# ---- design 1 ----
==> design_1/clock_wires.png <==
Scale: 8 px per um.
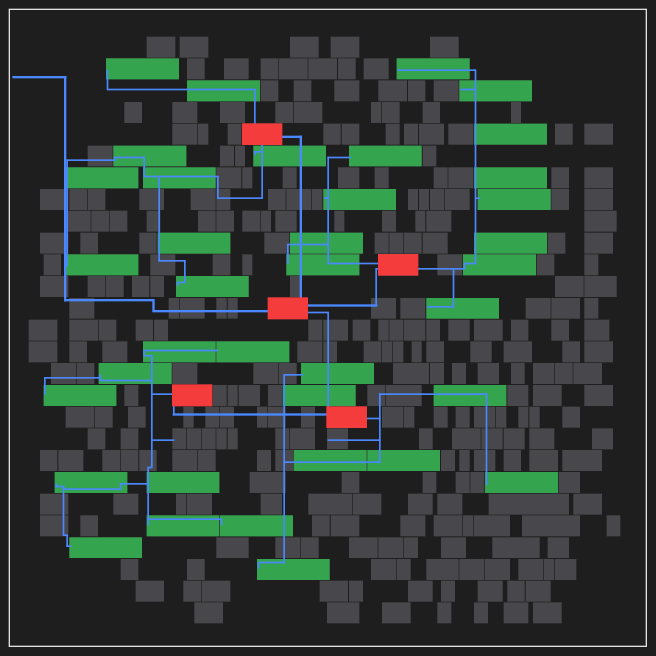
--- config.mk ---
export PLATFORM = sky130hd
export DESIGN_NAME = hazard_ctrl_flat
export DESIGN_NICKNAME = d
export VERILOG_FILES = /design/src/rtl/hazard_ctrl_if.sv /design/src/rtl/hazard_ctrl.sv /design/src/flat_wrapper.sv
export SDC_FILE = /design/constraint.sdc
export NUM_CORES = 1
export LEC_CHECK = 0
export CORE_MARGIN = 2
export CORE_UTILIZATION = 40
export CTS_CLUSTER_DIAMETER = 200
export CTS_CLUSTER_SIZE = 12
export DETAILED_ROUTE_END_ITERATION = 16
export GPL_ROUTABILITY_DRIVEN = 0
export PLACE_DENSITY_LB_ADDON = 0.2
export RECOVER_POWER = 100
export SYNTH_ARGS = -nofsm -noshare
export SYNTH_HDL_FRONTEND = slang
export SYNTH_SLANG_ARGS = --single-unit
--- constraint.sdc ---
create_clock -name clk -period 2.1 [get_ports clk]
set_input_delay 0.42 -clock clk [delete_from_list [all_inputs] [get_ports clk]]
set_output_delay 0.42 -clock clk [all_outputs]
set_load 0.02 [all_outputs]
--- src/rtl/hazard_ctrl_if.sv ---
// Hazard controller pipeline interface.
// Bundles the hazard-detection inputs from the datapath with the stall,
// bubble and flush controls that go back to the pipeline registers.
// The master side is the pipeline/datapath, and the slave side is hazard_ctrl.
interface hazard_ctrl_if;
    // Hazard sources observed in the pipeline.
    logic [4:0] id_rs1_i;
    logic [4:0] id_rs2_i;
    logic [4:0] ex_rd_i;
    logic       ex_mem_re_i;
    logic       branch_taken_i;
    logic       mem_req_i;
    logic       mem_ready_i;

    // Sequencing controls for the pipeline registers.
    logic       stall_if_o;
    logic       stall_id_o;
    logic       stall_ex_o;
    logic       bubble_ex_o;
    logic       flush_if_o;
    logic       flush_id_o;

    modport master (
        output id_rs1_i, id_rs2_i, ex_rd_i, ex_mem_re_i,
               branch_taken_i, mem_req_i, mem_ready_i,
        input  stall_if_o, stall_id_o, stall_ex_o, bubble_ex_o,
               flush_if_o, flush_id_o
    );

    modport slave (
        input  id_rs1_i, id_rs2_i, ex_rd_i, ex_mem_re_i,
               branch_taken_i, mem_req_i, mem_ready_i,
        output stall_if_o, stall_id_o, stall_ex_o, bubble_ex_o,
               flush_if_o, flush_id_o
    );
endinterface

--- src/rtl/hazard_ctrl.sv ---
// Pipeline sequencing controller for the 5-stage core.
// This module handles three jobs. It inserts one bubble on a load-use hazard.
// It freezes the pipe while a data-memory access is outstanding. It flushes
// IF and ID for 1+FLUSH_EXTRA cycles after a taken branch.
// All controls are Mealy outputs. They are forced low while reset is held.
// The module also counts the cycles in which decode is stalled. That count
// saturates instead of wrapping.
module hazard_ctrl #(
    parameter int FLUSH_EXTRA = 1,
    parameter int CNT_W       = 32
) (
    input  logic             clk,
    input  logic             rst_n,
    hazard_ctrl_if.slave     hz,
    output logic [1:0]       state_o,
    output logic [CNT_W-1:0] stall_cnt_o
);

    localparam logic [1:0] ST_RUN      = 2'd0;
    localparam logic [1:0] ST_LU_STALL = 2'd1;
    localparam logic [1:0] ST_MEM_WAIT = 2'd2;
    localparam logic [1:0] ST_FLUSH    = 2'd3;

    localparam logic [2:0] FLUSH_LOAD  = 3'(FLUSH_EXTRA);
    localparam bit         HAS_FLUSH   = (FLUSH_EXTRA > 0);

    logic [1:0]       state_q, state_d;
    logic [2:0]       flushCnt_q, flushCnt_d;
    logic [CNT_W-1:0] stallCnt_q, stallCnt_d;

    logic luHazard;
    logic memWait;
    logic stallIf;
    logic stallId;
    logic stallEx;
    logic bubbleEx;
    logic flushIf;
    logic flushId;

    // A load in EX feeds a source of the instruction in ID. x0 is never a
    // hazard source. An unused rs2 arrives as 0, so no opcode decode is needed.
    assign luHazard = hz.ex_mem_re_i
                    & (hz.ex_rd_i != 5'd0)
                    & ((hz.ex_rd_i == hz.id_rs1_i) | (hz.ex_rd_i == hz.id_rs2_i));

    // The data memory holds MEM this cycle. This has the highest priority.
    assign memWait = hz.mem_req_i & ~hz.mem_ready_i;

    // Next-state and Mealy control decode. The priority order is
    // memory wait, then branch, then load-use.
    always_comb begin
        state_d    = state_q;
        flushCnt_d = flushCnt_q;
        stallIf    = 1'b0;
        stallId    = 1'b0;
        stallEx    = 1'b0;
        bubbleEx   = 1'b0;
        flushIf    = 1'b0;
        flushId    = 1'b0;

        case (state_q)
            ST_RUN, ST_LU_STALL, ST_MEM_WAIT: begin
                if (memWait) begin
                    stallIf = 1'b1;
                    stallId = 1'b1;
                    stallEx = 1'b1;
                    state_d = ST_MEM_WAIT;
                end else if (state_q == ST_LU_STALL) begin
                    // The single bubble is already in EX, so the load has
                    // moved on. Do not re-check the hazard in this cycle.
                    state_d = ST_RUN;
                end else if (hz.branch_taken_i) begin
                    // This branch also covers a taken branch held in EX while
                    // a memory wait was in progress.
                    flushIf = 1'b1;
                    flushId = 1'b1;
                    if (HAS_FLUSH) begin
                        state_d    = ST_FLUSH;
                        flushCnt_d = FLUSH_LOAD;
                    end else begin
                        state_d    = ST_RUN;
                    end
                end else if (luHazard) begin
                    stallIf  = 1'b1;
                    stallId  = 1'b1;
                    bubbleEx = 1'b1;
                    state_d  = ST_LU_STALL;
                end else begin
                    state_d = ST_RUN;
                end
            end

            ST_FLUSH: begin
                // The EX instruction has already been killed. A branch_taken_i
                // seen here is stale, so it is ignored.
                flushIf = 1'b1;
                flushId = 1'b1;
                if (memWait) begin
                    stallEx = 1'b1;
                end else begin
                    flushCnt_d = flushCnt_q - 3'd1;
                    if (flushCnt_q == 3'd1) begin
                        state_d = ST_RUN;
                    end
                end
            end

            default: begin
                state_d = ST_RUN;
            end
        endcase
    end

    // Saturating stall-cycle counter. It counts every cycle in which decode
    // is held.
    always_comb begin
        stallCnt_d = stallCnt_q;
        if (stallId && (stallCnt_q != {CNT_W{1'b1}})) begin
            stallCnt_d = stallCnt_q + CNT_W'(1);
        end
    end

    // State, flush countdown and performance counter registers.
    always_ff @(posedge clk or negedge rst_n) begin
        if (!rst_n) begin
            state_q    <= ST_RUN;
            flushCnt_q <= 3'd0;
            stallCnt_q <= '0;
        end else begin
            state_q    <= state_d;
            flushCnt_q <= flushCnt_d;
            stallCnt_q <= stallCnt_d;
        end
    end

    // All outputs are held at zero while reset is asserted. This also
    // applies to the combinational controls, so no stale stall or flush
    // reaches the pipeline during reset.
    assign hz.stall_if_o  = rst_n & stallIf;
    assign hz.stall_id_o  = rst_n & stallId;
    assign hz.stall_ex_o  = rst_n & stallEx;
    assign hz.bubble_ex_o = rst_n & bubbleEx;
    assign hz.flush_if_o  = rst_n & flushIf;
    assign hz.flush_id_o  = rst_n & flushId;
    assign state_o        = rst_n ? state_q : ST_RUN;
    assign stall_cnt_o    = rst_n ? stallCnt_q : '0;

    // Decode is never held and killed in the same cycle.
    assert property (@(posedge clk) disable iff (!rst_n)
        !(stallId && flushId));

    // A bubble goes into EX only while EX advances.
    assert property (@(posedge clk) disable iff (!rst_n)
        !(bubbleEx && stallEx));

    // Every cycle in the FLUSH state kills both front-end stages.
    assert property (@(posedge clk) disable iff (!rst_n)
        (state_q == ST_FLUSH) |-> (flushIf && flushId));

endmodule

--- src/flat_wrapper.sv ---
// flat-port wrapper written by rule: the top's interface ports become plain ports
module hazard_ctrl_flat 
#(
    parameter int FLUSH_EXTRA = 1,
    parameter int CNT_W       = 32
)
  (clk, rst_n, state_o, stall_cnt_o, hz_id_rs1_i, hz_id_rs2_i, hz_ex_rd_i, hz_ex_mem_re_i, hz_branch_taken_i, hz_mem_req_i, hz_mem_ready_i, hz_stall_if_o, hz_stall_id_o, hz_stall_ex_o, hz_bubble_ex_o, hz_flush_if_o, hz_flush_id_o);
  hazard_ctrl_if hz_i ();
  input  logic clk;
  input  logic rst_n;
  output logic [1:0] state_o;
  output logic [CNT_W-1:0] stall_cnt_o;
  input wire logic [$bits(hz_i.id_rs1_i)-1:0] hz_id_rs1_i;
  input wire logic [$bits(hz_i.id_rs2_i)-1:0] hz_id_rs2_i;
  input wire logic [$bits(hz_i.ex_rd_i)-1:0] hz_ex_rd_i;
  input wire logic [$bits(hz_i.ex_mem_re_i)-1:0] hz_ex_mem_re_i;
  input wire logic [$bits(hz_i.branch_taken_i)-1:0] hz_branch_taken_i;
  input wire logic [$bits(hz_i.mem_req_i)-1:0] hz_mem_req_i;
  input wire logic [$bits(hz_i.mem_ready_i)-1:0] hz_mem_ready_i;
  output wire logic [$bits(hz_i.stall_if_o)-1:0] hz_stall_if_o;
  output wire logic [$bits(hz_i.stall_id_o)-1:0] hz_stall_id_o;
  output wire logic [$bits(hz_i.stall_ex_o)-1:0] hz_stall_ex_o;
  output wire logic [$bits(hz_i.bubble_ex_o)-1:0] hz_bubble_ex_o;
  output wire logic [$bits(hz_i.flush_if_o)-1:0] hz_flush_if_o;
  output wire logic [$bits(hz_i.flush_id_o)-1:0] hz_flush_id_o;
  assign hz_i.id_rs1_i = hz_id_rs1_i;
  assign hz_i.id_rs2_i = hz_id_rs2_i;
  assign hz_i.ex_rd_i = hz_ex_rd_i;
  assign hz_i.ex_mem_re_i = hz_ex_mem_re_i;
  assign hz_i.branch_taken_i = hz_branch_taken_i;
  assign hz_i.mem_req_i = hz_mem_req_i;
  assign hz_i.mem_ready_i = hz_mem_ready_i;
  assign hz_stall_if_o = hz_i.stall_if_o;
  assign hz_stall_id_o = hz_i.stall_id_o;
  assign hz_stall_ex_o = hz_i.stall_ex_o;
  assign hz_bubble_ex_o = hz_i.bubble_ex_o;
  assign hz_flush_if_o = hz_i.flush_if_o;
  assign hz_flush_id_o = hz_i.flush_id_o;
  hazard_ctrl #(.FLUSH_EXTRA(FLUSH_EXTRA), .CNT_W(CNT_W)) u_core (.clk(clk), .rst_n(rst_n), .hz(hz_i), .state_o(state_o), .stall_cnt_o(stall_cnt_o));
endmodule
==> results.sh <==
# physical design summary
export IMPL_mostFrequentLayoutCells="and2_1 (38), dfrtp_1 (37), xnor2_1 (31)"
export IMPL_use_met1_pct=23.3
export IMPL_p_leak_nw=1.44
export IMPL_status="finished clean"
export IMPL_first_iter_violations=65
export IMPL_powerClk_mw=0.489
export IMPL_flop_area_um2=926
export IMPL_critPathKind="in -> out"
export IMPL_die_w_um=79.5
export IMPL_diodes=0
export IMPL_cts_root_buf="clkbuf_8"
export IMPL_grt_pass1_wl_um=8960
export IMPL_final_min_clock_period_ps=2080
export IMPL_place_ws_ps=-931
export IMPL_mostFrequentLayoutCell="and2_1"
export IMPL_buf_share_pct=22.4
export IMPL_cts_buffer_depth=2
export IMPL_final_util_pct=56.9
export IMPL_ys_flops=37
export IMPL_met1_length_um=2490
export IMPL_met2_usage_pct=29.3
About design_1/clock_wires.png:
- red: clock-net drivers (count 5)
- blue: clock wires (length 500 um)
- green: flip-flops (count 37)
- routed clock nets: 6
- flops lie: all over the die

==> worst max path at each step <==
| stage | startpoint | to | slack (ps) | depth (start not counted) |
|---|---|---|---|---|
| global route | hz_ex_rd_i[0] | hz_stall_id_o | -40 | 7 |
| finish | hz_ex_rd_i[3] | hz_stall_id_o | 20 | 6 |
| global placement | hz_ex_rd_i[3] | hz_stall_id_o | -900 | 7 |
| CTS | hz_branch_taken_i | hz_flush_id_o | -40 | 5 |
| floorplan | hz_ex_rd_i[2] | hz_stall_if_o | -140 | 7 |
| detailed placement | hz_ex_rd_i[2] | hz_stall_id_o | -930 | 7 |
==> registers in the layout, summed over array words and instances, names as in the netlist <==
register / cells
u_core.state_q: 2
u_core.stallCnt_q: 32
u_core.flushCnt_q: 3
==> critical path, cell delays in order <==
cell and delay, ps:
buf_8 100, or4_4 540, o21ai_4 180, o41ai_4 110, and2_4 180, buf_6 120
==> repair_timing <==
action,in CTS,in global routing
hold buffers,1,0
buffers inserted,3,0
setup endpoints to repair,38,11
hold endpoints to repair,1,0
pin swaps,13,5
gates resized,68,15

# ---- design 2 ----
$ cat src/rtl/fp_pkg.sv
// Shared types and constants for the fp_add operand-preparation stage.
package fp_pkg;

    localparam int FP_W  = 32;
    localparam int EXP_W = 8;
    localparam int MAN_W = 23;
    localparam int RND_W = 3;
    localparam int TAG_W = 4;

    typedef enum logic [1:0] {
        NORM,
        ZERO,
        INF,
        NAN
    } fp_class_e;

    localparam logic [RND_W-1:0] RTNE     = 3'b000;
    localparam logic [RND_W-1:0] RTNA     = 3'b001;
    localparam logic [RND_W-1:0] INWARD   = 3'b010;
    localparam logic [RND_W-1:0] UPWARD   = 3'b011;
    localparam logic [RND_W-1:0] DOWNWARD = 3'b100;

    localparam logic [FP_W-1:0] CANON_NAN = 32'h7FC0_0000;

    typedef struct packed {
        logic [FP_W-1:0]  in1;
        logic [FP_W-1:0]  in2;
        logic [RND_W-1:0] round;
        logic             special;
        logic [FP_W-1:0]  special_res;
        logic [TAG_W-1:0] tag;
    } prep_entry_t;

endpackage

$ cat src/rtl/fp_classify.sv
// Combinational operand classifier; subnormals are reported as ZERO.
module fp_classify
    import fp_pkg::*;
#(
    parameter int FP_WIDTH  = FP_W,
    parameter int EXP_WIDTH = EXP_W,
    parameter int MAN_WIDTH = MAN_W
) (
    input  logic [FP_WIDTH-1:0] word,
    output fp_class_e           cls,
    output logic                sign
);

    logic [EXP_WIDTH-1:0] exp_f;
    logic [MAN_WIDTH-1:0] man_f;
    logic                 exp_ones;
    logic                 exp_zero;

    assign sign     = word[FP_WIDTH-1];
    assign exp_f    = word[FP_WIDTH-2 -: EXP_WIDTH];
    assign man_f    = word[MAN_WIDTH-1:0];
    assign exp_ones = &exp_f;
    assign exp_zero = ~|exp_f;

    always_comb begin
        cls = NORM;
        unique case (1'b1)
            exp_ones && |man_f:  cls = NAN;
            exp_ones && ~|man_f: cls = INF;
            exp_zero:            cls = ZERO;
            default:             cls = NORM;
        endcase
    end

endmodule

$ cat src/rtl/fp_add_prep.sv
// Operand preparation ahead of fp_add: special-case resolution feeding
// a 2-entry in-order buffer with registered ready and sequence tags.
module fp_add_prep
    import fp_pkg::*;
#(
    parameter int FP_WIDTH    = FP_W,
    parameter int EXP_WIDTH   = EXP_W,
    parameter int MAN_WIDTH   = MAN_W,
    parameter int ROUND_WIDTH = RND_W,
    parameter int TAG_WIDTH   = TAG_W
) (
    input  logic                   CLK,
    input  logic                   RST,
    input  logic                   IN_VALID,
    output logic                   IN_READY,
    input  logic [FP_WIDTH-1:0]    IN1,
    input  logic [FP_WIDTH-1:0]    IN2,
    input  logic [ROUND_WIDTH-1:0] ROUND_TYPE,
    output logic                   OUT_VALID,
    input  logic                   OUT_READY,
    output logic [FP_WIDTH-1:0]    OUT_IN1,
    output logic [FP_WIDTH-1:0]    OUT_IN2,
    output logic [ROUND_WIDTH-1:0] OUT_ROUND,
    output logic                   OUT_SPECIAL,
    output logic [FP_WIDTH-1:0]    OUT_SPECIAL_RES,
    output logic [TAG_WIDTH-1:0]   OUT_TAG
);

    fp_class_e cls1;
    fp_class_e cls2;
    logic      s1;
    logic      s2;

    fp_classify #(
        .FP_WIDTH (FP_WIDTH),
        .EXP_WIDTH(EXP_WIDTH),
        .MAN_WIDTH(MAN_WIDTH)
    ) u_cls1 (
        .word(IN1),
        .cls (cls1),
        .sign(s1)
    );

    fp_classify #(
        .FP_WIDTH (FP_WIDTH),
        .EXP_WIDTH(EXP_WIDTH),
        .MAN_WIDTH(MAN_WIDTH)
    ) u_cls2 (
        .word(IN2),
        .cls (cls2),
        .sign(s2)
    );

    logic                round_down;
    logic [FP_WIDTH-1:0] cancel_zero;
    logic                special;
    logic [FP_WIDTH-1:0] special_res;

    // Exact cancellation yields -0 only when rounding toward -inf.
    assign round_down  = (ROUND_TYPE == DOWNWARD);
    assign cancel_zero = {round_down, {(FP_WIDTH-1){1'b0}}};

    always_comb begin
        special     = 1'b1;
        special_res = '0;
        if (cls1 == NAN || cls2 == NAN ||
            (cls1 == INF && cls2 == INF && s1 != s2))
            special_res = CANON_NAN;
        else if (cls1 == INF)
            special_res = IN1;
        else if (cls2 == INF)
            special_res = IN2;
        else if (cls1 == ZERO && cls2 == ZERO)
            special_res = (s1 == s2) ?
                {s1, {(FP_WIDTH-1){1'b0}}} : cancel_zero;
        else if (cls1 == ZERO)
            special_res = IN2;
        else if (cls2 == ZERO)
            special_res = IN1;
        else if (IN1[FP_WIDTH-2:0] == IN2[FP_WIDTH-2:0] && s1 != s2)
            special_res = cancel_zero;
        else
            special = 1'b0;
    end

    prep_entry_t              ent0;
    prep_entry_t              ent1;
    prep_entry_t              new_ent;
    logic [1:0]               count;
    logic [1:0]               count_next;
    logic [TAG_WIDTH-1:0]     tag;
    logic                     push;
    logic                     pop;

    assign push = IN_VALID && IN_READY;
    assign pop  = OUT_VALID && OUT_READY;

    assign count_next = count + {1'b0, push} - {1'b0, pop};

    always_comb begin
        new_ent             = '0;
        new_ent.in1         = IN1;
        new_ent.in2         = IN2;
        new_ent.round       = ROUND_TYPE;
        new_ent.special     = special;
        new_ent.special_res = special_res;
        new_ent.tag         = tag;
    end

    always_ff @(posedge CLK) begin
        if (RST) begin
            ent0     <= '0;
            ent1     <= '0;
            count    <= 2'd0;
            tag      <= '0;
            IN_READY <= 1'b0;
        end else begin
            count    <= count_next;
            IN_READY <= (count_next < 2'd2);
            if (push)
                tag <= tag + 1'b1;
            // Head is always ent0; ent1 only holds the second-oldest pair.
            if (pop && count == 2'd2)
                ent0 <= ent1;
            else if (push && (count == 2'd0 || pop))
                ent0 <= new_ent;
            else if (push && count == 2'd1)
                ent1 <= new_ent;
        end
    end

    assign OUT_VALID       = (count != 2'd0);
    assign OUT_IN1         = ent0.in1;
    assign OUT_IN2         = ent0.in2;
    assign OUT_ROUND       = ent0.round;
    assign OUT_SPECIAL     = ent0.special;
    assign OUT_SPECIAL_RES = ent0.special_res;
    assign OUT_TAG         = ent0.tag;

endmodule

$ cat config.mk
export PLATFORM = sky130hd
export DESIGN_NAME = fp_add_prep
export DESIGN_NICKNAME = d
export VERILOG_FILES = /design/src/rtl/fp_pkg.sv /design/src/rtl/fp_classify.sv /design/src/rtl/fp_add_prep.sv
export SDC_FILE = /design/constraint.sdc
export NUM_CORES = 1
export LEC_CHECK = 0
export ABC_CLOCK_PERIOD_IN_PS = 8660
export CAP_MARGIN = 20
export CELL_PAD_IN_SITES_DETAIL_PLACEMENT = 2
export CELL_PAD_IN_SITES_GLOBAL_PLACEMENT = 2
export CORE_MARGIN = 2
export CORE_UTILIZATION = 25
export CTS_BUF_LIST = sky130_fd_sc_hd__clkbuf_4
export DETAILED_ROUTE_END_ITERATION = 10
export GPL_ROUTABILITY_DRIVEN = 0
export PLACE_DENSITY = 0.78
export SYNTH_ARGS = -nofsm -noshare
export SYNTH_HDL_FRONTEND = slang
export SYNTH_HIERARCHICAL = 1
export SYNTH_SLANG_ARGS = --single-unit
$ cat constraint.sdc
create_clock -name CLK -period 8.66 [get_ports CLK]
set_input_delay 2.598 -clock CLK [delete_from_list [all_inputs] [get_ports CLK]]
set_output_delay 2.598 -clock CLK [all_outputs]
set_load 0.03 [all_outputs]
==> design_2/clock_wires.png <==
Scale: 3 px per um.
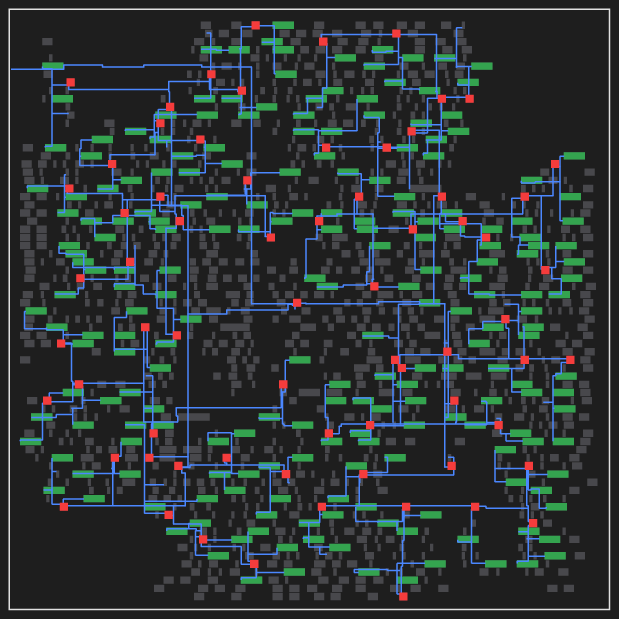
- red: clock-net drivers (count 68)
- green: flip-flops (count 215)
- blue: clock wires (length 4090 um)
- flops lie: all over the die
- routed clock nets: 69

==> design_2/m2.png <==
Scale: 2 px per um.
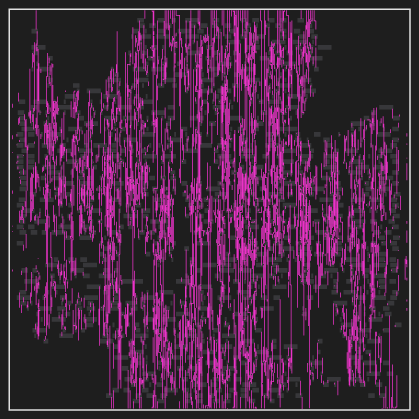
- share of all routed wire: 50%
- wire length on this layer: 19200 um

==> results.sh <==
# physical design summary
export IMPL_status="finished clean"
export IMPL_dp_hpwl_um=25300
export IMPL_critPathKind="in -> reg"
export IMPL_crit_slowest_cell="nor2_2"
export IMPL_grtUsageMet3_pct=4.08
export IMPL_r2r_start="IN_READY"
export IMPL_reg2reg_depth=5
export IMPL_ys_top_cells_by_area="dfxtp_1 (45%), nand2_1 (12%), a311oi_1 (6.5%)"
export IMPL_r2r_end="ent1[15]"
export IMPL_placed_area_mm2=0.0116
export IMPL_critPathTopFamily="simple AND/OR/NAND/NOR gates"
export IMPL_synth_nets=1220
export IMPL_met2_usage_pct=33.7
export IMPL_fin_ws_ps=3250
export IMPL_p_leak_nw=4.31
export IMPL_first_iter_violations=443
export IMPL_ant_nets=0
export IMPL_fp_utilization_pct=25.4
export IMPL_chipArea_mm2=0.0398
[tightest hold or removal path: stages, from the launching register on]
cell     delay, ps
dfxtp_1        310
nand2_1         50
a21oi_1         50
[flip-flops by register name (all words and copies together), names as in the netlist]
signal	flops
OUT_SPECIAL_RES	32
ent1	104
count	2
tag	4
OUT_TAG	4
OUT_SPECIAL	1
OUT_IN1	32
IN_READY	1
OUT_ROUND	3
OUT_IN2	32
[cells by family (layout without fill, tap and decap cells)]
group	after synthesis	after routing	share of synthesized area [%]
buffers and inverters	102	304	5.31
other	0	1	0
AND/OR/NAND/NOR	513	513	23.3
multiplexers	1	1	0.105
XOR/XNOR	37	37	3.39
adder cells (fa/ha/maj)	3	3	0.393
flip-flops	215	215	45.0
AND-OR/OR-AND	275	275	22.5
[cell type report]
type                            instances  area share [%]
Clock buffer                           92            5.55
Inverter                                5           0.151
Timing Repair Buffer                  185            14.8
Multi-Input combinational cell        829            38.6
Antenna cell                            1          0.0201
Clock inverter                         22            1.10
Tap cell                              511            5.14
Sequential cell                       215            34.6

# ---- design 3 ----
==> design_3/class_map.png <==
Scale: 4 px per um. Fill, decap, tap and diode cells in grey.
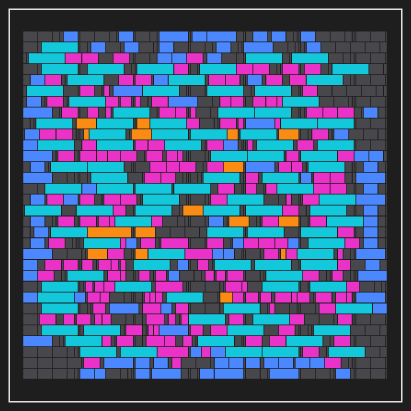
==> design_3/clock_wires.png <==
Scale: 6 px per um.
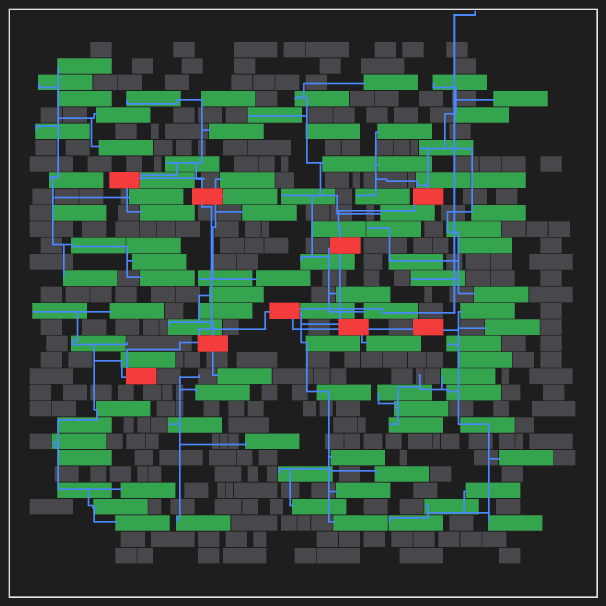
==> design_3/clock_nets.png <==
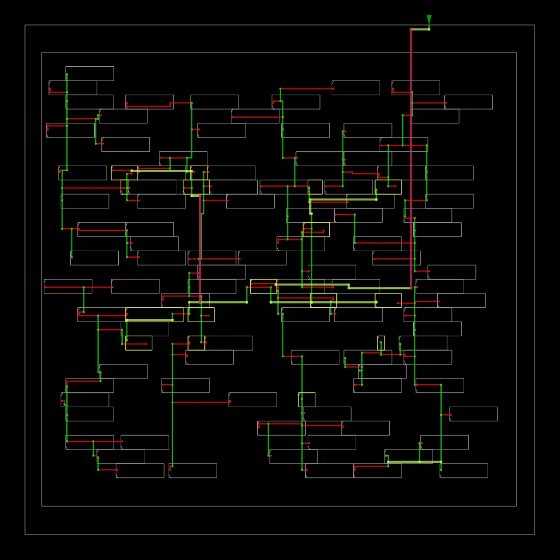
$ cat src/rtl/regfile_sequencer.sv
// Command sequencer for an 8-entry register file: accepts WRITE/COPY/SWAP/READ
// over valid/ready and drives the register file ports over several cycles.
module regfile_sequencer #(
  parameter int DATA_W = 16,
  parameter int IDX_W  = 3
) (
  input  logic              clk,
  input  logic              reset,
  input  logic              cmd_valid,
  output logic              cmd_ready,
  input  logic [1:0]        cmd_op,
  input  logic [IDX_W-1:0]  cmd_rd,
  input  logic [IDX_W-1:0]  cmd_rs,
  input  logic [DATA_W-1:0] cmd_imm,
  output logic [IDX_W-1:0]  rf_writenum,
  output logic              rf_write,
  output logic [IDX_W-1:0]  rf_readnum,
  output logic [DATA_W-1:0] rf_data_in,
  input  logic [DATA_W-1:0] rf_data_out,
  output logic              done,
  output logic [DATA_W-1:0] result
);

  typedef enum logic [2:0] {IDLE, RD1, RD2, WR1, WR2, DONE} state_t;
  typedef enum logic [1:0] {OP_WRITE, OP_COPY, OP_SWAP, OP_READ} op_t;

  state_t state, next_state;
  op_t              op;
  logic [IDX_W-1:0]  rd, rs;
  logic [DATA_W-1:0] imm, tmp_a, tmp_b;

  // Last driven port values, so the rf_* ports hold outside active states.
  logic [IDX_W-1:0]  writenum_q, readnum_q;
  logic [DATA_W-1:0] data_in_q;

  always_ff @(posedge clk or posedge reset) begin
    if (reset) begin
      state      <= IDLE;
      op         <= OP_WRITE;
      rd         <= '0;
      rs         <= '0;
      imm        <= '0;
      tmp_a      <= '0;
      tmp_b      <= '0;
      writenum_q <= '0;
      readnum_q  <= '0;
      data_in_q  <= '0;
      result     <= '0;
    end else begin
      state      <= next_state;
      writenum_q <= rf_writenum;
      readnum_q  <= rf_readnum;
      data_in_q  <= rf_data_in;
      if (cmd_ready && cmd_valid) begin
        op  <= op_t'(cmd_op);
        rd  <= cmd_rd;
        rs  <= cmd_rs;
        imm <= cmd_imm;
      end
      if (state == RD1) tmp_a <= rf_data_out;
      if (state == RD2) tmp_b <= rf_data_out;
      if (state == DONE && op == OP_READ) result <= tmp_a;
    end
  end

  always_comb begin
    next_state = state;
    unique case (state)
      IDLE: if (cmd_valid) next_state = (op_t'(cmd_op) == OP_WRITE) ? WR1 : RD1;
      RD1: begin
        if (op == OP_SWAP)      next_state = RD2;
        else if (op == OP_COPY) next_state = WR1;
        else                    next_state = DONE;
      end
      RD2:     next_state = WR1;
      WR1:     next_state = (op == OP_SWAP) ? WR2 : DONE;
      WR2:     next_state = DONE;
      DONE:    next_state = IDLE;
      default: next_state = IDLE;
    endcase
  end

  always_comb begin
    rf_write    = 1'b0;
    rf_writenum = writenum_q;
    rf_readnum  = readnum_q;
    rf_data_in  = data_in_q;
    unique case (state)
      RD1: rf_readnum = rs;
      RD2: rf_readnum = rd;
      WR1: begin
        rf_write    = 1'b1;
        rf_writenum = rd;
        rf_data_in  = (op == OP_WRITE) ? imm : tmp_a;
      end
      WR2: begin
        rf_write    = 1'b1;
        rf_writenum = rs;
        rf_data_in  = tmp_b;
      end
      default: ;
    endcase
  end

  assign cmd_ready = (state == IDLE) && !reset;
  assign done      = (state == DONE);

endmodule

$ cat config.mk
export PLATFORM = sky130hd
export DESIGN_NAME = regfile_sequencer
export DESIGN_NICKNAME = d
export VERILOG_FILES = /design/src/rtl/regfile_sequencer.sv
export SDC_FILE = /design/constraint.sdc
export NUM_CORES = 1
export LEC_CHECK = 0
export ABC_AREA = 0
export CORE_MARGIN = 3
export CORE_UTILIZATION = 50
export CTS_BUF_LIST = sky130_fd_sc_hd__clkbuf_8
export DETAILED_ROUTE_END_ITERATION = 8
export PLACE_DENSITY = 0.76
export SYNTH_ARGS = -nofsm -noshare
export SYNTH_HDL_FRONTEND = slang
export SYNTH_SLANG_ARGS = --single-unit
$ cat constraint.sdc
create_clock -name clk -period 4 [get_ports clk]
set_input_delay 1.2 -clock clk [delete_from_list [all_inputs] [get_ports clk]]
set_output_delay 1.2 -clock clk [all_outputs]
set_load 0.1 [all_outputs]
==> results.sh <==
# physical design summary
export IMPL_max_cap_viol_count=0
export IMPL_place_inst=475
export IMPL_seq_area_frac_synth_pct=57.7
export IMPL_rsz0062_at_grt="false"
export IMPL_pin_count=84
export IMPL_first_global_vias=3004
export IMPL_r2r_end="tmp_a[5]"
export IMPL_numPortBuffers=83
export IMPL_diodes=0
export IMPL_critPathKind="reg -> out"
export IMPL_overflow=0
export IMPL_path_max_fanout=16
export IMPL_drc_errors=0
export IMPL_slew_headroom_pct=35.0
export IMPL_status="finished clean"
export IMPL_hold_depth=1
export IMPL_fillers=550
export IMPL_ctsHoldBuffers=0
export IMPL_enable_flop_cells=0
export IMPL_synth_cell_type_count=34
export IMPL_endpoint_kind="output port"
export IMPL_drive_gt1_share_pct=29.8
export IMPL_dp_hpwl_um=6380
export IMPL_post_cts_resized=0
export IMPL_final_hold_violation_count=0
About design_3/class_map.png:
- cyan: registers (cells 97; share of their area 45%)
- orange: clock drivers and dummy loads (cells 16; share of their area 3.6%)
- magenta: remaining logic cells (cells 183; share of their area 31%)
- blue: remaining buffers and delay cells (cells 93; share of their area 21%)
Final Cell Area: 0.00555 mm2
fin util: 70.1%
num rows: 32
sequential share of cell area: 43.7%
core box area: 0.00793 mm2

About design_3/clock_wires.png:
- green: flip-flops (count 97)
- red: clock-net drivers (count 9)
- blue: clock wires (length 983 um)
- routed clock nets: 10

About design_3/clock_nets.png:
clock latency (worst-skew pair): 350 ps
skew final: 11.8 ps
Clock Sinks: 97
cts bufs inserted: 9

==> cells in the mapped netlist (3+ instances only) <==
| master | instances | area share [%] |
|---|---|---|
| buf_2 | 11 | 1.3 |
| o21ai_0 | 3 | 0.36 |
| buf_6 | 3 | 0.80 |
| ha_1 | 3 | 0.89 |
| dfrtp_1 | 97 | 58 |
| a221o_1 | 3 | 0.71 |
| a32oi_1 | 16 | 3.3 |
| inv_1 | 4 | 0.36 |
| mux2_1 | 12 | 3.2 |
| nand2_1 | 18 | 1.6 |
| mux2i_1 | 16 | 3.8 |
| nor3b_1 | 5 | 0.89 |
| o211ai_1 | 16 | 2.9 |
| clkbuf_1 | 5 | 0.45 |
| a21oi_1 | 3 | 0.36 |
| mux2_2 | 60 | 16 |
==> cells by family (layout without fill, tap and decap cells) <==
| group | after synthesis | count (layout) | synth area share (%) |
|---|---|---|---|
| AND-OR/OR-AND | 49 | 49 | 9.16 |
| adder cells (fa/ha/maj) | 3 | 3 | 0.892 |
| buffers and inverters | 26 | 113 | 3.27 |
| flip-flops | 97 | 97 | 57.7 |
| multiplexers | 88 | 88 | 23.1 |
| AND/OR/NAND/NOR | 39 | 39 | 5.92 |

# ---- design 4 ----
## src/rtl/robot_nav_core.sv

```systemverilog
// Navigation core of the pipe-cleaner robot: wall map, robot position,
// sensor/decision unit and advance unit, sequenced by a 4-phase step cycle.
module robot_nav_core #(
  parameter logic [63:0] WALLS   = 64'h0,
  parameter logic [2:0]  START_X = 3'd0,
  parameter logic [2:0]  START_Y = 3'd0
) (
  input  logic       clock,
  input  logic       reset,
  input  logic [2:0] orientacao,
  input  logic       under,
  input  logic       barreira,
  output logic       head,
  output logic       left,
  output logic       avancar,
  output logic       girar,
  output logic       remover,
  output logic [2:0] acao,
  output logic [2:0] pos_x,
  output logic [2:0] pos_y
);

  typedef enum logic [1:0] {
    PH_MAP    = 2'd0,
    PH_DECIDE = 2'd1,
    PH_ISSUE  = 2'd2,
    PH_UPDATE = 2'd3
  } phase_t;

  phase_t     ph, ph_n;
  logic       head_n, left_n, avancar_n, girar_n, remover_n;
  logic [2:0] acao_n, pos_x_n, pos_y_n;

  // Directions are 0=N 1=E 2=S 3=W; leaving the 8x8 grid counts as a wall.
  function automatic logic blocked(input logic [2:0] x, input logic [2:0] y,
                                   input logic [1:0] dir);
    logic [2:0] nx, ny;
    logic       oob;
    nx  = x;
    ny  = y;
    oob = 1'b0;
    case (dir)
      2'd0: begin oob = (y == 3'd0); ny = y - 3'd1; end
      2'd1: begin oob = (x == 3'd7); nx = x + 3'd1; end
      2'd2: begin oob = (y == 3'd7); ny = y + 3'd1; end
      default: begin oob = (x == 3'd0); nx = x - 3'd1; end
    endcase
    return oob || WALLS[{ny, nx}];
  endfunction

  // NOTE: every signal gets its hold value first so no path can infer a latch.
  always_comb begin
    ph_n      = phase_t'(ph + 2'd1);
    head_n    = head;
    left_n    = left;
    avancar_n = avancar;
    girar_n   = girar;
    remover_n = remover;
    acao_n    = acao;
    pos_x_n   = pos_x;
    pos_y_n   = pos_y;
    case (ph)
      PH_MAP: begin
        acao_n = 3'd0;
        if (orientacao[2]) begin
          head_n = 1'b1;
          left_n = 1'b1;
        end else begin
          head_n = blocked(pos_x, pos_y, orientacao[1:0]);
          // Counter-clockwise neighbour: N->W, E->N, S->E, W->S.
          left_n = blocked(pos_x, pos_y, orientacao[1:0] - 2'd1);
        end
      end
      PH_DECIDE: begin
        avancar_n = 1'b0;
        girar_n   = 1'b0;
        remover_n = 1'b0;
        if (under)                   remover_n = 1'b1;
        else if (!head && !barreira) avancar_n = 1'b1;
        else if (!head)              remover_n = 1'b1;
        else                         girar_n   = 1'b1;
      end
      PH_ISSUE: begin
        avancar_n = 1'b0;
        girar_n   = 1'b0;
        remover_n = 1'b0;
        acao_n    = (avancar && !orientacao[2]) ? orientacao + 3'd1 : 3'd0;
      end
      default: begin
        // Re-check the target so a move off the grid or into a wall is dropped.
        if (acao >= 3'd1 && acao <= 3'd4) begin
          if (!blocked(pos_x, pos_y, 2'(acao - 3'd1))) begin
            case (2'(acao - 3'd1))
              2'd0:    pos_y_n = pos_y - 3'd1;
              2'd1:    pos_x_n = pos_x + 3'd1;
              2'd2:    pos_y_n = pos_y + 3'd1;
              default: pos_x_n = pos_x - 3'd1;
            endcase
          end
        end
      end
    endcase
  end

  // NOTE: state registers use non-blocking assignments so all of them update
  // together from the values of the previous cycle.
  always_ff @(posedge clock) begin
    if (!reset) begin
      ph      <= PH_MAP;
      head    <= 1'b0;
      left    <= 1'b0;
      avancar <= 1'b0;
      girar   <= 1'b0;
      remover <= 1'b0;
      acao    <= 3'd0;
      pos_x   <= START_X;
      pos_y   <= START_Y;
    end else begin
      ph      <= ph_n;
      head    <= head_n;
      left    <= left_n;
      avancar <= avancar_n;
      girar   <= girar_n;
      remover <= remover_n;
      acao    <= acao_n;
      pos_x   <= pos_x_n;
      pos_y   <= pos_y_n;
    end
  end

endmodule

```

## config.mk

```make
export PLATFORM = sky130hd
export DESIGN_NAME = robot_nav_core
export DESIGN_NICKNAME = d
export VERILOG_FILES = /design/src/rtl/robot_nav_core.sv
export SDC_FILE = /design/constraint.sdc
export NUM_CORES = 1
export LEC_CHECK = 0
export CORE_MARGIN = 8
export CORE_UTILIZATION = 30
export DETAILED_ROUTE_END_ITERATION = 10
export GPL_ROUTABILITY_DRIVEN = 0
export PLACE_DENSITY = 0.57
export SYNTH_ARGS = -nofsm -noshare
export SYNTH_HDL_FRONTEND = slang
export SYNTH_SLANG_ARGS = --single-unit
export TNS_END_PERCENT = 100
```

## constraint.sdc

```tcl
create_clock -name clock -period 2.7 [get_ports clock]
set_clock_uncertainty 0.15 [all_clocks]
set_input_delay 0.405 -clock clock [delete_from_list [all_inputs] [get_ports clock]]
set_output_delay 0.405 -clock clock [all_outputs]
set_load 0.02 [all_outputs]
```

==> design_4/pinout.png <==
Scale: 4 px per um. Pins as bars across the die edge, other pins in grey.
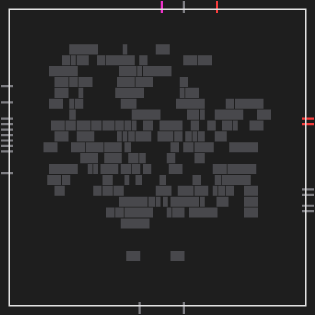
- magenta: `left` (pins 1; direction output; edge north)
- red: `pos_x` (pins 3; direction output; edge 2 east, 1 north)
- all pins by edge: 10 west, 6 east, 3 north, 2 south
Die W: 73.8 um
PortBufs: 20
DIE HEIGHT: 73.8 um

==> results.sh <==
# physical design summary
export IMPL_post_cts_setup_buffer_count=0
export IMPL_drv_slew=0
export IMPL_powerClk_mw=0.165
export IMPL_maxPowerGroup="sequential cells"
export IMPL_enable_flop_cells=0
export IMPL_min_path_type="reg -> reg"
export IMPL_cp_arrival_ps=1620
export IMPL_cts_sinks=16
export IMPL_endpoint_kind="output port"
export IMPL_ys_warn_count=0
export IMPL_cp_start_kind="flip-flop"
export IMPL_comb_power_share_pct=17.0
export IMPL_slowest_delay_ps=700
export IMPL_clk_pin_slew_ps=100
export IMPL_yosysChipArea_mm2=0.00100
export IMPL_cp_num_buf_inv=1
export IMPL_first_iter_violations=20
export IMPL_crit_cells=1
export IMPL_switching_share_pct=26.5
export IMPL_status="finished clean"
export IMPL_overflow=0
export IMPL_avgRoutedWirePerCell_um=12.6
export IMPL_fin_setup_tns_ps=0
export IMPL_startpoint="acao[1]"
export IMPL_ant_nets=0
export IMPL_flop_area_um2=320
export IMPL_ctsHoldBuffers=0
export IMPL_crit_slowest_cell="clkdlybuf4s50_1"
export IMPL_worstPathCellList="clkdlybuf4s50_1"
[registers in the layout, indices dropped and copies added (netlist names)]
signal,cells
avancar,1
pos_x,3
remover,1
left,1
girar,1
head,1
ph,2
acao,3
pos_y,3
[per-layer routing]
layer | global-route usage, % | vias up
li1 | - | 420
met1 | 9.60 | 393
met2 | 13.3 | 27
met3 | 4.77 | 2
met4 | 1.33 | 0
met5 | 0 | -
[per-stage QoR]
step                      setup WS, ps  cell area (um2)  power [mW]  std cells
final                              520             1270       0.503        175
after global placement             801             1230       0.344        171
after global routing               450             1270       0.532        175
after floorplan                    838             1000       0.309        109
after detailed placement           747             1230       0.345        171
after CTS                          506             1270       0.514        175
[logic make-up (layout without fill, tap and decap cells)]
family / after synthesis / after routing / synth area share (%)
flops: 16 / 16 / 32.0
mux: 2 / 2 / 2.00
simple gates: 50 / 50 / 28.8
buf+inv: 10 / 30 / 5.13
xor+xnor: 4 / 4 / 3.50
fa+ha+maj: 11 / 11 / 15.3
compound gates: 16 / 16 / 13.4
[final cells by class]
class,count,share of cell area (%)
Inverter,6,1.78
Clock buffer,4,2.87
Timing Repair Buffer,20,15.8
Sequential cell,16,25.3
Multi-Input combinational cell,83,49.7
Tap cell,46,4.55

# ---- design 5 ----
==> design_5/class_map.png <==
Scale: 2 px per um. Fill, decap, tap and diode cells in grey.
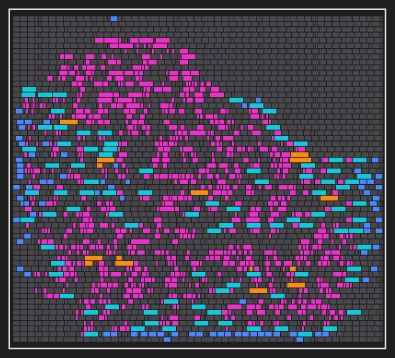
==> design_5/m2.png <==
Scale: 2 px per um.
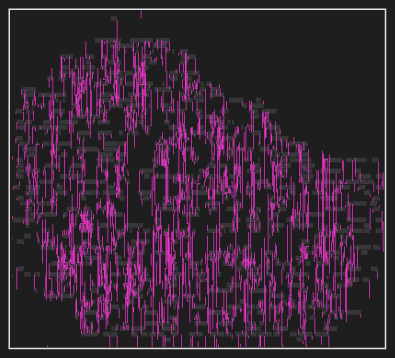
==> design_5/clock_wires.png <==
Scale: 3 px per um.
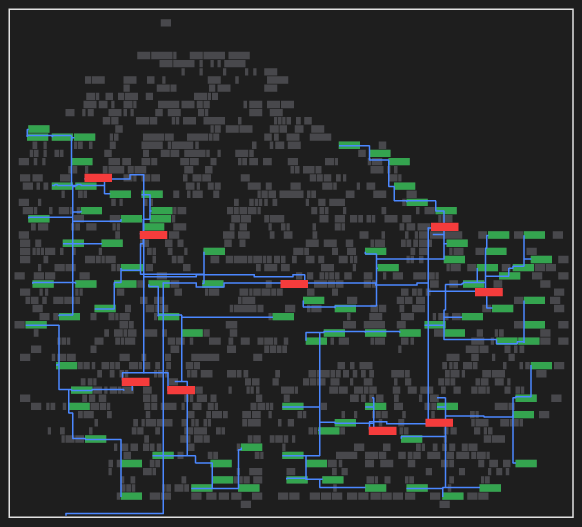
### config.mk
export PLATFORM = sky130hd
export DESIGN_NAME = mcmac_iter_flat
export DESIGN_NICKNAME = d
export VERILOG_FILES = /design/src/rtl/mcmac_iter_pkg.sv /design/src/rtl/mcmac_iter_if.sv /design/src/rtl/mcmac_iter_pp.sv /design/src/rtl/mcmac_iter.sv /design/src/flat_wrapper.sv
export SDC_FILE = /design/constraint.sdc
export NUM_CORES = 1
export LEC_CHECK = 0
export CORE_ASPECT_RATIO = 0.9
export CORE_UTILIZATION = 25
export DETAILED_ROUTE_END_ITERATION = 8
export PLACE_DENSITY = 0.41
export SYNTH_ARGS = -nofsm -noshare
export SYNTH_HDL_FRONTEND = slang
export SYNTH_HIERARCHICAL = 1
export SYNTH_SLANG_ARGS = --single-unit
### constraint.sdc
create_clock -name clk -period 14 [get_ports clk]
set_clock_uncertainty 0.05 [all_clocks]
set_input_delay 2.1 -clock clk [delete_from_list [all_inputs] [get_ports clk]]
set_output_delay 2.1 -clock clk [all_outputs]
set_load 0.01 [all_outputs]
### src/rtl/mcmac_iter_pkg.sv
// Shared types and helpers for the iterative multiply-accumulate unit.
// Extension helper works on a 64-bit carrier, so operand and accumulator widths stay <= 64.
package mcmac_pkg;

    typedef enum logic [0:0] {
        S_IDLE = 1'b0,
        S_RUN  = 1'b1
    } state_e;

    localparam int EXT_W = 64;

    function automatic int cnt_width(input int ii);
        return (ii > 1) ? $clog2(ii) : 1;
    endfunction

    // Keep the low w bits of v and fill the rest with bit w-1 (sgn=1) or zeros (sgn=0).
    function automatic logic [EXT_W-1:0] ext_fn(input logic [EXT_W-1:0] v, input int w, input logic sgn);
        logic [EXT_W-1:0] tmp;
        logic [EXT_W-1:0] res;
        tmp = v << (EXT_W - w);
        if (sgn) begin
            res = $unsigned($signed(tmp) >>> (EXT_W - w));
        end else begin
            res = tmp >> (EXT_W - w);
        end
        return res;
    endfunction

endpackage

### src/rtl/mcmac_iter_if.sv
// Operand/result bundle between the operand sequencer and the MAC unit.
interface mcmac_iter_if #(
    parameter int N    = 8,
    parameter int M    = 8,
    parameter int ACCW = 32
);
    logic              start;
    logic              sign;
    logic              acc_en;
    logic              acc_clr;
    logic [N-1:0]      aa;
    logic [M-1:0]      bb;
    logic              ready;
    logic              done;
    logic [N+M-1:0]    out;
    logic [ACCW-1:0]   acc;
    logic              overrun;
    logic              acc_ovf;

    modport master (
        output start, sign, acc_en, acc_clr, aa, bb,
        input  ready, done, out, acc, overrun, acc_ovf
    );

    modport slave (
        input  start, sign, acc_en, acc_clr, aa, bb,
        output ready, done, out, acc, overrun, acc_ovf
    );
endinterface

### src/rtl/mcmac_iter_pp.sv
// Combinational N x CH partial-product generator; each operand is sign- or zero-extended
// to N+CH bits, which always holds the exact product.
module mcmac_pp
    import mcmac_pkg::*;
#(
    parameter int N  = 8,
    parameter int CH = 2
) (
    input  logic [N-1:0]    a,
    input  logic [CH-1:0]   b,
    input  logic            a_signed,
    input  logic            b_signed,
    output logic [N+CH-1:0] p
);
    localparam int W = N + CH;

    logic [W-1:0] a_ext_s;
    logic [W-1:0] b_ext_s;

    // Extend both operands to the product width and multiply modulo 2^W.
    always_comb begin
        a_ext_s = W'(ext_fn(EXT_W'(a), N, a_signed));
        b_ext_s = W'(ext_fn(EXT_W'(b), CH, b_signed));
        p       = a_ext_s * b_ext_s;
    end
endmodule

### src/rtl/mcmac_iter.sv
// Iterative multiply-accumulate: consumes bb in II chunks of M/II bits, LSB first,
// then registers the product and optionally folds it into a running accumulator.
module mcmac_iter
    import mcmac_pkg::*;
#(
    parameter int N    = 8,
    parameter int M    = 8,
    parameter int II   = 4,
    parameter int ACCW = 32
) (
    input  logic       clk,
    input  logic       rst,
    mcmac_iter_if.slave bus
);
    localparam int CH  = M / II;
    localparam int P   = N + M;
    localparam int CW  = cnt_width(II);
    localparam int SHW = cnt_width(M) + 1;
    localparam logic [CW-1:0] LAST_CNT = CW'(II - 1);

    generate
        if ((II < 1) || (II > M) || ((M % II) != 0)) begin : g_bad_ii
            $error("mcmac_iter: II must divide M and lie in 1..M");
        end
        if ((ACCW < P) || (ACCW > EXT_W)) begin : g_bad_accw
            $error("mcmac_iter: ACCW must be in N+M..64");
        end
    endgenerate

    state_e          state_r, state_s;
    logic [CW-1:0]   cnt_r;
    logic [SHW-1:0]  sh_r;
    logic [N-1:0]    aa_r;
    logic [M-1:0]    bb_r;
    logic            sign_r, acc_en_r, acc_clr_r;
    logic [P-1:0]    psum_r, out_r;
    logic [ACCW-1:0] acc_r;
    logic            done_r, overrun_r, acc_ovf_r;

    logic [CH-1:0]   chunk_s;
    logic            last_s, chunk_signed_s, accept_s, finish_s;
    logic [N+CH-1:0] pp_s;
    logic [P-1:0]    pp_ext_s, term_s, sum_s;
    logic [ACCW-1:0] base_s, addend_s, acc_new_s;
    logic            carry_s, sovf_s, ovf_hit_s;

    // bb_r is shifted down each RUN cycle, so the current chunk is always its LSBs;
    // only the top chunk carries the sign of bb.
    assign chunk_s        = bb_r[CH-1:0];
    assign last_s         = (cnt_r == LAST_CNT);
    assign chunk_signed_s = sign_r & last_s;
    assign accept_s       = bus.start & (state_r == S_IDLE);
    assign finish_s       = (state_r == S_RUN) & last_s;

    mcmac_pp #(.N(N), .CH(CH)) u_pp (
        .a        (aa_r),
        .b        (chunk_s),
        .a_signed (sign_r),
        .b_signed (chunk_signed_s),
        .p        (pp_s)
    );

    // Partial-sum step and accumulator update with carry / signed-overflow detection.
    always_comb begin
        pp_ext_s  = P'(ext_fn(EXT_W'(pp_s), N + CH, sign_r));
        term_s    = pp_ext_s << sh_r;
        sum_s     = psum_r + term_s;
        base_s    = acc_clr_r ? {ACCW{1'b0}} : acc_r;
        addend_s  = ACCW'(ext_fn(EXT_W'(sum_s), P, sign_r));
        {carry_s, acc_new_s} = {1'b0, base_s} + {1'b0, addend_s};
        sovf_s    = (base_s[ACCW-1] == addend_s[ACCW-1]) && (acc_new_s[ACCW-1] != base_s[ACCW-1]);
        ovf_hit_s = sign_r ? sovf_s : carry_s;
    end

    // Next-state logic.
    always_comb begin
        state_s = state_r;
        case (state_r)
            S_IDLE: begin
                if (bus.start) state_s = S_RUN;
                else           state_s = S_IDLE;
            end
            S_RUN: begin
                if (last_s) state_s = S_IDLE;
                else        state_s = S_RUN;
            end
            default: state_s = S_IDLE;
        endcase
    end

    // State register.
    always_ff @(posedge clk) begin
        if (rst) state_r <= S_IDLE;
        else     state_r <= state_s;
    end

    // Operand capture and chunk iteration.
    always_ff @(posedge clk) begin
        if (rst) begin
            cnt_r     <= {CW{1'b0}};
            sh_r      <= {SHW{1'b0}};
            aa_r      <= {N{1'b0}};
            bb_r      <= {M{1'b0}};
            sign_r    <= 1'b0;
            acc_en_r  <= 1'b0;
            acc_clr_r <= 1'b0;
            psum_r    <= {P{1'b0}};
        end else if (accept_s) begin
            cnt_r     <= {CW{1'b0}};
            sh_r      <= {SHW{1'b0}};
            aa_r      <= bus.aa;
            bb_r      <= bus.bb;
            sign_r    <= bus.sign;
            acc_en_r  <= bus.acc_en;
            acc_clr_r <= bus.acc_clr;
            psum_r    <= {P{1'b0}};
        end else if (state_r == S_RUN) begin
            cnt_r     <= cnt_r + CW'(1);
            sh_r      <= sh_r + SHW'(CH);
            bb_r      <= bb_r >> CH;
            psum_r    <= sum_s;
        end
    end

    // Result, accumulator and sticky flag registers.
    always_ff @(posedge clk) begin
        if (rst) begin
            done_r    <= 1'b0;
            out_r     <= {P{1'b0}};
            acc_r     <= {ACCW{1'b0}};
            overrun_r <= 1'b0;
            acc_ovf_r <= 1'b0;
        end else begin
            done_r <= finish_s;
            if (finish_s) begin
                out_r <= sum_s;
                if (acc_en_r) begin
                    acc_r <= acc_new_s;
                    if (ovf_hit_s) acc_ovf_r <= 1'b1;
                end
            end
            if (bus.start && (state_r != S_IDLE)) overrun_r <= 1'b1;
        end
    end

    assign bus.ready   = (state_r == S_IDLE);
    assign bus.done    = done_r;
    assign bus.out     = out_r;
    assign bus.acc     = acc_r;
    assign bus.overrun = overrun_r;
    assign bus.acc_ovf = acc_ovf_r;
endmodule

### src/flat_wrapper.sv
// flat-port wrapper written by rule: the top's interface ports become plain ports
module mcmac_iter_flat import mcmac_pkg::*;
#(
    parameter int N    = 8,
    parameter int M    = 8,
    parameter int II   = 4,
    parameter int ACCW = 32
)
  (clk, rst, bus_start, bus_sign, bus_acc_en, bus_acc_clr, bus_aa, bus_bb, bus_ready, bus_done, bus_out, bus_acc, bus_overrun, bus_acc_ovf);
  mcmac_iter_if #(.N(N), .M(M), .ACCW(ACCW)) bus_i ();
  input  logic clk;
  input  logic rst;
  input wire logic [$bits(bus_i.start)-1:0] bus_start;
  input wire logic [$bits(bus_i.sign)-1:0] bus_sign;
  input wire logic [$bits(bus_i.acc_en)-1:0] bus_acc_en;
  input wire logic [$bits(bus_i.acc_clr)-1:0] bus_acc_clr;
  input wire logic [$bits(bus_i.aa)-1:0] bus_aa;
  input wire logic [$bits(bus_i.bb)-1:0] bus_bb;
  output wire logic [$bits(bus_i.ready)-1:0] bus_ready;
  output wire logic [$bits(bus_i.done)-1:0] bus_done;
  output wire logic [$bits(bus_i.out)-1:0] bus_out;
  output wire logic [$bits(bus_i.acc)-1:0] bus_acc;
  output wire logic [$bits(bus_i.overrun)-1:0] bus_overrun;
  output wire logic [$bits(bus_i.acc_ovf)-1:0] bus_acc_ovf;
  assign bus_i.start = bus_start;
  assign bus_i.sign = bus_sign;
  assign bus_i.acc_en = bus_acc_en;
  assign bus_i.acc_clr = bus_acc_clr;
  assign bus_i.aa = bus_aa;
  assign bus_i.bb = bus_bb;
  assign bus_ready = bus_i.ready;
  assign bus_done = bus_i.done;
  assign bus_out = bus_i.out;
  assign bus_acc = bus_i.acc;
  assign bus_overrun = bus_i.overrun;
  assign bus_acc_ovf = bus_i.acc_ovf;
  mcmac_iter #(.N(N), .M(M), .II(II), .ACCW(ACCW)) u_core (.clk(clk), .rst(rst), .bus(bus_i));
endmodule
==> results.sh <==
# physical design summary
export IMPL_status="finished clean"
export IMPL_fp_utilization_pct=25.6
export IMPL_critPathTopFamily="adder cells"
export IMPL_final_cells=1414
export IMPL_busiest_layer="met1"
export IMPL_synth_nets=1078
export IMPL_endpoint_kind="flip-flop"
export IMPL_wl_met3_um=830
export IMPL_p_leak_nw=3.72
export IMPL_ir_drop_uv=57.4
export IMPL_seq_area_frac_synth_pct=23.8
export IMPL_dominant_cell_class="combinational gates"
export IMPL_crit_slowest_cell="nor2_4"
export IMPL_comb_share_pct=60.5
export IMPL_syn_to_final_growth_pct=17.5
export IMPL_cp_start_kind="flip-flop"
export IMPL_fin_ws_ps=3390
export IMPL_path_max_fanout=30
export IMPL_drt_wl_total_um=23100
export IMPL_final_min_clock_period_ps=10610
Notes on design_5/class_map.png above:
- magenta: remaining logic cells (cells 823; share of their area 66%)
- cyan: registers (cells 92; share of their area 21%)
- orange: clock drivers and dummy loads (cells 15; share of their area 3.5%)
- blue: remaining buffers and delay cells (cells 81; share of their area 9.2%)
Final Cell Area: 0.00909 mm2
num rows: 60
core box area: 0.0302 mm2
fin util: 30.1%
sequential share of cell area: 20.3%

Notes on design_5/m2.png above:
- share of all routed wire: 41%
- wire length on this layer: 9510 um

Notes on design_5/clock_wires.png above:
- blue: clock wires (length 1650 um)
- green: flip-flops (count 92)
- red: clock-net drivers (count 9)
- routed clock nets: 10
clock group total power: 0.260 mW
clock latency (worst-skew pair): 370 ps
Clock power frac: 43.2%

## where the power goes
| group | leakage, nW | total, mW | switching [mW] | internal (mW) |
|---|---|---|---|---|
| Sequential | 0.746 | 0.277 | 0.00962 | 0.267 |
| Combinational | 2.82 | 0.0653 | 0.0389 | 0.0263 |
| Clock | 0.148 | 0.260 | 0.120 | 0.140 |
| Total | 3.72 | 0.602 | 0.168 | 0.434 |
## cells by family after synthesis
group / count (synthesis) / share of synthesized area [%]
xor+xnor: 56 / 6.34
fa+ha+maj: 84 / 15.1
mux: 39 / 5.36
compound gates: 265 / 22.5
buf+inv: 101 / 5.11
flops: 92 / 23.8
simple gates: 336 / 21.8
## sequential cells by signal, indices dropped and copies added, names as in the netlist
signal / flops
u_core/psum_r: 16
u_core/sh_r: 3
u_core/acc_clr_r: 1
u_core/bus.overrun: 1
u_core/bus.acc_ovf: 1
u_core/sign_r: 1
u_core/acc_en_r: 1
u_core/bus.done: 1
u_core/bb_r: 8
u_core/state_r: 1
u_core/aa_r: 8
u_core/cnt_r: 2
u_core/bus.out: 16
u_core/bus.acc: 32

# ---- design 6 ----
### config.mk
export PLATFORM = sky130hd
export DESIGN_NAME = div_unit
export DESIGN_NICKNAME = d
export VERILOG_FILES = /design/src/rtl/div_unit.sv
export SDC_FILE = /design/constraint.sdc
export NUM_CORES = 1
export LEC_CHECK = 0
export ABC_AREA = 1
export CORE_ASPECT_RATIO = 1.25
export CORE_MARGIN = 2
export CORE_UTILIZATION = 45
export DETAILED_ROUTE_END_ITERATION = 16
export MAX_ROUTING_LAYER = met4
export PLACE_DENSITY = 0.65
export SYNTH_ARGS = -nofsm -noshare
export SYNTH_HDL_FRONTEND = slang
export SYNTH_SLANG_ARGS = --single-unit
### constraint.sdc
create_clock -name clk -period 2.69 [get_ports clk]
set_input_delay 0.4035 -clock clk [delete_from_list [all_inputs] [get_ports clk]]
set_output_delay 0.4035 -clock clk [all_outputs]
set_load 0.01 [all_outputs]
### src/rtl/div_unit.sv
// Multi-cycle radix-2 restoring divider for RV32M DIV/DIVU/REM/REMU.
// Divide-by-zero and signed overflow finish at accept; all other ops take 34 cycles.
module div_unit #(
  parameter int XLEN  = 32,
  parameter int CNT_W = 6
) (
  input  logic            clk,
  input  logic            reset,
  input  logic            run,
  input  logic            start,
  input  logic [3:0]      div_op,
  input  logic [XLEN-1:0] a,
  input  logic [XLEN-1:0] b,
  input  logic [4:0]      rd_in,
  output logic            busy,
  output logic            div_ready,
  output logic [XLEN-1:0] result,
  output logic            reg_we,
  output logic [4:0]      rd_out
);

  typedef enum logic [1:0] {
    IDLE = 2'd0,
    CALC = 2'd1,
    FIX  = 2'd2,
    DONE = 2'd3
  } state_t;

  localparam logic [3:0]      OP_DIV   = 4'd1;
  localparam logic [3:0]      OP_DIVU  = 4'd2;
  localparam logic [3:0]      OP_REM   = 4'd3;
  localparam logic [3:0]      OP_REMU  = 4'd4;
  localparam logic [XLEN-1:0] ALL_ONES = {XLEN{1'b1}};
  localparam logic [XLEN-1:0] MIN_NEG  = {1'b1, {(XLEN-1){1'b0}}};
  localparam logic [XLEN-1:0] ZERO     = {XLEN{1'b0}};

  // Two's-complement negation when neg is set, pass-through otherwise.
  function automatic logic [XLEN-1:0] magnitude(input logic [XLEN-1:0] v, input logic neg);
    magnitude = neg ? (~v + {{(XLEN-1){1'b0}}, 1'b1}) : v;
  endfunction

  function automatic logic op_valid(input logic [3:0] op);
    op_valid = (op == OP_DIV) || (op == OP_DIVU) || (op == OP_REM) || (op == OP_REMU);
  endfunction

  state_t            state_r, state_s;
  logic [CNT_W-1:0]  cnt_r, cnt_s;
  logic [3:0]        op_r, op_s;
  logic              a_neg_r, a_neg_s;
  logic              b_neg_r, b_neg_s;
  logic [XLEN-1:0]   quo_r, quo_s;
  logic [XLEN-1:0]   rem_r, rem_s;
  logic [XLEN-1:0]   dvs_r, dvs_s;
  logic [XLEN-1:0]   result_s;
  logic [4:0]        rd_s;
  logic [XLEN:0]     rem_sh_s;
  logic              signed_op_s;
  logic              is_div_s;
  logic              accept_s;

  // Next-state, datapath and result selection.
  always_comb begin
    state_s     = state_r;
    cnt_s       = cnt_r;
    op_s        = op_r;
    a_neg_s     = a_neg_r;
    b_neg_s     = b_neg_r;
    quo_s       = quo_r;
    rem_s       = rem_r;
    dvs_s       = dvs_r;
    result_s    = result;
    rd_s        = rd_out;
    rem_sh_s    = {rem_r, quo_r[XLEN-1]};
    signed_op_s = (div_op == OP_DIV) || (div_op == OP_REM);
    is_div_s    = (div_op == OP_DIV) || (div_op == OP_DIVU);
    accept_s    = start && run && op_valid(div_op);

    case (state_r)
      IDLE: begin
        if (accept_s) begin
          op_s    = div_op;
          rd_s    = rd_in;
          a_neg_s = signed_op_s & a[XLEN-1];
          b_neg_s = signed_op_s & b[XLEN-1];
          quo_s   = magnitude(a, signed_op_s & a[XLEN-1]);
          dvs_s   = magnitude(b, signed_op_s & b[XLEN-1]);
          rem_s   = ZERO;
          cnt_s   = CNT_W'(XLEN - 1);
          if (b == ZERO) begin
            result_s = is_div_s ? ALL_ONES : a;
            state_s  = DONE;
          end else if (signed_op_s && (a == MIN_NEG) && (b == ALL_ONES)) begin
            result_s = is_div_s ? MIN_NEG : ZERO;
            state_s  = DONE;
          end else begin
            state_s = CALC;
          end
        end else begin
          state_s = IDLE;
        end
      end
      CALC: begin
        // The shifted partial remainder can need one extra bit before the compare.
        if (rem_sh_s >= {1'b0, dvs_r}) begin
          rem_s = rem_sh_s[XLEN-1:0] - dvs_r;
          quo_s = {quo_r[XLEN-2:0], 1'b1};
        end else begin
          rem_s = rem_sh_s[XLEN-1:0];
          quo_s = {quo_r[XLEN-2:0], 1'b0};
        end
        if (cnt_r == {CNT_W{1'b0}}) begin
          state_s = FIX;
        end else begin
          cnt_s   = cnt_r - {{(CNT_W-1){1'b0}}, 1'b1};
          state_s = CALC;
        end
      end
      FIX: begin
        case (op_r)
          OP_DIV:  result_s = magnitude(quo_r, a_neg_r ^ b_neg_r);
          OP_DIVU: result_s = quo_r;
          OP_REM:  result_s = magnitude(rem_r, a_neg_r);
          OP_REMU: result_s = rem_r;
          default: result_s = ZERO;
        endcase
        state_s = DONE;
      end
      DONE: begin
        state_s = IDLE;
      end
      default: begin
        state_s = IDLE;
      end
    endcase
  end

  // State, datapath and registered outputs with synchronous active-low reset.
  always_ff @(posedge clk) begin
    if (!reset) begin
      state_r   <= IDLE;
      cnt_r     <= {CNT_W{1'b0}};
      op_r      <= 4'd0;
      a_neg_r   <= 1'b0;
      b_neg_r   <= 1'b0;
      quo_r     <= ZERO;
      rem_r     <= ZERO;
      dvs_r     <= ZERO;
      result    <= ZERO;
      rd_out    <= 5'd0;
      busy      <= 1'b0;
      div_ready <= 1'b0;
      reg_we    <= 1'b0;
    end else begin
      state_r   <= state_s;
      cnt_r     <= cnt_s;
      op_r      <= op_s;
      a_neg_r   <= a_neg_s;
      b_neg_r   <= b_neg_s;
      quo_r     <= quo_s;
      rem_r     <= rem_s;
      dvs_r     <= dvs_s;
      result    <= result_s;
      rd_out    <= rd_s;
      busy      <= (state_s == CALC) || (state_s == FIX);
      div_ready <= (state_s == DONE);
      reg_we    <= (state_s == DONE) && (rd_s != 5'd0);
    end
  end

endmodule

==> design_6/m2.png <==
Scale: 2 px per um.
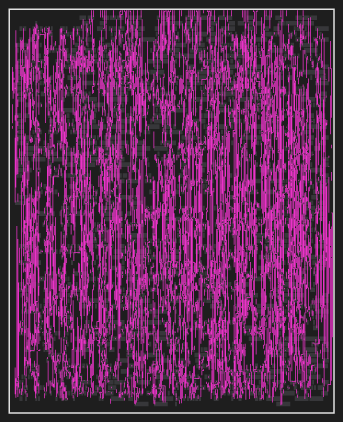
- longest straight run: 100 um
- main direction: vertical
- nets with wire on the layer: 2206
via count: 17.0k
met2 GRT Util: 62.2%
WL final: 56600 um

==> results.sh <==
# physical design summary
export IMPL_drv_slew=0
export IMPL_busiest_layer="met2"
export IMPL_status="finished clean"
export IMPL_core_area_mm2=0.0308
export IMPL_num_rows=72
export IMPL_rsz0062_at_grt="false"
export IMPL_flop_area_mm2=0.00300
export IMPL_syn_inst=2561
export IMPL_viasPerCell=5.41
export IMPL_cts_root_buf="clkbuf_16"
export IMPL_first_global_vias=16100
export IMPL_globalplace_congestion=1.01
export IMPL_sh_seq_area_pct=17.8
export IMPL_grt_max_degree=60
export IMPL_post_cts_resized=0
export IMPL_worstMarginPinSlew_ps=837
export IMPL_diodes=1
export IMPL_htreeDepth=4
export IMPL_dp_hpwl_um=45700
export IMPL_finClkSkew_ps=15.6
export IMPL_seq_power_mw=2.40
export IMPL_comb_power_share_pct=50.4
export IMPL_track_usage_pct=36.0
export IMPL_fin_ws_ps=192
export IMPL_insertion_delay_ps=460
export IMPL_ir_drop_uv=451
export IMPL_comb_area_mm2=0.00915
export IMPL_finalCritPeriodShare_pct=92.9
export IMPL_cp_start_kind="flip-flop"
export IMPL_maxPowerGroup="combinational logic"
==> flip-flops by register name (all words and copies together) (netlist names) <==
signal     count
dvs_r         32
reg_we         1
op_r           4
cnt_r          6
result        32
busy           1
rd_out         5
a_neg_r        1
div_ready      1
b_neg_r        1
rem_r         32
quo_r         32
state_r        2
==> worst max-delay path: stages, from the launching register on <==
cell     delay, ps
dfxtp_1        310
inv_1           80
ha_1           430
nand2_1        140
nor2_1         240
nand2_1        110
nor2_1         160
nand3_1        130
nand2_1        130
nor2_4          50
nand2_4        160
buf_4          200
nand2_1         70
nand3_1         70
a21oi_1         80
==> cells by family after synthesis <==
kind of cell	after synthesis	synth area share, %
flip-flops	150	21.5
adder cells (fa/ha/maj)	41	3.72
buffers and inverters	477	13.3
multiplexers	2	0.143
AND/OR/NAND/NOR	1508	45.6
XOR/XNOR	41	2.57
AND-OR/OR-AND	342	13.3
==> final timing paths <==
kind / to / slack [ps] / cells past startpoint
setup reg to reg: rem_r[11] / 190 / 14
setup / recovery: rem_r[11] / 190 / 14
hold reg to reg: op_r[3] / 470 / 2
hold / removal: rd_out[3] / 380 / 3

# ---- design 7 ----
**src/rtl/regfile_wr_arbiter_if.sv**
```systemverilog
// Writeback arbiter bus: requester handshake, scoreboard issue/hazard ports and
// the registered write port toward the register bank.
interface regfile_wr_arbiter_if #(
   parameter int N_REQ = 3,
   parameter int DW    = 32,
   parameter int AW    = 5
);
   logic [N_REQ-1:0]    req_valid;
   logic [N_REQ*AW-1:0] req_addr;
   logic [N_REQ*DW-1:0] req_data;
   logic [N_REQ-1:0]    req_ready;
   logic                hold;
   logic                issue_valid;
   logic [AW-1:0]       issue_addr;
   logic [AW-1:0]       rd_addr_a;
   logic [AW-1:0]       rd_addr_b;
   logic                rd_hazard;
   logic [AW-1:0]       dir_wra;
   logic [DW-1:0]       di;
   logic                reg_wr;
   logic [31:0]         busy;

   modport master (
      output req_valid, req_addr, req_data, hold, issue_valid, issue_addr,
             rd_addr_a, rd_addr_b,
      input  req_ready, rd_hazard, dir_wra, di, reg_wr, busy
   );

   modport slave (
      input  req_valid, req_addr, req_data, hold, issue_valid, issue_addr,
             rd_addr_a, rd_addr_b,
      output req_ready, rd_hazard, dir_wra, di, reg_wr, busy
   );
endinterface

```
**src/rtl/regfile_wr_arbiter.sv**
```systemverilog
// Round-robin writeback arbiter feeding a register bank, with a pending-write
// scoreboard used for read-after-write hazard detection.
module regfile_wr_arbiter #(
   parameter int N_REQ = 3,
   parameter int DW    = 32,
   parameter int AW    = 5
) (
   input logic                clk,
   input logic                rst,
   regfile_wr_arbiter_if.slave bus
);
   localparam int            PW = (N_REQ > 1) ? $clog2(N_REQ) : 1;
   localparam logic [PW:0]   NR = (PW+1)'(N_REQ);

   logic [PW-1:0]  ptr_q, ptr_d;
   logic [AW-1:0]  wra_q, wra_d;
   logic [DW-1:0]  di_q, di_d;
   logic           wr_q, wr_d;
   logic [31:0]    busy_q, busy_d;

   logic           found;
   logic [PW-1:0]  win;
   logic [PW:0]    idx;
   logic           hs;
   logic [AW-1:0]  win_addr;
   logic [DW-1:0]  win_data;

   // Scan ptr, ptr+1, ... wrapping at N_REQ; the first valid requester wins.
   always_comb begin
      found = 1'b0;
      win   = '0;
      idx   = '0;
      for (int k = 0; k < N_REQ; k++) begin
         idx = {1'b0, ptr_q} + (PW+1)'(k);
         if (idx >= NR) idx = idx - NR;
         if (!found && bus.req_valid[idx]) begin
            found = 1'b1;
            win   = idx[PW-1:0];
         end
      end
   end

   assign hs       = found & ~bus.hold & rst;
   assign win_addr = bus.req_addr[win*AW +: AW];
   assign win_data = bus.req_data[win*DW +: DW];

   always_comb begin
      bus.req_ready = '0;
      if (hs) bus.req_ready[win] = 1'b1;
   end

   always_comb begin
      ptr_d = ptr_q;
      wra_d = wra_q;
      di_d  = di_q;
      wr_d  = 1'b0;
      if (hs) begin
         ptr_d = (win == PW'(N_REQ-1)) ? '0 : win + 1'b1;
         wra_d = win_addr;
         di_d  = win_data;
         wr_d  = (win_addr != '0);
      end
   end

   // Clear first so a same-cycle issue to the written register keeps it busy.
   always_comb begin
      busy_d = busy_q;
      if (wr_q) busy_d[wra_q] = 1'b0;
      if (bus.issue_valid && bus.issue_addr != '0) busy_d[bus.issue_addr] = 1'b1;
   end

   always_ff @(posedge clk or negedge rst) begin
      if (!rst) begin
         ptr_q  <= '0;
         wra_q  <= '0;
         di_q   <= '0;
         wr_q   <= 1'b0;
         busy_q <= '0;
      end else begin
         ptr_q  <= ptr_d;
         wra_q  <= wra_d;
         di_q   <= di_d;
         wr_q   <= wr_d;
         busy_q <= busy_d;
      end
   end

   assign bus.dir_wra   = wra_q;
   assign bus.di        = di_q;
   assign bus.reg_wr    = wr_q;
   assign bus.busy      = busy_q;
   assign bus.rd_hazard = busy_q[bus.rd_addr_a] | busy_q[bus.rd_addr_b];
endmodule

```
**src/flat_wrapper.sv**
```systemverilog
// flat-port wrapper written by rule: the top's interface ports become plain ports
module regfile_wr_arbiter_flat 
#(
   parameter int N_REQ = 3,
   parameter int DW    = 32,
   parameter int AW    = 5
)
  (clk, rst, bus_req_valid, bus_req_addr, bus_req_data, bus_hold, bus_issue_valid, bus_issue_addr, bus_rd_addr_a, bus_rd_addr_b, bus_req_ready, bus_rd_hazard, bus_dir_wra, bus_di, bus_reg_wr, bus_busy);
  regfile_wr_arbiter_if #(.N_REQ(N_REQ), .DW(DW), .AW(AW)) bus_i ();
  input logic clk;
  input logic rst;
  input wire logic [$bits(bus_i.req_valid)-1:0] bus_req_valid;
  input wire logic [$bits(bus_i.req_addr)-1:0] bus_req_addr;
  input wire logic [$bits(bus_i.req_data)-1:0] bus_req_data;
  input wire logic [$bits(bus_i.hold)-1:0] bus_hold;
  input wire logic [$bits(bus_i.issue_valid)-1:0] bus_issue_valid;
  input wire logic [$bits(bus_i.issue_addr)-1:0] bus_issue_addr;
  input wire logic [$bits(bus_i.rd_addr_a)-1:0] bus_rd_addr_a;
  input wire logic [$bits(bus_i.rd_addr_b)-1:0] bus_rd_addr_b;
  output wire logic [$bits(bus_i.req_ready)-1:0] bus_req_ready;
  output wire logic [$bits(bus_i.rd_hazard)-1:0] bus_rd_hazard;
  output wire logic [$bits(bus_i.dir_wra)-1:0] bus_dir_wra;
  output wire logic [$bits(bus_i.di)-1:0] bus_di;
  output wire logic [$bits(bus_i.reg_wr)-1:0] bus_reg_wr;
  output wire logic [$bits(bus_i.busy)-1:0] bus_busy;
  assign bus_i.req_valid = bus_req_valid;
  assign bus_i.req_addr = bus_req_addr;
  assign bus_i.req_data = bus_req_data;
  assign bus_i.hold = bus_hold;
  assign bus_i.issue_valid = bus_issue_valid;
  assign bus_i.issue_addr = bus_issue_addr;
  assign bus_i.rd_addr_a = bus_rd_addr_a;
  assign bus_i.rd_addr_b = bus_rd_addr_b;
  assign bus_req_ready = bus_i.req_ready;
  assign bus_rd_hazard = bus_i.rd_hazard;
  assign bus_dir_wra = bus_i.dir_wra;
  assign bus_di = bus_i.di;
  assign bus_reg_wr = bus_i.reg_wr;
  assign bus_busy = bus_i.busy;
  regfile_wr_arbiter #(.N_REQ(N_REQ), .DW(DW), .AW(AW)) u_core (.clk(clk), .rst(rst), .bus(bus_i));
endmodule
```
**config.mk**
```make
export PLATFORM = sky130hd
export DESIGN_NAME = regfile_wr_arbiter_flat
export DESIGN_NICKNAME = d
export VERILOG_FILES = /design/src/rtl/regfile_wr_arbiter_if.sv /design/src/rtl/regfile_wr_arbiter.sv /design/src/flat_wrapper.sv
export SDC_FILE = /design/constraint.sdc
export NUM_CORES = 1
export LEC_CHECK = 0
export CAP_MARGIN = 15
export CORE_AREA = 3 3 79 138
export DETAILED_ROUTE_END_ITERATION = 12
export DIE_AREA = 0 0 82 141
export PLACE_DENSITY_LB_ADDON = 0.3
export SETUP_SLACK_MARGIN = 0.5
export SLEW_MARGIN = 20
export SYNTH_ARGS = -nofsm -noshare
export SYNTH_HDL_FRONTEND = slang
export SYNTH_SLANG_ARGS = --single-unit
```
**constraint.sdc**
```tcl
create_clock -name clk -period 3.6 [get_ports clk]
set_clock_uncertainty 0.1 [all_clocks]
set_input_delay 0.54 -clock clk [delete_from_list [all_inputs] [get_ports clk]]
set_output_delay 0.54 -clock clk [all_outputs]
set_load 0.02 [all_outputs]
```
==> design_7/clock_wires.png <==
Scale: 6 px per um.
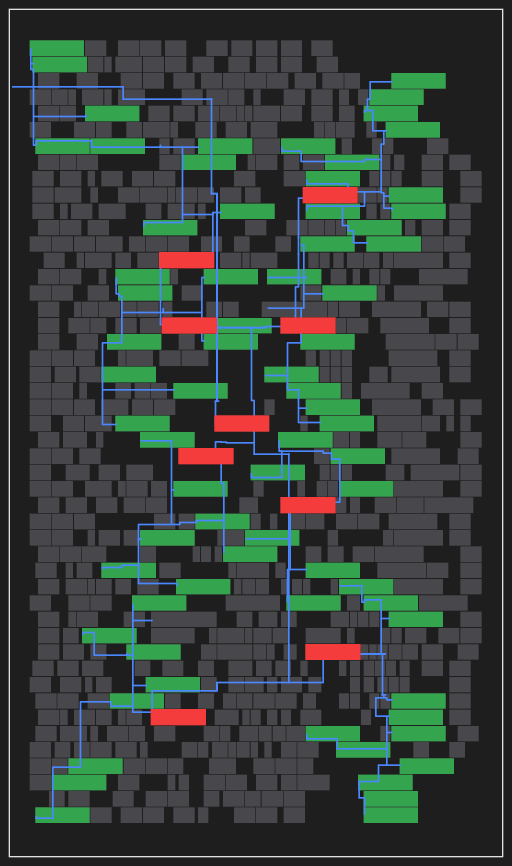
- blue: clock wires (length 883 um)
- red: clock-net drivers (count 9)
- green: flip-flops (count 72)
- flops lie: all over the die

==> results.sh <==
# physical design summary
export IMPL_comb_area_mm2=0.00255
export IMPL_htreeDepth=3
export IMPL_endpoint_kind="output port"
export IMPL_enable_flop_cells=0
export IMPL_hold_ws_ps=343
export IMPL_status="finished clean"
export IMPL_cp_arrival_ps=2420
export IMPL_ff_type="dfrtp_1"
export IMPL_antenna_found_initial=0
export IMPL_avgRoutedWirePerCell_um=19.3
export IMPL_cts_root_buf="clkbuf_16"
export IMPL_crit_slowest_cell="clkdlybuf4s50_1"
export IMPL_powerClk_mw=0.923
export IMPL_critPathKind="in -> out"
export IMPL_die_w_um=82
export IMPL_rrSetupSlack_ps=630
export IMPL_worstMarginPinSlew_ps=915
export IMPL_power_internal_mw=3.45
export IMPL_max_cap_viol_count=0
export IMPL_setup_viol=0
export IMPL_cts_buffers=9
export IMPL_reg2reg_depth=10
export IMPL_pin_count=207
export IMPL_final_util_pct=71.3
export IMPL_drive_gt1_share_pct=14.5
export IMPL_top_layer="met4"
export IMPL_ys_warn_count=0
export IMPL_placed_area_mm2=0.00665
export IMPL_mostFrequentLayoutCells="clkdlybuf4s50_1 (197), dfrtp_1 (72), o21ai_0 (69)"
==> design_7/m2.png <==
Scale: 3 px per um.
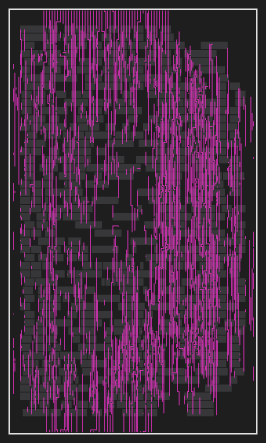
- longest straight run: 64.6 um
- wire length on this layer: 8040 um
- main direction: vertical
- share of all routed wire: 55%
met2 GRT Util: 46.5%
WL final: 14500 um
via count: 4352

[metal layers]
metal / GRT usage (%) / vias up
li1: - / 1982
met1: 26.5 / 2076
met2: 46.5 / 253
met3: 6.33 / 41
met4: 11.6 / 0
met5: 0 / -
[kinds of logic after synthesis]
family          share of synthesized area (%)
buf+inv                                  4.33
simple gates                             10.5
flops                                    39.9
fa+ha+maj                                1.11
compound gates                           23.7
mux                                      20.4
[final cells by class]
type	count	share of cell area (%)
Timing Repair Buffer	221	31.1
Clock inverter	6	1.21
Clock buffer	9	3.21
Sequential cell	72	25.7
Multi-Input combinational cell	315	36.4
Tap cell	125	2.23
Inverter	3	0.160
[synth_stat cells (all sizes together) (2+ instances only)]
cell type   n
dfrtp      72
o21ai      70
mux2i      42
nor2       40
a211oi     34
a21o       32
mux4       20
buf        17
nand2      16
clkbuf     13
nand3b     13
a21oi       5
ha          4
mux2        4
nand3       4
or3b        4
and2        3
and3        3
inv         3
and3b       2
nor2b       2
nor3        2
or2         2
or3         2
[timing repair]
item	in CTS	in global routing
pin swaps	1	3
resized	26	5
setup endpoints to repair	33	10
hold endpoints to repair	0	0
buffers inserted	2	4

# ---- design 8 ----
### src/rtl/mips_pkg.sv
// Shared definitions for the MIPS pipeline: memory-op encodings, mem-stage FSM
// states and small op-classification helpers.
package mips_pkg;

  typedef enum logic [2:0] {
    MEM_NONE = 3'd0,
    MEM_LW   = 3'd1,
    MEM_LB   = 3'd2,
    MEM_LBU  = 3'd3,
    MEM_SW   = 3'd4,
    MEM_SB   = 3'd5
  } mem_op_e;

  typedef enum logic {
    ST_IDLE   = 1'b0,
    ST_ACCESS = 1'b1
  } mem_state_e;

  // Codes 6 and 7 are unassigned and behave as MEM_NONE.
  function automatic logic is_mem_op(input logic [2:0] op);
    return (op >= 3'(MEM_LW)) && (op <= 3'(MEM_SB));
  endfunction

  function automatic logic is_store_op(input logic [2:0] op);
    return (op == 3'(MEM_SW)) || (op == 3'(MEM_SB));
  endfunction

  function automatic logic is_word_op(input logic [2:0] op);
    return (op == 3'(MEM_LW)) || (op == 3'(MEM_SW));
  endfunction

endpackage

### src/rtl/mem_load_align.sv
// Extracts and extends load data from a big-endian memory word:
// lane 0 is bits [31:24], lane 3 is bits [7:0].
module mem_load_align
  import mips_pkg::*;
(
  input  logic [31:0] i_rdata,
  input  logic [1:0]  i_lane,
  input  logic [2:0]  i_op,
  output logic [31:0] o_value
);

  logic [7:0] w_byte;

  assign w_byte = i_rdata[8*(3 - i_lane) +: 8];

  // NOTE: assign a default before any case/if in always_comb so that no path
  // leaves the output unassigned, which would infer a latch.
  always_comb begin
    o_value = i_rdata;
    case (i_op)
      3'(MEM_LB):  o_value = {{24{w_byte[7]}}, w_byte};
      3'(MEM_LBU): o_value = {24'h0, w_byte};
      default:     o_value = i_rdata;
    endcase
  end

endmodule

### src/rtl/mem_stage.sv
// Memory-access pipeline stage: issues loads/stores on a req/ack bus, stalls the
// execute stage while a request is outstanding, and emits one writeback pulse per op.
module mem_stage
  import mips_pkg::*;
#(
  parameter int DATA_W = 32,
  parameter int REG_W  = 5
) (
  input  logic              clock,
  input  logic              reset_n,
  input  logic              ex_valid,
  output logic              ex_ready,
  input  logic [DATA_W-1:0] ex_aluOut,
  input  logic [DATA_W-1:0] ex_rtData,
  input  logic [2:0]        ex_memOp,
  input  logic              ex_regWrite,
  input  logic [REG_W-1:0]  ex_destReg,
  output logic              mem_req,
  output logic              mem_we,
  output logic [DATA_W-1:0] mem_addr,
  output logic [DATA_W-1:0] mem_wdata,
  output logic [3:0]        mem_be,
  input  logic [DATA_W-1:0] mem_rdata,
  input  logic              mem_ack,
  output logic              wb_valid,
  output logic              wb_regWrite,
  output logic [REG_W-1:0]  wb_destReg,
  output logic [DATA_W-1:0] wb_data,
  output logic              wb_align_err
);

  mem_state_e        r_state, w_next_state;
  logic [2:0]        r_op;
  logic              r_regWrite;
  logic [REG_W-1:0]  r_destReg;
  logic [DATA_W-1:0] r_alu;

  logic              w_accept, w_misaligned, w_issue, w_ack_done;
  logic [1:0]        w_lane;
  logic [3:0]        w_be;
  logic [DATA_W-1:0] w_wdata, w_load_val;

  assign ex_ready     = (r_state == ST_IDLE);
  assign w_accept     = ex_valid && ex_ready;
  assign w_lane       = ex_aluOut[1:0];
  assign w_misaligned = is_word_op(ex_memOp) && (w_lane != 2'b00);
  assign w_issue      = w_accept && is_mem_op(ex_memOp) && !w_misaligned;
  assign w_ack_done   = (r_state == ST_ACCESS) && mem_ack;

  assign w_be    = is_word_op(ex_memOp) ? 4'b1111 : (4'b1000 >> w_lane);
  assign w_wdata = (ex_memOp == 3'(MEM_SB)) ? {4{ex_rtData[7:0]}} : ex_rtData;

  mem_load_align u_load_align (
    .i_rdata (mem_rdata),
    .i_lane  (r_alu[1:0]),
    .i_op    (r_op),
    .o_value (w_load_val)
  );

  // NOTE: sequential state uses non-blocking assignments so every register
  // samples pre-edge values regardless of statement order.
  always_ff @(posedge clock or negedge reset_n) begin
    if (!reset_n) r_state <= ST_IDLE;
    else          r_state <= w_next_state;
  end

  always_comb begin
    w_next_state = r_state;
    case (r_state)
      ST_IDLE:   if (w_issue) w_next_state = ST_ACCESS;
      ST_ACCESS: if (mem_ack) w_next_state = ST_IDLE;
      default:   w_next_state = ST_IDLE;
    endcase
  end

  always_ff @(posedge clock or negedge reset_n) begin
    if (!reset_n) begin
      mem_req      <= 1'b0;
      mem_we       <= 1'b0;
      mem_addr     <= '0;
      mem_wdata    <= '0;
      mem_be       <= 4'b0000;
      wb_valid     <= 1'b0;
      wb_regWrite  <= 1'b0;
      wb_destReg   <= '0;
      wb_data      <= '0;
      wb_align_err <= 1'b0;
      r_op         <= 3'(MEM_NONE);
      r_regWrite   <= 1'b0;
      r_destReg    <= '0;
      r_alu        <= '0;
    end else begin
      wb_valid <= 1'b0;
      if (w_issue) begin
        mem_req    <= 1'b1;
        mem_we     <= is_store_op(ex_memOp);
        mem_addr   <= {ex_aluOut[DATA_W-1:2], 2'b00};
        mem_wdata  <= w_wdata;
        mem_be     <= w_be;
        r_op       <= ex_memOp;
        r_regWrite <= ex_regWrite && !is_store_op(ex_memOp);
        r_destReg  <= ex_destReg;
        r_alu      <= ex_aluOut;
      end else if (w_accept) begin
        // Non-memory ops and misaligned word accesses retire immediately.
        wb_valid     <= 1'b1;
        wb_data      <= ex_aluOut;
        wb_regWrite  <= ex_regWrite && !w_misaligned;
        wb_destReg   <= ex_destReg;
        wb_align_err <= w_misaligned;
      end else if (w_ack_done) begin
        mem_req      <= 1'b0;
        wb_valid     <= 1'b1;
        wb_data      <= is_store_op(r_op) ? r_alu : w_load_val;
        wb_regWrite  <= r_regWrite;
        wb_destReg   <= r_destReg;
        wb_align_err <= 1'b0;
      end
    end
  end

endmodule

### config.mk
export PLATFORM = sky130hd
export DESIGN_NAME = mem_stage
export DESIGN_NICKNAME = d
export VERILOG_FILES = /design/src/rtl/mips_pkg.sv /design/src/rtl/mem_load_align.sv /design/src/rtl/mem_stage.sv
export SDC_FILE = /design/constraint.sdc
export NUM_CORES = 1
export LEC_CHECK = 0
export CELL_PAD_IN_SITES_DETAIL_PLACEMENT = 1
export CELL_PAD_IN_SITES_GLOBAL_PLACEMENT = 1
export CORE_ASPECT_RATIO = 1.2
export CORE_MARGIN = 8
export CORE_UTILIZATION = 33
export CTS_CLUSTER_SIZE = 28
export DETAILED_ROUTE_END_ITERATION = 10
export GPL_TIMING_DRIVEN = 1
export PLACE_DENSITY_LB_ADDON = 0.05
export SYNTH_ARGS = -nofsm -noshare
export SYNTH_HDL_FRONTEND = slang
export SYNTH_SLANG_ARGS = --single-unit
### constraint.sdc
create_clock -name clock -period 2.2 [get_ports clock]
set_input_delay 0.55 -clock clock [delete_from_list [all_inputs] [get_ports clock]]
set_output_delay 0.55 -clock clock [all_outputs]
set_load 0.05 [all_outputs]
==> design_8/m2.png <==
Scale: 2 px per um.
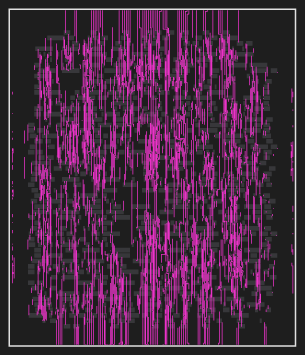
- main direction: vertical
- share of all routed wire: 50%
- wire length on this layer: 12100 um

==> design_8/clock_wires.png <==
Scale: 3 px per um.
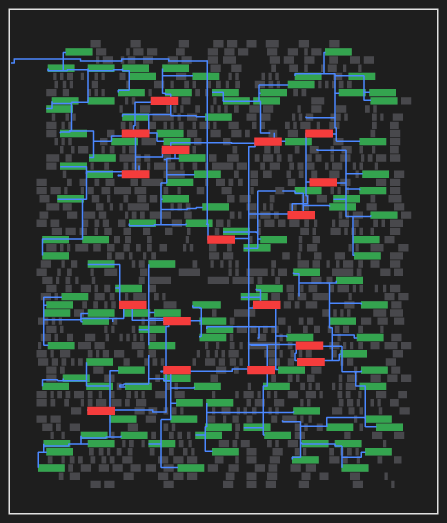
- blue: clock wires (length 1830 um)
- green: flip-flops (count 120)
- red: clock-net drivers (count 17)
- routed clock nets: 18
- flops lie: all over the die

==> results.sh <==
# physical design summary
export IMPL_status="finished clean"
export IMPL_ctsHoldBuffers=0
export IMPL_switching_share_pct=45.6
export IMPL_core_area_mm2=0.0189
export IMPL_powerClk_mw=2.68
export IMPL_worstPathCellList="clkdlybuf4s50_1"
export IMPL_use_met1_pct=23.9
export IMPL_clk_pin_slew_ps=60
export IMPL_numPortBuffers=217
export IMPL_fp_dieH_um=168
export IMPL_met1_length_um=9930
export IMPL_ant_nets=0
export IMPL_yosysChipArea_mm2=0.00632
export IMPL_path_max_fanout=3
export IMPL_power_per_cell_area_mw_per_mm2=1250
export IMPL_setup_viol=0
export IMPL_insertion_delay_ps=420
export IMPL_ys_cells=743
export IMPL_p_seq_share_pct=28.7
export IMPL_r2r_end="wb_data[1]"
export IMPL_syn_inst=743
export IMPL_slowest_delay_ps=820
export IMPL_wl_met3_um=1600
export IMPL_fin_ws_ps=43.5
export IMPL_die_w_um=142
export IMPL_reg2reg_depth=5
export IMPL_p_leak_nw=4.34
export IMPL_mostFrequentLayoutCells="nand2_1 (221), clkdlybuf4s50_1 (167), dfrtp_1 (119)"
export IMPL_synth_cell_type_count=46
export IMPL_cts_buffers=17
[state kept, by name, indices dropped and copies added, names as in the netlist, 3 cells and up]
register and flops:
mem_wdata 32, r_destReg 5, mem_be 4, r_op 3
r_alu 32, wb_data 32, wb_destReg 5
[through the flow]
stage	utilization [%]	hold slack [ps]	instance area (um2)	std cells	total power, mW
after detailed placement	46.9	462	8840	1179	9.32
after global routing	50.0	30.3	9430	1211	12.4
after global placement	46.9	457	8840	1179	9.18
after CTS	49.8	12.3	9380	1210	12.0
after floorplan	-	254	6330	744	7.20
final	50.0	19.2	9430	1211	11.8
[final cells by class]
cell class / instances / area (um2)
tap: 256 / 320
antenna: 1 / 2.50
multi-input combinational: 532 / 2800
clock inverter: 13 / 125
clock buffer: 18 / 439
timing repair buffer: 266 / 2720
inverter: 5 / 18.8
sequential: 120 / 3000
fill: 2207 / 9430
[cell families after synthesis]
| logic type | after synthesis | share of synthesized area [%] |
|---|---|---|
| flip-flops | 120 | 47.5 |
| XOR/XNOR | 1 | 0.139 |
| AND/OR/NAND/NOR | 292 | 18.8 |
| buffers and inverters | 92 | 8.77 |
| AND-OR/OR-AND | 196 | 18.0 |
| multiplexers | 41 | 6.73 |
| other | 1 | 0.0593 |

# ---- design 9 ----
==> design_9/class_map.png <==
Scale: 4 px per um. Fill, decap, tap and diode cells in grey.
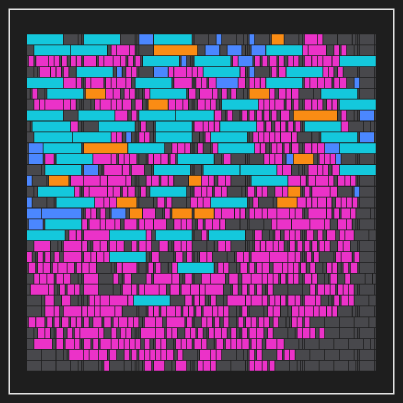
==> design_9/clock_wires.png <==
Scale: 6 px per um.
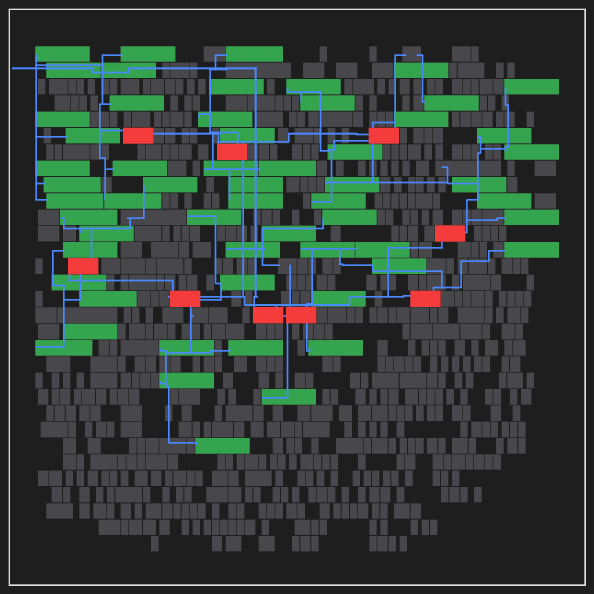
==> design_9/m2.png <==
Scale: 4 px per um.
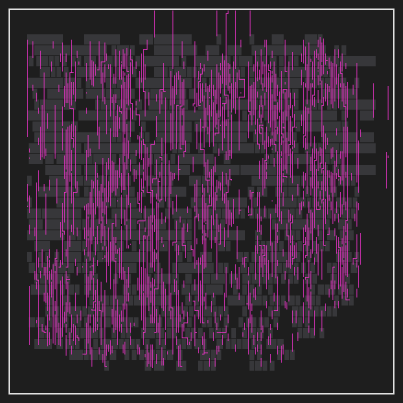
===== config.mk =====
export PLATFORM = sky130hd
export DESIGN_NAME = keypad_scan
export DESIGN_NICKNAME = d
export VERILOG_FILES = /design/src/rtl/keypad_scan.sv
export SDC_FILE = /design/constraint.sdc
export NUM_CORES = 1
export LEC_CHECK = 0
export ABC_AREA = 1
export CAP_MARGIN = 40
export CORE_MARGIN = 4
export CORE_UTILIZATION = 60
export DETAILED_ROUTE_END_ITERATION = 12
export PLACE_DENSITY = 0.78
export RECOVER_POWER = 100
export SLEW_MARGIN = 20
export SYNTH_ARGS = -nofsm -noshare
export SYNTH_HDL_FRONTEND = slang
export SYNTH_SLANG_ARGS = --single-unit

===== constraint.sdc =====
create_clock -name clk -period 24.6 [get_ports clk]
set_input_delay 4.92 -clock clk [delete_from_list [all_inputs] [get_ports clk]]
set_output_delay 4.92 -clock clk [all_outputs]
set_load 0.1 [all_outputs]

===== src/rtl/keypad_scan.sv =====
// keypad_scan: scans a 4x4 active-low key matrix one column at a time, debounces over whole scans
// and emits a hex key code with a one-cycle strobe. Define KEYPAD_REPEAT_EN for held-key auto-repeat.
module keypad_scan #(
  parameter int SCAN_DIV       = 4096,
  parameter int DEBOUNCE_SCANS = 4,
  parameter int REPEAT_SCANS   = 32
) (
  input  logic       clk,
  input  logic       reset,
  input  logic [3:0] row,
  output logic [3:0] col,
  output logic [3:0] key_code,
  output logic       key_valid,
  output logic       key_down
);

  localparam int DIV_W = (SCAN_DIV > 1) ? $clog2(SCAN_DIV) : 1;
  localparam logic [DIV_W-1:0] DIV_LAST = DIV_W'(SCAN_DIV - 1);
  localparam logic [3:0] DB_LAST = 4'(DEBOUNCE_SCANS - 1);

  typedef enum logic [1:0] {IDLE, DEBOUNCE, HELD} state_t;

  state_t           state;
  logic [DIV_W-1:0] div_cnt;
  logic             tick;
  logic             scan_end;
  logic [1:0]       col_idx;
  logic [3:0]       col_oh;
  logic [3:0]       row_p0;
  logic [3:0]       row_p1;
  logic [15:0]      hit;
  logic [15:0]      hit_next;
  logic [4:0]       hit_cnt;
  logic [3:0]       hit_code;
  logic             single;
  logic             match;
  logic             do_accept;
  logic             rep_fire;
  logic [3:0]       cand;
  logic [3:0]       press_cnt;
  logic [3:0]       rel_cnt;

  assign tick     = (div_cnt == DIV_LAST);
  assign scan_end = tick && (col_idx == 2'd3);
  assign col_oh   = 4'b0001 << col_idx;
  assign col      = ~col_oh;

  // Stage p0/p1: row synchroniser, prescaler and column stepping
  always_ff @(posedge clk or posedge reset) begin
    if (reset) begin
      row_p0  <= 4'b1111;
      row_p1  <= 4'b1111;
      div_cnt <= '0;
      col_idx <= 2'd0;
      hit     <= '0;
    end else begin
      row_p0 <= row;
      row_p1 <= row_p0;
      if (tick) begin
        div_cnt <= '0;
        col_idx <= col_idx + 2'd1;
        hit     <= hit_next;
      end else begin
        div_cnt <= div_cnt + DIV_W'(1);
      end
    end
  end

  // Column 0 starts a fresh map; the current column's sample is merged so scan end sees the full scan.
  always_comb begin
    hit_next = (col_idx == 2'd0) ? 16'h0000 : hit;
    for (int r = 0; r < 4; r++)
      if (!row_p1[r]) hit_next[r*4 +: 4] = hit_next[r*4 +: 4] | col_oh;
  end

  always_comb begin
    hit_cnt  = '0;
    hit_code = '0;
    for (int i = 0; i < 16; i++)
      if (hit_next[i]) begin
        hit_cnt  = hit_cnt + 5'd1;
        hit_code = 4'(i);
      end
  end

  // Multiple simultaneous hits are ghost-prone and count as no key.
  assign single = (hit_cnt == 5'd1);
  assign match  = single && (hit_code == cand);

  always_comb begin
    do_accept = 1'b0;
    if (scan_end && single)
      case (state)
        IDLE:     do_accept = (DEBOUNCE_SCANS == 1);
        DEBOUNCE: do_accept = match && (press_cnt == DB_LAST);
        default:  do_accept = 1'b0;
      endcase
  end

`ifdef KEYPAD_REPEAT_EN
  localparam int REP_W = (REPEAT_SCANS > 1) ? $clog2(REPEAT_SCANS + 1) : 1;
  localparam logic [REP_W-1:0] REP_LAST = REP_W'(REPEAT_SCANS - 1);
  logic [REP_W-1:0] rep_cnt;

  assign rep_fire = scan_end && (state == HELD) && match && (rep_cnt == REP_LAST);

  always_ff @(posedge clk or posedge reset) begin
    if (reset)
      rep_cnt <= '0;
    else if (do_accept)
      rep_cnt <= '0;
    else if (scan_end && state == HELD)
      rep_cnt <= (!match || rep_fire) ? '0 : rep_cnt + REP_W'(1);
  end
`else
  // REPEAT_SCANS is always positive, so this is a constant zero.
  assign rep_fire = (REPEAT_SCANS < 0);
`endif

  // Stage p2: debounce FSM and registered key outputs
  always_ff @(posedge clk or posedge reset) begin
    if (reset) begin
      state     <= IDLE;
      cand      <= '0;
      press_cnt <= '0;
      rel_cnt   <= '0;
      key_code  <= '0;
      key_valid <= 1'b0;
      key_down  <= 1'b0;
    end else begin
      key_valid <= rep_fire;
      if (do_accept) begin
        state     <= HELD;
        cand      <= hit_code;
        key_code  <= hit_code;
        key_valid <= 1'b1;
        key_down  <= 1'b1;
        press_cnt <= '0;
        rel_cnt   <= '0;
      end else if (scan_end) begin
        case (state)
          IDLE: begin
            if (single) begin
              cand      <= hit_code;
              press_cnt <= 4'd1;
              state     <= DEBOUNCE;
            end
          end
          DEBOUNCE: begin
            if (!single) begin
              press_cnt <= '0;
              state     <= IDLE;
            end else if (match) begin
              press_cnt <= press_cnt + 4'd1;
            end else begin
              cand      <= hit_code;
              press_cnt <= 4'd1;
            end
          end
          HELD: begin
            if (match) begin
              rel_cnt <= '0;
            end else if (rel_cnt == DB_LAST) begin
              rel_cnt  <= '0;
              key_down <= 1'b0;
              state    <= IDLE;
            end else begin
              rel_cnt <= rel_cnt + 4'd1;
            end
          end
          default: state <= IDLE;
        endcase
      end
    end
  end

endmodule

==> results.sh <==
# physical design summary
export IMPL_status="complete, but fails checks"
export IMPL_violations="max-capacitance violations, max-slew violations"
export IMPL_max_cap_viol_count=1
export IMPL_drv_slew=59
export IMPL_nets=754
export IMPL_finClkSkew_ps=10.2
export IMPL_avgRoutedWirePerCell_um=12.1
export IMPL_fp_utilization_pct=62.7
export IMPL_power_internal_mw=0.174
export IMPL_synthXorXnorAreaFrac_pct=2.46
export IMPL_drc_errors=0
export IMPL_insertion_delay_ps=340
export IMPL_flop_count=58
export IMPL_cp_arrival_ps=10990
export IMPL_placed_area_mm2=0.00505
export IMPL_clock_cell_area_share_pct=4.85
export IMPL_grt_max_degree=59
export IMPL_syn_to_final_growth_pct=11.2
export IMPL_pin_count=16
export IMPL_ys_cells=691
export IMPL_viasPerCell=5.22
export IMPL_grtUsageMet3_pct=5.47
export IMPL_yosysTopAreaCell="dfrtp_1"
export IMPL_firstDrtPassIters=5
export IMPL_final_cells=830
export IMPL_top_regs="hit: 16 flops, div_cnt: 12 flops"
export IMPL_chipArea_mm2=0.00917
export IMPL_numPortBuffers=15
export IMPL_ys_flops=58
About design_9/class_map.png:
- orange: clock drivers and dummy loads (cells 16; share of their area 5.0%)
- magenta: remaining logic cells (cells 628; share of their area 61%)
- blue: remaining buffers and delay cells (cells 29; share of their area 4.8%)
- cyan: registers (cells 58; share of their area 29%)
core box area: 0.00737 mm2
Final Cell Area: 0.00514 mm2
num rows: 31
fin util: 69.7%
sequential share of cell area: 28.4%

About design_9/clock_wires.png:
- green: flip-flops (count 58)
- red: clock-net drivers (count 9)
- blue: clock wires (length 795 um)
- routed clock nets: 10

About design_9/m2.png:
- main direction: vertical
- nets with wire on the layer: 587

-- synthesized netlist by cell type (5+ instances only) --
library cell,n
dfrtp_1,50
nand3_1,70
nand3b_1,5
nor2_1,49
inv_2,11
xor2_1,10
inv_1,101
ha_1,22
or2_2,8
dfstp_2,8
o21ai_0,37
nor3_1,6
o21ai_1,9
nand3_2,10
nand4_1,7
nand2_1,219
nand2_2,22
o21ai_2,5
-- worst paths after layout --
path | startpoint | end | slack, ps
hold / removal | row_p0[3] | row_p1[3] | 360
max in group asynchronous | reset | hit[10] | 16730
min in group asynchronous | reset | div_cnt[4] | 6170
setup / recovery | col_idx[1] | rel_cnt[0] | 13830
setup reg to reg | col_idx[1] | rel_cnt[0] | 13830
hold reg to reg | row_p0[3] | row_p1[3] | 360
-- metal layers --
metal  share of wire [%]  wire length, um
met5                   0                0
met4                 1.8              186
met3                 3.5              357
met2                  48             4860
met1                  46             4650
-- critical path, delay by kind of cell, from the launching register on --
kind | cells | cell delay (ps)
AOI/OAI and AO/OA | 3 | 300
adders and majority gates | 15 | 4140
buffers and inverters | 7 | 920
DFF | 1 | 430
and+or+nand+nor | 36 | 4890

# ---- design 10 ----
==> src/rtl/vga_timing_gen_if.sv <==
// Raster timing bundle from vga_timing_gen to the pixel-colour stages.
// frame_cnt exists only when VGA_TIMING_FRAME_CNT_EN is defined.
interface vga_timing_gen_if;
  logic       pix_ce;
  logic [9:0] x;
  logic [9:0] y;
  logic       hsync;
  logic       vsync;
  logic       video_on;
  logic       line_start;
  logic       frame_start;
`ifdef VGA_TIMING_FRAME_CNT_EN
  logic [15:0] frame_cnt;

  modport master (
    output pix_ce, x, y, hsync, vsync, video_on, line_start, frame_start, frame_cnt
  );
  modport slave (
    input pix_ce, x, y, hsync, vsync, video_on, line_start, frame_start, frame_cnt
  );
`else
  modport master (
    output pix_ce, x, y, hsync, vsync, video_on, line_start, frame_start
  );
  modport slave (
    input pix_ce, x, y, hsync, vsync, video_on, line_start, frame_start
  );
`endif
endinterface

==> src/rtl/vga_timing_gen.sv <==
// VGA raster timing generator: pixel-rate divider, x/y counters, registered sync/blank/pulses.
// Define VGA_TIMING_FRAME_CNT_EN to add the 16-bit frame counter output.
module vga_timing_gen #(
  parameter int unsigned CLK_DIV   = 2,
  parameter int unsigned H_VISIBLE = 640,
  parameter int unsigned H_FRONT   = 16,
  parameter int unsigned H_SYNC    = 96,
  parameter int unsigned H_BACK    = 48,
  parameter int unsigned V_VISIBLE = 480,
  parameter int unsigned V_FRONT   = 10,
  parameter int unsigned V_SYNC    = 2,
  parameter int unsigned V_BACK    = 33,
  parameter bit          SYNC_POL  = 1'b0
) (
  input  logic              clk,
  input  logic              rst,
  vga_timing_gen_if.master  vga_o
);

  localparam int unsigned H_TOTAL = H_VISIBLE + H_FRONT + H_SYNC + H_BACK;
  localparam int unsigned V_TOTAL = V_VISIBLE + V_FRONT + V_SYNC + V_BACK;

  localparam logic [3:0] DivLast  = 4'(CLK_DIV - 1);
  localparam logic [9:0] HLast    = 10'(H_TOTAL - 1);
  localparam logic [9:0] VLast    = 10'(V_TOTAL - 1);
  localparam logic [9:0] HVis     = 10'(H_VISIBLE);
  localparam logic [9:0] VVis     = 10'(V_VISIBLE);
  localparam logic [9:0] HSyncBeg = 10'(H_VISIBLE + H_FRONT);
  localparam logic [9:0] HSyncEnd = 10'(H_VISIBLE + H_FRONT + H_SYNC - 1);
  localparam logic [9:0] VSyncBeg = 10'(V_VISIBLE + V_FRONT);
  localparam logic [9:0] VSyncEnd = 10'(V_VISIBLE + V_FRONT + V_SYNC - 1);

  logic       tick;
  logic [3:0] div_q, div_d;
  logic [9:0] x_q, x_d;
  logic [9:0] y_q, y_d;
  logic       pix_ce_q, pix_ce_d;
  logic       hsync_q, hsync_d;
  logic       vsync_q, vsync_d;
  logic       video_on_q, video_on_d;
  logic       line_start_q, line_start_d;
  logic       frame_start_q, frame_start_d;

  always_comb begin
    tick  = (div_q == DivLast);
    div_d = tick ? 4'd0 : div_q + 4'd1;
    x_d   = x_q;
    y_d   = y_q;
    if (tick) begin
      if (x_q == HLast) begin
        x_d = 10'd0;
        y_d = (y_q == VLast) ? 10'd0 : y_q + 10'd1;
      end else begin
        x_d = x_q + 10'd1;
      end
    end
    // Decode from next-state counters so the registered flags line up with x/y.
    hsync_d       = ((x_d >= HSyncBeg) && (x_d <= HSyncEnd)) ? SYNC_POL : ~SYNC_POL;
    vsync_d       = ((y_d >= VSyncBeg) && (y_d <= VSyncEnd)) ? SYNC_POL : ~SYNC_POL;
    video_on_d    = (x_d < HVis) && (y_d < VVis);
    pix_ce_d      = tick;
    line_start_d  = tick && (x_d == 10'd0);
    frame_start_d = line_start_d && (y_d == 10'd0);
  end

  always_ff @(posedge clk or posedge rst) begin
    if (rst) begin
      div_q         <= 4'd0;
      x_q           <= 10'd0;
      y_q           <= 10'd0;
      pix_ce_q      <= 1'b0;
      hsync_q       <= ~SYNC_POL;
      vsync_q       <= ~SYNC_POL;
      video_on_q    <= 1'b1;
      line_start_q  <= 1'b0;
      frame_start_q <= 1'b0;
    end else begin
      div_q         <= div_d;
      x_q           <= x_d;
      y_q           <= y_d;
      pix_ce_q      <= pix_ce_d;
      hsync_q       <= hsync_d;
      vsync_q       <= vsync_d;
      video_on_q    <= video_on_d;
      line_start_q  <= line_start_d;
      frame_start_q <= frame_start_d;
    end
  end

`ifdef VGA_TIMING_FRAME_CNT_EN
  logic [15:0] frame_cnt_q, frame_cnt_d;

  always_comb begin
    frame_cnt_d = frame_start_d ? frame_cnt_q + 16'd1 : frame_cnt_q;
  end

  always_ff @(posedge clk or posedge rst) begin
    if (rst) begin
      frame_cnt_q <= 16'd0;
    end else begin
      frame_cnt_q <= frame_cnt_d;
    end
  end

  assign vga_o.frame_cnt = frame_cnt_q;
`endif

  assign vga_o.pix_ce      = pix_ce_q;
  assign vga_o.x           = x_q;
  assign vga_o.y           = y_q;
  assign vga_o.hsync       = hsync_q;
  assign vga_o.vsync       = vsync_q;
  assign vga_o.video_on    = video_on_q;
  assign vga_o.line_start  = line_start_q;
  assign vga_o.frame_start = frame_start_q;

endmodule

==> src/flat_wrapper.sv <==
// flat-port wrapper written by rule: the top's interface ports become plain ports
module vga_timing_gen_flat 
#(
  parameter int unsigned CLK_DIV   = 2,
  parameter int unsigned H_VISIBLE = 640,
  parameter int unsigned H_FRONT   = 16,
  parameter int unsigned H_SYNC    = 96,
  parameter int unsigned H_BACK    = 48,
  parameter int unsigned V_VISIBLE = 480,
  parameter int unsigned V_FRONT   = 10,
  parameter int unsigned V_SYNC    = 2,
  parameter int unsigned V_BACK    = 33,
  parameter bit          SYNC_POL  = 1'b0
)
  (clk, rst, vga_o_pix_ce, vga_o_x, vga_o_y, vga_o_hsync, vga_o_vsync, vga_o_video_on, vga_o_line_start, vga_o_frame_start);
  vga_timing_gen_if vga_o_i ();
  input  logic clk;
  input  logic rst;
  output wire logic [$bits(vga_o_i.pix_ce)-1:0] vga_o_pix_ce;
  output wire logic [$bits(vga_o_i.x)-1:0] vga_o_x;
  output wire logic [$bits(vga_o_i.y)-1:0] vga_o_y;
  output wire logic [$bits(vga_o_i.hsync)-1:0] vga_o_hsync;
  output wire logic [$bits(vga_o_i.vsync)-1:0] vga_o_vsync;
  output wire logic [$bits(vga_o_i.video_on)-1:0] vga_o_video_on;
  output wire logic [$bits(vga_o_i.line_start)-1:0] vga_o_line_start;
  output wire logic [$bits(vga_o_i.frame_start)-1:0] vga_o_frame_start;
  assign vga_o_pix_ce = vga_o_i.pix_ce;
  assign vga_o_x = vga_o_i.x;
  assign vga_o_y = vga_o_i.y;
  assign vga_o_hsync = vga_o_i.hsync;
  assign vga_o_vsync = vga_o_i.vsync;
  assign vga_o_video_on = vga_o_i.video_on;
  assign vga_o_line_start = vga_o_i.line_start;
  assign vga_o_frame_start = vga_o_i.frame_start;
  vga_timing_gen #(.CLK_DIV(CLK_DIV), .H_VISIBLE(H_VISIBLE), .H_FRONT(H_FRONT), .H_SYNC(H_SYNC), .H_BACK(H_BACK), .V_VISIBLE(V_VISIBLE), .V_FRONT(V_FRONT), .V_SYNC(V_SYNC), .V_BACK(V_BACK), .SYNC_POL(SYNC_POL)) u_core (.clk(clk), .rst(rst), .vga_o(vga_o_i));
endmodule
==> config.mk <==
export PLATFORM = sky130hd
export DESIGN_NAME = vga_timing_gen_flat
export DESIGN_NICKNAME = d
export VERILOG_FILES = /design/src/rtl/vga_timing_gen_if.sv /design/src/rtl/vga_timing_gen.sv /design/src/flat_wrapper.sv
export SDC_FILE = /design/constraint.sdc
export NUM_CORES = 1
export LEC_CHECK = 0
export ABC_CLOCK_PERIOD_IN_PS = 7300
export CAP_MARGIN = 30
export CORE_MARGIN = 3
export CORE_UTILIZATION = 57
export CTS_CLUSTER_SIZE = 8
export DETAILED_ROUTE_END_ITERATION = 10
export PLACE_DENSITY = 0.85
export SKIP_LAST_GASP = 1
export SLEW_MARGIN = 20
export SYNTH_ARGS = -nofsm -noshare
export SYNTH_HDL_FRONTEND = slang
export SYNTH_SLANG_ARGS = --single-unit
export TNS_END_PERCENT = 30
==> constraint.sdc <==
create_clock -name clk -period 7.3 [get_ports clk]
set_input_delay 0.73 -clock clk [delete_from_list [all_inputs] [get_ports clk]]
set_output_delay 0.73 -clock clk [all_outputs]
set_load 0.05 [all_outputs]
==> design_10/clock_wires.png <==
Scale: 10 px per um.
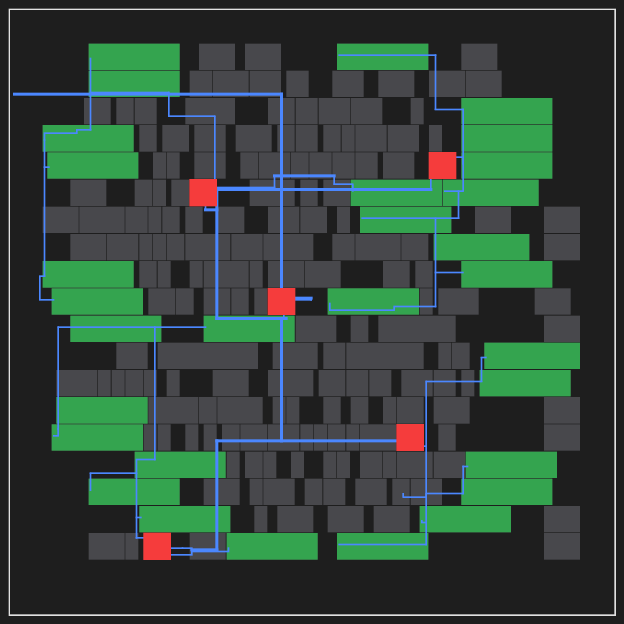
- blue: clock wires (length 398 um)
- green: flip-flops (count 30)
- red: clock-net drivers (count 5)
- flops lie: all over the die

==> design_10/m2.png <==
Scale: 6 px per um.
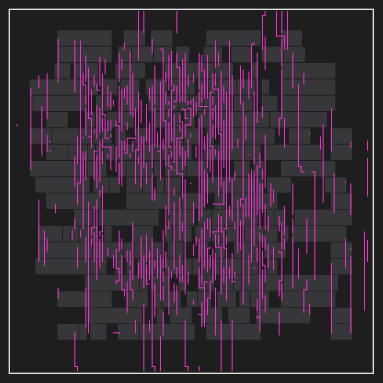
- longest straight run: 23.6 um
- nets with wire on the layer: 180

==> results.sh <==
# physical design summary
export IMPL_place_inst=228
export IMPL_p_leak_nw=0.945
export IMPL_clock_cell_area_share_pct=2.92
export IMPL_power_per_cell_area_mw_per_mm2=134
export IMPL_final_cells=236
export IMPL_htreeDepth=2
export IMPL_ant_nets=0
export IMPL_fin_setup_tns_ps=0
export IMPL_common_cells="dfrtp_1 (27), nand2_1 (19), inv_1 (12), nand3_1 (12), nor2_1 (10)"
export IMPL_avgRoutedWirePerCell_um=15.9
export IMPL_synth_async_reset_ratio_pct=100
export IMPL_chipArea_mm2=0.00365
export IMPL_rsz0062_at_grt="false"
export IMPL_ys_cells=175
export IMPL_post_cts_setup_buffer_count=0
export IMPL_pin_count=28
export IMPL_diodes=0
export IMPL_dominant_cell_class="combinational gates"
export IMPL_first_global_vias=1317
export IMPL_slowest_delay_ps=880
export IMPL_status="finished clean"
==> design_10/clock_nets.png <==
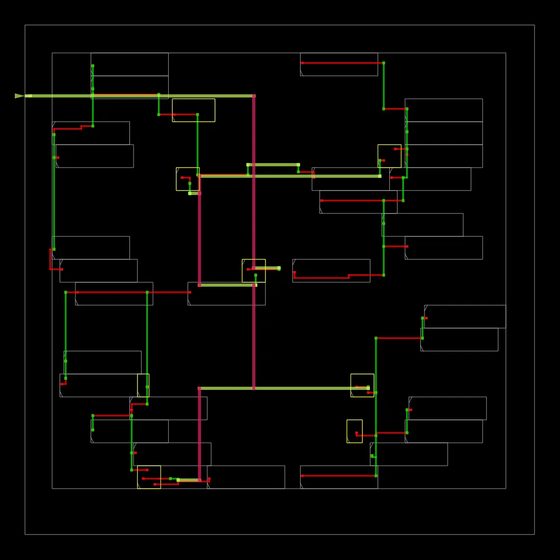
skew final: 10.7 ps
flop count: 30
clock latency (worst-skew pair): 340 ps
clock group total power: 0.104 mW
Clock Sinks: 30

[report_power, final]
group / internal, mW / switching, mW
logic: 0.00198 / 0.00340
clock network: 0.0466 / 0.0573
registers: 0.166 / 0
total: 0.215 / 0.0607
[path summary, 6_finish.rpt]
kind,from,endpoint,slack [ps],cells past startpoint
worst max-delay path,u_core.vga_o.y[3],vga_o_y[3],4750,1
worst min-delay path,u_core.div_q[0],u_core.div_q[0],490,1
worst max register to register,u_core.div_q[1],u_core.vga_o.frame_start,4770,6
worst min register to register,u_core.div_q[0],u_core.div_q[0],490,1
max in group asynchronous,rst,u_core.vga_o.hsync,5970,3
min in group asynchronous,rst,u_core.div_q[3],750,2
[stage by stage]
step	hold slack, ps	instance area (um2)
after global placement	468	1970
final	488	2060
after detailed placement	476	2000
after global routing	549	2060
after floorplan	456	1690
after CTS	490	2060
[cell usage in the layout, fill, tap and decap left out, types with 3 or more instances in the layout]
cell type	instances
ha_1	3
nor3_1	6
xnor2_1	6
dfstp_2	3
nor4_1	3
nand2_1	19
clkbuf_4	5
nand4_1	5
dfrtp_1	27
nand3_1	12
a21o_1	3
o21ai_0	8
clkdlybuf4s50_1	27
xor2_1	6
nor2_1	10
inv_1	12

# ---- design 11 ----
==> design_11/m2.png <==
Scale: 6 px per um.
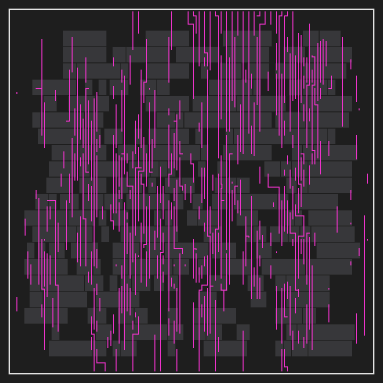
==> design_11/pinout.png <==
Scale: 4 px per um. Pins as bars across the die edge, other pins in grey.
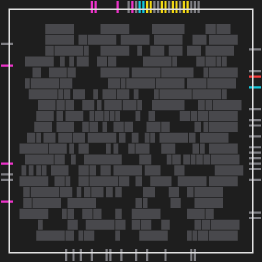
### src/rtl/ro_slot_scheduler.sv
// ro_slot_scheduler: ruler-sequence time-slot scheduler for the shared readout bus.
// Each slot is owned by one core, picked as ctz(cnt) (slot 0 goes to the top core).
// A core with pending data gets a one-cycle active-low tristate enable. The next
// cycle its event/polarity bits are registered onto the output port.
module ro_slot_scheduler #(
  parameter  int N_CH  = 8,
  localparam int CNT_W = N_CH - 1,
  localparam int CH_W  = $clog2(N_CH)
) (
  input  logic              clk_master,
  input  logic              reset,
  input  logic              en,
  input  logic [N_CH-1:0]   ch_req,
  input  logic [N_CH-1:0]   ch_eve,
  input  logic [N_CH-1:0]   ch_pol,
  output logic [N_CH-1:0]   grant_b,
  output logic              out_eve,
  output logic              out_pol,
  output logic              out_valid,
  output logic [CH_W-1:0]   out_ch,
  output logic              frame_start,
  output logic [CNT_W-1:0]  gray_out,
  output logic [N_CH-1:0]   overrun
);

  // Slot counter and per-core bookkeeping
  logic [CNT_W-1:0] cnt_q, cnt_d;
  logic [N_CH-1:0]  pending_q, pending_d;
  logic [N_CH-1:0]  overrun_q, overrun_d;

  // Stage 1 (grant) registers
  logic [N_CH-1:0]  grant_b_q;
  logic [CH_W-1:0]  sel_q;
  logic             gvalid_q;
  logic             frame_q;
  logic [CNT_W-1:0] gray_q;

  // Stage 2 (output) registers
  logic             out_eve_q, out_pol_q, out_valid_q;
  logic [CH_W-1:0]  out_ch_q;

  // Decode outputs
  logic [CH_W-1:0]  sel;
  logic             grant_now;
  logic [N_CH-1:0]  grant_vec;

  // Slot owner: index of the lowest set bit of cnt, or the top core for cnt==0
  always_comb begin
    // NOTE: every combinational output gets a default first so no path can infer a latch.
    sel = CH_W'(N_CH - 1);
    for (int k = N_CH - 2; k >= 0; k--) begin
      if (cnt_q[k]) sel = CH_W'(k);
    end
  end

  // Grant decision and next-state for counter, pending and overrun flags
  always_comb begin
    grant_now = en && pending_q[sel];
    grant_vec = grant_now ? (N_CH'(1) << sel) : '0;
    cnt_d     = en ? cnt_q + CNT_W'(1) : cnt_q;
    // A request coinciding with its own grant re-arms pending without an overrun
    pending_d = (pending_q & ~grant_vec) | ch_req;
    overrun_d = overrun_q | (ch_req & pending_q & ~grant_vec);
  end

  // Two-stage pipeline plus scheduler state, all synchronously reset
  always_ff @(posedge clk_master) begin
    if (reset) begin
      cnt_q       <= '0;
      pending_q   <= '0;
      overrun_q   <= '0;
      grant_b_q   <= '1;
      sel_q       <= '0;
      gvalid_q    <= 1'b0;
      frame_q     <= 1'b0;
      gray_q      <= '0;
      out_eve_q   <= 1'b0;
      out_pol_q   <= 1'b0;
      out_valid_q <= 1'b0;
      out_ch_q    <= '0;
    end else begin
      // NOTE: non-blocking assignments so every register samples pre-edge values.
      cnt_q     <= cnt_d;
      pending_q <= pending_d;
      overrun_q <= overrun_d;
      grant_b_q <= ~grant_vec;
      sel_q     <= sel;
      gvalid_q  <= grant_now;
      frame_q   <= en && (cnt_q == '0);
      gray_q    <= cnt_q ^ (cnt_q >> 1);
      // Stage 2 is not gated by en so an in-flight grant always completes
      out_valid_q <= gvalid_q;
      if (gvalid_q) begin
        out_eve_q <= ch_eve[sel_q];
        out_pol_q <= ch_pol[sel_q];
        out_ch_q  <= sel_q;
      end
    end
  end

  assign grant_b     = grant_b_q;
  assign out_eve     = out_eve_q;
  assign out_pol     = out_pol_q;
  assign out_valid   = out_valid_q;
  assign out_ch      = out_ch_q;
  assign frame_start = frame_q;
  assign gray_out    = gray_q;
  assign overrun     = overrun_q;

endmodule

### config.mk
export PLATFORM = sky130hd
export DESIGN_NAME = ro_slot_scheduler
export DESIGN_NICKNAME = d
export VERILOG_FILES = /design/src/rtl/ro_slot_scheduler.sv
export SDC_FILE = /design/constraint.sdc
export NUM_CORES = 1
export LEC_CHECK = 0
export CORE_MARGIN = 2
export CORE_UTILIZATION = 65
export CTS_BUF_LIST = sky130_fd_sc_hd__clkbuf_4 sky130_fd_sc_hd__clkbuf_8
export CTS_CLUSTER_DIAMETER = 50
export CTS_CLUSTER_SIZE = 30
export DETAILED_ROUTE_END_ITERATION = 8
export DONT_BUFFER_PORTS = 1
export PLACE_DENSITY = 0.81
export SETUP_SLACK_MARGIN = 0.15
export SYNTH_ARGS = -nofsm -noshare
export SYNTH_HDL_FRONTEND = slang
export SYNTH_SLANG_ARGS = --single-unit
### constraint.sdc
create_clock -name clk_master -period 2.7 [get_ports clk_master]
set_clock_uncertainty 0.15 [all_clocks]
set_input_delay 0.54 -clock clk_master [delete_from_list [all_inputs] [get_ports clk_master]]
set_output_delay 0.54 -clock clk_master [all_outputs]
set_load 0.01 [all_outputs]
==> results.sh <==
# physical design summary
export IMPL_status="finished clean"
export IMPL_dp_hpwl_um=3030
export IMPL_cts_buffers=5
export IMPL_drv_slew=0
export IMPL_p_leak_nw=0.831
export IMPL_ys_warn_count=0
export IMPL_htreeDepth=2
export IMPL_aoi_share_pct=14.7
export IMPL_seq_area_frac_synth_pct=47.3
export IMPL_cp_required_ps=2820
export IMPL_placed_area_mm2=0.00208
export IMPL_cts_buffer_depth=2
export IMPL_power_per_cell_area_mw_per_mm2=607
export IMPL_synthSimpleGateAreaFrac_pct=16.4
export IMPL_post_cts_setup_buffer_count=0
export IMPL_place_ws_ps=437
export IMPL_ys_sh_mux_pct=8.26
export IMPL_drt_wl_total_um=4050
Notes on design_11/m2.png above:
- main direction: vertical
- wire length on this layer: 2060 um
- share of all routed wire: 51%
- longest straight run: 27.9 um

Notes on design_11/pinout.png above:
- yellow: `ch_pol` (pins 8; direction input; edge north)
- cyan: `out_ch` (pins 3; direction output; edge 2 north, 1 east)
- magenta: `gray_out` (pins 7; direction output; edge 4 north, 3 west)
- red: `out_eve` (pins 1; direction output; edge east)
PortBufs: 0
Die W: 60.5 um
DIE HEIGHT: 60.5 um

[path summary, 6_finish.rpt]
path	to	slack (ps)	startpoint	depth (start not counted)
setup / recovery	gvalid_q	400	cnt_q[4]	6
hold / removal	pending_q[7]	80	reset	1
setup reg to reg	gvalid_q	400	cnt_q[4]	6
hold reg to reg	grant_b[5]	290	pending_q[5]	1
[layout make-up]
cell class,count,area (um2),area share [%]
Multi-Input combinational cell,135,982,45.9
Sequential cell,49,981,45.8
Clock buffer,7,58.8,2.75
Inverter,15,56.3,2.63
Tap cell,44,55.1,2.57
Timing Repair Buffer,1,7.51,0.351
[registers in the layout, summed over array words and instances (netlist names)]
name and flops:
out_valid 1, frame_start 1, out_pol 1, gvalid_q 1, overrun 8, cnt_q 7
out_eve 1, sel_q 3, grant_b 8, pending_q 8, out_ch 3, gray_out 7
[routing by layer]
metal	wire length [um]	vias to the layer above	global-route usage (%)
met5	0	-	0
met4	108	0	13.0
met3	262	11	5.76
met2	2060	50	39.8
met1	1630	678	29.3
li1	-	725	-
[power by group]
part           internal (mW)  switching (mW)
registers              0.764          0.0538
logic                 0.0742          0.0704
clock network          0.133           0.204

# ---- design 12 ----
==> design_12/pinout.png <==
Scale: 2 px per um. Pins as bars across the die edge, other pins in grey.
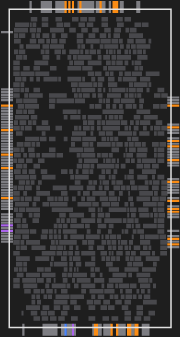
==> design_12/m2.png <==
Scale: 3 px per um.
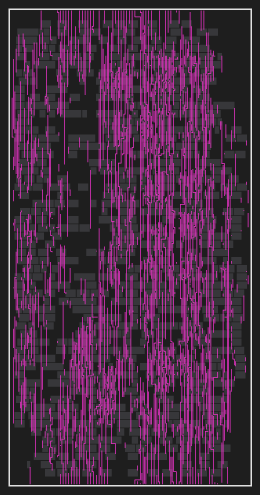
$ cat src/rtl/store_merge_unit_if.sv
// Store request and word-bus signal bundle between the memory stage, the store engine and the data bus.
interface store_merge_unit_if;
    localparam int unsigned ADDR_W = 32;
    localparam int unsigned DATA_W = 32;
    localparam int unsigned TYPE_W = 3;

    logic              st_valid_i;
    logic              st_ready_o;
    logic [ADDR_W-1:0] st_addr_i;
    logic [DATA_W-1:0] st_data_i;
    logic [TYPE_W-1:0] data_type_i;
    logic              stall_o;
    logic              done_o;
    logic              err_o;
    logic              bus_req_o;
    logic              bus_we_o;
    logic [ADDR_W-1:0] bus_addr_o;
    logic [DATA_W-1:0] bus_wdata_o;
    logic [DATA_W-1:0] bus_rdata_i;
    logic              bus_ack_i;

    modport slave (
        input  st_valid_i, st_addr_i, st_data_i, data_type_i, bus_rdata_i, bus_ack_i,
        output st_ready_o, stall_o, done_o, err_o, bus_req_o, bus_we_o, bus_addr_o, bus_wdata_o
    );

    modport master (
        output st_valid_i, st_addr_i, st_data_i, data_type_i, bus_rdata_i, bus_ack_i,
        input  st_ready_o, stall_o, done_o, err_o, bus_req_o, bus_we_o, bus_addr_o, bus_wdata_o
    );
endinterface

$ cat src/rtl/store_merge_unit.sv
// Store engine for a word-only bus: word stores write directly, byte/half stores use read-modify-write.
module store_merge_unit (
    input  logic              clk,
    input  logic              rst,
    store_merge_unit_if.slave io
);
    localparam int unsigned ADDR_W = 32;
    localparam int unsigned DATA_W = 32;
    localparam int unsigned TYPE_W = 3;
    localparam int unsigned HALF_W = 16;

    localparam logic [TYPE_W-1:0] T_BYTE  = TYPE_W'(0);
    localparam logic [TYPE_W-1:0] T_HALF  = TYPE_W'(1);
    localparam logic [TYPE_W-1:0] T_WORD  = TYPE_W'(2);
    localparam logic [TYPE_W-1:0] T_UBYTE = TYPE_W'(3);
    localparam logic [TYPE_W-1:0] T_UHALF = TYPE_W'(4);

    typedef enum logic [2:0] {S_IDLE, S_READ, S_WRITE, S_DONE, S_ERR} state_t;

    state_t            r_state, w_state_nxt;
    logic              r_req, w_req_nxt;
    logic              r_we, w_we_nxt;
    logic [ADDR_W-1:0] r_addr, w_addr_nxt;
    logic [DATA_W-1:0] r_wdata, w_wdata_nxt;
    logic              r_is_byte, w_is_byte_nxt;
    logic [1:0]        r_off, w_off_nxt;
    logic [HALF_W-1:0] r_sdata, w_sdata_nxt;
    logic              r_ready, r_stall, r_done, r_err;

    logic              w_type_byte, w_type_half, w_word_ok, w_half_ok;
    logic [DATA_W-1:0] w_merged;

    assign w_type_byte = (io.data_type_i == T_BYTE) || (io.data_type_i == T_UBYTE);
    assign w_type_half = (io.data_type_i == T_HALF) || (io.data_type_i == T_UHALF);
    assign w_word_ok   = (io.data_type_i == T_WORD) && (io.st_addr_i[1:0] == 2'b00);
    assign w_half_ok   = w_type_half && !io.st_addr_i[0];

    // Little-endian lane merge of the latched store data into the read word.
    always_comb begin
        w_merged = io.bus_rdata_i;
        if (r_is_byte) begin
            w_merged[{r_off, 3'b000} +: 8] = r_sdata[7:0];
        end else begin
            w_merged[{r_off[1], 4'b0000} +: HALF_W] = r_sdata;
        end
    end

    always_comb begin
        w_state_nxt   = r_state;
        w_req_nxt     = r_req;
        w_we_nxt      = r_we;
        w_addr_nxt    = r_addr;
        w_wdata_nxt   = r_wdata;
        w_is_byte_nxt = r_is_byte;
        w_off_nxt     = r_off;
        w_sdata_nxt   = r_sdata;
        case (r_state)
            S_IDLE: begin
                if (io.st_valid_i) begin
                    if (w_word_ok) begin
                        w_state_nxt = S_WRITE;
                        w_req_nxt   = 1'b1;
                        w_we_nxt    = 1'b1;
                        w_addr_nxt  = {io.st_addr_i[ADDR_W-1:2], 2'b00};
                        w_wdata_nxt = io.st_data_i;
                    end else if (w_half_ok || w_type_byte) begin
                        w_state_nxt   = S_READ;
                        w_req_nxt     = 1'b1;
                        w_we_nxt      = 1'b0;
                        w_addr_nxt    = {io.st_addr_i[ADDR_W-1:2], 2'b00};
                        w_is_byte_nxt = w_type_byte;
                        w_off_nxt     = io.st_addr_i[1:0];
                        w_sdata_nxt   = io.st_data_i[HALF_W-1:0];
                    end else begin
                        w_state_nxt = S_ERR;
                    end
                end
            end
            S_READ: begin
                if (io.bus_ack_i) begin
                    w_state_nxt = S_WRITE;
                    w_we_nxt    = 1'b1;
                    w_wdata_nxt = w_merged;
                end
            end
            S_WRITE: begin
                if (io.bus_ack_i) begin
                    w_state_nxt = S_DONE;
                    w_req_nxt   = 1'b0;
                    w_we_nxt    = 1'b0;
                end
            end
            S_DONE:  w_state_nxt = S_IDLE;
            S_ERR:   w_state_nxt = S_IDLE;
            default: w_state_nxt = S_IDLE;
        endcase
    end

    // Status outputs are registered from the next state so they line up with the state register.
    always_ff @(posedge clk) begin
        if (rst) begin
            r_state   <= S_IDLE;
            r_req     <= 1'b0;
            r_we      <= 1'b0;
            r_addr    <= '0;
            r_wdata   <= '0;
            r_is_byte <= 1'b0;
            r_off     <= 2'b00;
            r_sdata   <= '0;
            r_ready   <= 1'b1;
            r_stall   <= 1'b0;
            r_done    <= 1'b0;
            r_err     <= 1'b0;
        end else begin
            r_state   <= w_state_nxt;
            r_req     <= w_req_nxt;
            r_we      <= w_we_nxt;
            r_addr    <= w_addr_nxt;
            r_wdata   <= w_wdata_nxt;
            r_is_byte <= w_is_byte_nxt;
            r_off     <= w_off_nxt;
            r_sdata   <= w_sdata_nxt;
            r_ready   <= (w_state_nxt == S_IDLE);
            r_stall   <= (w_state_nxt == S_READ) || (w_state_nxt == S_WRITE) || (w_state_nxt == S_ERR);
            r_done    <= (w_state_nxt == S_DONE);
            r_err     <= (w_state_nxt == S_ERR);
        end
    end

    assign io.st_ready_o  = r_ready;
    assign io.stall_o     = r_stall;
    assign io.done_o      = r_done;
    assign io.err_o       = r_err;
    assign io.bus_req_o   = r_req;
    assign io.bus_we_o    = r_we;
    assign io.bus_addr_o  = r_addr;
    assign io.bus_wdata_o = r_wdata;
endmodule

$ cat src/flat_wrapper.sv
// flat-port wrapper written by rule: the top's interface ports become plain ports
module store_merge_unit_flat 
  (clk, rst, io_st_valid_i, io_st_addr_i, io_st_data_i, io_data_type_i, io_bus_rdata_i, io_bus_ack_i, io_st_ready_o, io_stall_o, io_done_o, io_err_o, io_bus_req_o, io_bus_we_o, io_bus_addr_o, io_bus_wdata_o);
  store_merge_unit_if io_i ();
  input  logic clk;
  input  logic rst;
  input wire logic [$bits(io_i.st_valid_i)-1:0] io_st_valid_i;
  input wire logic [$bits(io_i.st_addr_i)-1:0] io_st_addr_i;
  input wire logic [$bits(io_i.st_data_i)-1:0] io_st_data_i;
  input wire logic [$bits(io_i.data_type_i)-1:0] io_data_type_i;
  input wire logic [$bits(io_i.bus_rdata_i)-1:0] io_bus_rdata_i;
  input wire logic [$bits(io_i.bus_ack_i)-1:0] io_bus_ack_i;
  output wire logic [$bits(io_i.st_ready_o)-1:0] io_st_ready_o;
  output wire logic [$bits(io_i.stall_o)-1:0] io_stall_o;
  output wire logic [$bits(io_i.done_o)-1:0] io_done_o;
  output wire logic [$bits(io_i.err_o)-1:0] io_err_o;
  output wire logic [$bits(io_i.bus_req_o)-1:0] io_bus_req_o;
  output wire logic [$bits(io_i.bus_we_o)-1:0] io_bus_we_o;
  output wire logic [$bits(io_i.bus_addr_o)-1:0] io_bus_addr_o;
  output wire logic [$bits(io_i.bus_wdata_o)-1:0] io_bus_wdata_o;
  assign io_i.st_valid_i = io_st_valid_i;
  assign io_i.st_addr_i = io_st_addr_i;
  assign io_i.st_data_i = io_st_data_i;
  assign io_i.data_type_i = io_data_type_i;
  assign io_i.bus_rdata_i = io_bus_rdata_i;
  assign io_i.bus_ack_i = io_bus_ack_i;
  assign io_st_ready_o = io_i.st_ready_o;
  assign io_stall_o = io_i.stall_o;
  assign io_done_o = io_i.done_o;
  assign io_err_o = io_i.err_o;
  assign io_bus_req_o = io_i.bus_req_o;
  assign io_bus_we_o = io_i.bus_we_o;
  assign io_bus_addr_o = io_i.bus_addr_o;
  assign io_bus_wdata_o = io_i.bus_wdata_o;
  store_merge_unit u_core (.clk(clk), .rst(rst), .io(io_i));
endmodule
$ cat config.mk
export PLATFORM = sky130hd
export DESIGN_NAME = store_merge_unit_flat
export DESIGN_NICKNAME = d
export VERILOG_FILES = /design/src/rtl/store_merge_unit_if.sv /design/src/rtl/store_merge_unit.sv /design/src/flat_wrapper.sv
export SDC_FILE = /design/constraint.sdc
export NUM_CORES = 1
export LEC_CHECK = 0
export CORE_ASPECT_RATIO = 2
export CORE_UTILIZATION = 45
export CTS_CLUSTER_DIAMETER = 40
export DETAILED_ROUTE_END_ITERATION = 7
export HOLD_SLACK_MARGIN = 0.03
export PLACE_DENSITY = 0.78
export SETUP_SLACK_MARGIN = 0.3
export SLEW_MARGIN = 15
export SYNTH_ARGS = -nofsm -noshare
export SYNTH_HDL_FRONTEND = slang
export SYNTH_SLANG_ARGS = --single-unit
$ cat constraint.sdc
create_clock -name clk -period 2.9 [get_ports clk]
set_clock_uncertainty 0.1 [all_clocks]
set_input_delay 0.725 -clock clk [delete_from_list [all_inputs] [get_ports clk]]
set_output_delay 0.725 -clock clk [all_outputs]
set_load 0.01 [all_outputs]
==> results.sh <==
# physical design summary
export IMPL_path_max_fanout=12
export IMPL_endpoint_kind="flip-flop"
export IMPL_max_cap_viol_count=0
export IMPL_comb_area_mm2=0.00341
export IMPL_maxPowerGroup="sequential cells"
export IMPL_slew_headroom_pct=59.1
export IMPL_buf_share_pct=24.7
export IMPL_dp_hpwl_um=11600
export IMPL_slowest_delay_ps=520
export IMPL_clock_cell_area_share_pct=4.33
export IMPL_min_delay_worst_endpoint="u_core.io.bus_addr_o[3]"
export IMPL_aoi_share_pct=23.8
export IMPL_synth_cell_type_count=44
export IMPL_ys_warn_count=0
export IMPL_flop_count=90
export IMPL_comb_cell_power_mw=0.829
export IMPL_post_cts_resized=0
export IMPL_cts_buffer_depth=2
export IMPL_holdCritStartpoint="u_core.io.bus_addr_o[3]"
export IMPL_chipArea_mm2=0.0127
export IMPL_adder_share_pct=1.14
export IMPL_cts_root_buf="clkbuf_16"
export IMPL_power_internal_mw=2.54
export IMPL_globalplace_congestion=0.895
export IMPL_status="finished clean"
export IMPL_antenna_found_initial=0
Notes on design_12/pinout.png above:
- blue: `io_st_valid_i` (pins 1; direction input; edge south)
- orange: `io_st_data_i` (pins 32; direction input; edge 11 east, 8 north, 8 south, 5 west)
- purple: `io_data_type_i` (pins 3; direction input; edge 2 west, 1 south)
- all pins by edge: 56 west, 42 south, 38 east, 37 north
PortBufs: 170
Die W: 80.2 um
DIE HEIGHT: 158 um

Notes on design_12/m2.png above:
- longest straight run: 70.0 um
- main direction: vertical
- wire length on this layer: 8810 um
- share of all routed wire: 56%
via count: 5084
WL final: 15800 um
met2 GRT Util: 48.5%

[routing by layer]
metal  wire, um  share of wire (%)
met3        835                5.3
met2       8810                 56
met5          0                  0
met1       5680                 36
met4        501                3.2
[synth_stat cells (2+ instances only)]
master       n  area share (%)
nand2b_1   158              18
dfxtp_1     90              33
mux2i_1     46             8.4
clkbuf_1    37             2.5
a21oi_1     36             3.3
a211oi_1    33             4.5
nand2_1     33             2.3
a311o_1     32             5.8
a311oi_2    30             8.2
nor2b_1     22             2.5
and2_1      18             2.0
buf_2       10            0.91
buf_4        6            0.82
buf_6        5             1.0
ha_1         5             1.1
nand3b_1     5            0.68
nor3_1       5            0.45
nor2_1       4            0.27
o31ai_1      3            0.41
a2111oi_0    2            0.32
a311oi_1     2            0.32
and4bb_1     2            0.45
nand4_1      2            0.23
[per-stage QoR]
step | hold WS, ps | instance area (um2) | utilization, % | cells
4_1_cts | 375 | 7590 | 64.1 | 893
3_5_place_dp | 365 | 7260 | 61.3 | 877
6_report | 372 | 7610 | 64.2 | 893
2_1_floorplan | 352 | 5500 | - | 608
3_3_place_gp | 357 | 7260 | 61.3 | 877
5_1_grt | 396 | 7610 | 64.2 | 893

# ---- design 13 ----
==> design_13/class_map.png <==
Scale: 4 px per um. Fill, decap, tap and diode cells in grey.
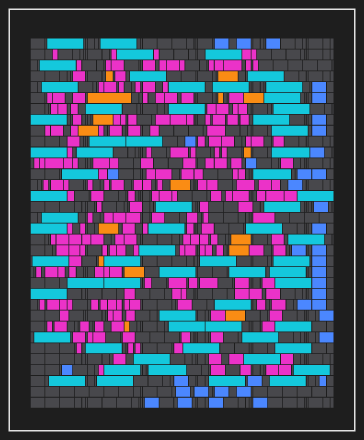
==> design_13/clock_nets.png <==
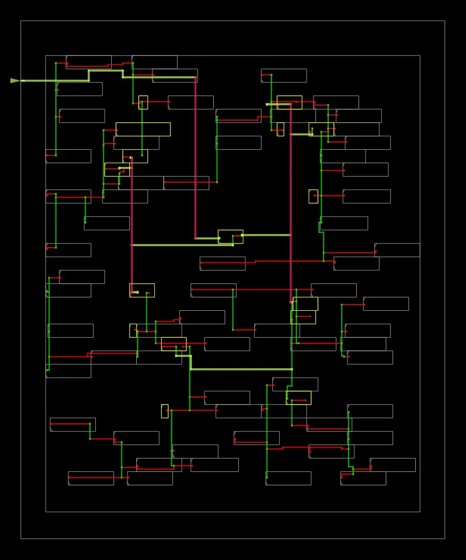
===== config.mk =====
export PLATFORM = sky130hd
export DESIGN_NAME = pwd_lock_ctrl
export DESIGN_NICKNAME = d
export VERILOG_FILES = /design/src/rtl/pwd_lock_ctrl.sv
export SDC_FILE = /design/constraint.sdc
export NUM_CORES = 1
export LEC_CHECK = 0
export CAP_MARGIN = 5
export CORE_ASPECT_RATIO = 1.25
export CORE_MARGIN = 5
export CORE_UTILIZATION = 45
export CTS_CLUSTER_DIAMETER = 100
export CTS_CLUSTER_SIZE = 28
export DETAILED_ROUTE_END_ITERATION = 6
export PLACE_DENSITY_LB_ADDON = 0.08
export SYNTH_ARGS = -nofsm -noshare
export SYNTH_HDL_FRONTEND = slang
export SYNTH_SLANG_ARGS = --single-unit

===== constraint.sdc =====
create_clock -name clk -period 3.3 [get_ports clk]
set_input_delay 0.33 -clock clk [delete_from_list [all_inputs] [get_ports clk]]
set_output_delay 0.33 -clock clk [all_outputs]
set_load 0.005 [all_outputs]

===== src/rtl/pwd_lock_ctrl.sv =====
// Password-entry controller for the lock.
// Turns the three debounced, active-low key levels into single-cycle press
// events, assembles an NDIG-digit BCD code and compares it against PWD.
// It drives unlock / err / alarm and locks out after MAX_FAIL consecutive
// wrong codes.
module pwd_lock_ctrl #(
   parameter int unsigned       NDIG     = 4,
   parameter logic [4*NDIG-1:0] PWD      = 16'h1234,
   parameter int unsigned       MAX_FAIL = 3,
   parameter int unsigned       ERR_CYC  = 50_000_000,
   parameter int unsigned       LOCK_CYC = 250_000_000
) (
   input  logic              clk,
   input  logic              reset,
   input  logic              dekey_inc,
   input  logic              dekey_ok,
   input  logic              dekey_clr,
   output logic [3:0]        cur_digit,
   output logic [1:0]        digit_idx,
   output logic [4*NDIG-1:0] entry,
   output logic              unlock,
   output logic              err,
   output logic              alarm,
   output logic [1:0]        fail_cnt,
   output logic [2:0]        state
);

   typedef enum logic [2:0] {
      S_ENTER  = 3'd0,
      S_CHECK  = 3'd1,
      S_OPEN   = 3'd2,
      S_ERROR  = 3'd3,
      S_LOCKED = 3'd4
   } state_t;

   state_t            state_q, state_d;
   logic [3:0]        cur_digit_q, cur_digit_d;
   logic [1:0]        digit_idx_q, digit_idx_d;
   logic [4*NDIG-1:0] entry_q, entry_d;
   logic [1:0]        fail_cnt_q, fail_cnt_d;
   logic [31:0]       timer_q, timer_d;
   logic              prev_inc_q, prev_ok_q, prev_clr_q;
   logic              unlock_q, err_q, alarm_q;

   logic              press_inc, press_ok, press_clr;

   // Falling-edge detection on the idle-high key levels: one press per key-down.
   assign press_inc = prev_inc_q & ~dekey_inc;
   assign press_ok  = prev_ok_q  & ~dekey_ok;
   assign press_clr = prev_clr_q & ~dekey_clr;

   // Next-state logic: key handling (clr > ok > inc), code check and timeouts.
   always_comb begin
      state_d     = state_q;
      cur_digit_d = cur_digit_q;
      digit_idx_d = digit_idx_q;
      entry_d     = entry_q;
      fail_cnt_d  = fail_cnt_q;

      case (state_q)
         S_ENTER: begin
            if (press_clr) begin
               entry_d     = '0;
               cur_digit_d = '0;
               digit_idx_d = '0;
            end else if (press_ok) begin
               entry_d     = {entry_q[4*NDIG-5:0], cur_digit_q};
               cur_digit_d = '0;
               if (digit_idx_q == 2'(NDIG - 1)) begin
                  digit_idx_d = '0;
                  state_d     = S_CHECK;
               end else begin
                  digit_idx_d = digit_idx_q + 2'd1;
               end
            end else if (press_inc) begin
               cur_digit_d = (cur_digit_q == 4'd9) ? 4'd0 : cur_digit_q + 4'd1;
            end
         end
         S_CHECK: begin
            if (entry_q == PWD) begin
               state_d    = S_OPEN;
               fail_cnt_d = '0;
            end else if (({30'd0, fail_cnt_q} + 32'd1) == MAX_FAIL) begin
               state_d    = S_LOCKED;
               fail_cnt_d = 2'(MAX_FAIL);
            end else begin
               state_d    = S_ERROR;
               fail_cnt_d = fail_cnt_q + 2'd1;
            end
         end
         S_OPEN: begin
            if (press_clr) begin
               state_d     = S_ENTER;
               entry_d     = '0;
               cur_digit_d = '0;
               digit_idx_d = '0;
            end
         end
         S_ERROR: begin
            if (timer_q == 32'(ERR_CYC - 1)) begin
               state_d     = S_ENTER;
               entry_d     = '0;
               cur_digit_d = '0;
               digit_idx_d = '0;
            end
         end
         S_LOCKED: begin
            if (timer_q == 32'(LOCK_CYC - 1)) begin
               state_d     = S_ENTER;
               fail_cnt_d  = '0;
               entry_d     = '0;
               cur_digit_d = '0;
               digit_idx_d = '0;
            end
         end
         default: begin
            state_d     = S_ENTER;
            entry_d     = '0;
            cur_digit_d = '0;
            digit_idx_d = '0;
            fail_cnt_d  = '0;
         end
      endcase

      // Timer runs only while waiting out ERROR/LOCKED and restarts on any move.
      if (state_d != state_q)
         timer_d = '0;
      else if (state_q == S_ERROR || state_q == S_LOCKED)
         timer_d = timer_q + 32'd1;
      else
         timer_d = '0;
   end

   // State, datapath, key history and outputs decoded from the next state.
   always_ff @(posedge clk or negedge reset) begin
      if (!reset) begin
         state_q     <= S_ENTER;
         cur_digit_q <= '0;
         digit_idx_q <= '0;
         entry_q     <= '0;
         fail_cnt_q  <= '0;
         timer_q     <= '0;
         prev_inc_q  <= 1'b1;
         prev_ok_q   <= 1'b1;
         prev_clr_q  <= 1'b1;
         unlock_q    <= 1'b0;
         err_q       <= 1'b0;
         alarm_q     <= 1'b0;
      end else begin
         state_q     <= state_d;
         cur_digit_q <= cur_digit_d;
         digit_idx_q <= digit_idx_d;
         entry_q     <= entry_d;
         fail_cnt_q  <= fail_cnt_d;
         timer_q     <= timer_d;
         prev_inc_q  <= dekey_inc;
         prev_ok_q   <= dekey_ok;
         prev_clr_q  <= dekey_clr;
         unlock_q    <= (state_d == S_OPEN);
         err_q       <= (state_d == S_ERROR);
         alarm_q     <= (state_d == S_LOCKED);
      end
   end

   assign cur_digit = cur_digit_q;
   assign digit_idx = digit_idx_q;
   assign entry     = entry_q;
   assign fail_cnt  = fail_cnt_q;
   assign state     = state_q;
   assign unlock    = unlock_q;
   assign err       = err_q;
   assign alarm     = alarm_q;

endmodule


==> results.sh <==
# physical design summary
export IMPL_adder_share_pct=1.93
export IMPL_min_path_type="in -> async"
export IMPL_placed_area_mm2=0.00363
export IMPL_final_hold_violation_count=0
export IMPL_startpoint="entry[11]"
export IMPL_place_ws_ps=634
export IMPL_wl_met3_um=301
export IMPL_ir_drop_uv=271
export IMPL_drive_gt1_share_pct=13.0
export IMPL_status="finished clean"
export IMPL_ys_flops=65
export IMPL_r2r_end="timer_q[7]"
export IMPL_final_util_pct=54.4
export IMPL_rsz0062_at_grt="false"
export IMPL_firstDrtPassIters=4
export IMPL_place_inst=419
export IMPL_cts_root_buf="clkbuf_8"
export IMPL_synth_async_reset_ratio_pct=100
export IMPL_first_global_vias=2421
export IMPL_synth_nets=314
export IMPL_globalplace_congestion=0.745
export IMPL_syn_avg_cell_area_um2=10.7
export IMPL_fin_area_mm2=0.00382
export IMPL_track_usage_pct=16.9
export IMPL_cts_tree="yes"
About design_13/class_map.png:
- magenta: remaining logic cells (cells 226; share of their area 41%)
- cyan: registers (cells 65; share of their area 44%)
- blue: remaining buffers and delay cells (cells 38; share of their area 9.9%)
- orange: clock drivers and dummy loads (cells 16; share of their area 5.1%)
core box area: 0.00702 mm2
num rows: 34

About design_13/clock_nets.png:
clock latency (worst-skew pair): 340 ps
skew final: 9.83 ps

==> cell usage after synthesis, drive strengths merged (2+ instances only) <==
master,number
a211oi,2
a21o,2
a21oi,5
a22o,17
a31o,3
a31oi,3
and2,3
and2b,3
and3,7
and4,7
buf,6
clkbuf,7
dfrtp,62
dfstp,3
ha,5
inv,7
mux2i,2
nand2,18
nand2b,3
nand3,12
nand4,10
nand4b,2
nor2,39
nor3,5
nor3b,3
nor4,11
nor4b,3
o21ai,3
o22ai,3
o2bb2ai,2
o31ai,2
or3,3
or4,3
or4b,2
xnor2,16
xor2,13
==> sequential cells by signal (all words and copies together), names as in the netlist <==
register,count
alarm,1
prev_inc_q,1
prev_ok_q,1
timer_q,32
entry,16
cur_digit,4
unlock,1
digit_idx,2
err,1
prev_clr_q,1
fail_cnt,2
state,3
==> power groups by stage <==
stage	clock network (mW)	logic [mW]	registers, mW
after detailed placement	0	0.600	0.965
after global placement	0	0.602	0.962
after floorplan	0	0.466	0.939
after CTS	0.680	0.604	0.950
after global routing	0.720	0.661	0.961
final	0.661	0.597	0.950

# ---- design 14 ----
File: config.mk
export PLATFORM = sky130hd
export DESIGN_NAME = mux_scan
export DESIGN_NICKNAME = d
export VERILOG_FILES = /design/src/rtl/mux_scan.sv
export SDC_FILE = /design/constraint.sdc
export NUM_CORES = 1
export LEC_CHECK = 0
export CAP_MARGIN = 20
export CORE_AREA = 5 5 91 93
export CTS_BUF_LIST = sky130_fd_sc_hd__clkbuf_4 sky130_fd_sc_hd__clkbuf_8
export CTS_CLUSTER_DIAMETER = 100
export CTS_CLUSTER_SIZE = 28
export DETAILED_ROUTE_END_ITERATION = 6
export DIE_AREA = 0 0 96 98
export GPL_TIMING_DRIVEN = 0
export PLACE_DENSITY = 0.59
export SLEW_MARGIN = 15
export SYNTH_ARGS = -nofsm -noshare
export SYNTH_HDL_FRONTEND = slang
export SYNTH_SLANG_ARGS = --single-unit
File: constraint.sdc
create_clock -name clk -period 3 [get_ports clk]
set_clock_uncertainty 0.05 [all_clocks]
set_input_delay 0.45 -clock clk [delete_from_list [all_inputs] [get_ports clk]]
set_output_delay 0.45 -clock clk [all_outputs]
set_load 0.005 [all_outputs]
File: src/rtl/mux_scan.sv
// mux_scan: registered N-to-1 channel multiplexer with a manual select mode and
// an automatic round-robin scan mode that dwells DWELL cycles on each channel.
//
// Ports:
//   clk    in   1      clock, all state updates on rising edge
//   rst_n  in   1      asynchronous active-low reset
//   din    in   N*W    flattened channel data, channel k at [k*W +: W]
//   sel    in   SELW   channel index used in manual mode
//   mode   in   1      0 = manual select, 1 = round-robin scan
//   en     in   1      advance enable; low holds every register
//   s      out  W      registered selected data
//   ch     out  SELW   channel index currently presented on s
//   valid  out  1      s holds data from a legal channel
//   wrap   out  1      one-cycle pulse when scan wraps from N-1 to 0
//
// State   | meaning
// MANUAL  | output follows sel every enabled cycle
// SCAN    | output steps through channels, DWELL cycles each
module mux_scan #(
    parameter int W     = 8,
    parameter int N     = 4,
    parameter int SELW  = 2,
    parameter int DWELL = 16
) (
    input  logic              clk,
    input  logic              rst_n,
    input  logic [N*W-1:0]    din,
    input  logic [SELW-1:0]   sel,
    input  logic              mode,
    input  logic              en,
    output logic [W-1:0]      s,
    output logic [SELW-1:0]   ch,
    output logic              valid,
    output logic              wrap
);

    typedef enum logic {
        MANUAL = 1'b0,
        SCAN   = 1'b1
    } state_t;

    localparam logic [15:0]     DWELL_LAST = 16'(DWELL - 1);
    localparam logic [SELW-1:0] CH_LAST    = SELW'(N - 1);

    state_t            state_q, state_d;
    logic [15:0]       cnt_q, cnt_d;
    logic [W-1:0]      s_q, s_d;
    logic [SELW-1:0]   ch_q, ch_d;
    logic              valid_q, valid_d;
    logic              wrap_q, wrap_d;

    // Out-of-range indices select nothing, so the result is zero for them.
    function automatic logic [W-1:0] pick(input logic [N*W-1:0] d,
                                          input logic [SELW-1:0] idx);
        logic [W-1:0] r;
        r = '0;
        for (int k = 0; k < N; k++) begin
            if (idx == SELW'(k)) r = d[k*W +: W];
        end
        return r;
    endfunction

    function automatic logic legal(input logic [SELW-1:0] idx);
        return (int'(idx) < N);
    endfunction

    always_comb begin
        state_d = state_q;
        cnt_d   = cnt_q;
        s_d     = s_q;
        ch_d    = ch_q;
        valid_d = valid_q;
        wrap_d  = 1'b0;
        if (en) begin
            if (!mode) begin
                // Manual takes effect on the same edge, even when leaving SCAN.
                state_d = MANUAL;
                cnt_d   = '0;
                ch_d    = sel;
                if (legal(sel)) begin
                    s_d     = pick(din, sel);
                    valid_d = 1'b1;
                end else begin
                    s_d     = '0;
                    valid_d = 1'b0;
                end
            end else begin
                state_d = SCAN;
                valid_d = 1'b1;
                if (state_q == MANUAL) begin
                    // Entry: continue from the current channel if it is real.
                    cnt_d = '0;
                    ch_d  = legal(ch_q) ? ch_q : '0;
                end else if (cnt_q == DWELL_LAST) begin
                    cnt_d = '0;
                    if (ch_q == CH_LAST) begin
                        ch_d   = '0;
                        wrap_d = 1'b1;
                    end else begin
                        ch_d = ch_q + SELW'(1);
                    end
                end else begin
                    cnt_d = cnt_q + 16'd1;
                end
                s_d = pick(din, ch_d);
            end
        end
    end

    always_ff @(posedge clk or negedge rst_n) begin
        if (!rst_n) begin
            state_q <= MANUAL;
            cnt_q   <= '0;
            s_q     <= '0;
            ch_q    <= '0;
            valid_q <= 1'b0;
            wrap_q  <= 1'b0;
        end else begin
            state_q <= state_d;
            cnt_q   <= cnt_d;
            s_q     <= s_d;
            ch_q    <= ch_d;
            valid_q <= valid_d;
            wrap_q  <= wrap_d;
        end
    end

    assign s     = s_q;
    assign ch    = ch_q;
    assign valid = valid_q;
    assign wrap  = wrap_q;

endmodule

==> results.sh <==
# physical design summary
export IMPL_status="finished clean"
export IMPL_worstMarginPinSlew_ps=737
export IMPL_core_area_mm2=0.00745
export IMPL_startpoint="cnt_q[13]"
export IMPL_fin_setup_tns_ps=0
export IMPL_r2r_start="cnt_q[13]"
export IMPL_power_per_cell_area_mw_per_mm2=380
export IMPL_clock_cell_area_share_pct=3.22
export IMPL_nets=327
export IMPL_cts_buffer_depth=2
export IMPL_comb_area_mm2=0.00133
export IMPL_cp_required_ps=3080
export IMPL_ys_cells=233
export IMPL_globalplace_congestion=0.812
export IMPL_min_path_type="in -> async"
export IMPL_worstPathCellList="or4_1 > or4_4 > buf_6 > nor2_8 > mux2_2 > a21oi_1 > o31ai_2"
export IMPL_synthSimpleGateAreaFrac_pct=20.7
export IMPL_cp_num_buf_inv=1
export IMPL_synthXorXnorAreaFrac_pct=0.408
export IMPL_ir_drop_uv=134
export IMPL_warning_count=26
export IMPL_htreeDepth=2
export IMPL_path_max_fanout=8
export IMPL_firstDrtPassIters=4
export IMPL_use_met1_pct=18.5
export IMPL_ff_type="dfrtp_1"
export IMPL_slew_headroom_pct=50.8
export IMPL_final_clkbuf_count=8
export IMPL_sh_seq_area_pct=25.6
export IMPL_yosysTopAreaCell="dfrtp_1"
[report_power, final]
| part | internal, mW | switching (mW) |
|---|---|---|
| clock | 0.192 | 0.143 |
| sequential | 0.413 | 0.0184 |
| combinational | 0.157 | 0.157 |
[cells in the final DEF (no fill, tap or decap), types with 3 or more instances in the layout]
cell type and count:
a21o_1 3, a21oi_1 9, clkbuf_1 12, clkbuf_4 3, clkbuf_8 5, clkdlybuf4s50_1 46, dfrtp_1 29, inv_1 10
mux2_2 7, mux2i_1 3, mux4_2 8, nand2_1 22, nand3_1 28, nor2_1 8, nor3_1 3, o21ai_0 33
o22ai_1 7, o31ai_1 4, o31ai_2 8, or4_4 3
[sequential cells by signal (all words and copies together), names as in the netlist]
name,count
state_q,1
cnt_q,16
s,8
ch,2
wrap,1
valid,1
[worst register-to-register path, cell delays in order (launching register included)]
cell	delay, ps
dfrtp_1	430
or4_1	630
or4_4	530
buf_6	160
nor2_8	180
mux2_2	360
a21oi_1	210
o31ai_2	90
[routing by layer]
metal | up-vias | share of wire [%]
met4 | 0 | 0.78
met2 | 66 | 48
met1 | 985 | 44
met3 | 4 | 6.4
li1 | 990 | -
met5 | - | 0
==> design_14/clock_wires.png <==
Scale: 6 px per um.
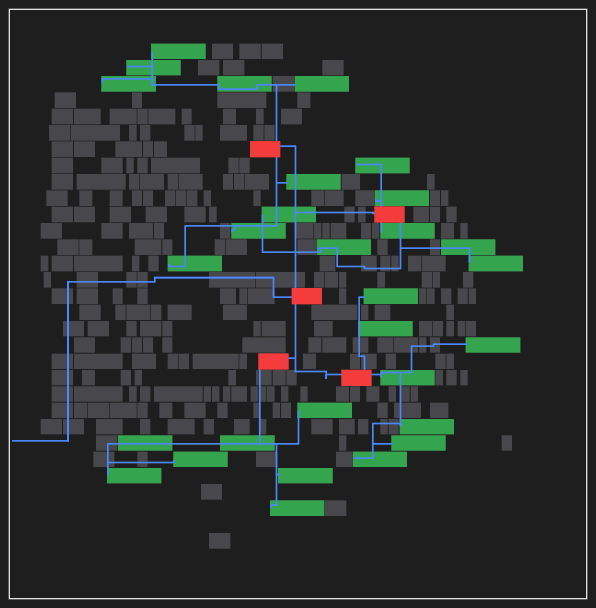
- green: flip-flops (count 29)
- blue: clock wires (length 474 um)
- red: clock-net drivers (count 5)
- routed clock nets: 6

==> design_14/pinout.png <==
Scale: 3 px per um. Pins as bars across the die edge, other pins in grey.
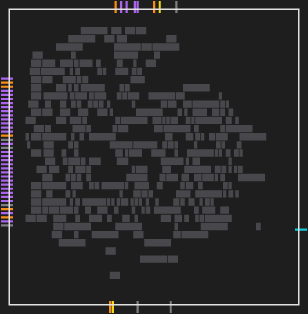
- purple: `din` (pins 32; direction input; edge 28 west, 4 north)
- yellow: `ch` (pins 2; direction output; edge 1 north, 1 south)
- orange: `s` (pins 8; direction output; edge 5 west, 2 north, 1 south)
- cyan: `rst_n` (pins 1; direction input; edge east)
DIE HEIGHT: 98 um
PortBufs: 47
Die W: 96 um


# ---- design 15 ----
--- config.mk ---
export PLATFORM = sky130hd
export DESIGN_NAME = crack_range
export DESIGN_NICKNAME = d
export VERILOG_FILES = /design/src/rtl/crack_range.sv
export SDC_FILE = /design/constraint.sdc
export NUM_CORES = 1
export LEC_CHECK = 0
export ABC_AREA = 1
export CAP_MARGIN = 0
export CORE_UTILIZATION = 30
export CTS_BUF_LIST = sky130_fd_sc_hd__clkbuf_4
export DETAILED_ROUTE_END_ITERATION = 8
export GPL_ROUTABILITY_DRIVEN = 0
export GPL_TIMING_DRIVEN = 0
export SYNTH_ARGS = -nofsm -noshare
export SYNTH_HDL_FRONTEND = slang
export SYNTH_SLANG_ARGS = --single-unit
--- constraint.sdc ---
create_clock -name clk -period 5.15 [get_ports clk]
set_input_delay 0.515 -clock clk [delete_from_list [all_inputs] [get_ports clk]]
set_output_delay 0.515 -clock clk [all_outputs]
set_load 0.05 [all_outputs]
--- src/rtl/crack_range.sv ---
// ARC4 key-search controller: walks start_key..last_key by stride, runs the arc4
// core per candidate and accepts the first plaintext whose bytes all lie in [CHAR_LO,CHAR_HI].
module crack_range #(
  parameter int         KEY_W   = 24,
  parameter int         ADDR_W  = 8,
  parameter int         CNT_W   = 32,
  parameter logic [7:0] CHAR_LO = 8'h20,
  parameter logic [7:0] CHAR_HI = 8'h7E
) (
  input  logic              clk,
  input  logic              rst_n,
  input  logic              en,
  output logic              rdy,
  input  logic [KEY_W-1:0]  start_key,
  input  logic [KEY_W-1:0]  stride,
  input  logic [KEY_W-1:0]  last_key,
  input  logic              abort,
  output logic [KEY_W-1:0]  key,
  output logic              key_valid,
  output logic              done,
  output logic [CNT_W-1:0]  keys_tried,
  output logic              a4_en,
  input  logic              a4_rdy,
  output logic [KEY_W-1:0]  a4_key,
  output logic [ADDR_W-1:0] mem_addr,
  input  logic [7:0]        mem_rddata,
  input  logic [ADDR_W-1:0] host_addr,
  output logic [7:0]        host_rddata
);
  typedef enum logic [3:0] {
    S_IDLE, S_START, S_BUSY, S_RUN, S_LEN0, S_LEN1, S_RD0, S_RD1, S_NEXT, S_FOUND
  } state_t;

  localparam int CW = (ADDR_W > 8) ? ADDR_W : 8;

  state_t            state_q, state_d;
  logic [KEY_W-1:0]  cand_q, cand_d;
  logic [KEY_W-1:0]  stp_q, stp_d;
  logic [KEY_W-1:0]  end_q, end_d;
  logic [ADDR_W-1:0] idx_q, idx_d;
  logic [7:0]        len_q, len_d;
  logic              kv_q, kv_d;
  logic              done_q, done_d;
  logic              a4_en_q, a4_en_d;
  logic [CNT_W-1:0]  tried_q, tried_d, tried_inc;
  logic [KEY_W:0]    sum;
  logic              byte_ok, last_byte;

  // Extra top bit catches a wrap past the end of the keyspace.
  assign sum       = {1'b0, cand_q} + {1'b0, stp_q};
  assign byte_ok   = (mem_rddata >= CHAR_LO) && (mem_rddata <= CHAR_HI);
  assign last_byte = CW'(idx_q) == CW'(len_q);
  assign tried_inc = (&tried_q) ? tried_q : tried_q + CNT_W'(1);

  always_comb begin
    state_d = state_q;
    cand_d  = cand_q;
    stp_d   = stp_q;
    end_d   = end_q;
    idx_d   = idx_q;
    len_d   = len_q;
    kv_d    = kv_q;
    done_d  = done_q;
    tried_d = tried_q;
    case (state_q)
      S_IDLE: if (en) begin
        cand_d  = start_key;
        stp_d   = (stride == '0) ? KEY_W'(1) : stride;
        end_d   = last_key;
        kv_d    = 1'b0;
        done_d  = 1'b0;
        tried_d = '0;
        state_d = S_START;
      end
      S_START: if (a4_rdy) state_d = S_BUSY;
      S_BUSY:  if (!a4_rdy) state_d = S_RUN;
      S_RUN:   if (a4_rdy) state_d = S_LEN0;
      S_LEN0:  state_d = S_LEN1;
      S_LEN1: begin
        len_d   = mem_rddata;
        idx_d   = ADDR_W'(1);
        state_d = (mem_rddata == 8'h00) ? S_FOUND : S_RD0;
      end
      S_RD0: state_d = S_RD1;
      S_RD1: begin
        if (!byte_ok)       state_d = S_NEXT;
        else if (last_byte) state_d = S_FOUND;
        else begin
          idx_d   = idx_q + ADDR_W'(1);
          state_d = S_RD0;
        end
      end
      S_NEXT: begin
        tried_d = tried_inc;
        if (cand_q == end_q || sum[KEY_W] || sum[KEY_W-1:0] > end_q) begin
          done_d  = 1'b1;
          kv_d    = 1'b0;
          state_d = S_IDLE;
        end else begin
          cand_d  = sum[KEY_W-1:0];
          state_d = S_START;
        end
      end
      S_FOUND: begin
        tried_d = tried_inc;
        kv_d    = 1'b1;
        done_d  = 1'b1;
        state_d = S_IDLE;
      end
      default: state_d = S_IDLE;
    endcase
    // Abort overrides whatever the current state decided, including FOUND/NEXT.
    if (abort && state_q != S_IDLE) begin
      state_d = S_IDLE;
      done_d  = 1'b1;
      kv_d    = 1'b0;
      tried_d = tried_q;
      cand_d  = cand_q;
    end
    a4_en_d = (state_d == S_START);
  end

  always_ff @(posedge clk or negedge rst_n) begin
    if (!rst_n) begin
      state_q <= S_IDLE;
      cand_q  <= '0;
      stp_q   <= '0;
      end_q   <= '0;
      idx_q   <= '0;
      len_q   <= '0;
      kv_q    <= 1'b0;
      done_q  <= 1'b0;
      a4_en_q <= 1'b0;
      tried_q <= '0;
    end else begin
      state_q <= state_d;
      cand_q  <= cand_d;
      stp_q   <= stp_d;
      end_q   <= end_d;
      idx_q   <= idx_d;
      len_q   <= len_d;
      kv_q    <= kv_d;
      done_q  <= done_d;
      a4_en_q <= a4_en_d;
      tried_q <= tried_d;
    end
  end

  assign rdy         = (state_q == S_IDLE);
  assign key         = kv_q ? cand_q : '0;
  assign key_valid   = kv_q;
  assign done        = done_q;
  assign keys_tried  = tried_q;
  assign a4_en       = a4_en_q;
  assign a4_key      = cand_q;
  assign mem_addr    = rdy ? host_addr : ((state_q == S_RD0) ? idx_q : '0);
  assign host_rddata = rdy ? mem_rddata : 8'h00;
endmodule

==> design_15/pinout.png <==
Scale: 1.5 px per um. Pins as bars across the die edge, other pins in grey.
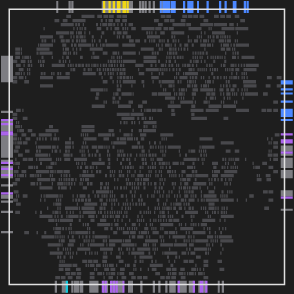
- purple: `key` (pins 24; direction output; edge 11 south, 8 west, 5 east)
- cyan: `rst_n` (pins 1; direction input; edge south)
- blue: `keys_tried` (pins 32; direction output; edge 22 north, 10 east)
- yellow: `mem_addr` (pins 8; direction output; edge north)
- all pins by edge: 60 south, 53 north, 48 west, 32 east

==> results.sh <==
# physical design summary
export IMPL_rrSetupSlack_ps=920
export IMPL_htreeDepth=4
export IMPL_avgRoutedWirePerCell_um=15.3
export IMPL_r2r_end="a4_key[10]"
export IMPL_placed_area_mm2=0.0123
export IMPL_status="finished clean"
export IMPL_switching_share_pct=55.6
export IMPL_pin_count=193
export IMPL_syn_to_final_growth_pct=28.4
export IMPL_path_max_fanout=10
export IMPL_fp_dieH_um=182
export IMPL_chipArea_mm2=0.0333
export IMPL_yosysTopAreaCell="dfrtp_1"
export IMPL_ys_flops=127
export IMPL_cp_arrival_ps=4730
export IMPL_final_util_pct=39.4
export IMPL_yosysChipArea_mm2=0.00977
export IMPL_synth_cell_type_count=39
export IMPL_nets=1863
export IMPL_largest_reg_flops=32
export IMPL_fin_area_mm2=0.0125
-- area by class of cell --
cell class	count	area, um2
sequential	127	3180
fill	3392	19300
buffer	35	224
inverter	232	871
tap	435	544
clock buffer	17	128
clock inverter	15	135
multi-input combinational	1112	5500
antenna	2	5.00
timing repair buffer	194	1960
-- what timing repair did --
action,in CTS,in global routing
hold buffers,1,0
endpoints found under the setup margin,0,0
hold endpoints to repair,51,0
-- critical path: stages (launching register included) --
cell and delay [ps]:
dfrtp_1 480, ha_1 260, inv_1 70, fa_1 420
inv_1 130, nand3_1 100, nand3_2 150, nand2_1 70
nand2_1 170, nand2_1 100, nand2_1 70, nand2_1 40
and2_1 160, ha_1 280, nand2_1 60, nor2_1 370
nand2_1 100, nor3_1 150, nand2_1 80, nand3_1 70
nand2_1 150, nand2_2 140, nand2_4 110, nand2_4 130
buf_6 170, nand2_1 70, nand2_1 60
-- metal layers --
metal	up-vias	global-route usage (%)	part of all wire (%)
met5	-	0	0
met1	4688	28.4	49
met3	43	2.81	5.3
li1	5115	-	-
met2	315	31.6	44
met4	0	6.72	1.8

# ---- design 16 ----
<file path="src/rtl/data_mem_arbiter.sv">
// data_mem_arbiter: shares one synchronous data-memory port (one-cycle read latency)
// between the processor load/store path (A) and the loader/debug path (B).
// B may lock the port for bursts. After LOCK_MAX consecutive locked grants with A
// waiting, A gets exactly one slot.
// Optional feature macro: MEM_ARB_ROUND_ROBIN_EN. When defined, unlocked contention
// is round robin. Otherwise it is fixed priority to A.
module data_mem_arbiter #(
   parameter int unsigned ADDR_SIZE = 18,
   parameter int unsigned WORD_SIZE = 18,
   parameter int unsigned LOCK_MAX  = 16
) (
   input  logic                 clock,
   input  logic                 reset,
   input  logic                 req_a,
   input  logic                 we_a,
   input  logic [ADDR_SIZE-1:0] addr_a,
   input  logic [WORD_SIZE-1:0] wdata_a,
   input  logic                 req_b,
   input  logic                 we_b,
   input  logic [ADDR_SIZE-1:0] addr_b,
   input  logic [WORD_SIZE-1:0] wdata_b,
   input  logic                 lock_b,
   output logic                 gnt_a,
   output logic                 gnt_b,
   output logic                 rvalid_a,
   output logic                 rvalid_b,
   output logic [WORD_SIZE-1:0] rdata_a,
   output logic [WORD_SIZE-1:0] rdata_b,
   output logic                 memory_write_enable,
   output logic [ADDR_SIZE-1:0] memory_addr,
   output logic [WORD_SIZE-1:0] memory_in,
   input  logic [WORD_SIZE-1:0] memory_out
);

   localparam int unsigned CNT_W = $clog2(LOCK_MAX + 1);
   localparam logic [CNT_W-1:0] LOCK_LIMIT = CNT_W'(LOCK_MAX);
   localparam logic PORT_A = 1'b0;
   localparam logic PORT_B = 1'b1;

   logic             last_q, last_d;
   logic             locked_q, locked_d;
   logic [CNT_W-1:0] lock_cnt_q, lock_cnt_d;
   logic             rd_own_a_q, rd_own_b_q;
   logic             lock_hold;

   // Grant decision: single requester wins, an unexhausted lock favours B, else mode rule.
   always_comb begin
      gnt_a     = 1'b0;
      gnt_b     = 1'b0;
      lock_hold = locked_q && (lock_cnt_q < LOCK_LIMIT);
      if (reset) begin
         if (req_a && !req_b) begin
            gnt_a = 1'b1;
         end else if (!req_a && req_b) begin
            gnt_b = 1'b1;
         end else if (req_a && req_b) begin
            if (lock_hold) begin
               gnt_b = 1'b1;
`ifdef MEM_ARB_ROUND_ROBIN_EN
            end else if (last_q == PORT_A) begin
               gnt_b = 1'b1;
            end else begin
               gnt_a = 1'b1;
            end
`else
            end else begin
               gnt_a = 1'b1;
            end
`endif
         end
      end
   end

   // Next-state for last-granted port, lock flag and lock counter.
   always_comb begin
      last_d     = last_q;
      locked_d   = locked_q;
      lock_cnt_d = lock_cnt_q;
      if (gnt_a) begin
         last_d     = PORT_A;
         lock_cnt_d = '0;
         // The single A slot forced by an exhausted lock does not end B's burst:
         // ownership resumes if B still requests with lock_b held.
         locked_d   = locked_q && (lock_cnt_q == LOCK_LIMIT) && req_b && lock_b;
      end else if (gnt_b) begin
         last_d   = PORT_B;
         locked_d = lock_b;
         if (!lock_b) begin
            lock_cnt_d = '0;
         end else if (req_a && (lock_cnt_q < LOCK_LIMIT)) begin
            lock_cnt_d = lock_cnt_q + CNT_W'(1);
         end
      end else begin
         // No grant while out of reset means B is not requesting.
         locked_d   = 1'b0;
         lock_cnt_d = '0;
      end
   end

   // Memory port mux: winner's access, all-zero when idle.
   always_comb begin
      memory_write_enable = 1'b0;
      memory_addr         = '0;
      memory_in           = '0;
      if (gnt_a) begin
         memory_write_enable = we_a;
         memory_addr         = addr_a;
         memory_in           = wdata_a;
      end else if (gnt_b) begin
         memory_write_enable = we_b;
         memory_addr         = addr_b;
         memory_in           = wdata_b;
      end
   end

   // Read return: data is shared, valid is per-owner and suppressed during reset.
   always_comb begin
      rdata_a  = memory_out;
      rdata_b  = memory_out;
      rvalid_a = rd_own_a_q && reset;
      rvalid_b = rd_own_b_q && reset;
   end

   // State registers with synchronous active-low reset; last resets to B so A goes first.
   always_ff @(posedge clock) begin
      if (!reset) begin
         last_q     <= PORT_B;
         locked_q   <= 1'b0;
         lock_cnt_q <= '0;
         rd_own_a_q <= 1'b0;
         rd_own_b_q <= 1'b0;
      end else begin
         last_q     <= last_d;
         locked_q   <= locked_d;
         lock_cnt_q <= lock_cnt_d;
         rd_own_a_q <= gnt_a && !we_a;
         rd_own_b_q <= gnt_b && !we_b;
      end
   end

endmodule

</file>
<file path="config.mk">
export PLATFORM = sky130hd
export DESIGN_NAME = data_mem_arbiter
export DESIGN_NICKNAME = d
export VERILOG_FILES = /design/src/rtl/data_mem_arbiter.sv
export SDC_FILE = /design/constraint.sdc
export NUM_CORES = 1
export LEC_CHECK = 0
export CORE_MARGIN = 8
export CORE_UTILIZATION = 22
export DETAILED_ROUTE_END_ITERATION = 16
export PLACE_DENSITY = 0.77
export SKIP_CTS_REPAIR_TIMING = 1
export SLEW_MARGIN = 20
export SYNTH_ARGS = -nofsm -noshare
export SYNTH_HDL_FRONTEND = slang
export SYNTH_SLANG_ARGS = --single-unit
</file>
<file path="constraint.sdc">
create_clock -name clock -period 1.85 [get_ports clock]
set_input_delay 0.37 -clock clock [delete_from_list [all_inputs] [get_ports clock]]
set_output_delay 0.37 -clock clock [all_outputs]
set_load 0.02 [all_outputs]
</file>
==> results.sh <==
# physical design summary
export IMPL_flop_count=8
export IMPL_worstPathCellList="nand3b_1 > and3_4 > buf_12 > a22o_1 > clkbuf_2"
export IMPL_ff_type="dfxtp_1"
export IMPL_min_path_type="reg -> reg"
export IMPL_num_rows=25
export IMPL_syn_area_mm2=0.00106
export IMPL_mostFrequentLayoutCells="clkdlybuf4s50_1 (76), a22o_1 (36), buf_2 (22)"
export IMPL_buffers=133
export IMPL_synth_async_reset_ratio_pct=0
export IMPL_finClkSkew_ps=2.64
export IMPL_fmax_mhz=542
export IMPL_diodes=0
export IMPL_avgRoutedWirePerCell_um=18.4
export IMPL_status="finished clean"
export IMPL_crit_slowest_cell="dfxtp_2"
export IMPL_dp_hpwl_um=4040
export IMPL_cts_tree="yes"
export IMPL_fp_utilization_pct=22.6
export IMPL_r2r_start="lock_cnt_q[0]"
export IMPL_fp_dieH_um=85.5
export IMPL_cp_num_buf_inv=2
export IMPL_cp_required_ps=1480
export IMPL_ys_warn_count=0
## where the power goes
group | switching [mW] | internal, mW
clock network | 0.0683 | 0.141
logic | 0.178 | 0.277
registers | 0.00148 | 0.176
total | 0.248 | 0.593
## layer usage
layer	vias up	track usage, %	wire (um)	share of wire [%]
met2	76	22.1	2590	52
met4	0	5.25	88	1.8
met5	-	0	0	0
met3	14	5.69	519	10
met1	562	11.0	1780	36
li1	611	-	-	-
## worst reg2reg max path: stages (launching register included)
cell	delay, ps
dfxtp_1	350
inv_1	80
ha_1	300
mux2_1	280
and3_1	170
## synth_stat cells, types with 2 or more instances
master / n / share of area [%]
a22o_1: 36 / 30
buf_6: 3 / 3.2
and3_1: 5 / 2.9
and2_1: 2 / 1.2
buf_2: 6 / 2.8
inv_1: 2 / 0.71
ha_1: 2 / 2.4
nand2b_1: 2 / 1.2
buf_4: 36 / 25
nor2b_1: 3 / 1.8
nand2_1: 3 / 1.1
xnor2_1: 2 / 1.6
o21a_1: 3 / 2.1
nand3b_1: 2 / 1.4
dfxtp_1: 8 / 15
## flip-flops by register name, indices dropped and copies added (netlist names)
signal      flops
locked_q        1
lock_cnt_q      5
rd_own_a_q      1
rd_own_b_q      1
==> design_16/clock_nets.png <==
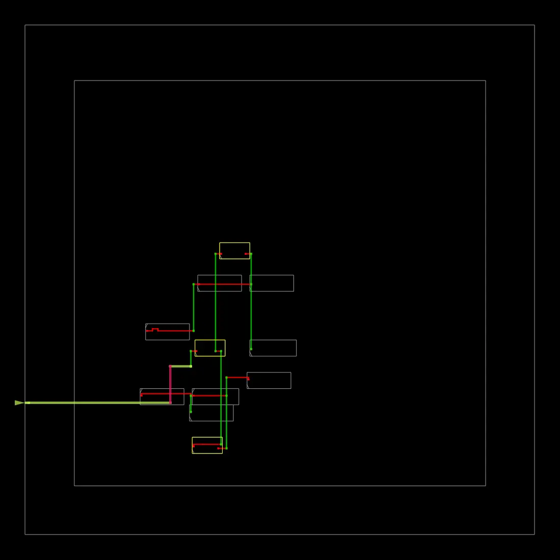
Clock Sinks: 8
clock group total power: 0.209 mW
clkbuf count: 3
cts bufs inserted: 3


# ---- design 17 ----
File: src/rtl/spi_pkg.sv
// Shared SPI definitions for the spi_master / spi_slave pair.
package spi_pkg;

  localparam int unsigned SPI_W = 8;

  // {CPOL, CPHA}
  localparam logic [1:0] SPI_MODE0 = 2'b00;
  localparam logic [1:0] SPI_MODE1 = 2'b01;
  localparam logic [1:0] SPI_MODE2 = 2'b10;
  localparam logic [1:0] SPI_MODE3 = 2'b11;

  typedef enum logic {
    ST_IDLE   = 1'b0,
    ST_ACTIVE = 1'b1
  } spi_state_e;

endpackage

File: src/rtl/spi_sync_edge.sv
// Multi-stage synchronizer for an asynchronous input with rise/fall strobes
// derived from the synchronized level and its registered previous value.
module spi_sync_edge #(
  parameter int unsigned STAGES  = 2,
  parameter logic        RST_VAL = 1'b0
) (
  input  logic clk,
  input  logic rst,
  input  logic din,
  output logic sync_out,
  output logic rise,
  output logic fall
);

  logic [STAGES-1:0] sync_sr;
  logic              prev;

  always_ff @(posedge clk or negedge rst) begin
    if (!rst) begin
      sync_sr <= {STAGES{RST_VAL}};
      prev    <= RST_VAL;
    end else begin
      sync_sr <= {sync_sr[STAGES-2:0], din};
      prev    <= sync_sr[STAGES-1];
    end
  end

  assign sync_out = sync_sr[STAGES-1];
  assign rise     = sync_sr[STAGES-1] & ~prev;
  assign fall     = ~sync_sr[STAGES-1] & prev;

endmodule

File: src/rtl/spi_slave.sv
// SPI responder: shifts in MOSI bytes MSB-first, returns a preloaded byte on
// MISO, and strobes each received byte to the fabric on rx_valid.
module spi_slave
  import spi_pkg::*;
#(
  parameter logic        CPOL        = 1'b0,
  parameter logic        CPHA        = 1'b0,
  parameter int unsigned SYNC_STAGES = 2
) (
  input  logic             clk,
  input  logic             rst,
  input  logic             spi_cs,
  input  logic             spi_clk,
  input  logic             spi_mosi,
  output logic             spi_miso,
  input  logic [SPI_W-1:0] tx_data,
  input  logic             tx_load,
  output logic             tx_ready,
  output logic [SPI_W-1:0] rx_data,
  output logic             rx_valid,
  output logic             spi_busy,
  output logic             tx_underrun
);

  logic cs_s, cs_rise, cs_fall;
  logic sck_lvl_unused, sck_rise, sck_fall;
  logic mosi_s, mosi_rise_unused, mosi_fall_unused;

  // Chip select idles deasserted so reset never looks like a frame start.
  spi_sync_edge #(.STAGES(SYNC_STAGES), .RST_VAL(1'b1)) u_sync_cs (
    .clk(clk), .rst(rst), .din(spi_cs),
    .sync_out(cs_s), .rise(cs_rise), .fall(cs_fall)
  );

  spi_sync_edge #(.STAGES(SYNC_STAGES), .RST_VAL(1'b0)) u_sync_sclk (
    .clk(clk), .rst(rst), .din(spi_clk),
    .sync_out(sck_lvl_unused), .rise(sck_rise), .fall(sck_fall)
  );

  spi_sync_edge #(.STAGES(SYNC_STAGES), .RST_VAL(1'b0)) u_sync_mosi (
    .clk(clk), .rst(rst), .din(spi_mosi),
    .sync_out(mosi_s), .rise(mosi_rise_unused), .fall(mosi_fall_unused)
  );

  spi_state_e       state;
  logic [2:0]       bit_cnt;
  logic [SPI_W-1:0] rx_sr;
  logic [SPI_W-1:0] tx_sr;
  logic [SPI_W-1:0] tx_buf;

  logic lead, trail, sample_ev, shift_ev, byte_start, tx_accept;
  logic [SPI_W-1:0] next_tx;

  always_comb begin
    lead       = CPOL ? sck_fall : sck_rise;
    trail      = CPOL ? sck_rise : sck_fall;
    sample_ev  = ~cs_s & (CPHA ? trail : lead);
    shift_ev   = ~cs_s & (CPHA ? lead : trail);
    byte_start = ((state == ST_IDLE) && cs_fall) ||
                 ((state == ST_ACTIVE) && sample_ev && (bit_cnt == 3'd7));
    next_tx    = tx_ready ? '0 : tx_buf;
    tx_accept  = tx_load & tx_ready;
  end

  assign spi_busy = ~cs_s;

  always_ff @(posedge clk or negedge rst) begin
    if (!rst) begin
      state       <= ST_IDLE;
      bit_cnt     <= '0;
      rx_sr       <= '0;
      tx_sr       <= '0;
      tx_buf      <= '0;
      tx_ready    <= 1'b1;
      tx_underrun <= 1'b0;
      spi_miso    <= 1'b0;
      rx_data     <= '0;
      rx_valid    <= 1'b0;
    end else begin
      rx_valid <= 1'b0;

      // A load in the byte-start cycle fills the buffer for the following byte.
      if (tx_accept) begin
        tx_buf   <= tx_data;
        tx_ready <= 1'b0;
      end else if (byte_start) begin
        tx_ready <= 1'b1;
      end

      if (byte_start && tx_ready) tx_underrun <= 1'b1;
      else if (tx_accept)         tx_underrun <= 1'b0;

      case (state)
        ST_IDLE: begin
          if (cs_fall) begin
            state    <= ST_ACTIVE;
            bit_cnt  <= '0;
            rx_sr    <= '0;
            tx_sr    <= next_tx;
            spi_miso <= CPHA ? 1'b0 : next_tx[SPI_W-1];
          end
        end
        ST_ACTIVE: begin
          if (cs_rise) begin
            state    <= ST_IDLE;
            bit_cnt  <= '0;
            rx_sr    <= '0;
            tx_sr    <= '0;
            spi_miso <= 1'b0;
          end else if (sample_ev) begin
            rx_sr   <= {rx_sr[SPI_W-2:0], mosi_s};
            bit_cnt <= bit_cnt + 3'd1;
            if (bit_cnt == 3'd7) begin
              rx_data  <= {rx_sr[SPI_W-2:0], mosi_s};
              rx_valid <= 1'b1;
              tx_sr    <= next_tx;
              if (!CPHA) spi_miso <= next_tx[SPI_W-1];
            end
          end else if (shift_ev) begin
            // bit_cnt==0 marks the first shift edge of a byte: CPHA=1 presents
            // bit 7 there, CPHA=0 already drove it at byte start.
            if (bit_cnt != 3'd0) begin
              tx_sr    <= {tx_sr[SPI_W-2:0], 1'b0};
              spi_miso <= tx_sr[SPI_W-2];
            end else if (CPHA) begin
              spi_miso <= tx_sr[SPI_W-1];
            end
          end
        end
        default: state <= ST_IDLE;
      endcase
    end
  end

endmodule

File: config.mk
export PLATFORM = sky130hd
export DESIGN_NAME = spi_slave
export DESIGN_NICKNAME = d
export VERILOG_FILES = /design/src/rtl/spi_pkg.sv /design/src/rtl/spi_sync_edge.sv /design/src/rtl/spi_slave.sv
export SDC_FILE = /design/constraint.sdc
export NUM_CORES = 1
export LEC_CHECK = 0
export ABC_AREA = 1
export ABC_CLOCK_PERIOD_IN_PS = 2600
export CORE_ASPECT_RATIO = 0.5
export CORE_MARGIN = 2
export CORE_UTILIZATION = 35
export DETAILED_ROUTE_END_ITERATION = 6
export GPL_TIMING_DRIVEN = 0
export PLACE_DENSITY_LB_ADDON = 0.3
export SLEW_MARGIN = 20
export SYNTH_ARGS = -nofsm -noshare
export SYNTH_HDL_FRONTEND = slang
export SYNTH_SLANG_ARGS = --single-unit
File: constraint.sdc
create_clock -name clk -period 2.6 [get_ports clk]
set_input_delay 0.39 -clock clk [delete_from_list [all_inputs] [get_ports clk]]
set_output_delay 0.39 -clock clk [all_outputs]
set_load 0.01 [all_outputs]
==> design_17/clock_nets.png <==
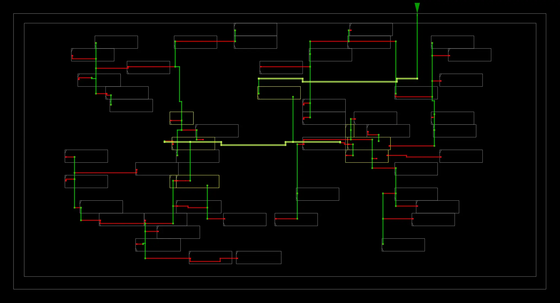
skew final: 5.25 ps
cts bufs inserted: 5

==> results.sh <==
# physical design summary
export IMPL_cts_tree="yes"
export IMPL_post_cts_setup_buffer_count=0
export IMPL_status="finished clean"
export IMPL_overflow=0
export IMPL_placed_area_mm2=0.00250
export IMPL_final_min_clock_period_ps=1840
export IMPL_fin_ws_ps=758
export IMPL_ys_top_cells_by_area="dfrtp_1 (49%), nand2_1 (12%), o21ai_2 (6.2%)"
export IMPL_ys_warn_count=0
export IMPL_chipArea_mm2=0.00677
export IMPL_grt_max_degree=29
export IMPL_power_mw=2.05
export IMPL_enable_flop_cells=0
export IMPL_synthXorXnorAreaFrac_pct=0
export IMPL_cp_arrival_ps=1450
export IMPL_syn_avg_cell_area_um2=9.65
export IMPL_endpoint_kind="output port"
export IMPL_power_per_cell_area_mw_per_mm2=773
export IMPL_fin_setup_tns_ps=0
export IMPL_cts_sinks=46
export IMPL_finalCritPeriodShare_pct=70.8
export IMPL_syn_area_mm2=0.00213
export IMPL_slowest_delay_ps=610
export IMPL_viasPerCell=4.61
export IMPL_antenna_found_initial=0
report_power, final:
group	total (mW)	switching, mW	internal, mW
clock network	0.626	0.245	0.381
logic	0.473	0.255	0.218
registers	0.950	0.0896	0.861
layout by cell type, fill, tap and decap left out, drive strengths merged:
master         instances
nand2                 74
nand4                  2
a21boi                 1
buf                    8
clkdlybuf4s50         25
dfstp                  4
a21oi                  3
clkbuf                 8
clkinv                 1
nand3                 20
inv                   27
ha                     3
o22ai                  3
nor2                   9
o21bai                 1
o21ai                 18
dfrtp                 42
mux2                   7
area by class of cell:
type,count,area [um2]
plain buffers,7,51.3
clock buffers,7,143
clock inverters,1,5.00
fillers,577,3330
inverters,27,106
multi-input cells,141,818
flip-flops and latches,46,1160
well taps,77,96.3
repair buffers,27,275
registers in the layout (all words and copies together), names as in the netlist:
name                 cells
rx_data                  8
u_sync_mosi.sync_sr      2
rx_valid                 1
spi_miso                 1
u_sync_sclk.prev         1
rx_sr                    7
state                    1
tx_buf                   8
u_sync_cs.sync_sr        2
tx_ready                 1
bit_cnt                  3
tx_sr                    7
u_sync_sclk.sync_sr      2
tx_underrun              1
u_sync_cs.prev           1

# ---- design 18 ----
===== src/rtl/cam_pixel_capture_pkg.sv =====
// Shared pixel-stream definitions: RGB565 layout, capture FSM states, default frame geometry.
package cam_pixel_capture_pkg;

  localparam int unsigned PixW     = 16;
  localparam int unsigned RedW     = 5;
  localparam int unsigned GreenW   = 6;
  localparam int unsigned BlueW    = 5;
  localparam int unsigned RedOfs   = 11;
  localparam int unsigned GreenOfs = 5;
  localparam int unsigned BlueOfs  = 0;

  localparam int unsigned HActiveDef = 640;
  localparam int unsigned VActiveDef = 480;

  typedef enum logic [1:0] {
    StIdle,
    StVblank,
    StActive,
    StSkip
  } cap_state_e;

  // Combine two camera bytes into one RGB565 word in the configured byte order.
  function automatic logic [PixW-1:0] pack_pixel(input logic [7:0] first,
                                                 input logic [7:0] second,
                                                 input logic       hi_first);
    return hi_first ? {first, second} : {second, first};
  endfunction

endpackage


===== src/rtl/cam_pixel_capture_if.sv =====
// Camera byte bus in, RGB565 pixel stream out; master is the capture block, slave its environment.
interface cam_pixel_capture_if
  import cam_pixel_capture_pkg::*;
#(
  parameter int unsigned XW = 10,
  parameter int unsigned YW = 9
);
  logic            cam_pclk_en;
  logic            cam_vsync;
  logic            cam_href;
  logic [7:0]      cam_data;
  logic [PixW-1:0] pixel_out;
  logic            data_valid_out;
  logic [XW-1:0]   x_out;
  logic [YW-1:0]   y_out;
  logic            frame_start;
  logic            line_end;
  logic            frame_done;

  modport master (
    input  cam_pclk_en, cam_vsync, cam_href, cam_data,
    output pixel_out, data_valid_out, x_out, y_out, frame_start, line_end, frame_done
  );

  modport slave (
    output cam_pclk_en, cam_vsync, cam_href, cam_data,
    input  pixel_out, data_valid_out, x_out, y_out, frame_start, line_end, frame_done
  );
endinterface


===== src/rtl/cam_sync_edge.sv =====
// Rise/fall detector whose history only advances on qualified (strobed) samples.
module cam_sync_edge (
  input  logic clk,
  input  logic rst_n,
  input  logic strobe,
  input  logic sig,
  output logic rise,
  output logic fall
);
  logic prev_q;

  always_ff @(posedge clk or negedge rst_n) begin
    if (!rst_n) begin
      prev_q <= 1'b0;
    end else if (strobe) begin
      prev_q <= sig;
    end
  end

  assign rise = strobe & sig & ~prev_q;
  assign fall = strobe & ~sig & prev_q;
endmodule


===== src/rtl/cam_pixel_capture.sv =====
// Camera byte-pair capture into RGB565 pixels with x/y tagging, geometry checks and frame counting.
module cam_pixel_capture
  import cam_pixel_capture_pkg::*;
#(
  parameter int unsigned H_ACTIVE = HActiveDef,
  parameter int unsigned V_ACTIVE = VActiveDef,
  parameter bit          HI_FIRST = 1'b1
) (
  input  logic                clk,
  input  logic                rst_n,
  cam_pixel_capture_if.master bus,
  input  logic                capture_en,
  input  logic                err_clr,
  output logic                line_err,
  output logic                frame_err,
  output logic [15:0]         frame_count
);
  localparam int unsigned XW  = $clog2(H_ACTIVE);
  localparam int unsigned YW  = $clog2(V_ACTIVE);
  // Counters need one extra value so a complete line/frame can be told apart from an overrun.
  localparam int unsigned XCW = $clog2(H_ACTIVE + 1);
  localparam int unsigned YCW = $clog2(V_ACTIVE + 1);
  localparam logic [XCW-1:0] XMax = XCW'(H_ACTIVE);
  localparam logic [YCW-1:0] YMax = YCW'(V_ACTIVE);

  cap_state_e      state_q, state_d;
  logic [7:0]      byte_q, byte_d;
  logic            phase_q, phase_d;
  logic [XCW-1:0]  x_q, x_d;
  logic [YCW-1:0]  y_q, y_d;
  logic            line_err_q, line_err_d;
  logic            frame_err_q, frame_err_d;
  logic [15:0]     frame_cnt_q, frame_cnt_d;
  logic            valid_q, valid_d;
  logic [PixW-1:0] pix_q, pix_d;
  logic [XW-1:0]   xo_q, xo_d;
  logic [YW-1:0]   yo_q, yo_d;
  logic            fs_q, fs_d;
  logic            le_q, le_d;
  logic            fd_q, fd_d;

  logic vsync_rise, vsync_fall, href_rise, href_fall;
  logic line_set, frame_set, line_end_ev;

  cam_sync_edge u_vsync_edge (
    .clk    (clk),
    .rst_n  (rst_n),
    .strobe (bus.cam_pclk_en),
    .sig    (bus.cam_vsync),
    .rise   (vsync_rise),
    .fall   (vsync_fall)
  );

  cam_sync_edge u_href_edge (
    .clk    (clk),
    .rst_n  (rst_n),
    .strobe (bus.cam_pclk_en),
    .sig    (bus.cam_href),
    .rise   (href_rise),
    .fall   (href_fall)
  );

  always_comb begin
    state_d     = state_q;
    byte_d      = byte_q;
    phase_d     = phase_q;
    x_d         = x_q;
    y_d         = y_q;
    frame_cnt_d = frame_cnt_q;
    line_set    = 1'b0;
    frame_set   = 1'b0;
    valid_d     = 1'b0;
    pix_d       = pix_q;
    xo_d        = xo_q;
    yo_d        = yo_q;
    fs_d        = 1'b0;
    le_d        = 1'b0;
    fd_d        = 1'b0;
    // An href still high when vsync rises closes the line on that same strobe.
    line_end_ev = href_fall | (vsync_rise & bus.cam_href);

    unique case (state_q)
      StIdle: begin
        if (vsync_rise) state_d = StVblank;
      end
      StVblank: begin
        if (vsync_fall) begin
          state_d = capture_en ? StActive : StSkip;
          x_d     = '0;
          y_d     = '0;
          phase_d = 1'b0;
        end
      end
      StSkip: begin
        if (vsync_rise) state_d = StVblank;
      end
      StActive: begin
        if (bus.cam_pclk_en && bus.cam_href) begin
          // A fresh href always starts on the first byte of a pair.
          if (phase_q && !href_rise) begin
            phase_d = 1'b0;
            if (x_q < XMax && y_q < YMax) begin
              valid_d = 1'b1;
              pix_d   = pack_pixel(byte_q, bus.cam_data, HI_FIRST);
              xo_d    = x_q[XW-1:0];
              yo_d    = y_q[YW-1:0];
              fs_d    = (x_q == '0) && (y_q == '0);
              le_d    = (x_q == XMax - 1'b1);
            end
            if (x_q >= XMax) line_set = 1'b1;
            else             x_d = x_q + 1'b1;
            if (y_q >= YMax) frame_set = 1'b1;
          end else begin
            byte_d  = bus.cam_data;
            phase_d = 1'b1;
          end
        end

        if (line_end_ev) begin
          if (x_d != XMax || phase_d) line_set = 1'b1;
          x_d     = '0;
          phase_d = 1'b0;
          if (y_q < YMax) y_d = y_q + 1'b1;
        end

        if (vsync_rise) begin
          state_d     = StVblank;
          fd_d        = 1'b1;
          frame_cnt_d = frame_cnt_q + 16'd1;
          if (y_d != YMax) frame_set = 1'b1;
          x_d     = '0;
          y_d     = '0;
          phase_d = 1'b0;
        end
      end
      default: state_d = StIdle;
    endcase

    line_err_d  = err_clr ? 1'b0 : (line_err_q | line_set);
    frame_err_d = err_clr ? 1'b0 : (frame_err_q | frame_set);
  end

  always_ff @(posedge clk or negedge rst_n) begin
    if (!rst_n) begin
      state_q     <= StIdle;
      byte_q      <= '0;
      phase_q     <= 1'b0;
      x_q         <= '0;
      y_q         <= '0;
      line_err_q  <= 1'b0;
      frame_err_q <= 1'b0;
      frame_cnt_q <= '0;
      valid_q     <= 1'b0;
      pix_q       <= '0;
      xo_q        <= '0;
      yo_q        <= '0;
      fs_q        <= 1'b0;
      le_q        <= 1'b0;
      fd_q        <= 1'b0;
    end else begin
      state_q     <= state_d;
      byte_q      <= byte_d;
      phase_q     <= phase_d;
      x_q         <= x_d;
      y_q         <= y_d;
      line_err_q  <= line_err_d;
      frame_err_q <= frame_err_d;
      frame_cnt_q <= frame_cnt_d;
      valid_q     <= valid_d;
      pix_q       <= pix_d;
      xo_q        <= xo_d;
      yo_q        <= yo_d;
      fs_q        <= fs_d;
      le_q        <= le_d;
      fd_q        <= fd_d;
    end
  end

  assign bus.pixel_out      = pix_q;
  assign bus.data_valid_out = valid_q;
  assign bus.x_out          = xo_q;
  assign bus.y_out          = yo_q;
  assign bus.frame_start    = fs_q;
  assign bus.line_end       = le_q;
  assign bus.frame_done     = fd_q;
  assign line_err           = line_err_q;
  assign frame_err          = frame_err_q;
  assign frame_count        = frame_cnt_q;
endmodule


===== src/flat_wrapper.sv =====
// flat-port wrapper written by rule: the top's interface ports become plain ports
module cam_pixel_capture_flat import cam_pixel_capture_pkg::*;
#(
  parameter int unsigned H_ACTIVE = HActiveDef,
  parameter int unsigned V_ACTIVE = VActiveDef,
  parameter bit          HI_FIRST = 1'b1
)
  (clk, rst_n, capture_en, err_clr, line_err, frame_err, frame_count, bus_cam_pclk_en, bus_cam_vsync, bus_cam_href, bus_cam_data, bus_pixel_out, bus_data_valid_out, bus_x_out, bus_y_out, bus_frame_start, bus_line_end, bus_frame_done);
  cam_pixel_capture_if #(.XW(2), .YW(1)) bus_i ();
  input  logic clk;
  input  logic rst_n;
  input  logic capture_en;
  input  logic err_clr;
  output logic line_err;
  output logic frame_err;
  output logic [15:0] frame_count;
  input wire logic [$bits(bus_i.cam_pclk_en)-1:0] bus_cam_pclk_en;
  input wire logic [$bits(bus_i.cam_vsync)-1:0] bus_cam_vsync;
  input wire logic [$bits(bus_i.cam_href)-1:0] bus_cam_href;
  input wire logic [$bits(bus_i.cam_data)-1:0] bus_cam_data;
  output wire logic [$bits(bus_i.pixel_out)-1:0] bus_pixel_out;
  output wire logic [$bits(bus_i.data_valid_out)-1:0] bus_data_valid_out;
  output wire logic [$bits(bus_i.x_out)-1:0] bus_x_out;
  output wire logic [$bits(bus_i.y_out)-1:0] bus_y_out;
  output wire logic [$bits(bus_i.frame_start)-1:0] bus_frame_start;
  output wire logic [$bits(bus_i.line_end)-1:0] bus_line_end;
  output wire logic [$bits(bus_i.frame_done)-1:0] bus_frame_done;
  assign bus_i.cam_pclk_en = bus_cam_pclk_en;
  assign bus_i.cam_vsync = bus_cam_vsync;
  assign bus_i.cam_href = bus_cam_href;
  assign bus_i.cam_data = bus_cam_data;
  assign bus_pixel_out = bus_i.pixel_out;
  assign bus_data_valid_out = bus_i.data_valid_out;
  assign bus_x_out = bus_i.x_out;
  assign bus_y_out = bus_i.y_out;
  assign bus_frame_start = bus_i.frame_start;
  assign bus_line_end = bus_i.line_end;
  assign bus_frame_done = bus_i.frame_done;
  cam_pixel_capture #(.H_ACTIVE(H_ACTIVE), .V_ACTIVE(V_ACTIVE), .HI_FIRST(HI_FIRST)) u_core (.clk(clk), .rst_n(rst_n), .bus(bus_i), .capture_en(capture_en), .err_clr(err_clr), .line_err(line_err), .frame_err(frame_err), .frame_count(frame_count));
endmodule

===== config.mk =====
export PLATFORM = sky130hd
export DESIGN_NAME = cam_pixel_capture_flat
export DESIGN_NICKNAME = d
export VERILOG_FILES = /design/src/rtl/cam_pixel_capture_pkg.sv /design/src/rtl/cam_pixel_capture_if.sv /design/src/rtl/cam_sync_edge.sv /design/src/rtl/cam_pixel_capture.sv /design/src/flat_wrapper.sv
export SDC_FILE = /design/constraint.sdc
export NUM_CORES = 1
export LEC_CHECK = 0
export CELL_PAD_IN_SITES_DETAIL_PLACEMENT = 2
export CELL_PAD_IN_SITES_GLOBAL_PLACEMENT = 2
export CORE_MARGIN = 2
export CORE_UTILIZATION = 34
export DETAILED_ROUTE_END_ITERATION = 16
export PLACE_DENSITY_LB_ADDON = 0.1
export SYNTH_ARGS = -nofsm -noshare
export SYNTH_HDL_FRONTEND = slang
export SYNTH_SLANG_ARGS = --single-unit
export TNS_END_PERCENT = 100

===== constraint.sdc =====
create_clock -name clk -period 2.4 [get_ports clk]
set_input_delay 0.48 -clock clk [delete_from_list [all_inputs] [get_ports clk]]
set_output_delay 0.48 -clock clk [all_outputs]
set_load 0.05 [all_outputs]

==> design_18/class_map.png <==
Scale: 4 px per um. Fill, decap, tap and diode cells in grey.
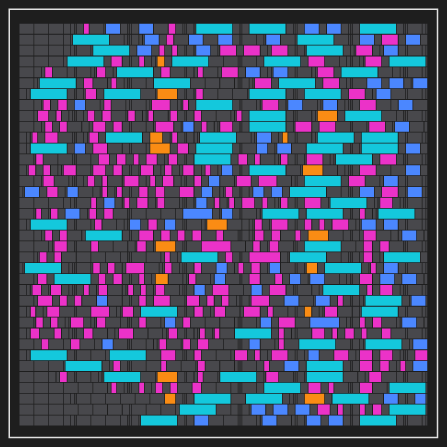
- cyan: registers (cells 73; share of their area 41%)
- orange: clock drivers and dummy loads (cells 16; share of their area 3.8%)
- magenta: remaining logic cells (cells 252; share of their area 38%)
- blue: remaining buffers and delay cells (cells 84; share of their area 18%)
num rows: 37
Final Cell Area: 0.00466 mm2
core box area: 0.0103 mm2
fin util: 45.3%

==> results.sh <==
# physical design summary
export IMPL_switching_share_pct=40.8
export IMPL_met2_usage_pct=36.1
export IMPL_ys_cells=339
export IMPL_cp_start_kind="input pin"
export IMPL_htreeDepth=3
export IMPL_final_cells=561
export IMPL_crit_cells=6
export IMPL_status="finished clean"
export IMPL_comb_share_pct=35.4
export IMPL_max_cap_viol_count=0
export IMPL_track_usage_pct=21.0
export IMPL_crit_slowest_cell="clkdlybuf4s50_1"
export IMPL_nets=440
export IMPL_diodes=0
export IMPL_r2r_end="u_core.line_err"
export IMPL_buf_share_pct=17.0
export IMPL_startpoint="bus_cam_href"
export IMPL_synth_cell_type_count=53
export IMPL_place_inst=545
export IMPL_final_hold_violation_count=0
export IMPL_fillers=1106
export IMPL_ff_type="dfrtp_1"
export IMPL_vias=2968
export IMPL_warning_count=28
## power by group through the flow
stage	combinational (mW)	sequential (mW)	clock (mW)
2_1_floorplan	0.446	2.22	0
6_report	1.62	1.68	0.876
5_1_grt	1.72	1.73	0.950
3_5_place_dp	1.63	1.71	0
4_1_cts	1.64	1.69	0.913
3_3_place_gp	1.58	1.68	0
## logic make-up after synthesis
logic type,Yosys count
compound gates,78
xor+xnor,19
fa+ha+maj,5
buf+inv,28
flops,73
mux,28
simple gates,108
## flip-flops by register name (all words and copies together) (netlist names)
register	flops
u_core.bus.pixel_out	16
u_core.frame_count	16
u_core.x_q	10
u_core.y_q	9
u_core.byte_q	8
u_core.state_q	2
u_core.xo_q	2
u_core.bus.data_valid_out	1
u_core.bus.frame_done	1
u_core.bus.frame_start	1
u_core.bus.line_end	1
u_core.frame_err	1
u_core.line_err	1
u_core.phase_q	1
u_core.u_href_edge.prev_q	1
u_core.u_vsync_edge.prev_q	1
u_core.yo_q	1
## worst reg2reg max path, stage by stage, from the launching register on
cell	delay (ps)
dfrtp_1	480
ha_1	300
nand2_1	120
nor3_2	330
a21boi_0	230
nor4_1	300
a31oi_1	120

# ---- design 19 ----
==> design_19/clock_wires.png <==
Scale: 10 px per um.
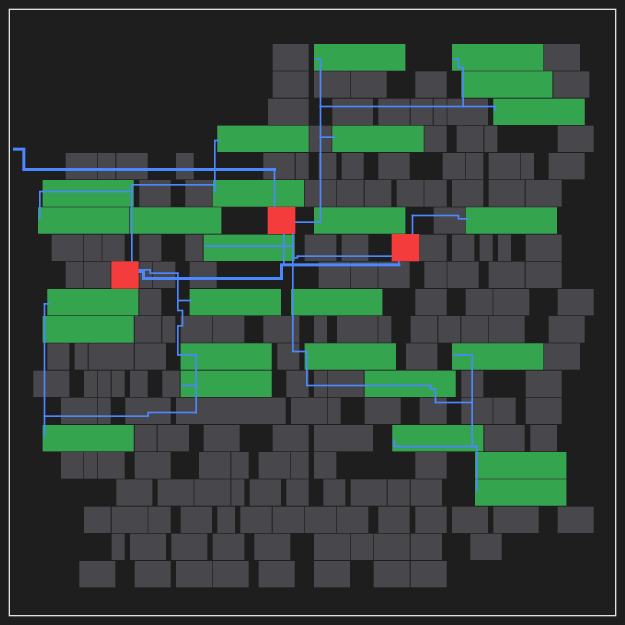
==> design_19/pinout.png <==
Scale: 4 px per um. Pins as bars across the die edge, other pins in grey.
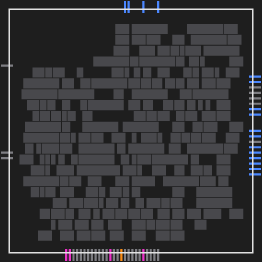
[src/rtl/hazard_ctrl.sv]
// Pipeline hazard controller: SRAM-access freeze, branch flush and RAW-hazard bubble,
// plus a saturating count of cycles in which the PC is held.
module hazard_ctrl #(
  parameter int WAIT_CYCLES = 4,
  parameter int CNT_W       = 16
) (
  input  logic             clk,
  input  logic             rst,
  input  logic [3:0]       src1,
  input  logic [3:0]       src2,
  input  logic             use_src1,
  input  logic             two_src,
  input  logic [3:0]       exe_dest,
  input  logic             exe_wb_en,
  input  logic             exe_mem_r_en,
  input  logic [3:0]       mem_dest,
  input  logic             mem_wb_en,
  input  logic             forward_en,
  input  logic             branch_taken,
  input  logic             mem_req,
  output logic             en_pc,
  output logic             en_if,
  output logic             clr_if,
  output logic             en_id,
  output logic             clr_id,
  output logic             en_back,
  output logic             mem_ready,
  output logic             hazard,
  output logic [CNT_W-1:0] stall_cnt
);

  typedef enum logic [1:0] {S_IDLE, S_WAIT, S_DONE} state_t;

  localparam logic [7:0] LP_WAIT_M1 = 8'(WAIT_CYCLES - 1);

  state_t           r_state, w_state_nxt;
  logic [7:0]       r_cnt, w_cnt_nxt;
  logic [CNT_W-1:0] r_stall;
  logic             w_freeze, w_m1, w_m2, w_ld1, w_ld2, w_hazard;

  always_ff @(posedge clk or negedge rst) begin
    if (!rst) begin
      r_state <= S_IDLE;
      r_cnt   <= '0;
    end else begin
      r_state <= w_state_nxt;
      r_cnt   <= w_cnt_nxt;
    end
  end

  // DONE never samples mem_req: the request that just completed is still asserted.
  always_comb begin
    w_state_nxt = r_state;
    w_cnt_nxt   = r_cnt;
    case (r_state)
      S_IDLE: if (mem_req) begin
        if (WAIT_CYCLES > 1) begin
          w_state_nxt = S_WAIT;
          w_cnt_nxt   = LP_WAIT_M1;
        end else begin
          w_state_nxt = S_DONE;
        end
      end
      S_WAIT: begin
        w_cnt_nxt = r_cnt - 8'd1;
        if (r_cnt == 8'd1) w_state_nxt = S_DONE;
      end
      S_DONE:  w_state_nxt = S_IDLE;
      default: w_state_nxt = S_IDLE;
    endcase
  end

  assign w_freeze = ((r_state == S_IDLE) && mem_req) || (r_state == S_WAIT);

  assign w_m1  = use_src1 && ((exe_wb_en && src1 == exe_dest) || (mem_wb_en && src1 == mem_dest));
  assign w_m2  = two_src  && ((exe_wb_en && src2 == exe_dest) || (mem_wb_en && src2 == mem_dest));
  assign w_ld1 = use_src1 && (src1 == exe_dest);
  assign w_ld2 = two_src  && (src2 == exe_dest);
  // With forwarding only a load in EXE cannot supply its result in time.
  assign w_hazard = forward_en ? (exe_mem_r_en && exe_wb_en && (w_ld1 || w_ld2))
                               : (w_m1 || w_m2);

  always_comb begin
    en_pc   = 1'b1;
    en_if   = 1'b1;
    clr_if  = 1'b0;
    en_id   = 1'b1;
    clr_id  = 1'b0;
    en_back = 1'b1;
    if (!rst) begin
      en_pc   = 1'b0;
      en_if   = 1'b0;
      en_id   = 1'b0;
      en_back = 1'b0;
    end else if (w_freeze) begin
      en_pc   = 1'b0;
      en_if   = 1'b0;
      en_id   = 1'b0;
      en_back = 1'b0;
    end else if (branch_taken) begin
      clr_if = 1'b1;
      clr_id = 1'b1;
    end else if (w_hazard) begin
      en_pc  = 1'b0;
      en_if  = 1'b0;
      clr_id = 1'b1;
    end
  end

  always_ff @(posedge clk or negedge rst) begin
    if (!rst) r_stall <= '0;
    else if (!en_pc && r_stall != {CNT_W{1'b1}}) r_stall <= r_stall + 1'b1;
  end

  assign mem_ready = rst && (r_state == S_DONE);
  assign hazard    = w_hazard;
  assign stall_cnt = r_stall;

endmodule

[config.mk]
export PLATFORM = sky130hd
export DESIGN_NAME = hazard_ctrl
export DESIGN_NICKNAME = d
export VERILOG_FILES = /design/src/rtl/hazard_ctrl.sv
export SDC_FILE = /design/constraint.sdc
export NUM_CORES = 1
export LEC_CHECK = 0
export CAP_MARGIN = 20
export CORE_MARGIN = 2
export CORE_UTILIZATION = 49
export DETAILED_ROUTE_END_ITERATION = 8
export PLACE_DENSITY = 0.88
export SYNTH_ARGS = -nofsm -noshare
export SYNTH_HDL_FRONTEND = slang
export SYNTH_SLANG_ARGS = --single-unit
[constraint.sdc]
create_clock -name clk -period 5.4 [get_ports clk]
set_input_delay 1.08 -clock clk [delete_from_list [all_inputs] [get_ports clk]]
set_output_delay 1.08 -clock clk [all_outputs]
set_load 0.01 [all_outputs]
==> results.sh <==
# physical design summary
export IMPL_status="finished clean"
export IMPL_ys_top_cells_by_area="dfrtp_1 (42%), xnor2_1 (7.8%), xor2_1 (6.7%)"
export IMPL_nets=232
export IMPL_path_max_fanout=16
export IMPL_synth_cell_type_count=42
export IMPL_p_leak_nw=0.868
export IMPL_vias=1337
export IMPL_holdCritStartpoint="r_cnt[5]"
export IMPL_critPathTopFamily="buffers and inverters"
export IMPL_p_sw_mw=0.0778
export IMPL_cp_arrival_ps=3240
export IMPL_common_cells="dfrtp_1 (26), xnor2_1 (14), xor2_1 (12)"
export IMPL_cp_start_kind="input pin"
export IMPL_yosysTopAreaCellShare_pct=41.6
export IMPL_cp_common_cell="clkdlybuf4s50_1"
export IMPL_syn_inst=154
export IMPL_final_min_clock_period_ps=4320
Notes on design_19/clock_wires.png above:
- red: clock-net drivers (count 3)
- green: flip-flops (count 26)
- blue: clock wires (length 289 um)
- routed clock nets: 4
clock group total power: 0.135 mW
skew final: 18.3 ps
Clock power frac: 36.3%

Notes on design_19/pinout.png above:
- blue: `stall_cnt` (pins 16; direction output; edge 12 east, 4 north)
- orange: `clr_if` (pins 1; direction output; edge south)
- magenta: `exe_dest` (pins 4; direction input; edge south)
- all pins by edge: 26 south, 17 east, 4 north, 3 west
Die W: 60.5 um
PortBufs: 49
DIE HEIGHT: 60.5 um

-- logic make-up (layout without fill, tap and decap cells) --
family / Yosys count / count (layout) / share of synthesized area (%)
DFF: 26 / 26 / 41.6
muxes: 5 / 5 / 3.60
xor gates and xnor gates: 26 / 26 / 14.6
and+or+nand+nor: 48 / 48 / 16.9
adders and majority gates: 3 / 3 / 2.40
AOI/OAI and AO/OA: 34 / 34 / 16.6
buffers and inverters: 12 / 60 / 4.32
-- per-layer routing --
layer	GRT usage, %	vias up
li1	-	662
met1	28.9	644
met2	36.6	29
met3	4.69	2
met4	4.66	0
met5	0	-
-- sequential cells by signal (all words and copies together), names as in the netlist --
signal     flops
r_state        2
r_cnt          8
stall_cnt     16
-- cell type report --
type	count	area [um2]
Clock buffer	3	22.5
Clock inverter	1	30.0
Inverter	6	22.5
Sequential cell	26	651
Multi-Input combinational cell	116	846
Fill cell	254	928
Timing Repair Buffer	50	498
Tap cell	44	55.1
-- stage by stage --
step                hold slack (ps)  power, mW  cell area (um2)  cells
CTS                             498      0.373             2120    246
finish                          499      0.372             2120    246
floorplan                       440      0.211             1560    154
global placement                455      0.239             2070    242
global route                    530      0.385             2120    246
detailed placement              480      0.240             2070    242

# ---- design 20 ----
==> design_20/class_map.png <==
Scale: 3 px per um. Fill, decap, tap and diode cells in grey.
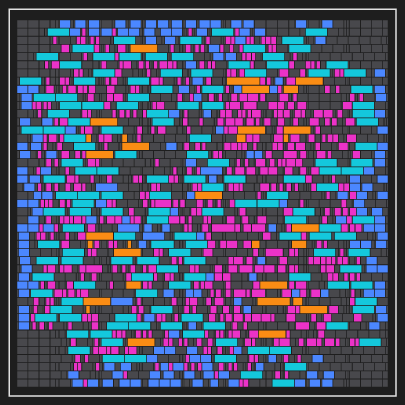
==> design_20/m2.png <==
Scale: 3 px per um.
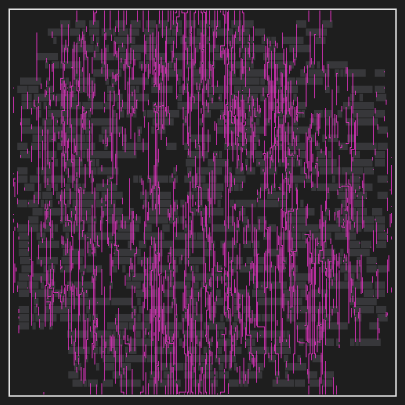
==> design_20/pinout.png <==
Scale: 2 px per um. Pins as bars across the die edge, other pins in grey.
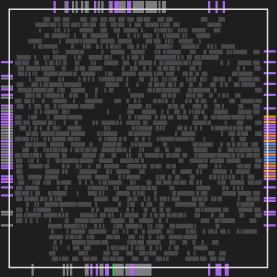
**config.mk**
```make
export PLATFORM = sky130hd
export DESIGN_NAME = bf16_convert_pipe
export DESIGN_NICKNAME = d
export VERILOG_FILES = /design/src/rtl/bf16_convert_pipe.sv
export SDC_FILE = /design/constraint.sdc
export NUM_CORES = 1
export LEC_CHECK = 0
export CAP_MARGIN = 20
export CORE_MARGIN = 2
export CORE_UTILIZATION = 40
export CTS_CLUSTER_DIAMETER = 150
export CTS_CLUSTER_SIZE = 40
export DETAILED_ROUTE_END_ITERATION = 10
export HOLD_SLACK_MARGIN = 0.12
export PLACE_DENSITY = 0.67
export SLEW_MARGIN = 15
export SYNTH_ARGS = -nofsm -noshare
export SYNTH_HDL_FRONTEND = slang
export SYNTH_SLANG_ARGS = --single-unit
```
**constraint.sdc**
```tcl
create_clock -name clk -period 2.3 [get_ports clk]
set_input_delay 0.23 -clock clk [delete_from_list [all_inputs] [get_ports clk]]
set_output_delay 0.23 -clock clk [all_outputs]
set_load 0.02 [all_outputs]
```
**src/rtl/bf16_convert_pipe.sv**
```systemverilog
// BF16 <-> FP32 conversion pipeline: S1 holds the accepted beat and feeds the
// classify/round logic, S2 is the output register. A single advance gates both stages.
`timescale 1ns/1ps

module bf16_convert_pipe #(
  parameter int LANES  = 2,
  parameter bit RTZ_EN = 1'b1
) (
  input  logic                clk,
  input  logic                reset,
  input  logic                in_valid,
  output logic                in_ready,
  input  logic [3:0]          operation,
  input  logic                rm,
  input  logic [32*LANES-1:0] operand,
  output logic                out_valid,
  input  logic                out_ready,
  output logic [32*LANES-1:0] result,
  output logic [4*LANES-1:0]  lane_flags,
  input  logic                flag_clear,
  output logic [3:0]          fpcsr
);

  localparam logic [3:0] OP_BF2FP = 4'b0000;
  localparam logic [3:0] OP_FP2BF = 4'b0001;

  logic                adv;
  logic                s1_valid_q, s1_valid_d;
  logic [3:0]          s1_op_q, s1_op_d;
  logic                s1_rm_q, s1_rm_d;
  logic [32*LANES-1:0] s1_opnd_q, s1_opnd_d;
  logic                s2_valid_q, s2_valid_d;
  logic [32*LANES-1:0] s2_result_q, s2_result_d;
  logic [4*LANES-1:0]  s2_flags_q, s2_flags_d;
  logic [3:0]          fpcsr_q, fpcsr_d;
  logic [32*LANES-1:0] conv_result;
  logic [4*LANES-1:0]  conv_flags;
  logic [3:0]          beat_or;
  logic                out_xfer;

  // Returns {flags[3:0], result[31:0]} for one lane.
  function automatic logic [35:0] convert_lane(input logic [3:0] op, input logic rtz,
                                               input logic [31:0] x);
    logic [15:0] r;
    logic [3:0]  fl;
    logic [31:0] res;
    logic        rnd;
    r   = '0;
    fl  = '0;
    res = '0;
    rnd = 1'b0;
    case (op)
      OP_BF2FP: begin
        if (x[14:7] == 8'hFF && x[6:0] != 7'd0) begin
          res   = {x[15:7], 1'b1, x[5:0], 16'h0000};
          fl[0] = ~x[6];
        end else begin
          res = {x[15:0], 16'h0000};
        end
      end
      OP_FP2BF: begin
        if (x[30:23] == 8'hFF && x[22:0] != 23'd0) begin
          r     = {x[31], 8'hFF, 1'b1, x[21:16]};
          fl[0] = ~x[22];
        end else if (x[30:0] == 31'd0 || x[30:0] == 31'h7F80_0000) begin
          r = x[31:16];
        end else begin
          rnd   = !rtz && x[15] && (x[14:0] != 15'd0 || x[16]);
          r     = x[31:16] + {15'd0, rnd};
          fl[3] = (x[15:0] != 16'd0);
          fl[1] = !rtz && (r[14:7] == 8'hFF);
          fl[2] = fl[3] && (r[14:7] == 8'h00);
        end
        res = {16'h0000, r};
      end
      default: fl = 4'b0001;
    endcase
    return {fl, res};
  endfunction

  always_comb begin
    conv_result = '0;
    conv_flags  = '0;
    for (int i = 0; i < LANES; i++) begin
      {conv_flags[4*i +: 4], conv_result[32*i +: 32]} =
        convert_lane(s1_op_q, RTZ_EN && s1_rm_q, s1_opnd_q[32*i +: 32]);
    end
  end

  always_comb begin
    adv        = !s2_valid_q || out_ready;
    in_ready   = adv && !reset;
    s1_valid_d = s1_valid_q;
    s1_op_d    = s1_op_q;
    s1_rm_d    = s1_rm_q;
    s1_opnd_d  = s1_opnd_q;
    s2_valid_d  = s2_valid_q;
    s2_result_d = s2_result_q;
    s2_flags_d  = s2_flags_q;
    if (adv) begin
      s1_valid_d = in_valid;
      if (in_valid) begin
        s1_op_d   = operation;
        s1_rm_d   = rm;
        s1_opnd_d = operand;
      end
      s2_valid_d = s1_valid_q;
      if (s1_valid_q) begin
        s2_result_d = conv_result;
        s2_flags_d  = conv_flags;
      end
    end
  end

  // Clear wins over accumulation, but the beat leaving this cycle still counts.
  always_comb begin
    out_xfer = s2_valid_q && out_ready;
    beat_or  = '0;
    for (int i = 0; i < LANES; i++) begin
      beat_or = beat_or | s2_flags_q[4*i +: 4];
    end
    fpcsr_d = fpcsr_q;
    if (flag_clear) begin
      fpcsr_d = out_xfer ? beat_or : 4'h0;
    end else if (out_xfer) begin
      fpcsr_d = fpcsr_q | beat_or;
    end
  end

  always_ff @(posedge clk) begin
    if (reset) begin
      s1_valid_q  <= 1'b0;
      s1_op_q     <= '0;
      s1_rm_q     <= 1'b0;
      s1_opnd_q   <= '0;
      s2_valid_q  <= 1'b0;
      s2_result_q <= '0;
      s2_flags_q  <= '0;
      fpcsr_q     <= '0;
    end else begin
      s1_valid_q  <= s1_valid_d;
      s1_op_q     <= s1_op_d;
      s1_rm_q     <= s1_rm_d;
      s1_opnd_q   <= s1_opnd_d;
      s2_valid_q  <= s2_valid_d;
      s2_result_q <= s2_result_d;
      s2_flags_q  <= s2_flags_d;
      fpcsr_q     <= fpcsr_d;
    end
  end

  assign out_valid  = s2_valid_q;
  assign result     = s2_result_q;
  assign lane_flags = s2_flags_q;
  assign fpcsr      = fpcsr_q;

endmodule

```
==> results.sh <==
# physical design summary
export IMPL_fillers=1430
export IMPL_comb_power_share_pct=10.8
export IMPL_ff_type="dfxtp_1"
export IMPL_cts_tree="yes"
export IMPL_crit_cells=3
export IMPL_status="finished clean"
export IMPL_comb_cell_power_mw=0.664
export IMPL_syn_area_mm2=0.00619
export IMPL_clk_pin_slew_ps=60
export IMPL_synthTopLogicFamily="simple AND/OR/NAND/NOR gates"
export IMPL_flop_area_mm2=0.00294
export IMPL_startpoint="out_valid"
export IMPL_ir_drop_uv=522
export IMPL_aoi_share_pct=18.3
export IMPL_vias=5925
export IMPL_mostFrequentLayoutCell="nand2_1"
export IMPL_seq_power_mw=2.73
export IMPL_yosysTopAreaCell="dfxtp_1"
export IMPL_final_min_clock_period_ps=2210
export IMPL_fin_setup_tns_ps=0
export IMPL_track_usage_pct=22.5
export IMPL_grt_max_degree=76
export IMPL_r2r_start="s1_opnd_q[23]"
export IMPL_nets=998
export IMPL_yosysChipArea_mm2=0.00619
## Picture notes: design_20/class_map.png
- blue: remaining buffers and delay cells (cells 189; share of their area 22%)
- orange: clock drivers and dummy loads (cells 31; share of their area 6.9%)
- cyan: registers (cells 147; share of their area 35%)
- magenta: remaining logic cells (cells 567; share of their area 36%)
sequential share of cell area: 34.0%
Final Cell Area: 0.00867 mm2
fin util: 57.2%

## Picture notes: design_20/m2.png
- longest straight run: 45.7 um
- main direction: vertical
- share of all routed wire: 46%

## Picture notes: design_20/pinout.png
- blue: `fpcsr` (pins 4; direction output; edge east)
- green: `in_ready` (pins 1; direction output; edge south)
- orange: `lane_flags` (pins 8; direction output; edge east)
- purple: `result` (pins 64; direction output; edge 21 east, 20 west, 12 south, 11 north)

## flip-flops by register name, summed over array words and instances, names as in the netlist
signal / flops
s1_valid_q: 1
out_valid: 1
lane_flags: 8
result: 64
s1_opnd_q: 64
s1_rm_q: 1
fpcsr: 4
s1_op_q: 4
## through the flow
| stage | cells | hold slack [ps] | utilization, % |
|---|---|---|---|
| 6_report | 1122 | 140 | 57.2 |
| 5_1_grt | 1122 | 160 | 57.2 |
| 4_1_cts | 1122 | 138 | 57.1 |
| 3_5_place_dp | 1091 | 442 | 53.3 |
| 3_3_place_gp | 1091 | 434 | 53.3 |
| 2_1_floorplan | 769 | 366 | - |
## logic make-up after synthesis
group / after synthesis
DFF: 147
xor gates and xnor gates: 29
adders and majority gates: 2
AOI/OAI and AO/OA: 190
and+or+nand+nor: 334
buffers and inverters: 63
muxes: 4
## Yosys cell counts, types with 12 or more instances
library cell	instances
a21oi_1	96
dfxtp_1	147
nor4_1	17
nor2_1	47
nand4_1	19
nand3_1	16
xnor2_1	17
clkbuf_1	47
xor2_1	12
a22oi_1	30
o21ai_0	31
nor3_1	14
nand2_1	182

# ---- design 21 ----
## src/rtl/seven_seg_pkg.sv

```systemverilog
// Shared constants and helpers for the seven-segment bus decoder:
// segment patterns (active-high, {g,f,e,d,c,b,a}), output codes and digit indices.
package seven_seg_pkg;

    localparam logic [6:0] SEG_0     = 7'h3F;
    localparam logic [6:0] SEG_1     = 7'h06;
    localparam logic [6:0] SEG_2     = 7'h5B;
    localparam logic [6:0] SEG_3     = 7'h4F;
    localparam logic [6:0] SEG_4     = 7'h66;
    localparam logic [6:0] SEG_5     = 7'h6D;
    localparam logic [6:0] SEG_6     = 7'h7D;
    localparam logic [6:0] SEG_7     = 7'h07;
    localparam logic [6:0] SEG_8     = 7'h7F;
    localparam logic [6:0] SEG_9     = 7'h6F;
    localparam logic [6:0] SEG_6_ALT = 7'h7C;
    localparam logic [6:0] SEG_7_ALT = 7'h27;
    localparam logic [6:0] SEG_9_ALT = 7'h67;
    localparam logic [6:0] SEG_BLANK = 7'h00;

    localparam logic [3:0] CODE_BLANK = 4'hF;
    localparam logic [3:0] CODE_ERR   = 4'hE;

    typedef logic [1:0] dig_idx_t;

    localparam dig_idx_t DIG_UNITS     = 2'd0;
    localparam dig_idx_t DIG_TENS      = 2'd1;
    localparam dig_idx_t DIG_HUNDREDS  = 2'd2;
    localparam dig_idx_t DIG_THOUSANDS = 2'd3;

    // One registered bus sample after polarity normalisation (all active-high).
    typedef struct packed {
        logic [7:0] seg;
        logic [3:0] digit;
    } sample_t;

    function automatic logic is_one_hot(input logic [3:0] v);
        return (v != 4'd0) && ((v & (v - 4'd1)) == 4'd0);
    endfunction

    function automatic dig_idx_t onehot_to_idx(input logic [3:0] v);
        dig_idx_t idx;
        idx = '0;
        for (int i = 0; i < 4; i++) begin
            if (v[i]) idx = dig_idx_t'(i);
        end
        return idx;
    endfunction

endpackage

```

## src/rtl/seg_to_bcd.sv

```systemverilog
// Combinational inverse of the seven-segment encoder table: pattern {g..a} to
// 4-bit code, with an invalid flag for patterns no encoder produces.
module seg_to_bcd
    import seven_seg_pkg::*;
(
    input  logic [6:0] pattern_i,
    output logic [3:0] code_o,
    output logic       invalid_o
);

    // NOTE: every output gets a default before the case, so no path can infer a latch.
    always_comb begin
        code_o    = CODE_ERR;
        invalid_o = 1'b0;
        case (pattern_i)
            SEG_0:     code_o = 4'd0;
            SEG_1:     code_o = 4'd1;
            SEG_2:     code_o = 4'd2;
            SEG_3:     code_o = 4'd3;
            SEG_4:     code_o = 4'd4;
            SEG_5:     code_o = 4'd5;
            SEG_6:     code_o = 4'd6;
            SEG_7:     code_o = 4'd7;
            SEG_8:     code_o = 4'd8;
            SEG_9:     code_o = 4'd9;
            SEG_6_ALT: code_o = 4'd6;
            SEG_7_ALT: code_o = 4'd7;
            SEG_9_ALT: code_o = 4'd9;
            SEG_BLANK: code_o = CODE_BLANK;
            default: begin
                code_o    = CODE_ERR;
                invalid_o = 1'b1;
            end
        endcase
    end

endmodule

```

## src/rtl/seven_seg_decoder.sv

```systemverilog
// Monitors a multiplexed 4-digit seven-segment bus and recovers the displayed
// digits and decimal points once each digit pattern has been stable long enough.
module seven_seg_decoder
    import seven_seg_pkg::*;
#(
    parameter int unsigned SETTLE_CYCLES    = 4,
    parameter bit          SEG_ACTIVE_LOW   = 1'b1,
    parameter bit          DIGIT_ACTIVE_LOW = 1'b1
) (
    input  logic       CLK,
    input  logic       RST,
    input  logic [7:0] SEG,
    input  logic [3:0] DIGIT,
    output logic [3:0] units,
    output logic [3:0] tens,
    output logic [3:0] hundreds,
    output logic [3:0] thousands,
    output logic [3:0] dp,
    output logic       valid,
    output logic       frame_done,
    output logic       err
);

    localparam logic [7:0] SETTLE_TGT = 8'(SETTLE_CYCLES);
    localparam logic [7:0] SEG_INV    = SEG_ACTIVE_LOW   ? 8'hFF : 8'h00;
    localparam logic [3:0] DIG_INV    = DIGIT_ACTIVE_LOW ? 4'hF  : 4'h0;

    logic [7:0]      seg_raw_q;
    logic [3:0]      digit_raw_q;
    sample_t         sample;
    sample_t         prev_q;
    logic [7:0]      cnt_q, cnt_d;
    logic            captured_q, captured_d;
    logic            selectable, same, capture;

    logic [3:0]      code;
    logic            invalid;
    dig_idx_t        idx;

    logic [3:0][3:0] digits_q, digits_d;
    logic [3:0]      dp_q, dp_d;
    logic [3:0]      mask_q, mask_d;
    logic            valid_q, valid_d;
    logic            frame_done_q, frame_done_d;
    logic            err_q, err_d;

    assign sample = {seg_raw_q ^ SEG_INV, digit_raw_q ^ DIG_INV};

    // ---------------------------------------------------------------------
    // Settle tracking: count consecutive identical samples, capture once per run.
    // ---------------------------------------------------------------------
    always_comb begin
        selectable = is_one_hot(sample.digit);
        same       = (sample == prev_q);
        cnt_d      = cnt_q;
        captured_d = captured_q;
        capture    = 1'b0;

        if (!selectable) begin
            cnt_d      = 8'd0;
            captured_d = 1'b0;
        end else begin
            if (same) begin
                cnt_d = (cnt_q == 8'hFF) ? cnt_q : cnt_q + 8'd1;
            end else begin
                cnt_d      = 8'd1;
                captured_d = 1'b0;
            end
            if (cnt_d == SETTLE_TGT && !captured_d) begin
                capture    = 1'b1;
                captured_d = 1'b1;
            end
        end
    end

    // Reset deassertion is expected to arrive already synchronised to CLK.
    // NOTE: sequential state uses non-blocking assignments only, so every flop sees pre-edge values.
    always_ff @(posedge CLK or posedge RST) begin
        if (RST) begin
            seg_raw_q   <= '0;
            digit_raw_q <= '0;
            prev_q      <= '0;
            cnt_q       <= '0;
            captured_q  <= 1'b0;
        end else begin
            seg_raw_q   <= SEG;
            digit_raw_q <= DIGIT;
            prev_q      <= sample;
            cnt_q       <= cnt_d;
            captured_q  <= captured_d;
        end
    end

    // ---------------------------------------------------------------------
    // Decode and capture into the selected digit position.
    // ---------------------------------------------------------------------
    seg_to_bcd u_seg_to_bcd (
        .pattern_i (sample.seg[6:0]),
        .code_o    (code),
        .invalid_o (invalid)
    );

    assign idx = onehot_to_idx(sample.digit);

    always_comb begin
        digits_d     = digits_q;
        dp_d         = dp_q;
        mask_d       = mask_q;
        valid_d      = valid_q;
        frame_done_d = 1'b0;
        err_d        = 1'b0;

        if (capture) begin
            digits_d[idx] = code;
            dp_d[idx]     = sample.seg[7];
            err_d         = invalid;
            mask_d        = mask_q | sample.digit;
            // Completing capture closes the frame; the next frame starts empty.
            if (mask_d == 4'hF) begin
                frame_done_d = 1'b1;
                valid_d      = 1'b1;
                mask_d       = 4'h0;
            end
        end
    end

    // NOTE: digit outputs are reset to the blank code because the reset value is observable.
    always_ff @(posedge CLK or posedge RST) begin
        if (RST) begin
            digits_q     <= {4{CODE_BLANK}};
            dp_q         <= '0;
            mask_q       <= '0;
            valid_q      <= 1'b0;
            frame_done_q <= 1'b0;
            err_q        <= 1'b0;
        end else begin
            digits_q     <= digits_d;
            dp_q         <= dp_d;
            mask_q       <= mask_d;
            valid_q      <= valid_d;
            frame_done_q <= frame_done_d;
            err_q        <= err_d;
        end
    end

    assign units      = digits_q[DIG_UNITS];
    assign tens       = digits_q[DIG_TENS];
    assign hundreds   = digits_q[DIG_HUNDREDS];
    assign thousands  = digits_q[DIG_THOUSANDS];
    assign dp         = dp_q;
    assign valid      = valid_q;
    assign frame_done = frame_done_q;
    assign err        = err_q;

endmodule

```

## config.mk

```make
export PLATFORM = sky130hd
export DESIGN_NAME = seven_seg_decoder
export DESIGN_NICKNAME = d
export VERILOG_FILES = /design/src/rtl/seven_seg_pkg.sv /design/src/rtl/seg_to_bcd.sv /design/src/rtl/seven_seg_decoder.sv
export SDC_FILE = /design/constraint.sdc
export NUM_CORES = 1
export LEC_CHECK = 0
export CORE_UTILIZATION = 49
export CTS_CLUSTER_DIAMETER = 50
export CTS_CLUSTER_SIZE = 28
export DETAILED_ROUTE_END_ITERATION = 10
export PLACE_DENSITY = 0.76
export SYNTH_ARGS = -nofsm -noshare
export SYNTH_HDL_FRONTEND = slang
export SYNTH_SLANG_ARGS = --single-unit
```

## constraint.sdc

```tcl
create_clock -name CLK -period 2.1 [get_ports CLK]
set_input_delay 0.42 -clock CLK [delete_from_list [all_inputs] [get_ports CLK]]
set_output_delay 0.42 -clock CLK [all_outputs]
set_load 0.01 [all_outputs]
```

==> design_21/clock_nets.png <==
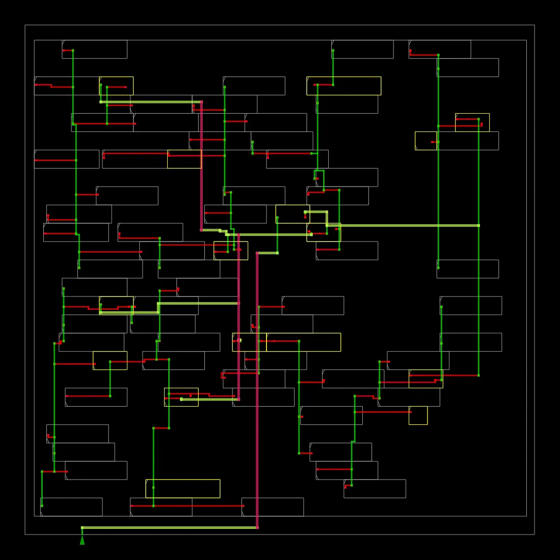
clock latency (worst-skew pair): 350 ps
clkbuf count: 11
flop count: 60
cts bufs inserted: 9
Clock Sinks: 60

## layout make-up
type	count	area (um2)
multi-input combinational	143	1080
clock inverter	5	106
tap	70	87.6
timing repair buffer	67	629
fill	343	1530
clock buffer	11	151
sequential	60	1520
inverter	19	71.3
## flip-flops by register name, indices dropped and copies added, names as in the netlist
name	cells
digit_raw_q	4
seg_raw_q	8
cnt_q	8
units	4
captured_q	1
hundreds	4
prev_q	12
dp	4
thousands	4
mask_q	4
valid	1
frame_done	1
tens	4
err	1
## cells by family after synthesis
family                     count (synthesis)
and+or+nand+nor                           76
DFF                                       60
buffers and inverters                     30
AOI/OAI and AO/OA                         25
muxes                                     22
xor gates and xnor gates                  19
adders and majority gates                  1
## power breakdown
part	internal [mW]	switching, mW	leakage, nW	total [mW]
clock	0.857	0.472	0.126	1.33
sequential	1.18	0.0241	0.723	1.21
combinational	0.0747	0.0910	0.761	0.166
total	2.11	0.587	1.61	2.70
## layer usage
layer | track usage (%) | part of all wire (%) | wire [um] | up-vias
li1 | - | - | - | 953
met1 | 30.3 | 44 | 2640 | 996
met2 | 35.1 | 48 | 2860 | 58
met3 | 6.88 | 5.3 | 317 | 12
met4 | 12.6 | 2.0 | 121 | 0
met5 | 0 | 0 | 0 | -
==> results.sh <==
# physical design summary
export IMPL_ff_type="dfrtp_1"
export IMPL_final_min_clock_period_ps=2170
export IMPL_fin_setup_tns_ps=-569
export IMPL_cts_tree="yes"
export IMPL_ys_top_cells_by_area="dfrtp_1 (41%), dfstp_2 (16%), mux2_2 (8.5%)"
export IMPL_pin_count=37
export IMPL_violations="negative setup slack"
export IMPL_place_ws_ps=-62.7
export IMPL_setup_viol=18
export IMPL_status="complete, but fails checks"
export IMPL_cp_start_kind="flip-flop"
export IMPL_worstMarginPinSlew_ps=505
export IMPL_fin_ws_ps=-73.0
export IMPL_post_cts_resized=6
export IMPL_ys_flops=60
export IMPL_first_iter_violations=64
export IMPL_crit_slowest_cell="dfrtp_1"

# ---- design 22 ----
`config.mk`:
```
export PLATFORM = sky130hd
export DESIGN_NAME = ip_rx_arbiter
export DESIGN_NICKNAME = d
export VERILOG_FILES = /design/src/rtl/ip_rx_arbiter.sv
export SDC_FILE = /design/constraint.sdc
export NUM_CORES = 1
export LEC_CHECK = 0
export CORE_MARGIN = 3
export CORE_UTILIZATION = 51
export DETAILED_ROUTE_END_ITERATION = 10
export PLACE_DENSITY = 0.83
export SETUP_SLACK_MARGIN = 0.2
export SLEW_MARGIN = 10
export SYNTH_ARGS = -nofsm -noshare
export SYNTH_HDL_FRONTEND = slang
export SYNTH_SLANG_ARGS = --single-unit
```
`constraint.sdc`:
```
create_clock -name clock -period 5.4 [get_ports clock]
set_input_delay 0.81 -clock clock [delete_from_list [all_inputs] [get_ports clock]]
set_output_delay 0.81 -clock clock [all_outputs]
set_load 0.01 [all_outputs]
```
`src/rtl/ip_rx_arbiter.sv`:
```
// Round-robin, frame-granular arbiter sharing the IP receive header checker
// between two 16-bit frame sources; a watchdog force-ends stalled frames.
module ip_rx_arbiter #(
    parameter logic [15:0] TIMEOUT = 16'd2048
) (
    input  logic        clock,
    input  logic        reset,
    input  logic        req0,
    input  logic        req1,
    output logic        gnt0,
    output logic        gnt1,
    input  logic        sof0,
    input  logic        sof1,
    input  logic        eof0,
    input  logic        eof1,
    input  logic        valid0,
    input  logic        valid1,
    input  logic [15:0] data0,
    input  logic [15:0] data1,
    output logic        ipsof,
    output logic        ipeof,
    output logic        ipvalidin,
    output logic [15:0] ipdatain,
    output logic        busy,
    output logic        timeout_err,
    output logic [7:0]  frame_cnt0,
    output logic [7:0]  frame_cnt1
);

    typedef enum logic [1:0] {IDLE, GRANT0, GRANT1, GAP} state_t;

    state_t      state, state_next;
    logic        last_winner, last_winner_next;
    logic [15:0] idle_cnt, idle_cnt_next;
    logic        sof_next, eof_next, valid_next, terr_next;
    logic [15:0] data_next;
    logic [7:0]  cnt0_next, cnt1_next;
    logic        sel_valid, sel_sof, sel_eof;
    logic [15:0] sel_data;

    assign gnt0 = (state == GRANT0);
    assign gnt1 = (state == GRANT1);
    assign busy = (state != IDLE);

    always_comb begin
        state_next       = state;
        last_winner_next = last_winner;
        idle_cnt_next    = idle_cnt;
        sof_next         = 1'b0;
        eof_next         = 1'b0;
        valid_next       = 1'b0;
        terr_next        = 1'b0;
        data_next        = ipdatain;
        cnt0_next        = frame_cnt0;
        cnt1_next        = frame_cnt1;

        sel_valid = valid0;
        sel_sof   = sof0;
        sel_eof   = eof0;
        sel_data  = data0;
        if (state == GRANT1) begin
            sel_valid = valid1;
            sel_sof   = sof1;
            sel_eof   = eof1;
            sel_data  = data1;
        end

        case (state)
            IDLE: begin
                // On a tie the source that did not win last time is served.
                if (req0 && (!req1 || last_winner)) begin
                    state_next       = GRANT0;
                    last_winner_next = 1'b0;
                    idle_cnt_next    = '0;
                end else if (req1) begin
                    state_next       = GRANT1;
                    last_winner_next = 1'b1;
                    idle_cnt_next    = '0;
                end
            end
            GRANT0, GRANT1: begin
                if (sel_valid) begin
                    valid_next    = 1'b1;
                    sof_next      = sel_sof;
                    eof_next      = sel_eof;
                    data_next     = sel_data;
                    idle_cnt_next = '0;
                    if (sel_eof) begin
                        state_next = GAP;
                        if (state == GRANT0) cnt0_next = frame_cnt0 + 8'd1;
                        else                 cnt1_next = frame_cnt1 + 8'd1;
                    end
                end else if (idle_cnt == TIMEOUT) begin
                    // Forced eof closes the frame downstream without counting it.
                    valid_next    = 1'b1;
                    eof_next      = 1'b1;
                    data_next     = '0;
                    terr_next     = 1'b1;
                    idle_cnt_next = '0;
                    state_next    = GAP;
                end else begin
                    idle_cnt_next = idle_cnt + 16'd1;
                end
            end
            GAP:     state_next = IDLE;
            default: state_next = IDLE;
        endcase
    end

    always_ff @(posedge clock or posedge reset) begin
        if (reset) begin
            state       <= IDLE;
            last_winner <= 1'b1;
            idle_cnt    <= '0;
            ipsof       <= 1'b0;
            ipeof       <= 1'b0;
            ipvalidin   <= 1'b0;
            ipdatain    <= '0;
            timeout_err <= 1'b0;
            frame_cnt0  <= '0;
            frame_cnt1  <= '0;
        end else begin
            state       <= state_next;
            last_winner <= last_winner_next;
            idle_cnt    <= idle_cnt_next;
            ipsof       <= sof_next;
            ipeof       <= eof_next;
            ipvalidin   <= valid_next;
            ipdatain    <= data_next;
            timeout_err <= terr_next;
            frame_cnt0  <= cnt0_next;
            frame_cnt1  <= cnt1_next;
        end
    end

endmodule

```
==> design_22/class_map.png <==
Scale: 4 px per um. Fill, decap, tap and diode cells in grey.
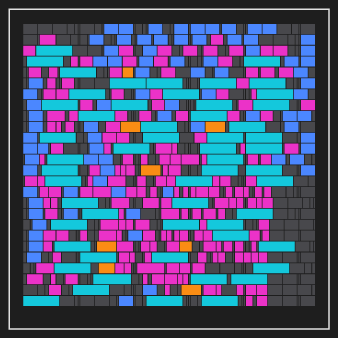
- blue: remaining buffers and delay cells (cells 82; share of their area 23%)
- magenta: remaining logic cells (cells 180; share of their area 36%)
- cyan: registers (cells 55; share of their area 38%)
- orange: clock drivers and dummy loads (cells 8; share of their area 2.7%)

==> design_22/clock_wires.png <==
Scale: 8 px per um.
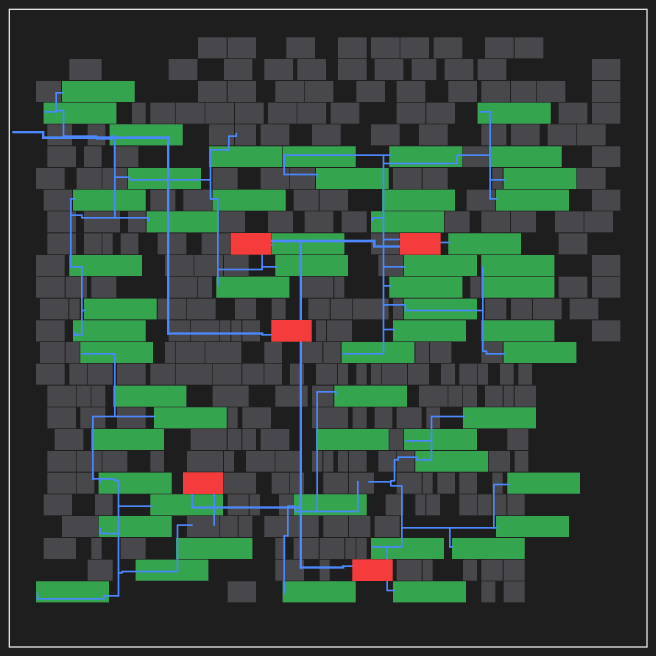
- red: clock-net drivers (count 5)
- blue: clock wires (length 566 um)
- green: flip-flops (count 55)
- flops lie: all over the die
- routed clock nets: 6
skew final: 4.81 ps
Clock power frac: 13.6%
clock group total power: 0.238 mW

registers in the layout, indices dropped and copies added (netlist names):
register and flops:
state 2, timeout_err 1, ipsof 1, idle_cnt 16
ipdatain 16, ipeof 1, last_winner 1, frame_cnt0 8
frame_cnt1 8, ipvalidin 1
Yosys cell counts (all sizes together) (5+ instances only):
master / instances / area [um2]
a21oi: 11 / 55.1
buf: 7 / 45.0
dfrtp: 54 / 1350
ha: 8 / 100
inv: 12 / 45.0
mux2i: 18 / 180
nand2: 8 / 30.0
nand3: 10 / 50.1
nand4: 9 / 56.3
nor2: 10 / 37.5
o21ai: 6 / 30.0
o2bb2ai: 17 / 149
o31ai: 6 / 45.0
or3: 5 / 32.5
or4: 5 / 37.5
xnor2: 16 / 140
path summary, 6_finish.rpt:
kind / start / end / slack [ps] / depth (start not counted)
min reg2reg: frame_cnt1[7] / frame_cnt1[7] / 490 / 1
max in group asynchronous: reset / idle_cnt[3] / 3980 / 3
min: frame_cnt1[7] / frame_cnt1[7] / 490 / 1
max reg2reg: state[0] / ipdatain[9] / 2190 / 6
min in group asynchronous: reset / frame_cnt0[4] / 990 / 3
max: state[0] / gnt1 / 2130 / 3
==> results.sh <==
# physical design summary
export IMPL_synth_async_reset_ratio_pct=100
export IMPL_met1_length_um=2580
export IMPL_grt_pass1_wl_um=11000
export IMPL_enable_flop_cells=0
export IMPL_post_cts_setup_buffer_count=0
export IMPL_place_ws_ps=2160
export IMPL_status="finished clean"
export IMPL_overflow=0
export IMPL_slowest_delay_ps=900
export IMPL_comb_area_mm2=0.00127
export IMPL_die_w_um=79.5
export IMPL_cp_required_ps=4590
export IMPL_seq_area_frac_synth_pct=50.0
export IMPL_drive_gt1_share_pct=6.46
export IMPL_post_cts_resized=0
export IMPL_yosysChipArea_mm2=0.00276
export IMPL_cts_tree="yes"

# ---- design 23 ----
==> design_23/clock_wires.png <==
Scale: 4 px per um.
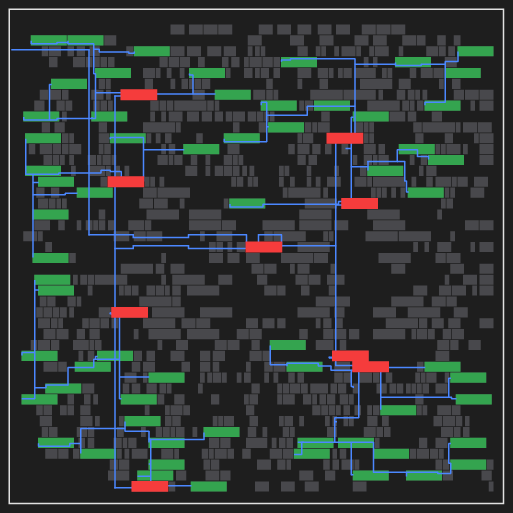
==> design_23/clock_nets.png <==
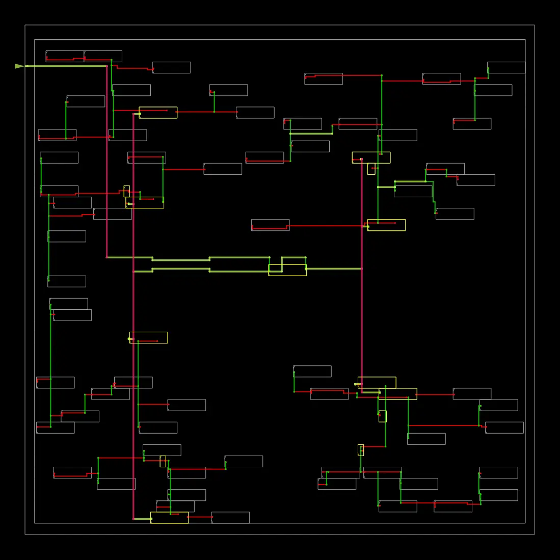
[src/rtl/reg_scoreboard_pkg.sv]
// reg_scoreboard_pkg
// Shared defaults for the register scoreboard and its per-register counters.
//   NREG_DEFAULT  : architectural register count (register 0 is hard-wired zero)
//   AW_DEFAULT    : register-address width, 2**AW_DEFAULT == NREG_DEFAULT
//   CNT_W_DEFAULT : width of each outstanding-write counter
//   REG_ZERO      : index of the hard-wired zero register, never tracked
package reg_scoreboard_pkg;

    localparam int NREG_DEFAULT  = 32;
    localparam int AW_DEFAULT    = 5;
    localparam int CNT_W_DEFAULT = 2;
    localparam int REG_ZERO      = 0;

endpackage

[src/rtl/reg_scoreboard_sb_counter.sv]
// sb_counter
// One saturating up/down counter of outstanding writes to a single register.
// Ports:
//   clk, rst_n : clock, asynchronous active-low reset
//   inc        : an accepted issue targets this register
//   dec        : writeback targets this register (ignored while count is 0)
//   clr        : pipeline flush, wins over inc/dec
//   count      : current number of outstanding writes
//   nonzero    : count != 0
module sb_counter #(
    parameter int W = 2
) (
    input  logic         clk,
    input  logic         rst_n,
    input  logic         inc,
    input  logic         dec,
    input  logic         clr,
    output logic [W-1:0] count,
    output logic         nonzero
);

    logic dec_eff;
    logic at_max;

    assign nonzero = (count != '0);
    // A writeback with nothing outstanding is an underflow; the top flags it,
    // the counter itself just stays at zero.
    assign dec_eff = dec && nonzero;
    assign at_max  = (count == {W{1'b1}});

    always_ff @(posedge clk or negedge rst_n) begin
        if (!rst_n) begin
            count <= '0;
        end else if (clr) begin
            count <= '0;
        end else if (inc && !dec_eff) begin
            // The top stalls issue at max, so saturation is only a safety net.
            if (!at_max) begin
                count <= count + W'(1);
            end
        end else if (dec_eff && !inc) begin
            count <= count - W'(1);
        end
    end

endmodule

[src/rtl/reg_scoreboard.sv]
// reg_scoreboard
// Tracks in-flight register writes from issue to writeback and stalls decode
// when a source operand's newest value is neither written back nor forwardable.
// Ports:
//   clk, rst_n            : clock, asynchronous active-low reset
//   rs_id, rt_id          : ID-stage source registers
//   use_rs, use_rt        : ID instruction actually reads rs_id / rt_id
//   issue_valid, issue_wr : ID instruction wants to issue / writes a register
//   issue_rd              : destination of the issuing instruction
//   wb_valid, wb_rd       : writeback this cycle and its destination
//   flush                 : synchronous clear of all outstanding writes
//   stall                 : hold ID/IF, issue not accepted
//   issue_ack             : issue accepted this cycle
//   busy_vec              : bit r set while register r has outstanding writes
//   sb_empty              : no outstanding writes anywhere
//   sb_err                : sticky, writeback seen to a register with count 0
//
// Handshake: issue_valid is the request, issue_ack = issue_valid && !stall is
// the grant. An issue takes effect only on a rising edge where issue_ack is 1;
// the requester keeps issue_valid and its fields stable while stalled.
module reg_scoreboard
    import reg_scoreboard_pkg::*;
#(
    parameter int NREG  = NREG_DEFAULT,
    parameter int CNT_W = CNT_W_DEFAULT,
    parameter int AW    = AW_DEFAULT
) (
    input  logic            clk,
    input  logic            rst_n,
    input  logic [AW-1:0]   rs_id,
    input  logic [AW-1:0]   rt_id,
    input  logic            use_rs,
    input  logic            use_rt,
    input  logic            issue_valid,
    input  logic            issue_wr,
    input  logic [AW-1:0]   issue_rd,
    input  logic            wb_valid,
    input  logic [AW-1:0]   wb_rd,
    input  logic            flush,
    output logic            stall,
    output logic            issue_ack,
    output logic [NREG-1:0] busy_vec,
    output logic            sb_empty,
    output logic            sb_err
);

    localparam logic [AW-1:0]    RZ      = AW'(REG_ZERO);
    localparam logic [CNT_W-1:0] CNT_ONE = CNT_W'(1);
    localparam logic [CNT_W-1:0] CNT_MAX = {CNT_W{1'b1}};

    logic [NREG-1:0][CNT_W-1:0] cnt;
    logic [CNT_W-1:0]           cnt_rs;
    logic [CNT_W-1:0]           cnt_rt;
    logic [CNT_W-1:0]           cnt_rd;
    logic [CNT_W-1:0]           cnt_wb;
    logic                       haz_a;
    logic                       haz_b;
    logic                       haz_ovf;
    logic                       underflow;

    assign cnt[0]      = '0;
    assign busy_vec[0] = 1'b0;

    for (genvar r = 1; r < NREG; r++) begin : g_cnt
        sb_counter #(.W(CNT_W)) u_cnt (
            .clk     (clk),
            .rst_n   (rst_n),
            .inc     (issue_ack && issue_wr && (issue_rd == AW'(r))),
            .dec     (wb_valid && (wb_rd == AW'(r))),
            .clr     (flush),
            .count   (cnt[r]),
            .nonzero (busy_vec[r])
        );
    end

    assign cnt_rs = cnt[rs_id];
    assign cnt_rt = cnt[rt_id];
    assign cnt_rd = cnt[issue_rd];
    assign cnt_wb = cnt[wb_rd];

    always_comb begin
        haz_a     = 1'b0;
        haz_b     = 1'b0;
        haz_ovf   = 1'b0;
        stall     = 1'b0;
        issue_ack = 1'b0;
        // A source with exactly one outstanding write retiring in WB right now
        // is served by the WB bypass, so it does not stall.
        if (use_rs && rs_id != RZ && cnt_rs != '0 &&
            !(wb_valid && wb_rd == rs_id && cnt_rs == CNT_ONE)) begin
            haz_a = 1'b1;
        end
        if (use_rt && rt_id != RZ && cnt_rt != '0 &&
            !(wb_valid && wb_rd == rt_id && cnt_rt == CNT_ONE)) begin
            haz_b = 1'b1;
        end
        // A full counter can still take an issue if WB retires one in the same
        // cycle; the counter then holds its value.
        if (issue_wr && issue_rd != RZ && cnt_rd == CNT_MAX &&
            !(wb_valid && wb_rd == issue_rd)) begin
            haz_ovf = 1'b1;
        end
        stall     = issue_valid && (haz_a || haz_b || haz_ovf);
        issue_ack = issue_valid && !stall;
    end

    assign underflow = wb_valid && wb_rd != RZ && cnt_wb == '0;
    assign sb_empty  = ~|busy_vec;

    // Sticky until reset; flush deliberately leaves it alone.
    always_ff @(posedge clk or negedge rst_n) begin
        if (!rst_n) begin
            sb_err <= 1'b0;
        end else if (underflow) begin
            sb_err <= 1'b1;
        end
    end

endmodule

[config.mk]
export PLATFORM = sky130hd
export DESIGN_NAME = reg_scoreboard
export DESIGN_NICKNAME = d
export VERILOG_FILES = /design/src/rtl/reg_scoreboard_pkg.sv /design/src/rtl/reg_scoreboard_sb_counter.sv /design/src/rtl/reg_scoreboard.sv
export SDC_FILE = /design/constraint.sdc
export NUM_CORES = 1
export LEC_CHECK = 0
export CAP_MARGIN = 20
export CORE_MARGIN = 2
export CORE_UTILIZATION = 45
export CTS_CLUSTER_SIZE = 40
export DETAILED_ROUTE_END_ITERATION = 7
export HOLD_SLACK_MARGIN = 0.05
export MAX_ROUTING_LAYER = met4
export PLACE_DENSITY_LB_ADDON = 0.12
export SLEW_MARGIN = 10
export SYNTH_ARGS = -nofsm -noshare
export SYNTH_HDL_FRONTEND = slang
export SYNTH_SLANG_ARGS = --single-unit
[constraint.sdc]
create_clock -name clk -period 7.9 [get_ports clk]
set_input_delay 0.79 -clock clk [delete_from_list [all_inputs] [get_ports clk]]
set_output_delay 0.79 -clock clk [all_outputs]
set_load 0.05 [all_outputs]
==> results.sh <==
# physical design summary
export IMPL_common_cells="nor2_1 (95), a21oi_1 (77), nand2_1 (69)"
export IMPL_reg2reg_depth=8
export IMPL_cts_buffer_depth=2
export IMPL_setup_viol=0
export IMPL_met2_usage_pct=49.9
export IMPL_crit_slowest_cell="clkdlybuf4s50_1"
export IMPL_syn_avg_cell_area_um2=8.24
export IMPL_met1_length_um=9440
export IMPL_antenna_found_initial=0
export IMPL_cp_required_ps=7110
export IMPL_ff_type="dfrtp_1"
export IMPL_mostFrequentLayoutCell="nor2_1"
export IMPL_syn_inst=776
export IMPL_rrSetupSlack_ps=3960
export IMPL_fin_area_mm2=0.00704
export IMPL_drv_slew=0
export IMPL_placed_area_mm2=0.00678
export IMPL_mostFrequentLayoutCells="nor2_1 (95), a21oi_1 (77), nand2_1 (69)"
export IMPL_fp_utilization_pct=46.1
export IMPL_top_layer="met4"
export IMPL_clk_pin_slew_ps=60
export IMPL_wl_met2_um=10600
export IMPL_drc_errors=0
export IMPL_num_rows=43
export IMPL_yosysChipArea_mm2=0.00639
export IMPL_enable_flop_cells=0
export IMPL_drt_wl_total_um=23400
export IMPL_avgRoutedWirePerCell_um=24.6
export IMPL_status="finished clean"
export IMPL_busiest_layer="met2"
About design_23/clock_wires.png:
- red: clock-net drivers (count 9)
- blue: clock wires (length 1150 um)
- green: flip-flops (count 63)
- flops lie: all over the die
- routed clock nets: 10
clock latency (worst-skew pair): 340 ps
skew final: 9.16 ps
Clock power frac: 42.3%
clock group total power: 0.358 mW

About design_23/clock_nets.png:
clkbuf count: 12
flop count: 63
Clock Sinks: 63
cts bufs inserted: 9

-- report_power, final --
part,total (mW),switching [mW],internal (mW),leakage (nW)
Combinational,0.163,0.113,0.0497,1.77
Clock,0.358,0.150,0.208,0.122
Sequential,0.326,0.00218,0.324,0.875
Total,0.847,0.265,0.582,2.77
-- cell families after synthesis --
family	count (synthesis)	share of synthesized area, %
compound gates	193	19.3
buf+inv	115	9.45
flops	63	24.7
simple gates	321	25.9
xor+xnor	20	2.74
mux	63	17.9
other cells	1	0.0587
-- registers in the layout, indices dropped and copies added (netlist names) --
| register | count |
|---|---|
| g_cnt.u_cnt.count | 62 |
| sb_err | 1 |
-- cell type report --
class / count / share of cell area [%]
multi-input combinational: 598 / 59.8
sequential: 63 / 22.4
timing repair buffer: 70 / 9.63
clock buffer: 12 / 3.36
tap: 180 / 3.20
inverter: 28 / 1.49
clock inverter: 2 / 0.142
-- worst max-delay path: cells and delay by family --
family                 cells  cell delay, ps
buffers and inverters      2            1970
muxes                      2            1110
and+or+nand+nor            3             950
AOI/OAI and AO/OA          1             280
-- metrics by stage --
step,cells,power (mW)
finish,953,0.847
global route,953,0.880
CTS,952,0.849
detailed placement,938,0.490
global placement,938,0.489
floorplan,776,0.437

# ---- design 24 ----
==> design_24/clock_nets.png <==
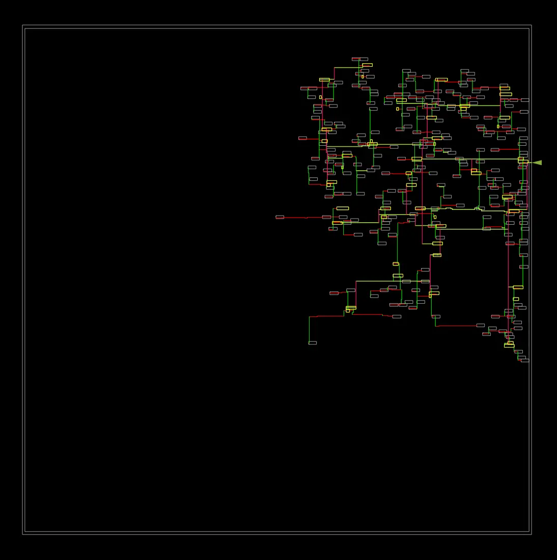
==> design_24/class_map.png <==
Scale: 1 px per um. Fill, decap, tap and diode cells in grey.
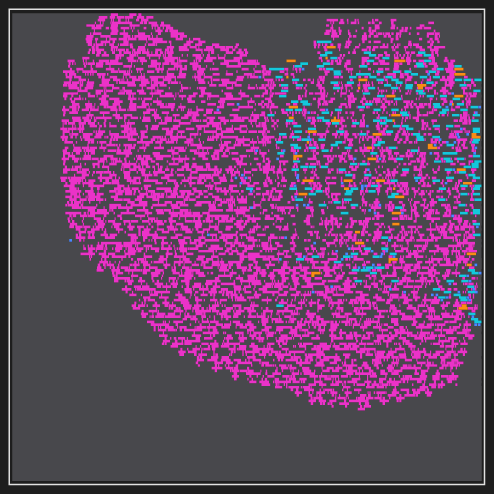
==> design_24/clock_wires.png <==
Scale: 1 px per um.
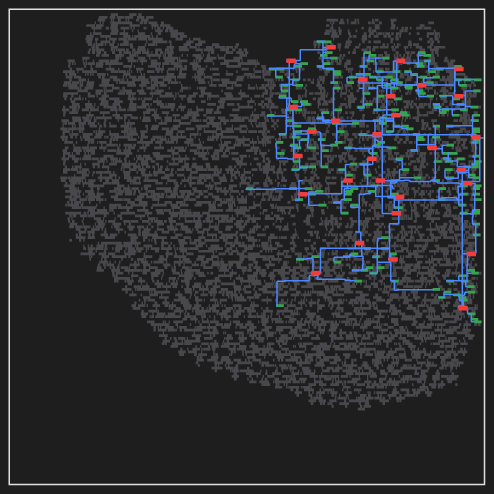
$ cat config.mk
export PLATFORM = sky130hd
export DESIGN_NAME = mult_div_unit
export DESIGN_NICKNAME = d
export VERILOG_FILES = /design/src/rtl/md_pkg.sv /design/src/rtl/div_core.sv /design/src/rtl/mult_div_unit.sv
export SDC_FILE = /design/constraint.sdc
export NUM_CORES = 2
export LEC_CHECK = 0
export CAP_MARGIN = 20
export CORE_MARGIN = 2
export CORE_UTILIZATION = 29
export DETAILED_ROUTE_END_ITERATION = 12
export DONT_BUFFER_PORTS = 1
export GPL_TIMING_DRIVEN = 1
export PLACE_DENSITY = 0.49
export SLEW_MARGIN = 5
export SYNTH_ARGS = -nofsm -noshare
export SYNTH_HDL_FRONTEND = slang
export SYNTH_HIERARCHICAL = 1
export SYNTH_SLANG_ARGS = --single-unit
export TNS_END_PERCENT = 30
$ cat constraint.sdc
create_clock -name clk -period 13.4 [get_ports clk]
set_clock_uncertainty 0.15 [all_clocks]
set_input_delay 3.35 -clock clk [delete_from_list [all_inputs] [get_ports clk]]
set_output_delay 3.35 -clock clk [all_outputs]
set_load 0.02 [all_outputs]
$ cat src/rtl/md_pkg.sv
// Shared encodings for the multiply/divide unit: operation codes and FSM states.
package md_pkg;

  typedef enum logic [2:0] {
    OP_MULT  = 3'd0,
    OP_MULTU = 3'd1,
    OP_DIV   = 3'd2,
    OP_DIVU  = 3'd3,
    OP_MTHI  = 3'd4,
    OP_MTLO  = 3'd5
  } op_e;

  typedef enum logic [1:0] {
    ST_IDLE = 2'd0,
    ST_MUL  = 2'd1,
    ST_DIV  = 2'd2
  } state_e;

endpackage

$ cat src/rtl/div_core.sv
// Iterative restoring divider on unsigned magnitudes; one quotient bit per cycle.
// A start pulse loads the operands; done is high during the final iteration cycle.
module div_core #(
  parameter int WIDTH = 32
) (
  input  logic             clk,
  input  logic             reset_n,
  input  logic             start,
  input  logic [WIDTH-1:0] dividend,
  input  logic [WIDTH-1:0] divisor,
  output logic             busy,
  output logic             done,
  output logic [WIDTH-1:0] quotient,
  output logic [WIDTH-1:0] remainder
);

  localparam int CW = $clog2(WIDTH + 1);

  logic [WIDTH-1:0] quo_q, quo_d, rem_q, rem_d, dvs_q, dvs_d;
  logic [CW-1:0]    cnt_q, cnt_d;
  logic             run_q, run_d;
  logic [WIDTH:0]   shifted;
  logic             take;
  logic [WIDTH-1:0] step_quo, step_rem;

  always_comb begin
    // NOTE: every signal written here gets a default first so no latch is inferred.
    run_d = run_q;
    cnt_d = cnt_q;
    quo_d = quo_q;
    rem_d = rem_q;
    dvs_d = dvs_q;

    // Partial remainder stays below the divisor, so the restored value fits WIDTH bits.
    shifted  = {rem_q, quo_q[WIDTH-1]};
    take     = (shifted >= {1'b0, dvs_q});
    step_rem = take ? (shifted[WIDTH-1:0] - dvs_q) : shifted[WIDTH-1:0];
    step_quo = {quo_q[WIDTH-2:0], take};

    if (!run_q) begin
      if (start) begin
        run_d = 1'b1;
        cnt_d = CW'(WIDTH);
        quo_d = dividend;
        rem_d = '0;
        dvs_d = divisor;
      end
    end else begin
      quo_d = step_quo;
      rem_d = step_rem;
      cnt_d = cnt_q - CW'(1);
      if (cnt_q == CW'(1)) run_d = 1'b0;
    end
  end

  always_ff @(posedge clk) begin
    // NOTE: sequential state uses non-blocking assignments only.
    if (!reset_n) begin
      run_q <= 1'b0;
      cnt_q <= '0;
      quo_q <= '0;
      rem_q <= '0;
      dvs_q <= '0;
    end else begin
      run_q <= run_d;
      cnt_q <= cnt_d;
      quo_q <= quo_d;
      rem_q <= rem_d;
      dvs_q <= dvs_d;
    end
  end

  assign busy      = run_q;
  assign done      = run_q && (cnt_q == CW'(1));
  assign quotient  = step_quo;
  assign remainder = step_rem;

endmodule

$ cat src/rtl/mult_div_unit.sv
// MIPS-style HI/LO multiply/divide unit: fixed-latency multiply, iterative divide,
// and direct HI/LO writes. Sign handling around the unsigned divider lives here.
module mult_div_unit
  import md_pkg::*;
#(
  parameter int WIDTH       = 32,
  parameter int MULT_CYCLES = 5
) (
  input  logic             clk,
  input  logic             reset_n,
  input  logic             start,
  input  logic [2:0]       op,
  input  logic [WIDTH-1:0] a,
  input  logic [WIDTH-1:0] b,
  output logic [WIDTH-1:0] hi,
  output logic [WIDTH-1:0] lo,
  output logic             busy,
  output logic             done
);

  localparam int CNT_W = (MULT_CYCLES > 1) ? $clog2(MULT_CYCLES) : 1;

  state_e             state_q, state_d;
  logic [CNT_W-1:0]   cnt_q, cnt_d;
  logic [WIDTH-1:0]   a_q, a_d, b_q, b_d;
  logic [WIDTH-1:0]   hi_q, hi_d, lo_q, lo_d;
  logic               sgn_q, sgn_d;
  logic               done_q, done_d;

  logic               neg_a, neg_b;
  logic [WIDTH-1:0]   mag_a, mag_b;
  logic [2*WIDTH-1:0] a_ext, b_ext, product;
  logic               div_start, div_busy, div_done;
  logic [WIDTH-1:0]   div_quo, div_rem, quo_s, rem_s;

  div_core #(.WIDTH(WIDTH)) u_div_core (
    .clk       (clk),
    .reset_n   (reset_n),
    .start     (div_start),
    .dividend  (mag_a),
    .divisor   (mag_b),
    .busy      (div_busy),
    .done      (div_done),
    .quotient  (div_quo),
    .remainder (div_rem)
  );

  // Operand datapath works only from the registered copies.
  always_comb begin
    neg_a   = sgn_q & a_q[WIDTH-1];
    neg_b   = sgn_q & b_q[WIDTH-1];
    mag_a   = neg_a ? -a_q : a_q;
    mag_b   = neg_b ? -b_q : b_q;
    a_ext   = sgn_q ? {{WIDTH{a_q[WIDTH-1]}}, a_q} : {{WIDTH{1'b0}}, a_q};
    b_ext   = sgn_q ? {{WIDTH{b_q[WIDTH-1]}}, b_q} : {{WIDTH{1'b0}}, b_q};
    product = a_ext * b_ext;

    // Quotient truncates toward zero; remainder follows the dividend's sign.
    // Most-negative / -1 falls out naturally: magnitude 2^(W-1) negates to itself.
    if (b_q == '0) begin
      quo_s = neg_a ? WIDTH'(1) : '1;
      rem_s = a_q;
    end else begin
      quo_s = (neg_a ^ neg_b) ? -div_quo : div_quo;
      rem_s = neg_a ? -div_rem : div_rem;
    end

    div_start = (state_q == ST_DIV) && !div_busy;
  end

  always_comb begin
    state_d = state_q;
    cnt_d   = cnt_q;
    a_d     = a_q;
    b_d     = b_q;
    sgn_d   = sgn_q;
    hi_d    = hi_q;
    lo_d    = lo_q;
    done_d  = 1'b0;

    case (state_q)
      ST_IDLE: begin
        if (start) begin
          case (op)
            OP_MULT, OP_MULTU: begin
              a_d     = a;
              b_d     = b;
              sgn_d   = (op == OP_MULT);
              cnt_d   = CNT_W'(MULT_CYCLES - 1);
              state_d = ST_MUL;
            end
            OP_DIV, OP_DIVU: begin
              a_d     = a;
              b_d     = b;
              sgn_d   = (op == OP_DIV);
              state_d = ST_DIV;
            end
            OP_MTHI: hi_d = a;
            OP_MTLO: lo_d = a;
            default: ;
          endcase
        end
      end
      ST_MUL: begin
        if (cnt_q == '0) begin
          {hi_d, lo_d} = product;
          done_d       = 1'b1;
          state_d      = ST_IDLE;
        end else begin
          cnt_d = cnt_q - CNT_W'(1);
        end
      end
      ST_DIV: begin
        if (div_done) begin
          hi_d    = rem_s;
          lo_d    = quo_s;
          done_d  = 1'b1;
          state_d = ST_IDLE;
        end
      end
      default: state_d = ST_IDLE;
    endcase
  end

  always_ff @(posedge clk) begin
    if (!reset_n) begin
      state_q <= ST_IDLE;
      cnt_q   <= '0;
      a_q     <= '0;
      b_q     <= '0;
      sgn_q   <= 1'b0;
      hi_q    <= '0;
      lo_q    <= '0;
      done_q  <= 1'b0;
    end else begin
      state_q <= state_d;
      cnt_q   <= cnt_d;
      a_q     <= a_d;
      b_q     <= b_d;
      sgn_q   <= sgn_d;
      hi_q    <= hi_d;
      lo_q    <= lo_d;
      done_q  <= done_d;
    end
  end

  assign hi   = hi_q;
  assign lo   = lo_q;
  assign busy = (state_q != ST_IDLE);
  assign done = done_q;

endmodule

==> results.sh <==
# physical design summary
export IMPL_inv_count=1595
export IMPL_enable_flop_cells=0
export IMPL_pin_count=136
export IMPL_drt_wl_total_um=226000
export IMPL_crit_slowest_cell="fa_1"
export IMPL_yosysTopAreaCell="fa_1"
export IMPL_holdCritStartpoint="u_div_core/dvs_q[18]"
export IMPL_vias=48600
export IMPL_numPortBuffers=0
export IMPL_globalplace_congestion=0.946
export IMPL_synth_nets=9142
export IMPL_ys_warn_count=6
export IMPL_post_cts_setup_buffer_count=0
export IMPL_adder_share_pct=51.3
export IMPL_ff_type="dfxtp_1"
export IMPL_status="finished clean"
export IMPL_min_path_type="reg -> reg"
export IMPL_slew_headroom_pct=20.6
export IMPL_mostFrequentLayoutCell="inv_1"
export IMPL_ys_sh_mux_pct=1.08
export IMPL_track_usage_pct=20.2
export IMPL_reg2reg_depth=29
export IMPL_ys_cells=7301
export IMPL_max_cap_viol_count=0
export IMPL_common_cells="inv_1 (1591), fa_1 (1420), nand2_1 (898)"
export IMPL_yosysChipArea_mm2=0.0640
export IMPL_p_leak_nw=32.8
export IMPL_die_w_um=474
Notes on design_24/clock_nets.png above:
clock latency (worst-skew pair): 610 ps
cts bufs inserted: 29
flop count: 238
Clock Sinks: 238
clkbuf count: 41

Notes on design_24/class_map.png above:
- blue: remaining buffers and delay cells (cells 103; share of their area 1.2%)
- magenta: remaining logic cells (cells 6591; share of their area 90%)
- orange: clock drivers and dummy loads (cells 53; share of their area 1.6%)
- cyan: registers (cells 238; share of their area 7.5%)
Final Cell Area: 0.0675 mm2
fin util: 30.7%
core box area: 0.220 mm2
num rows: 172

Notes on design_24/clock_wires.png above:
- blue: clock wires (length 4370 um)
- red: clock-net drivers (count 29)
- green: flip-flops (count 238)
- routed clock nets: 30
clock group total power: 0.858 mW
Clock power frac: 26.5%

[sequential cells by signal, summed over array words and instances, names as in the netlist]
name	count
a_q	32
b_q	32
hi	32
lo	32
u_div_core/dvs_q	32
u_div_core/quo_q	32
u_div_core/rem_q	32
u_div_core/cnt_q	6
cnt_q	3
state_q	2
done	1
sgn_q	1
u_div_core/busy	1
[power groups by stage]
stage	clock network, mW	logic [mW]	registers, mW
global placement	0	1.54	0.826
floorplan	0	1.08	0.775
global route	0.891	1.70	0.815
finish	0.858	1.57	0.813
detailed placement	0	1.54	0.826
CTS	0.864	1.55	0.811
[critical path, delay by kind of cell (launching register included)]
family / cells / cell delay [ps]
AND/OR/NAND/NOR: 5 / 1780
buffers and inverters: 7 / 1170
flip-flops: 1 / 310
adder cells (fa/ha/maj): 11 / 6080
AND-OR/OR-AND: 6 / 1330
[routing by layer]
layer	track usage (%)	wire length (um)	up-vias
li1	-	-	21200
met1	27.2	98300	25400
met2	33.9	105000	1617
met3	2.53	14000	339
met4	5.94	8060	2
met5	0	13	-
[stage by stage]
step                      worst slack (ps)  cell area [um2]
final                                 2450            67500
after global routing                  2070            67500
after CTS                             2450            67500
after detailed placement              2500            66500
after global placement                2500            66500
after floorplan                       3330            64000


## Gallery

M2 wires.
panel A
Scale: 1 px per um.
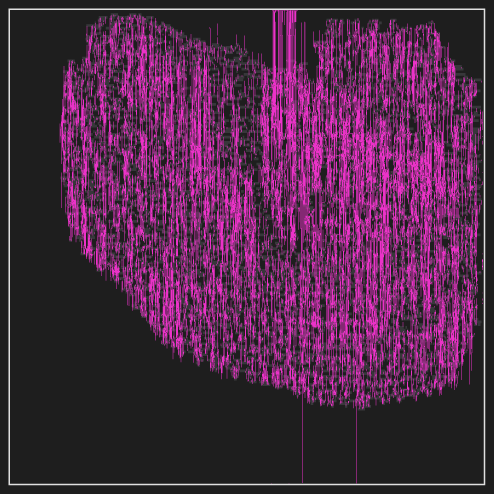
panel B
Scale: 6 px per um.
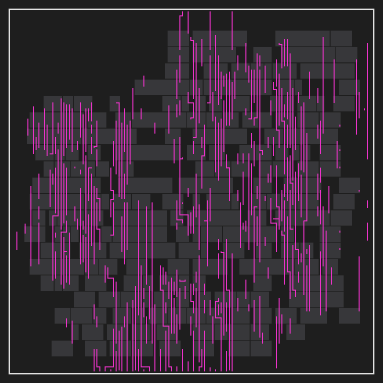
panel C
Scale: 4 px per um.
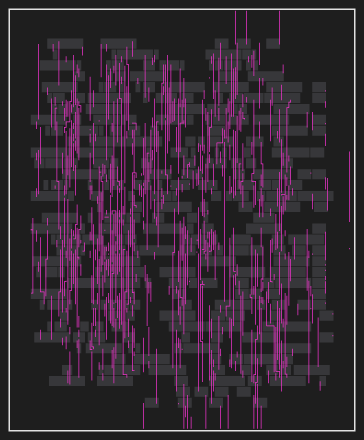
panel D
Scale: 4 px per um.
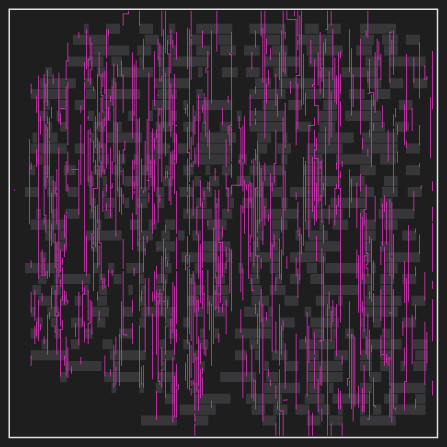
panel E
Scale: 4 px per um.
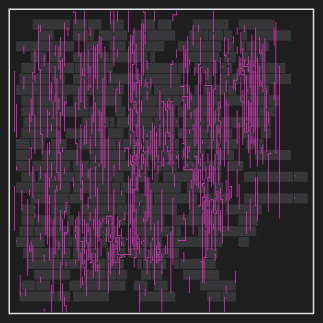
panel F
Scale: 4 px per um.
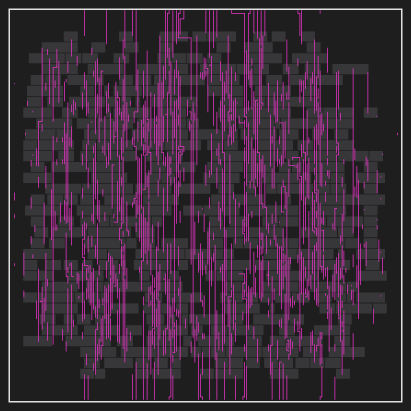
Of these, largest die: panel A
Of these, smallest die: panel B
| picture | from |
|---|---|
| panel D | design 18 |
| panel B | design 19 |
| panel A | design 24 |
| panel F | design 3 |
| panel E | design 21 |
| panel C | design 13 |


==> layout pictures side by side <==
Routed clock nets over the placement.
image #1
Scale: 6 px per um.
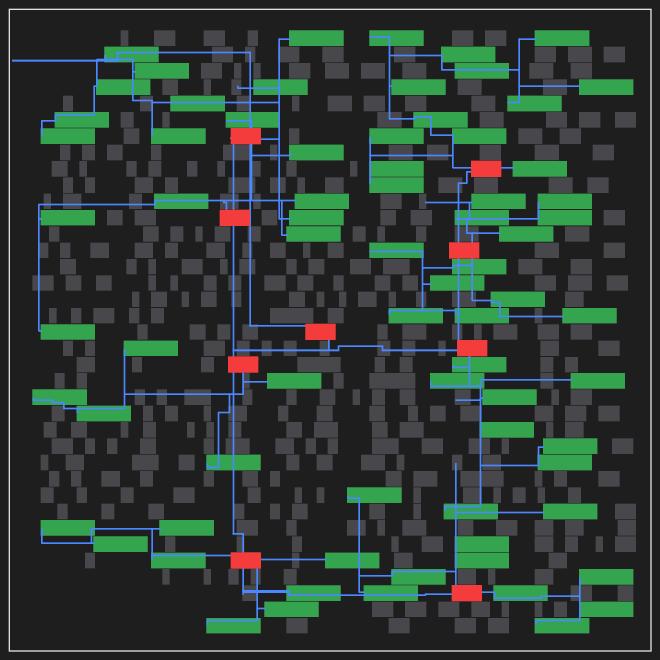
image #2
Scale: 4 px per um.
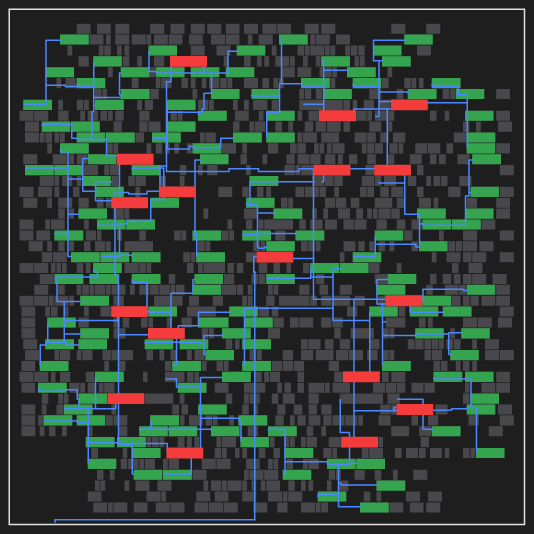
image #3
Scale: 10 px per um.
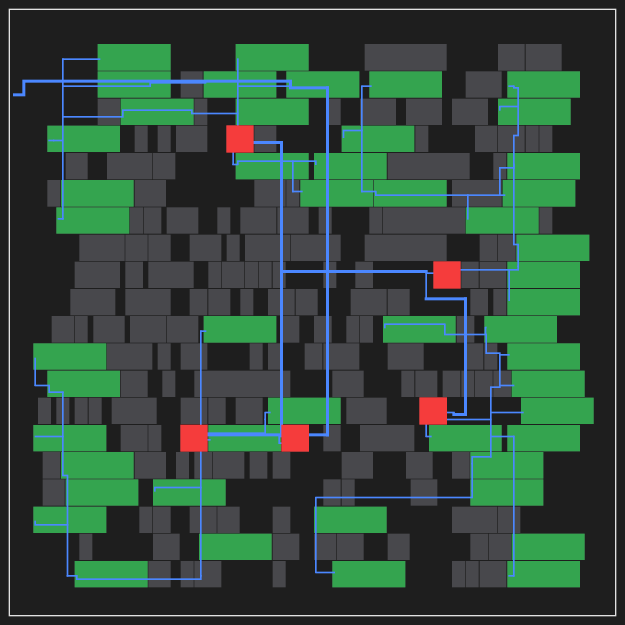
image #4
Scale: 6 px per um.
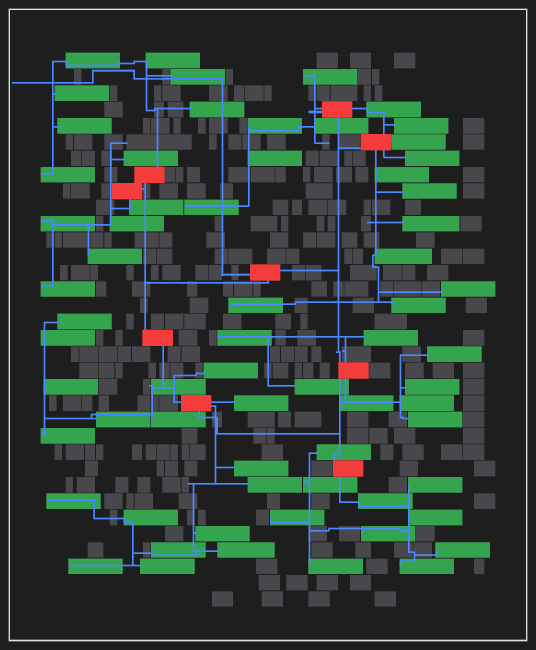
image #5
Scale: 8 px per um.
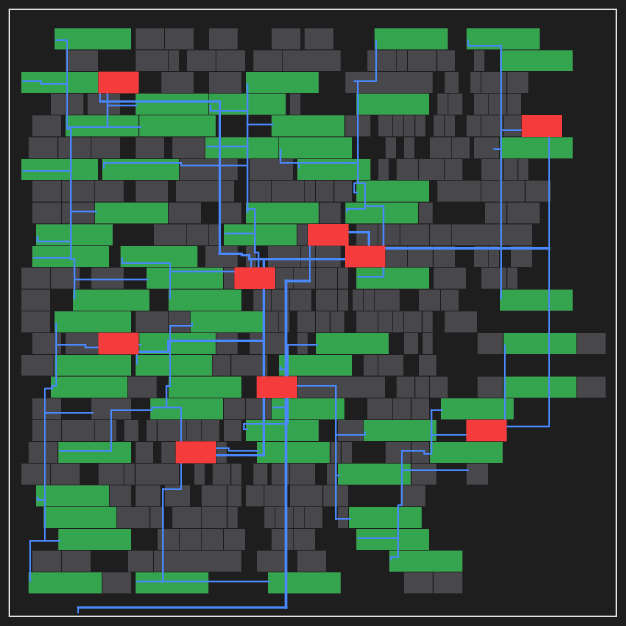
design 21 -> image #5
design 20 -> image #2
design 18 -> image #1
design 11 -> image #3
design 13 -> image #4

Key to image #4:
- blue: clock wires (length 874 um)
- green: flip-flops (count 65)
- red: clock-net drivers (count 9)
- flops lie: all over the die
- routed clock nets: 10

Power figures rest on the tool's default switching activity, not on a simulated workload.
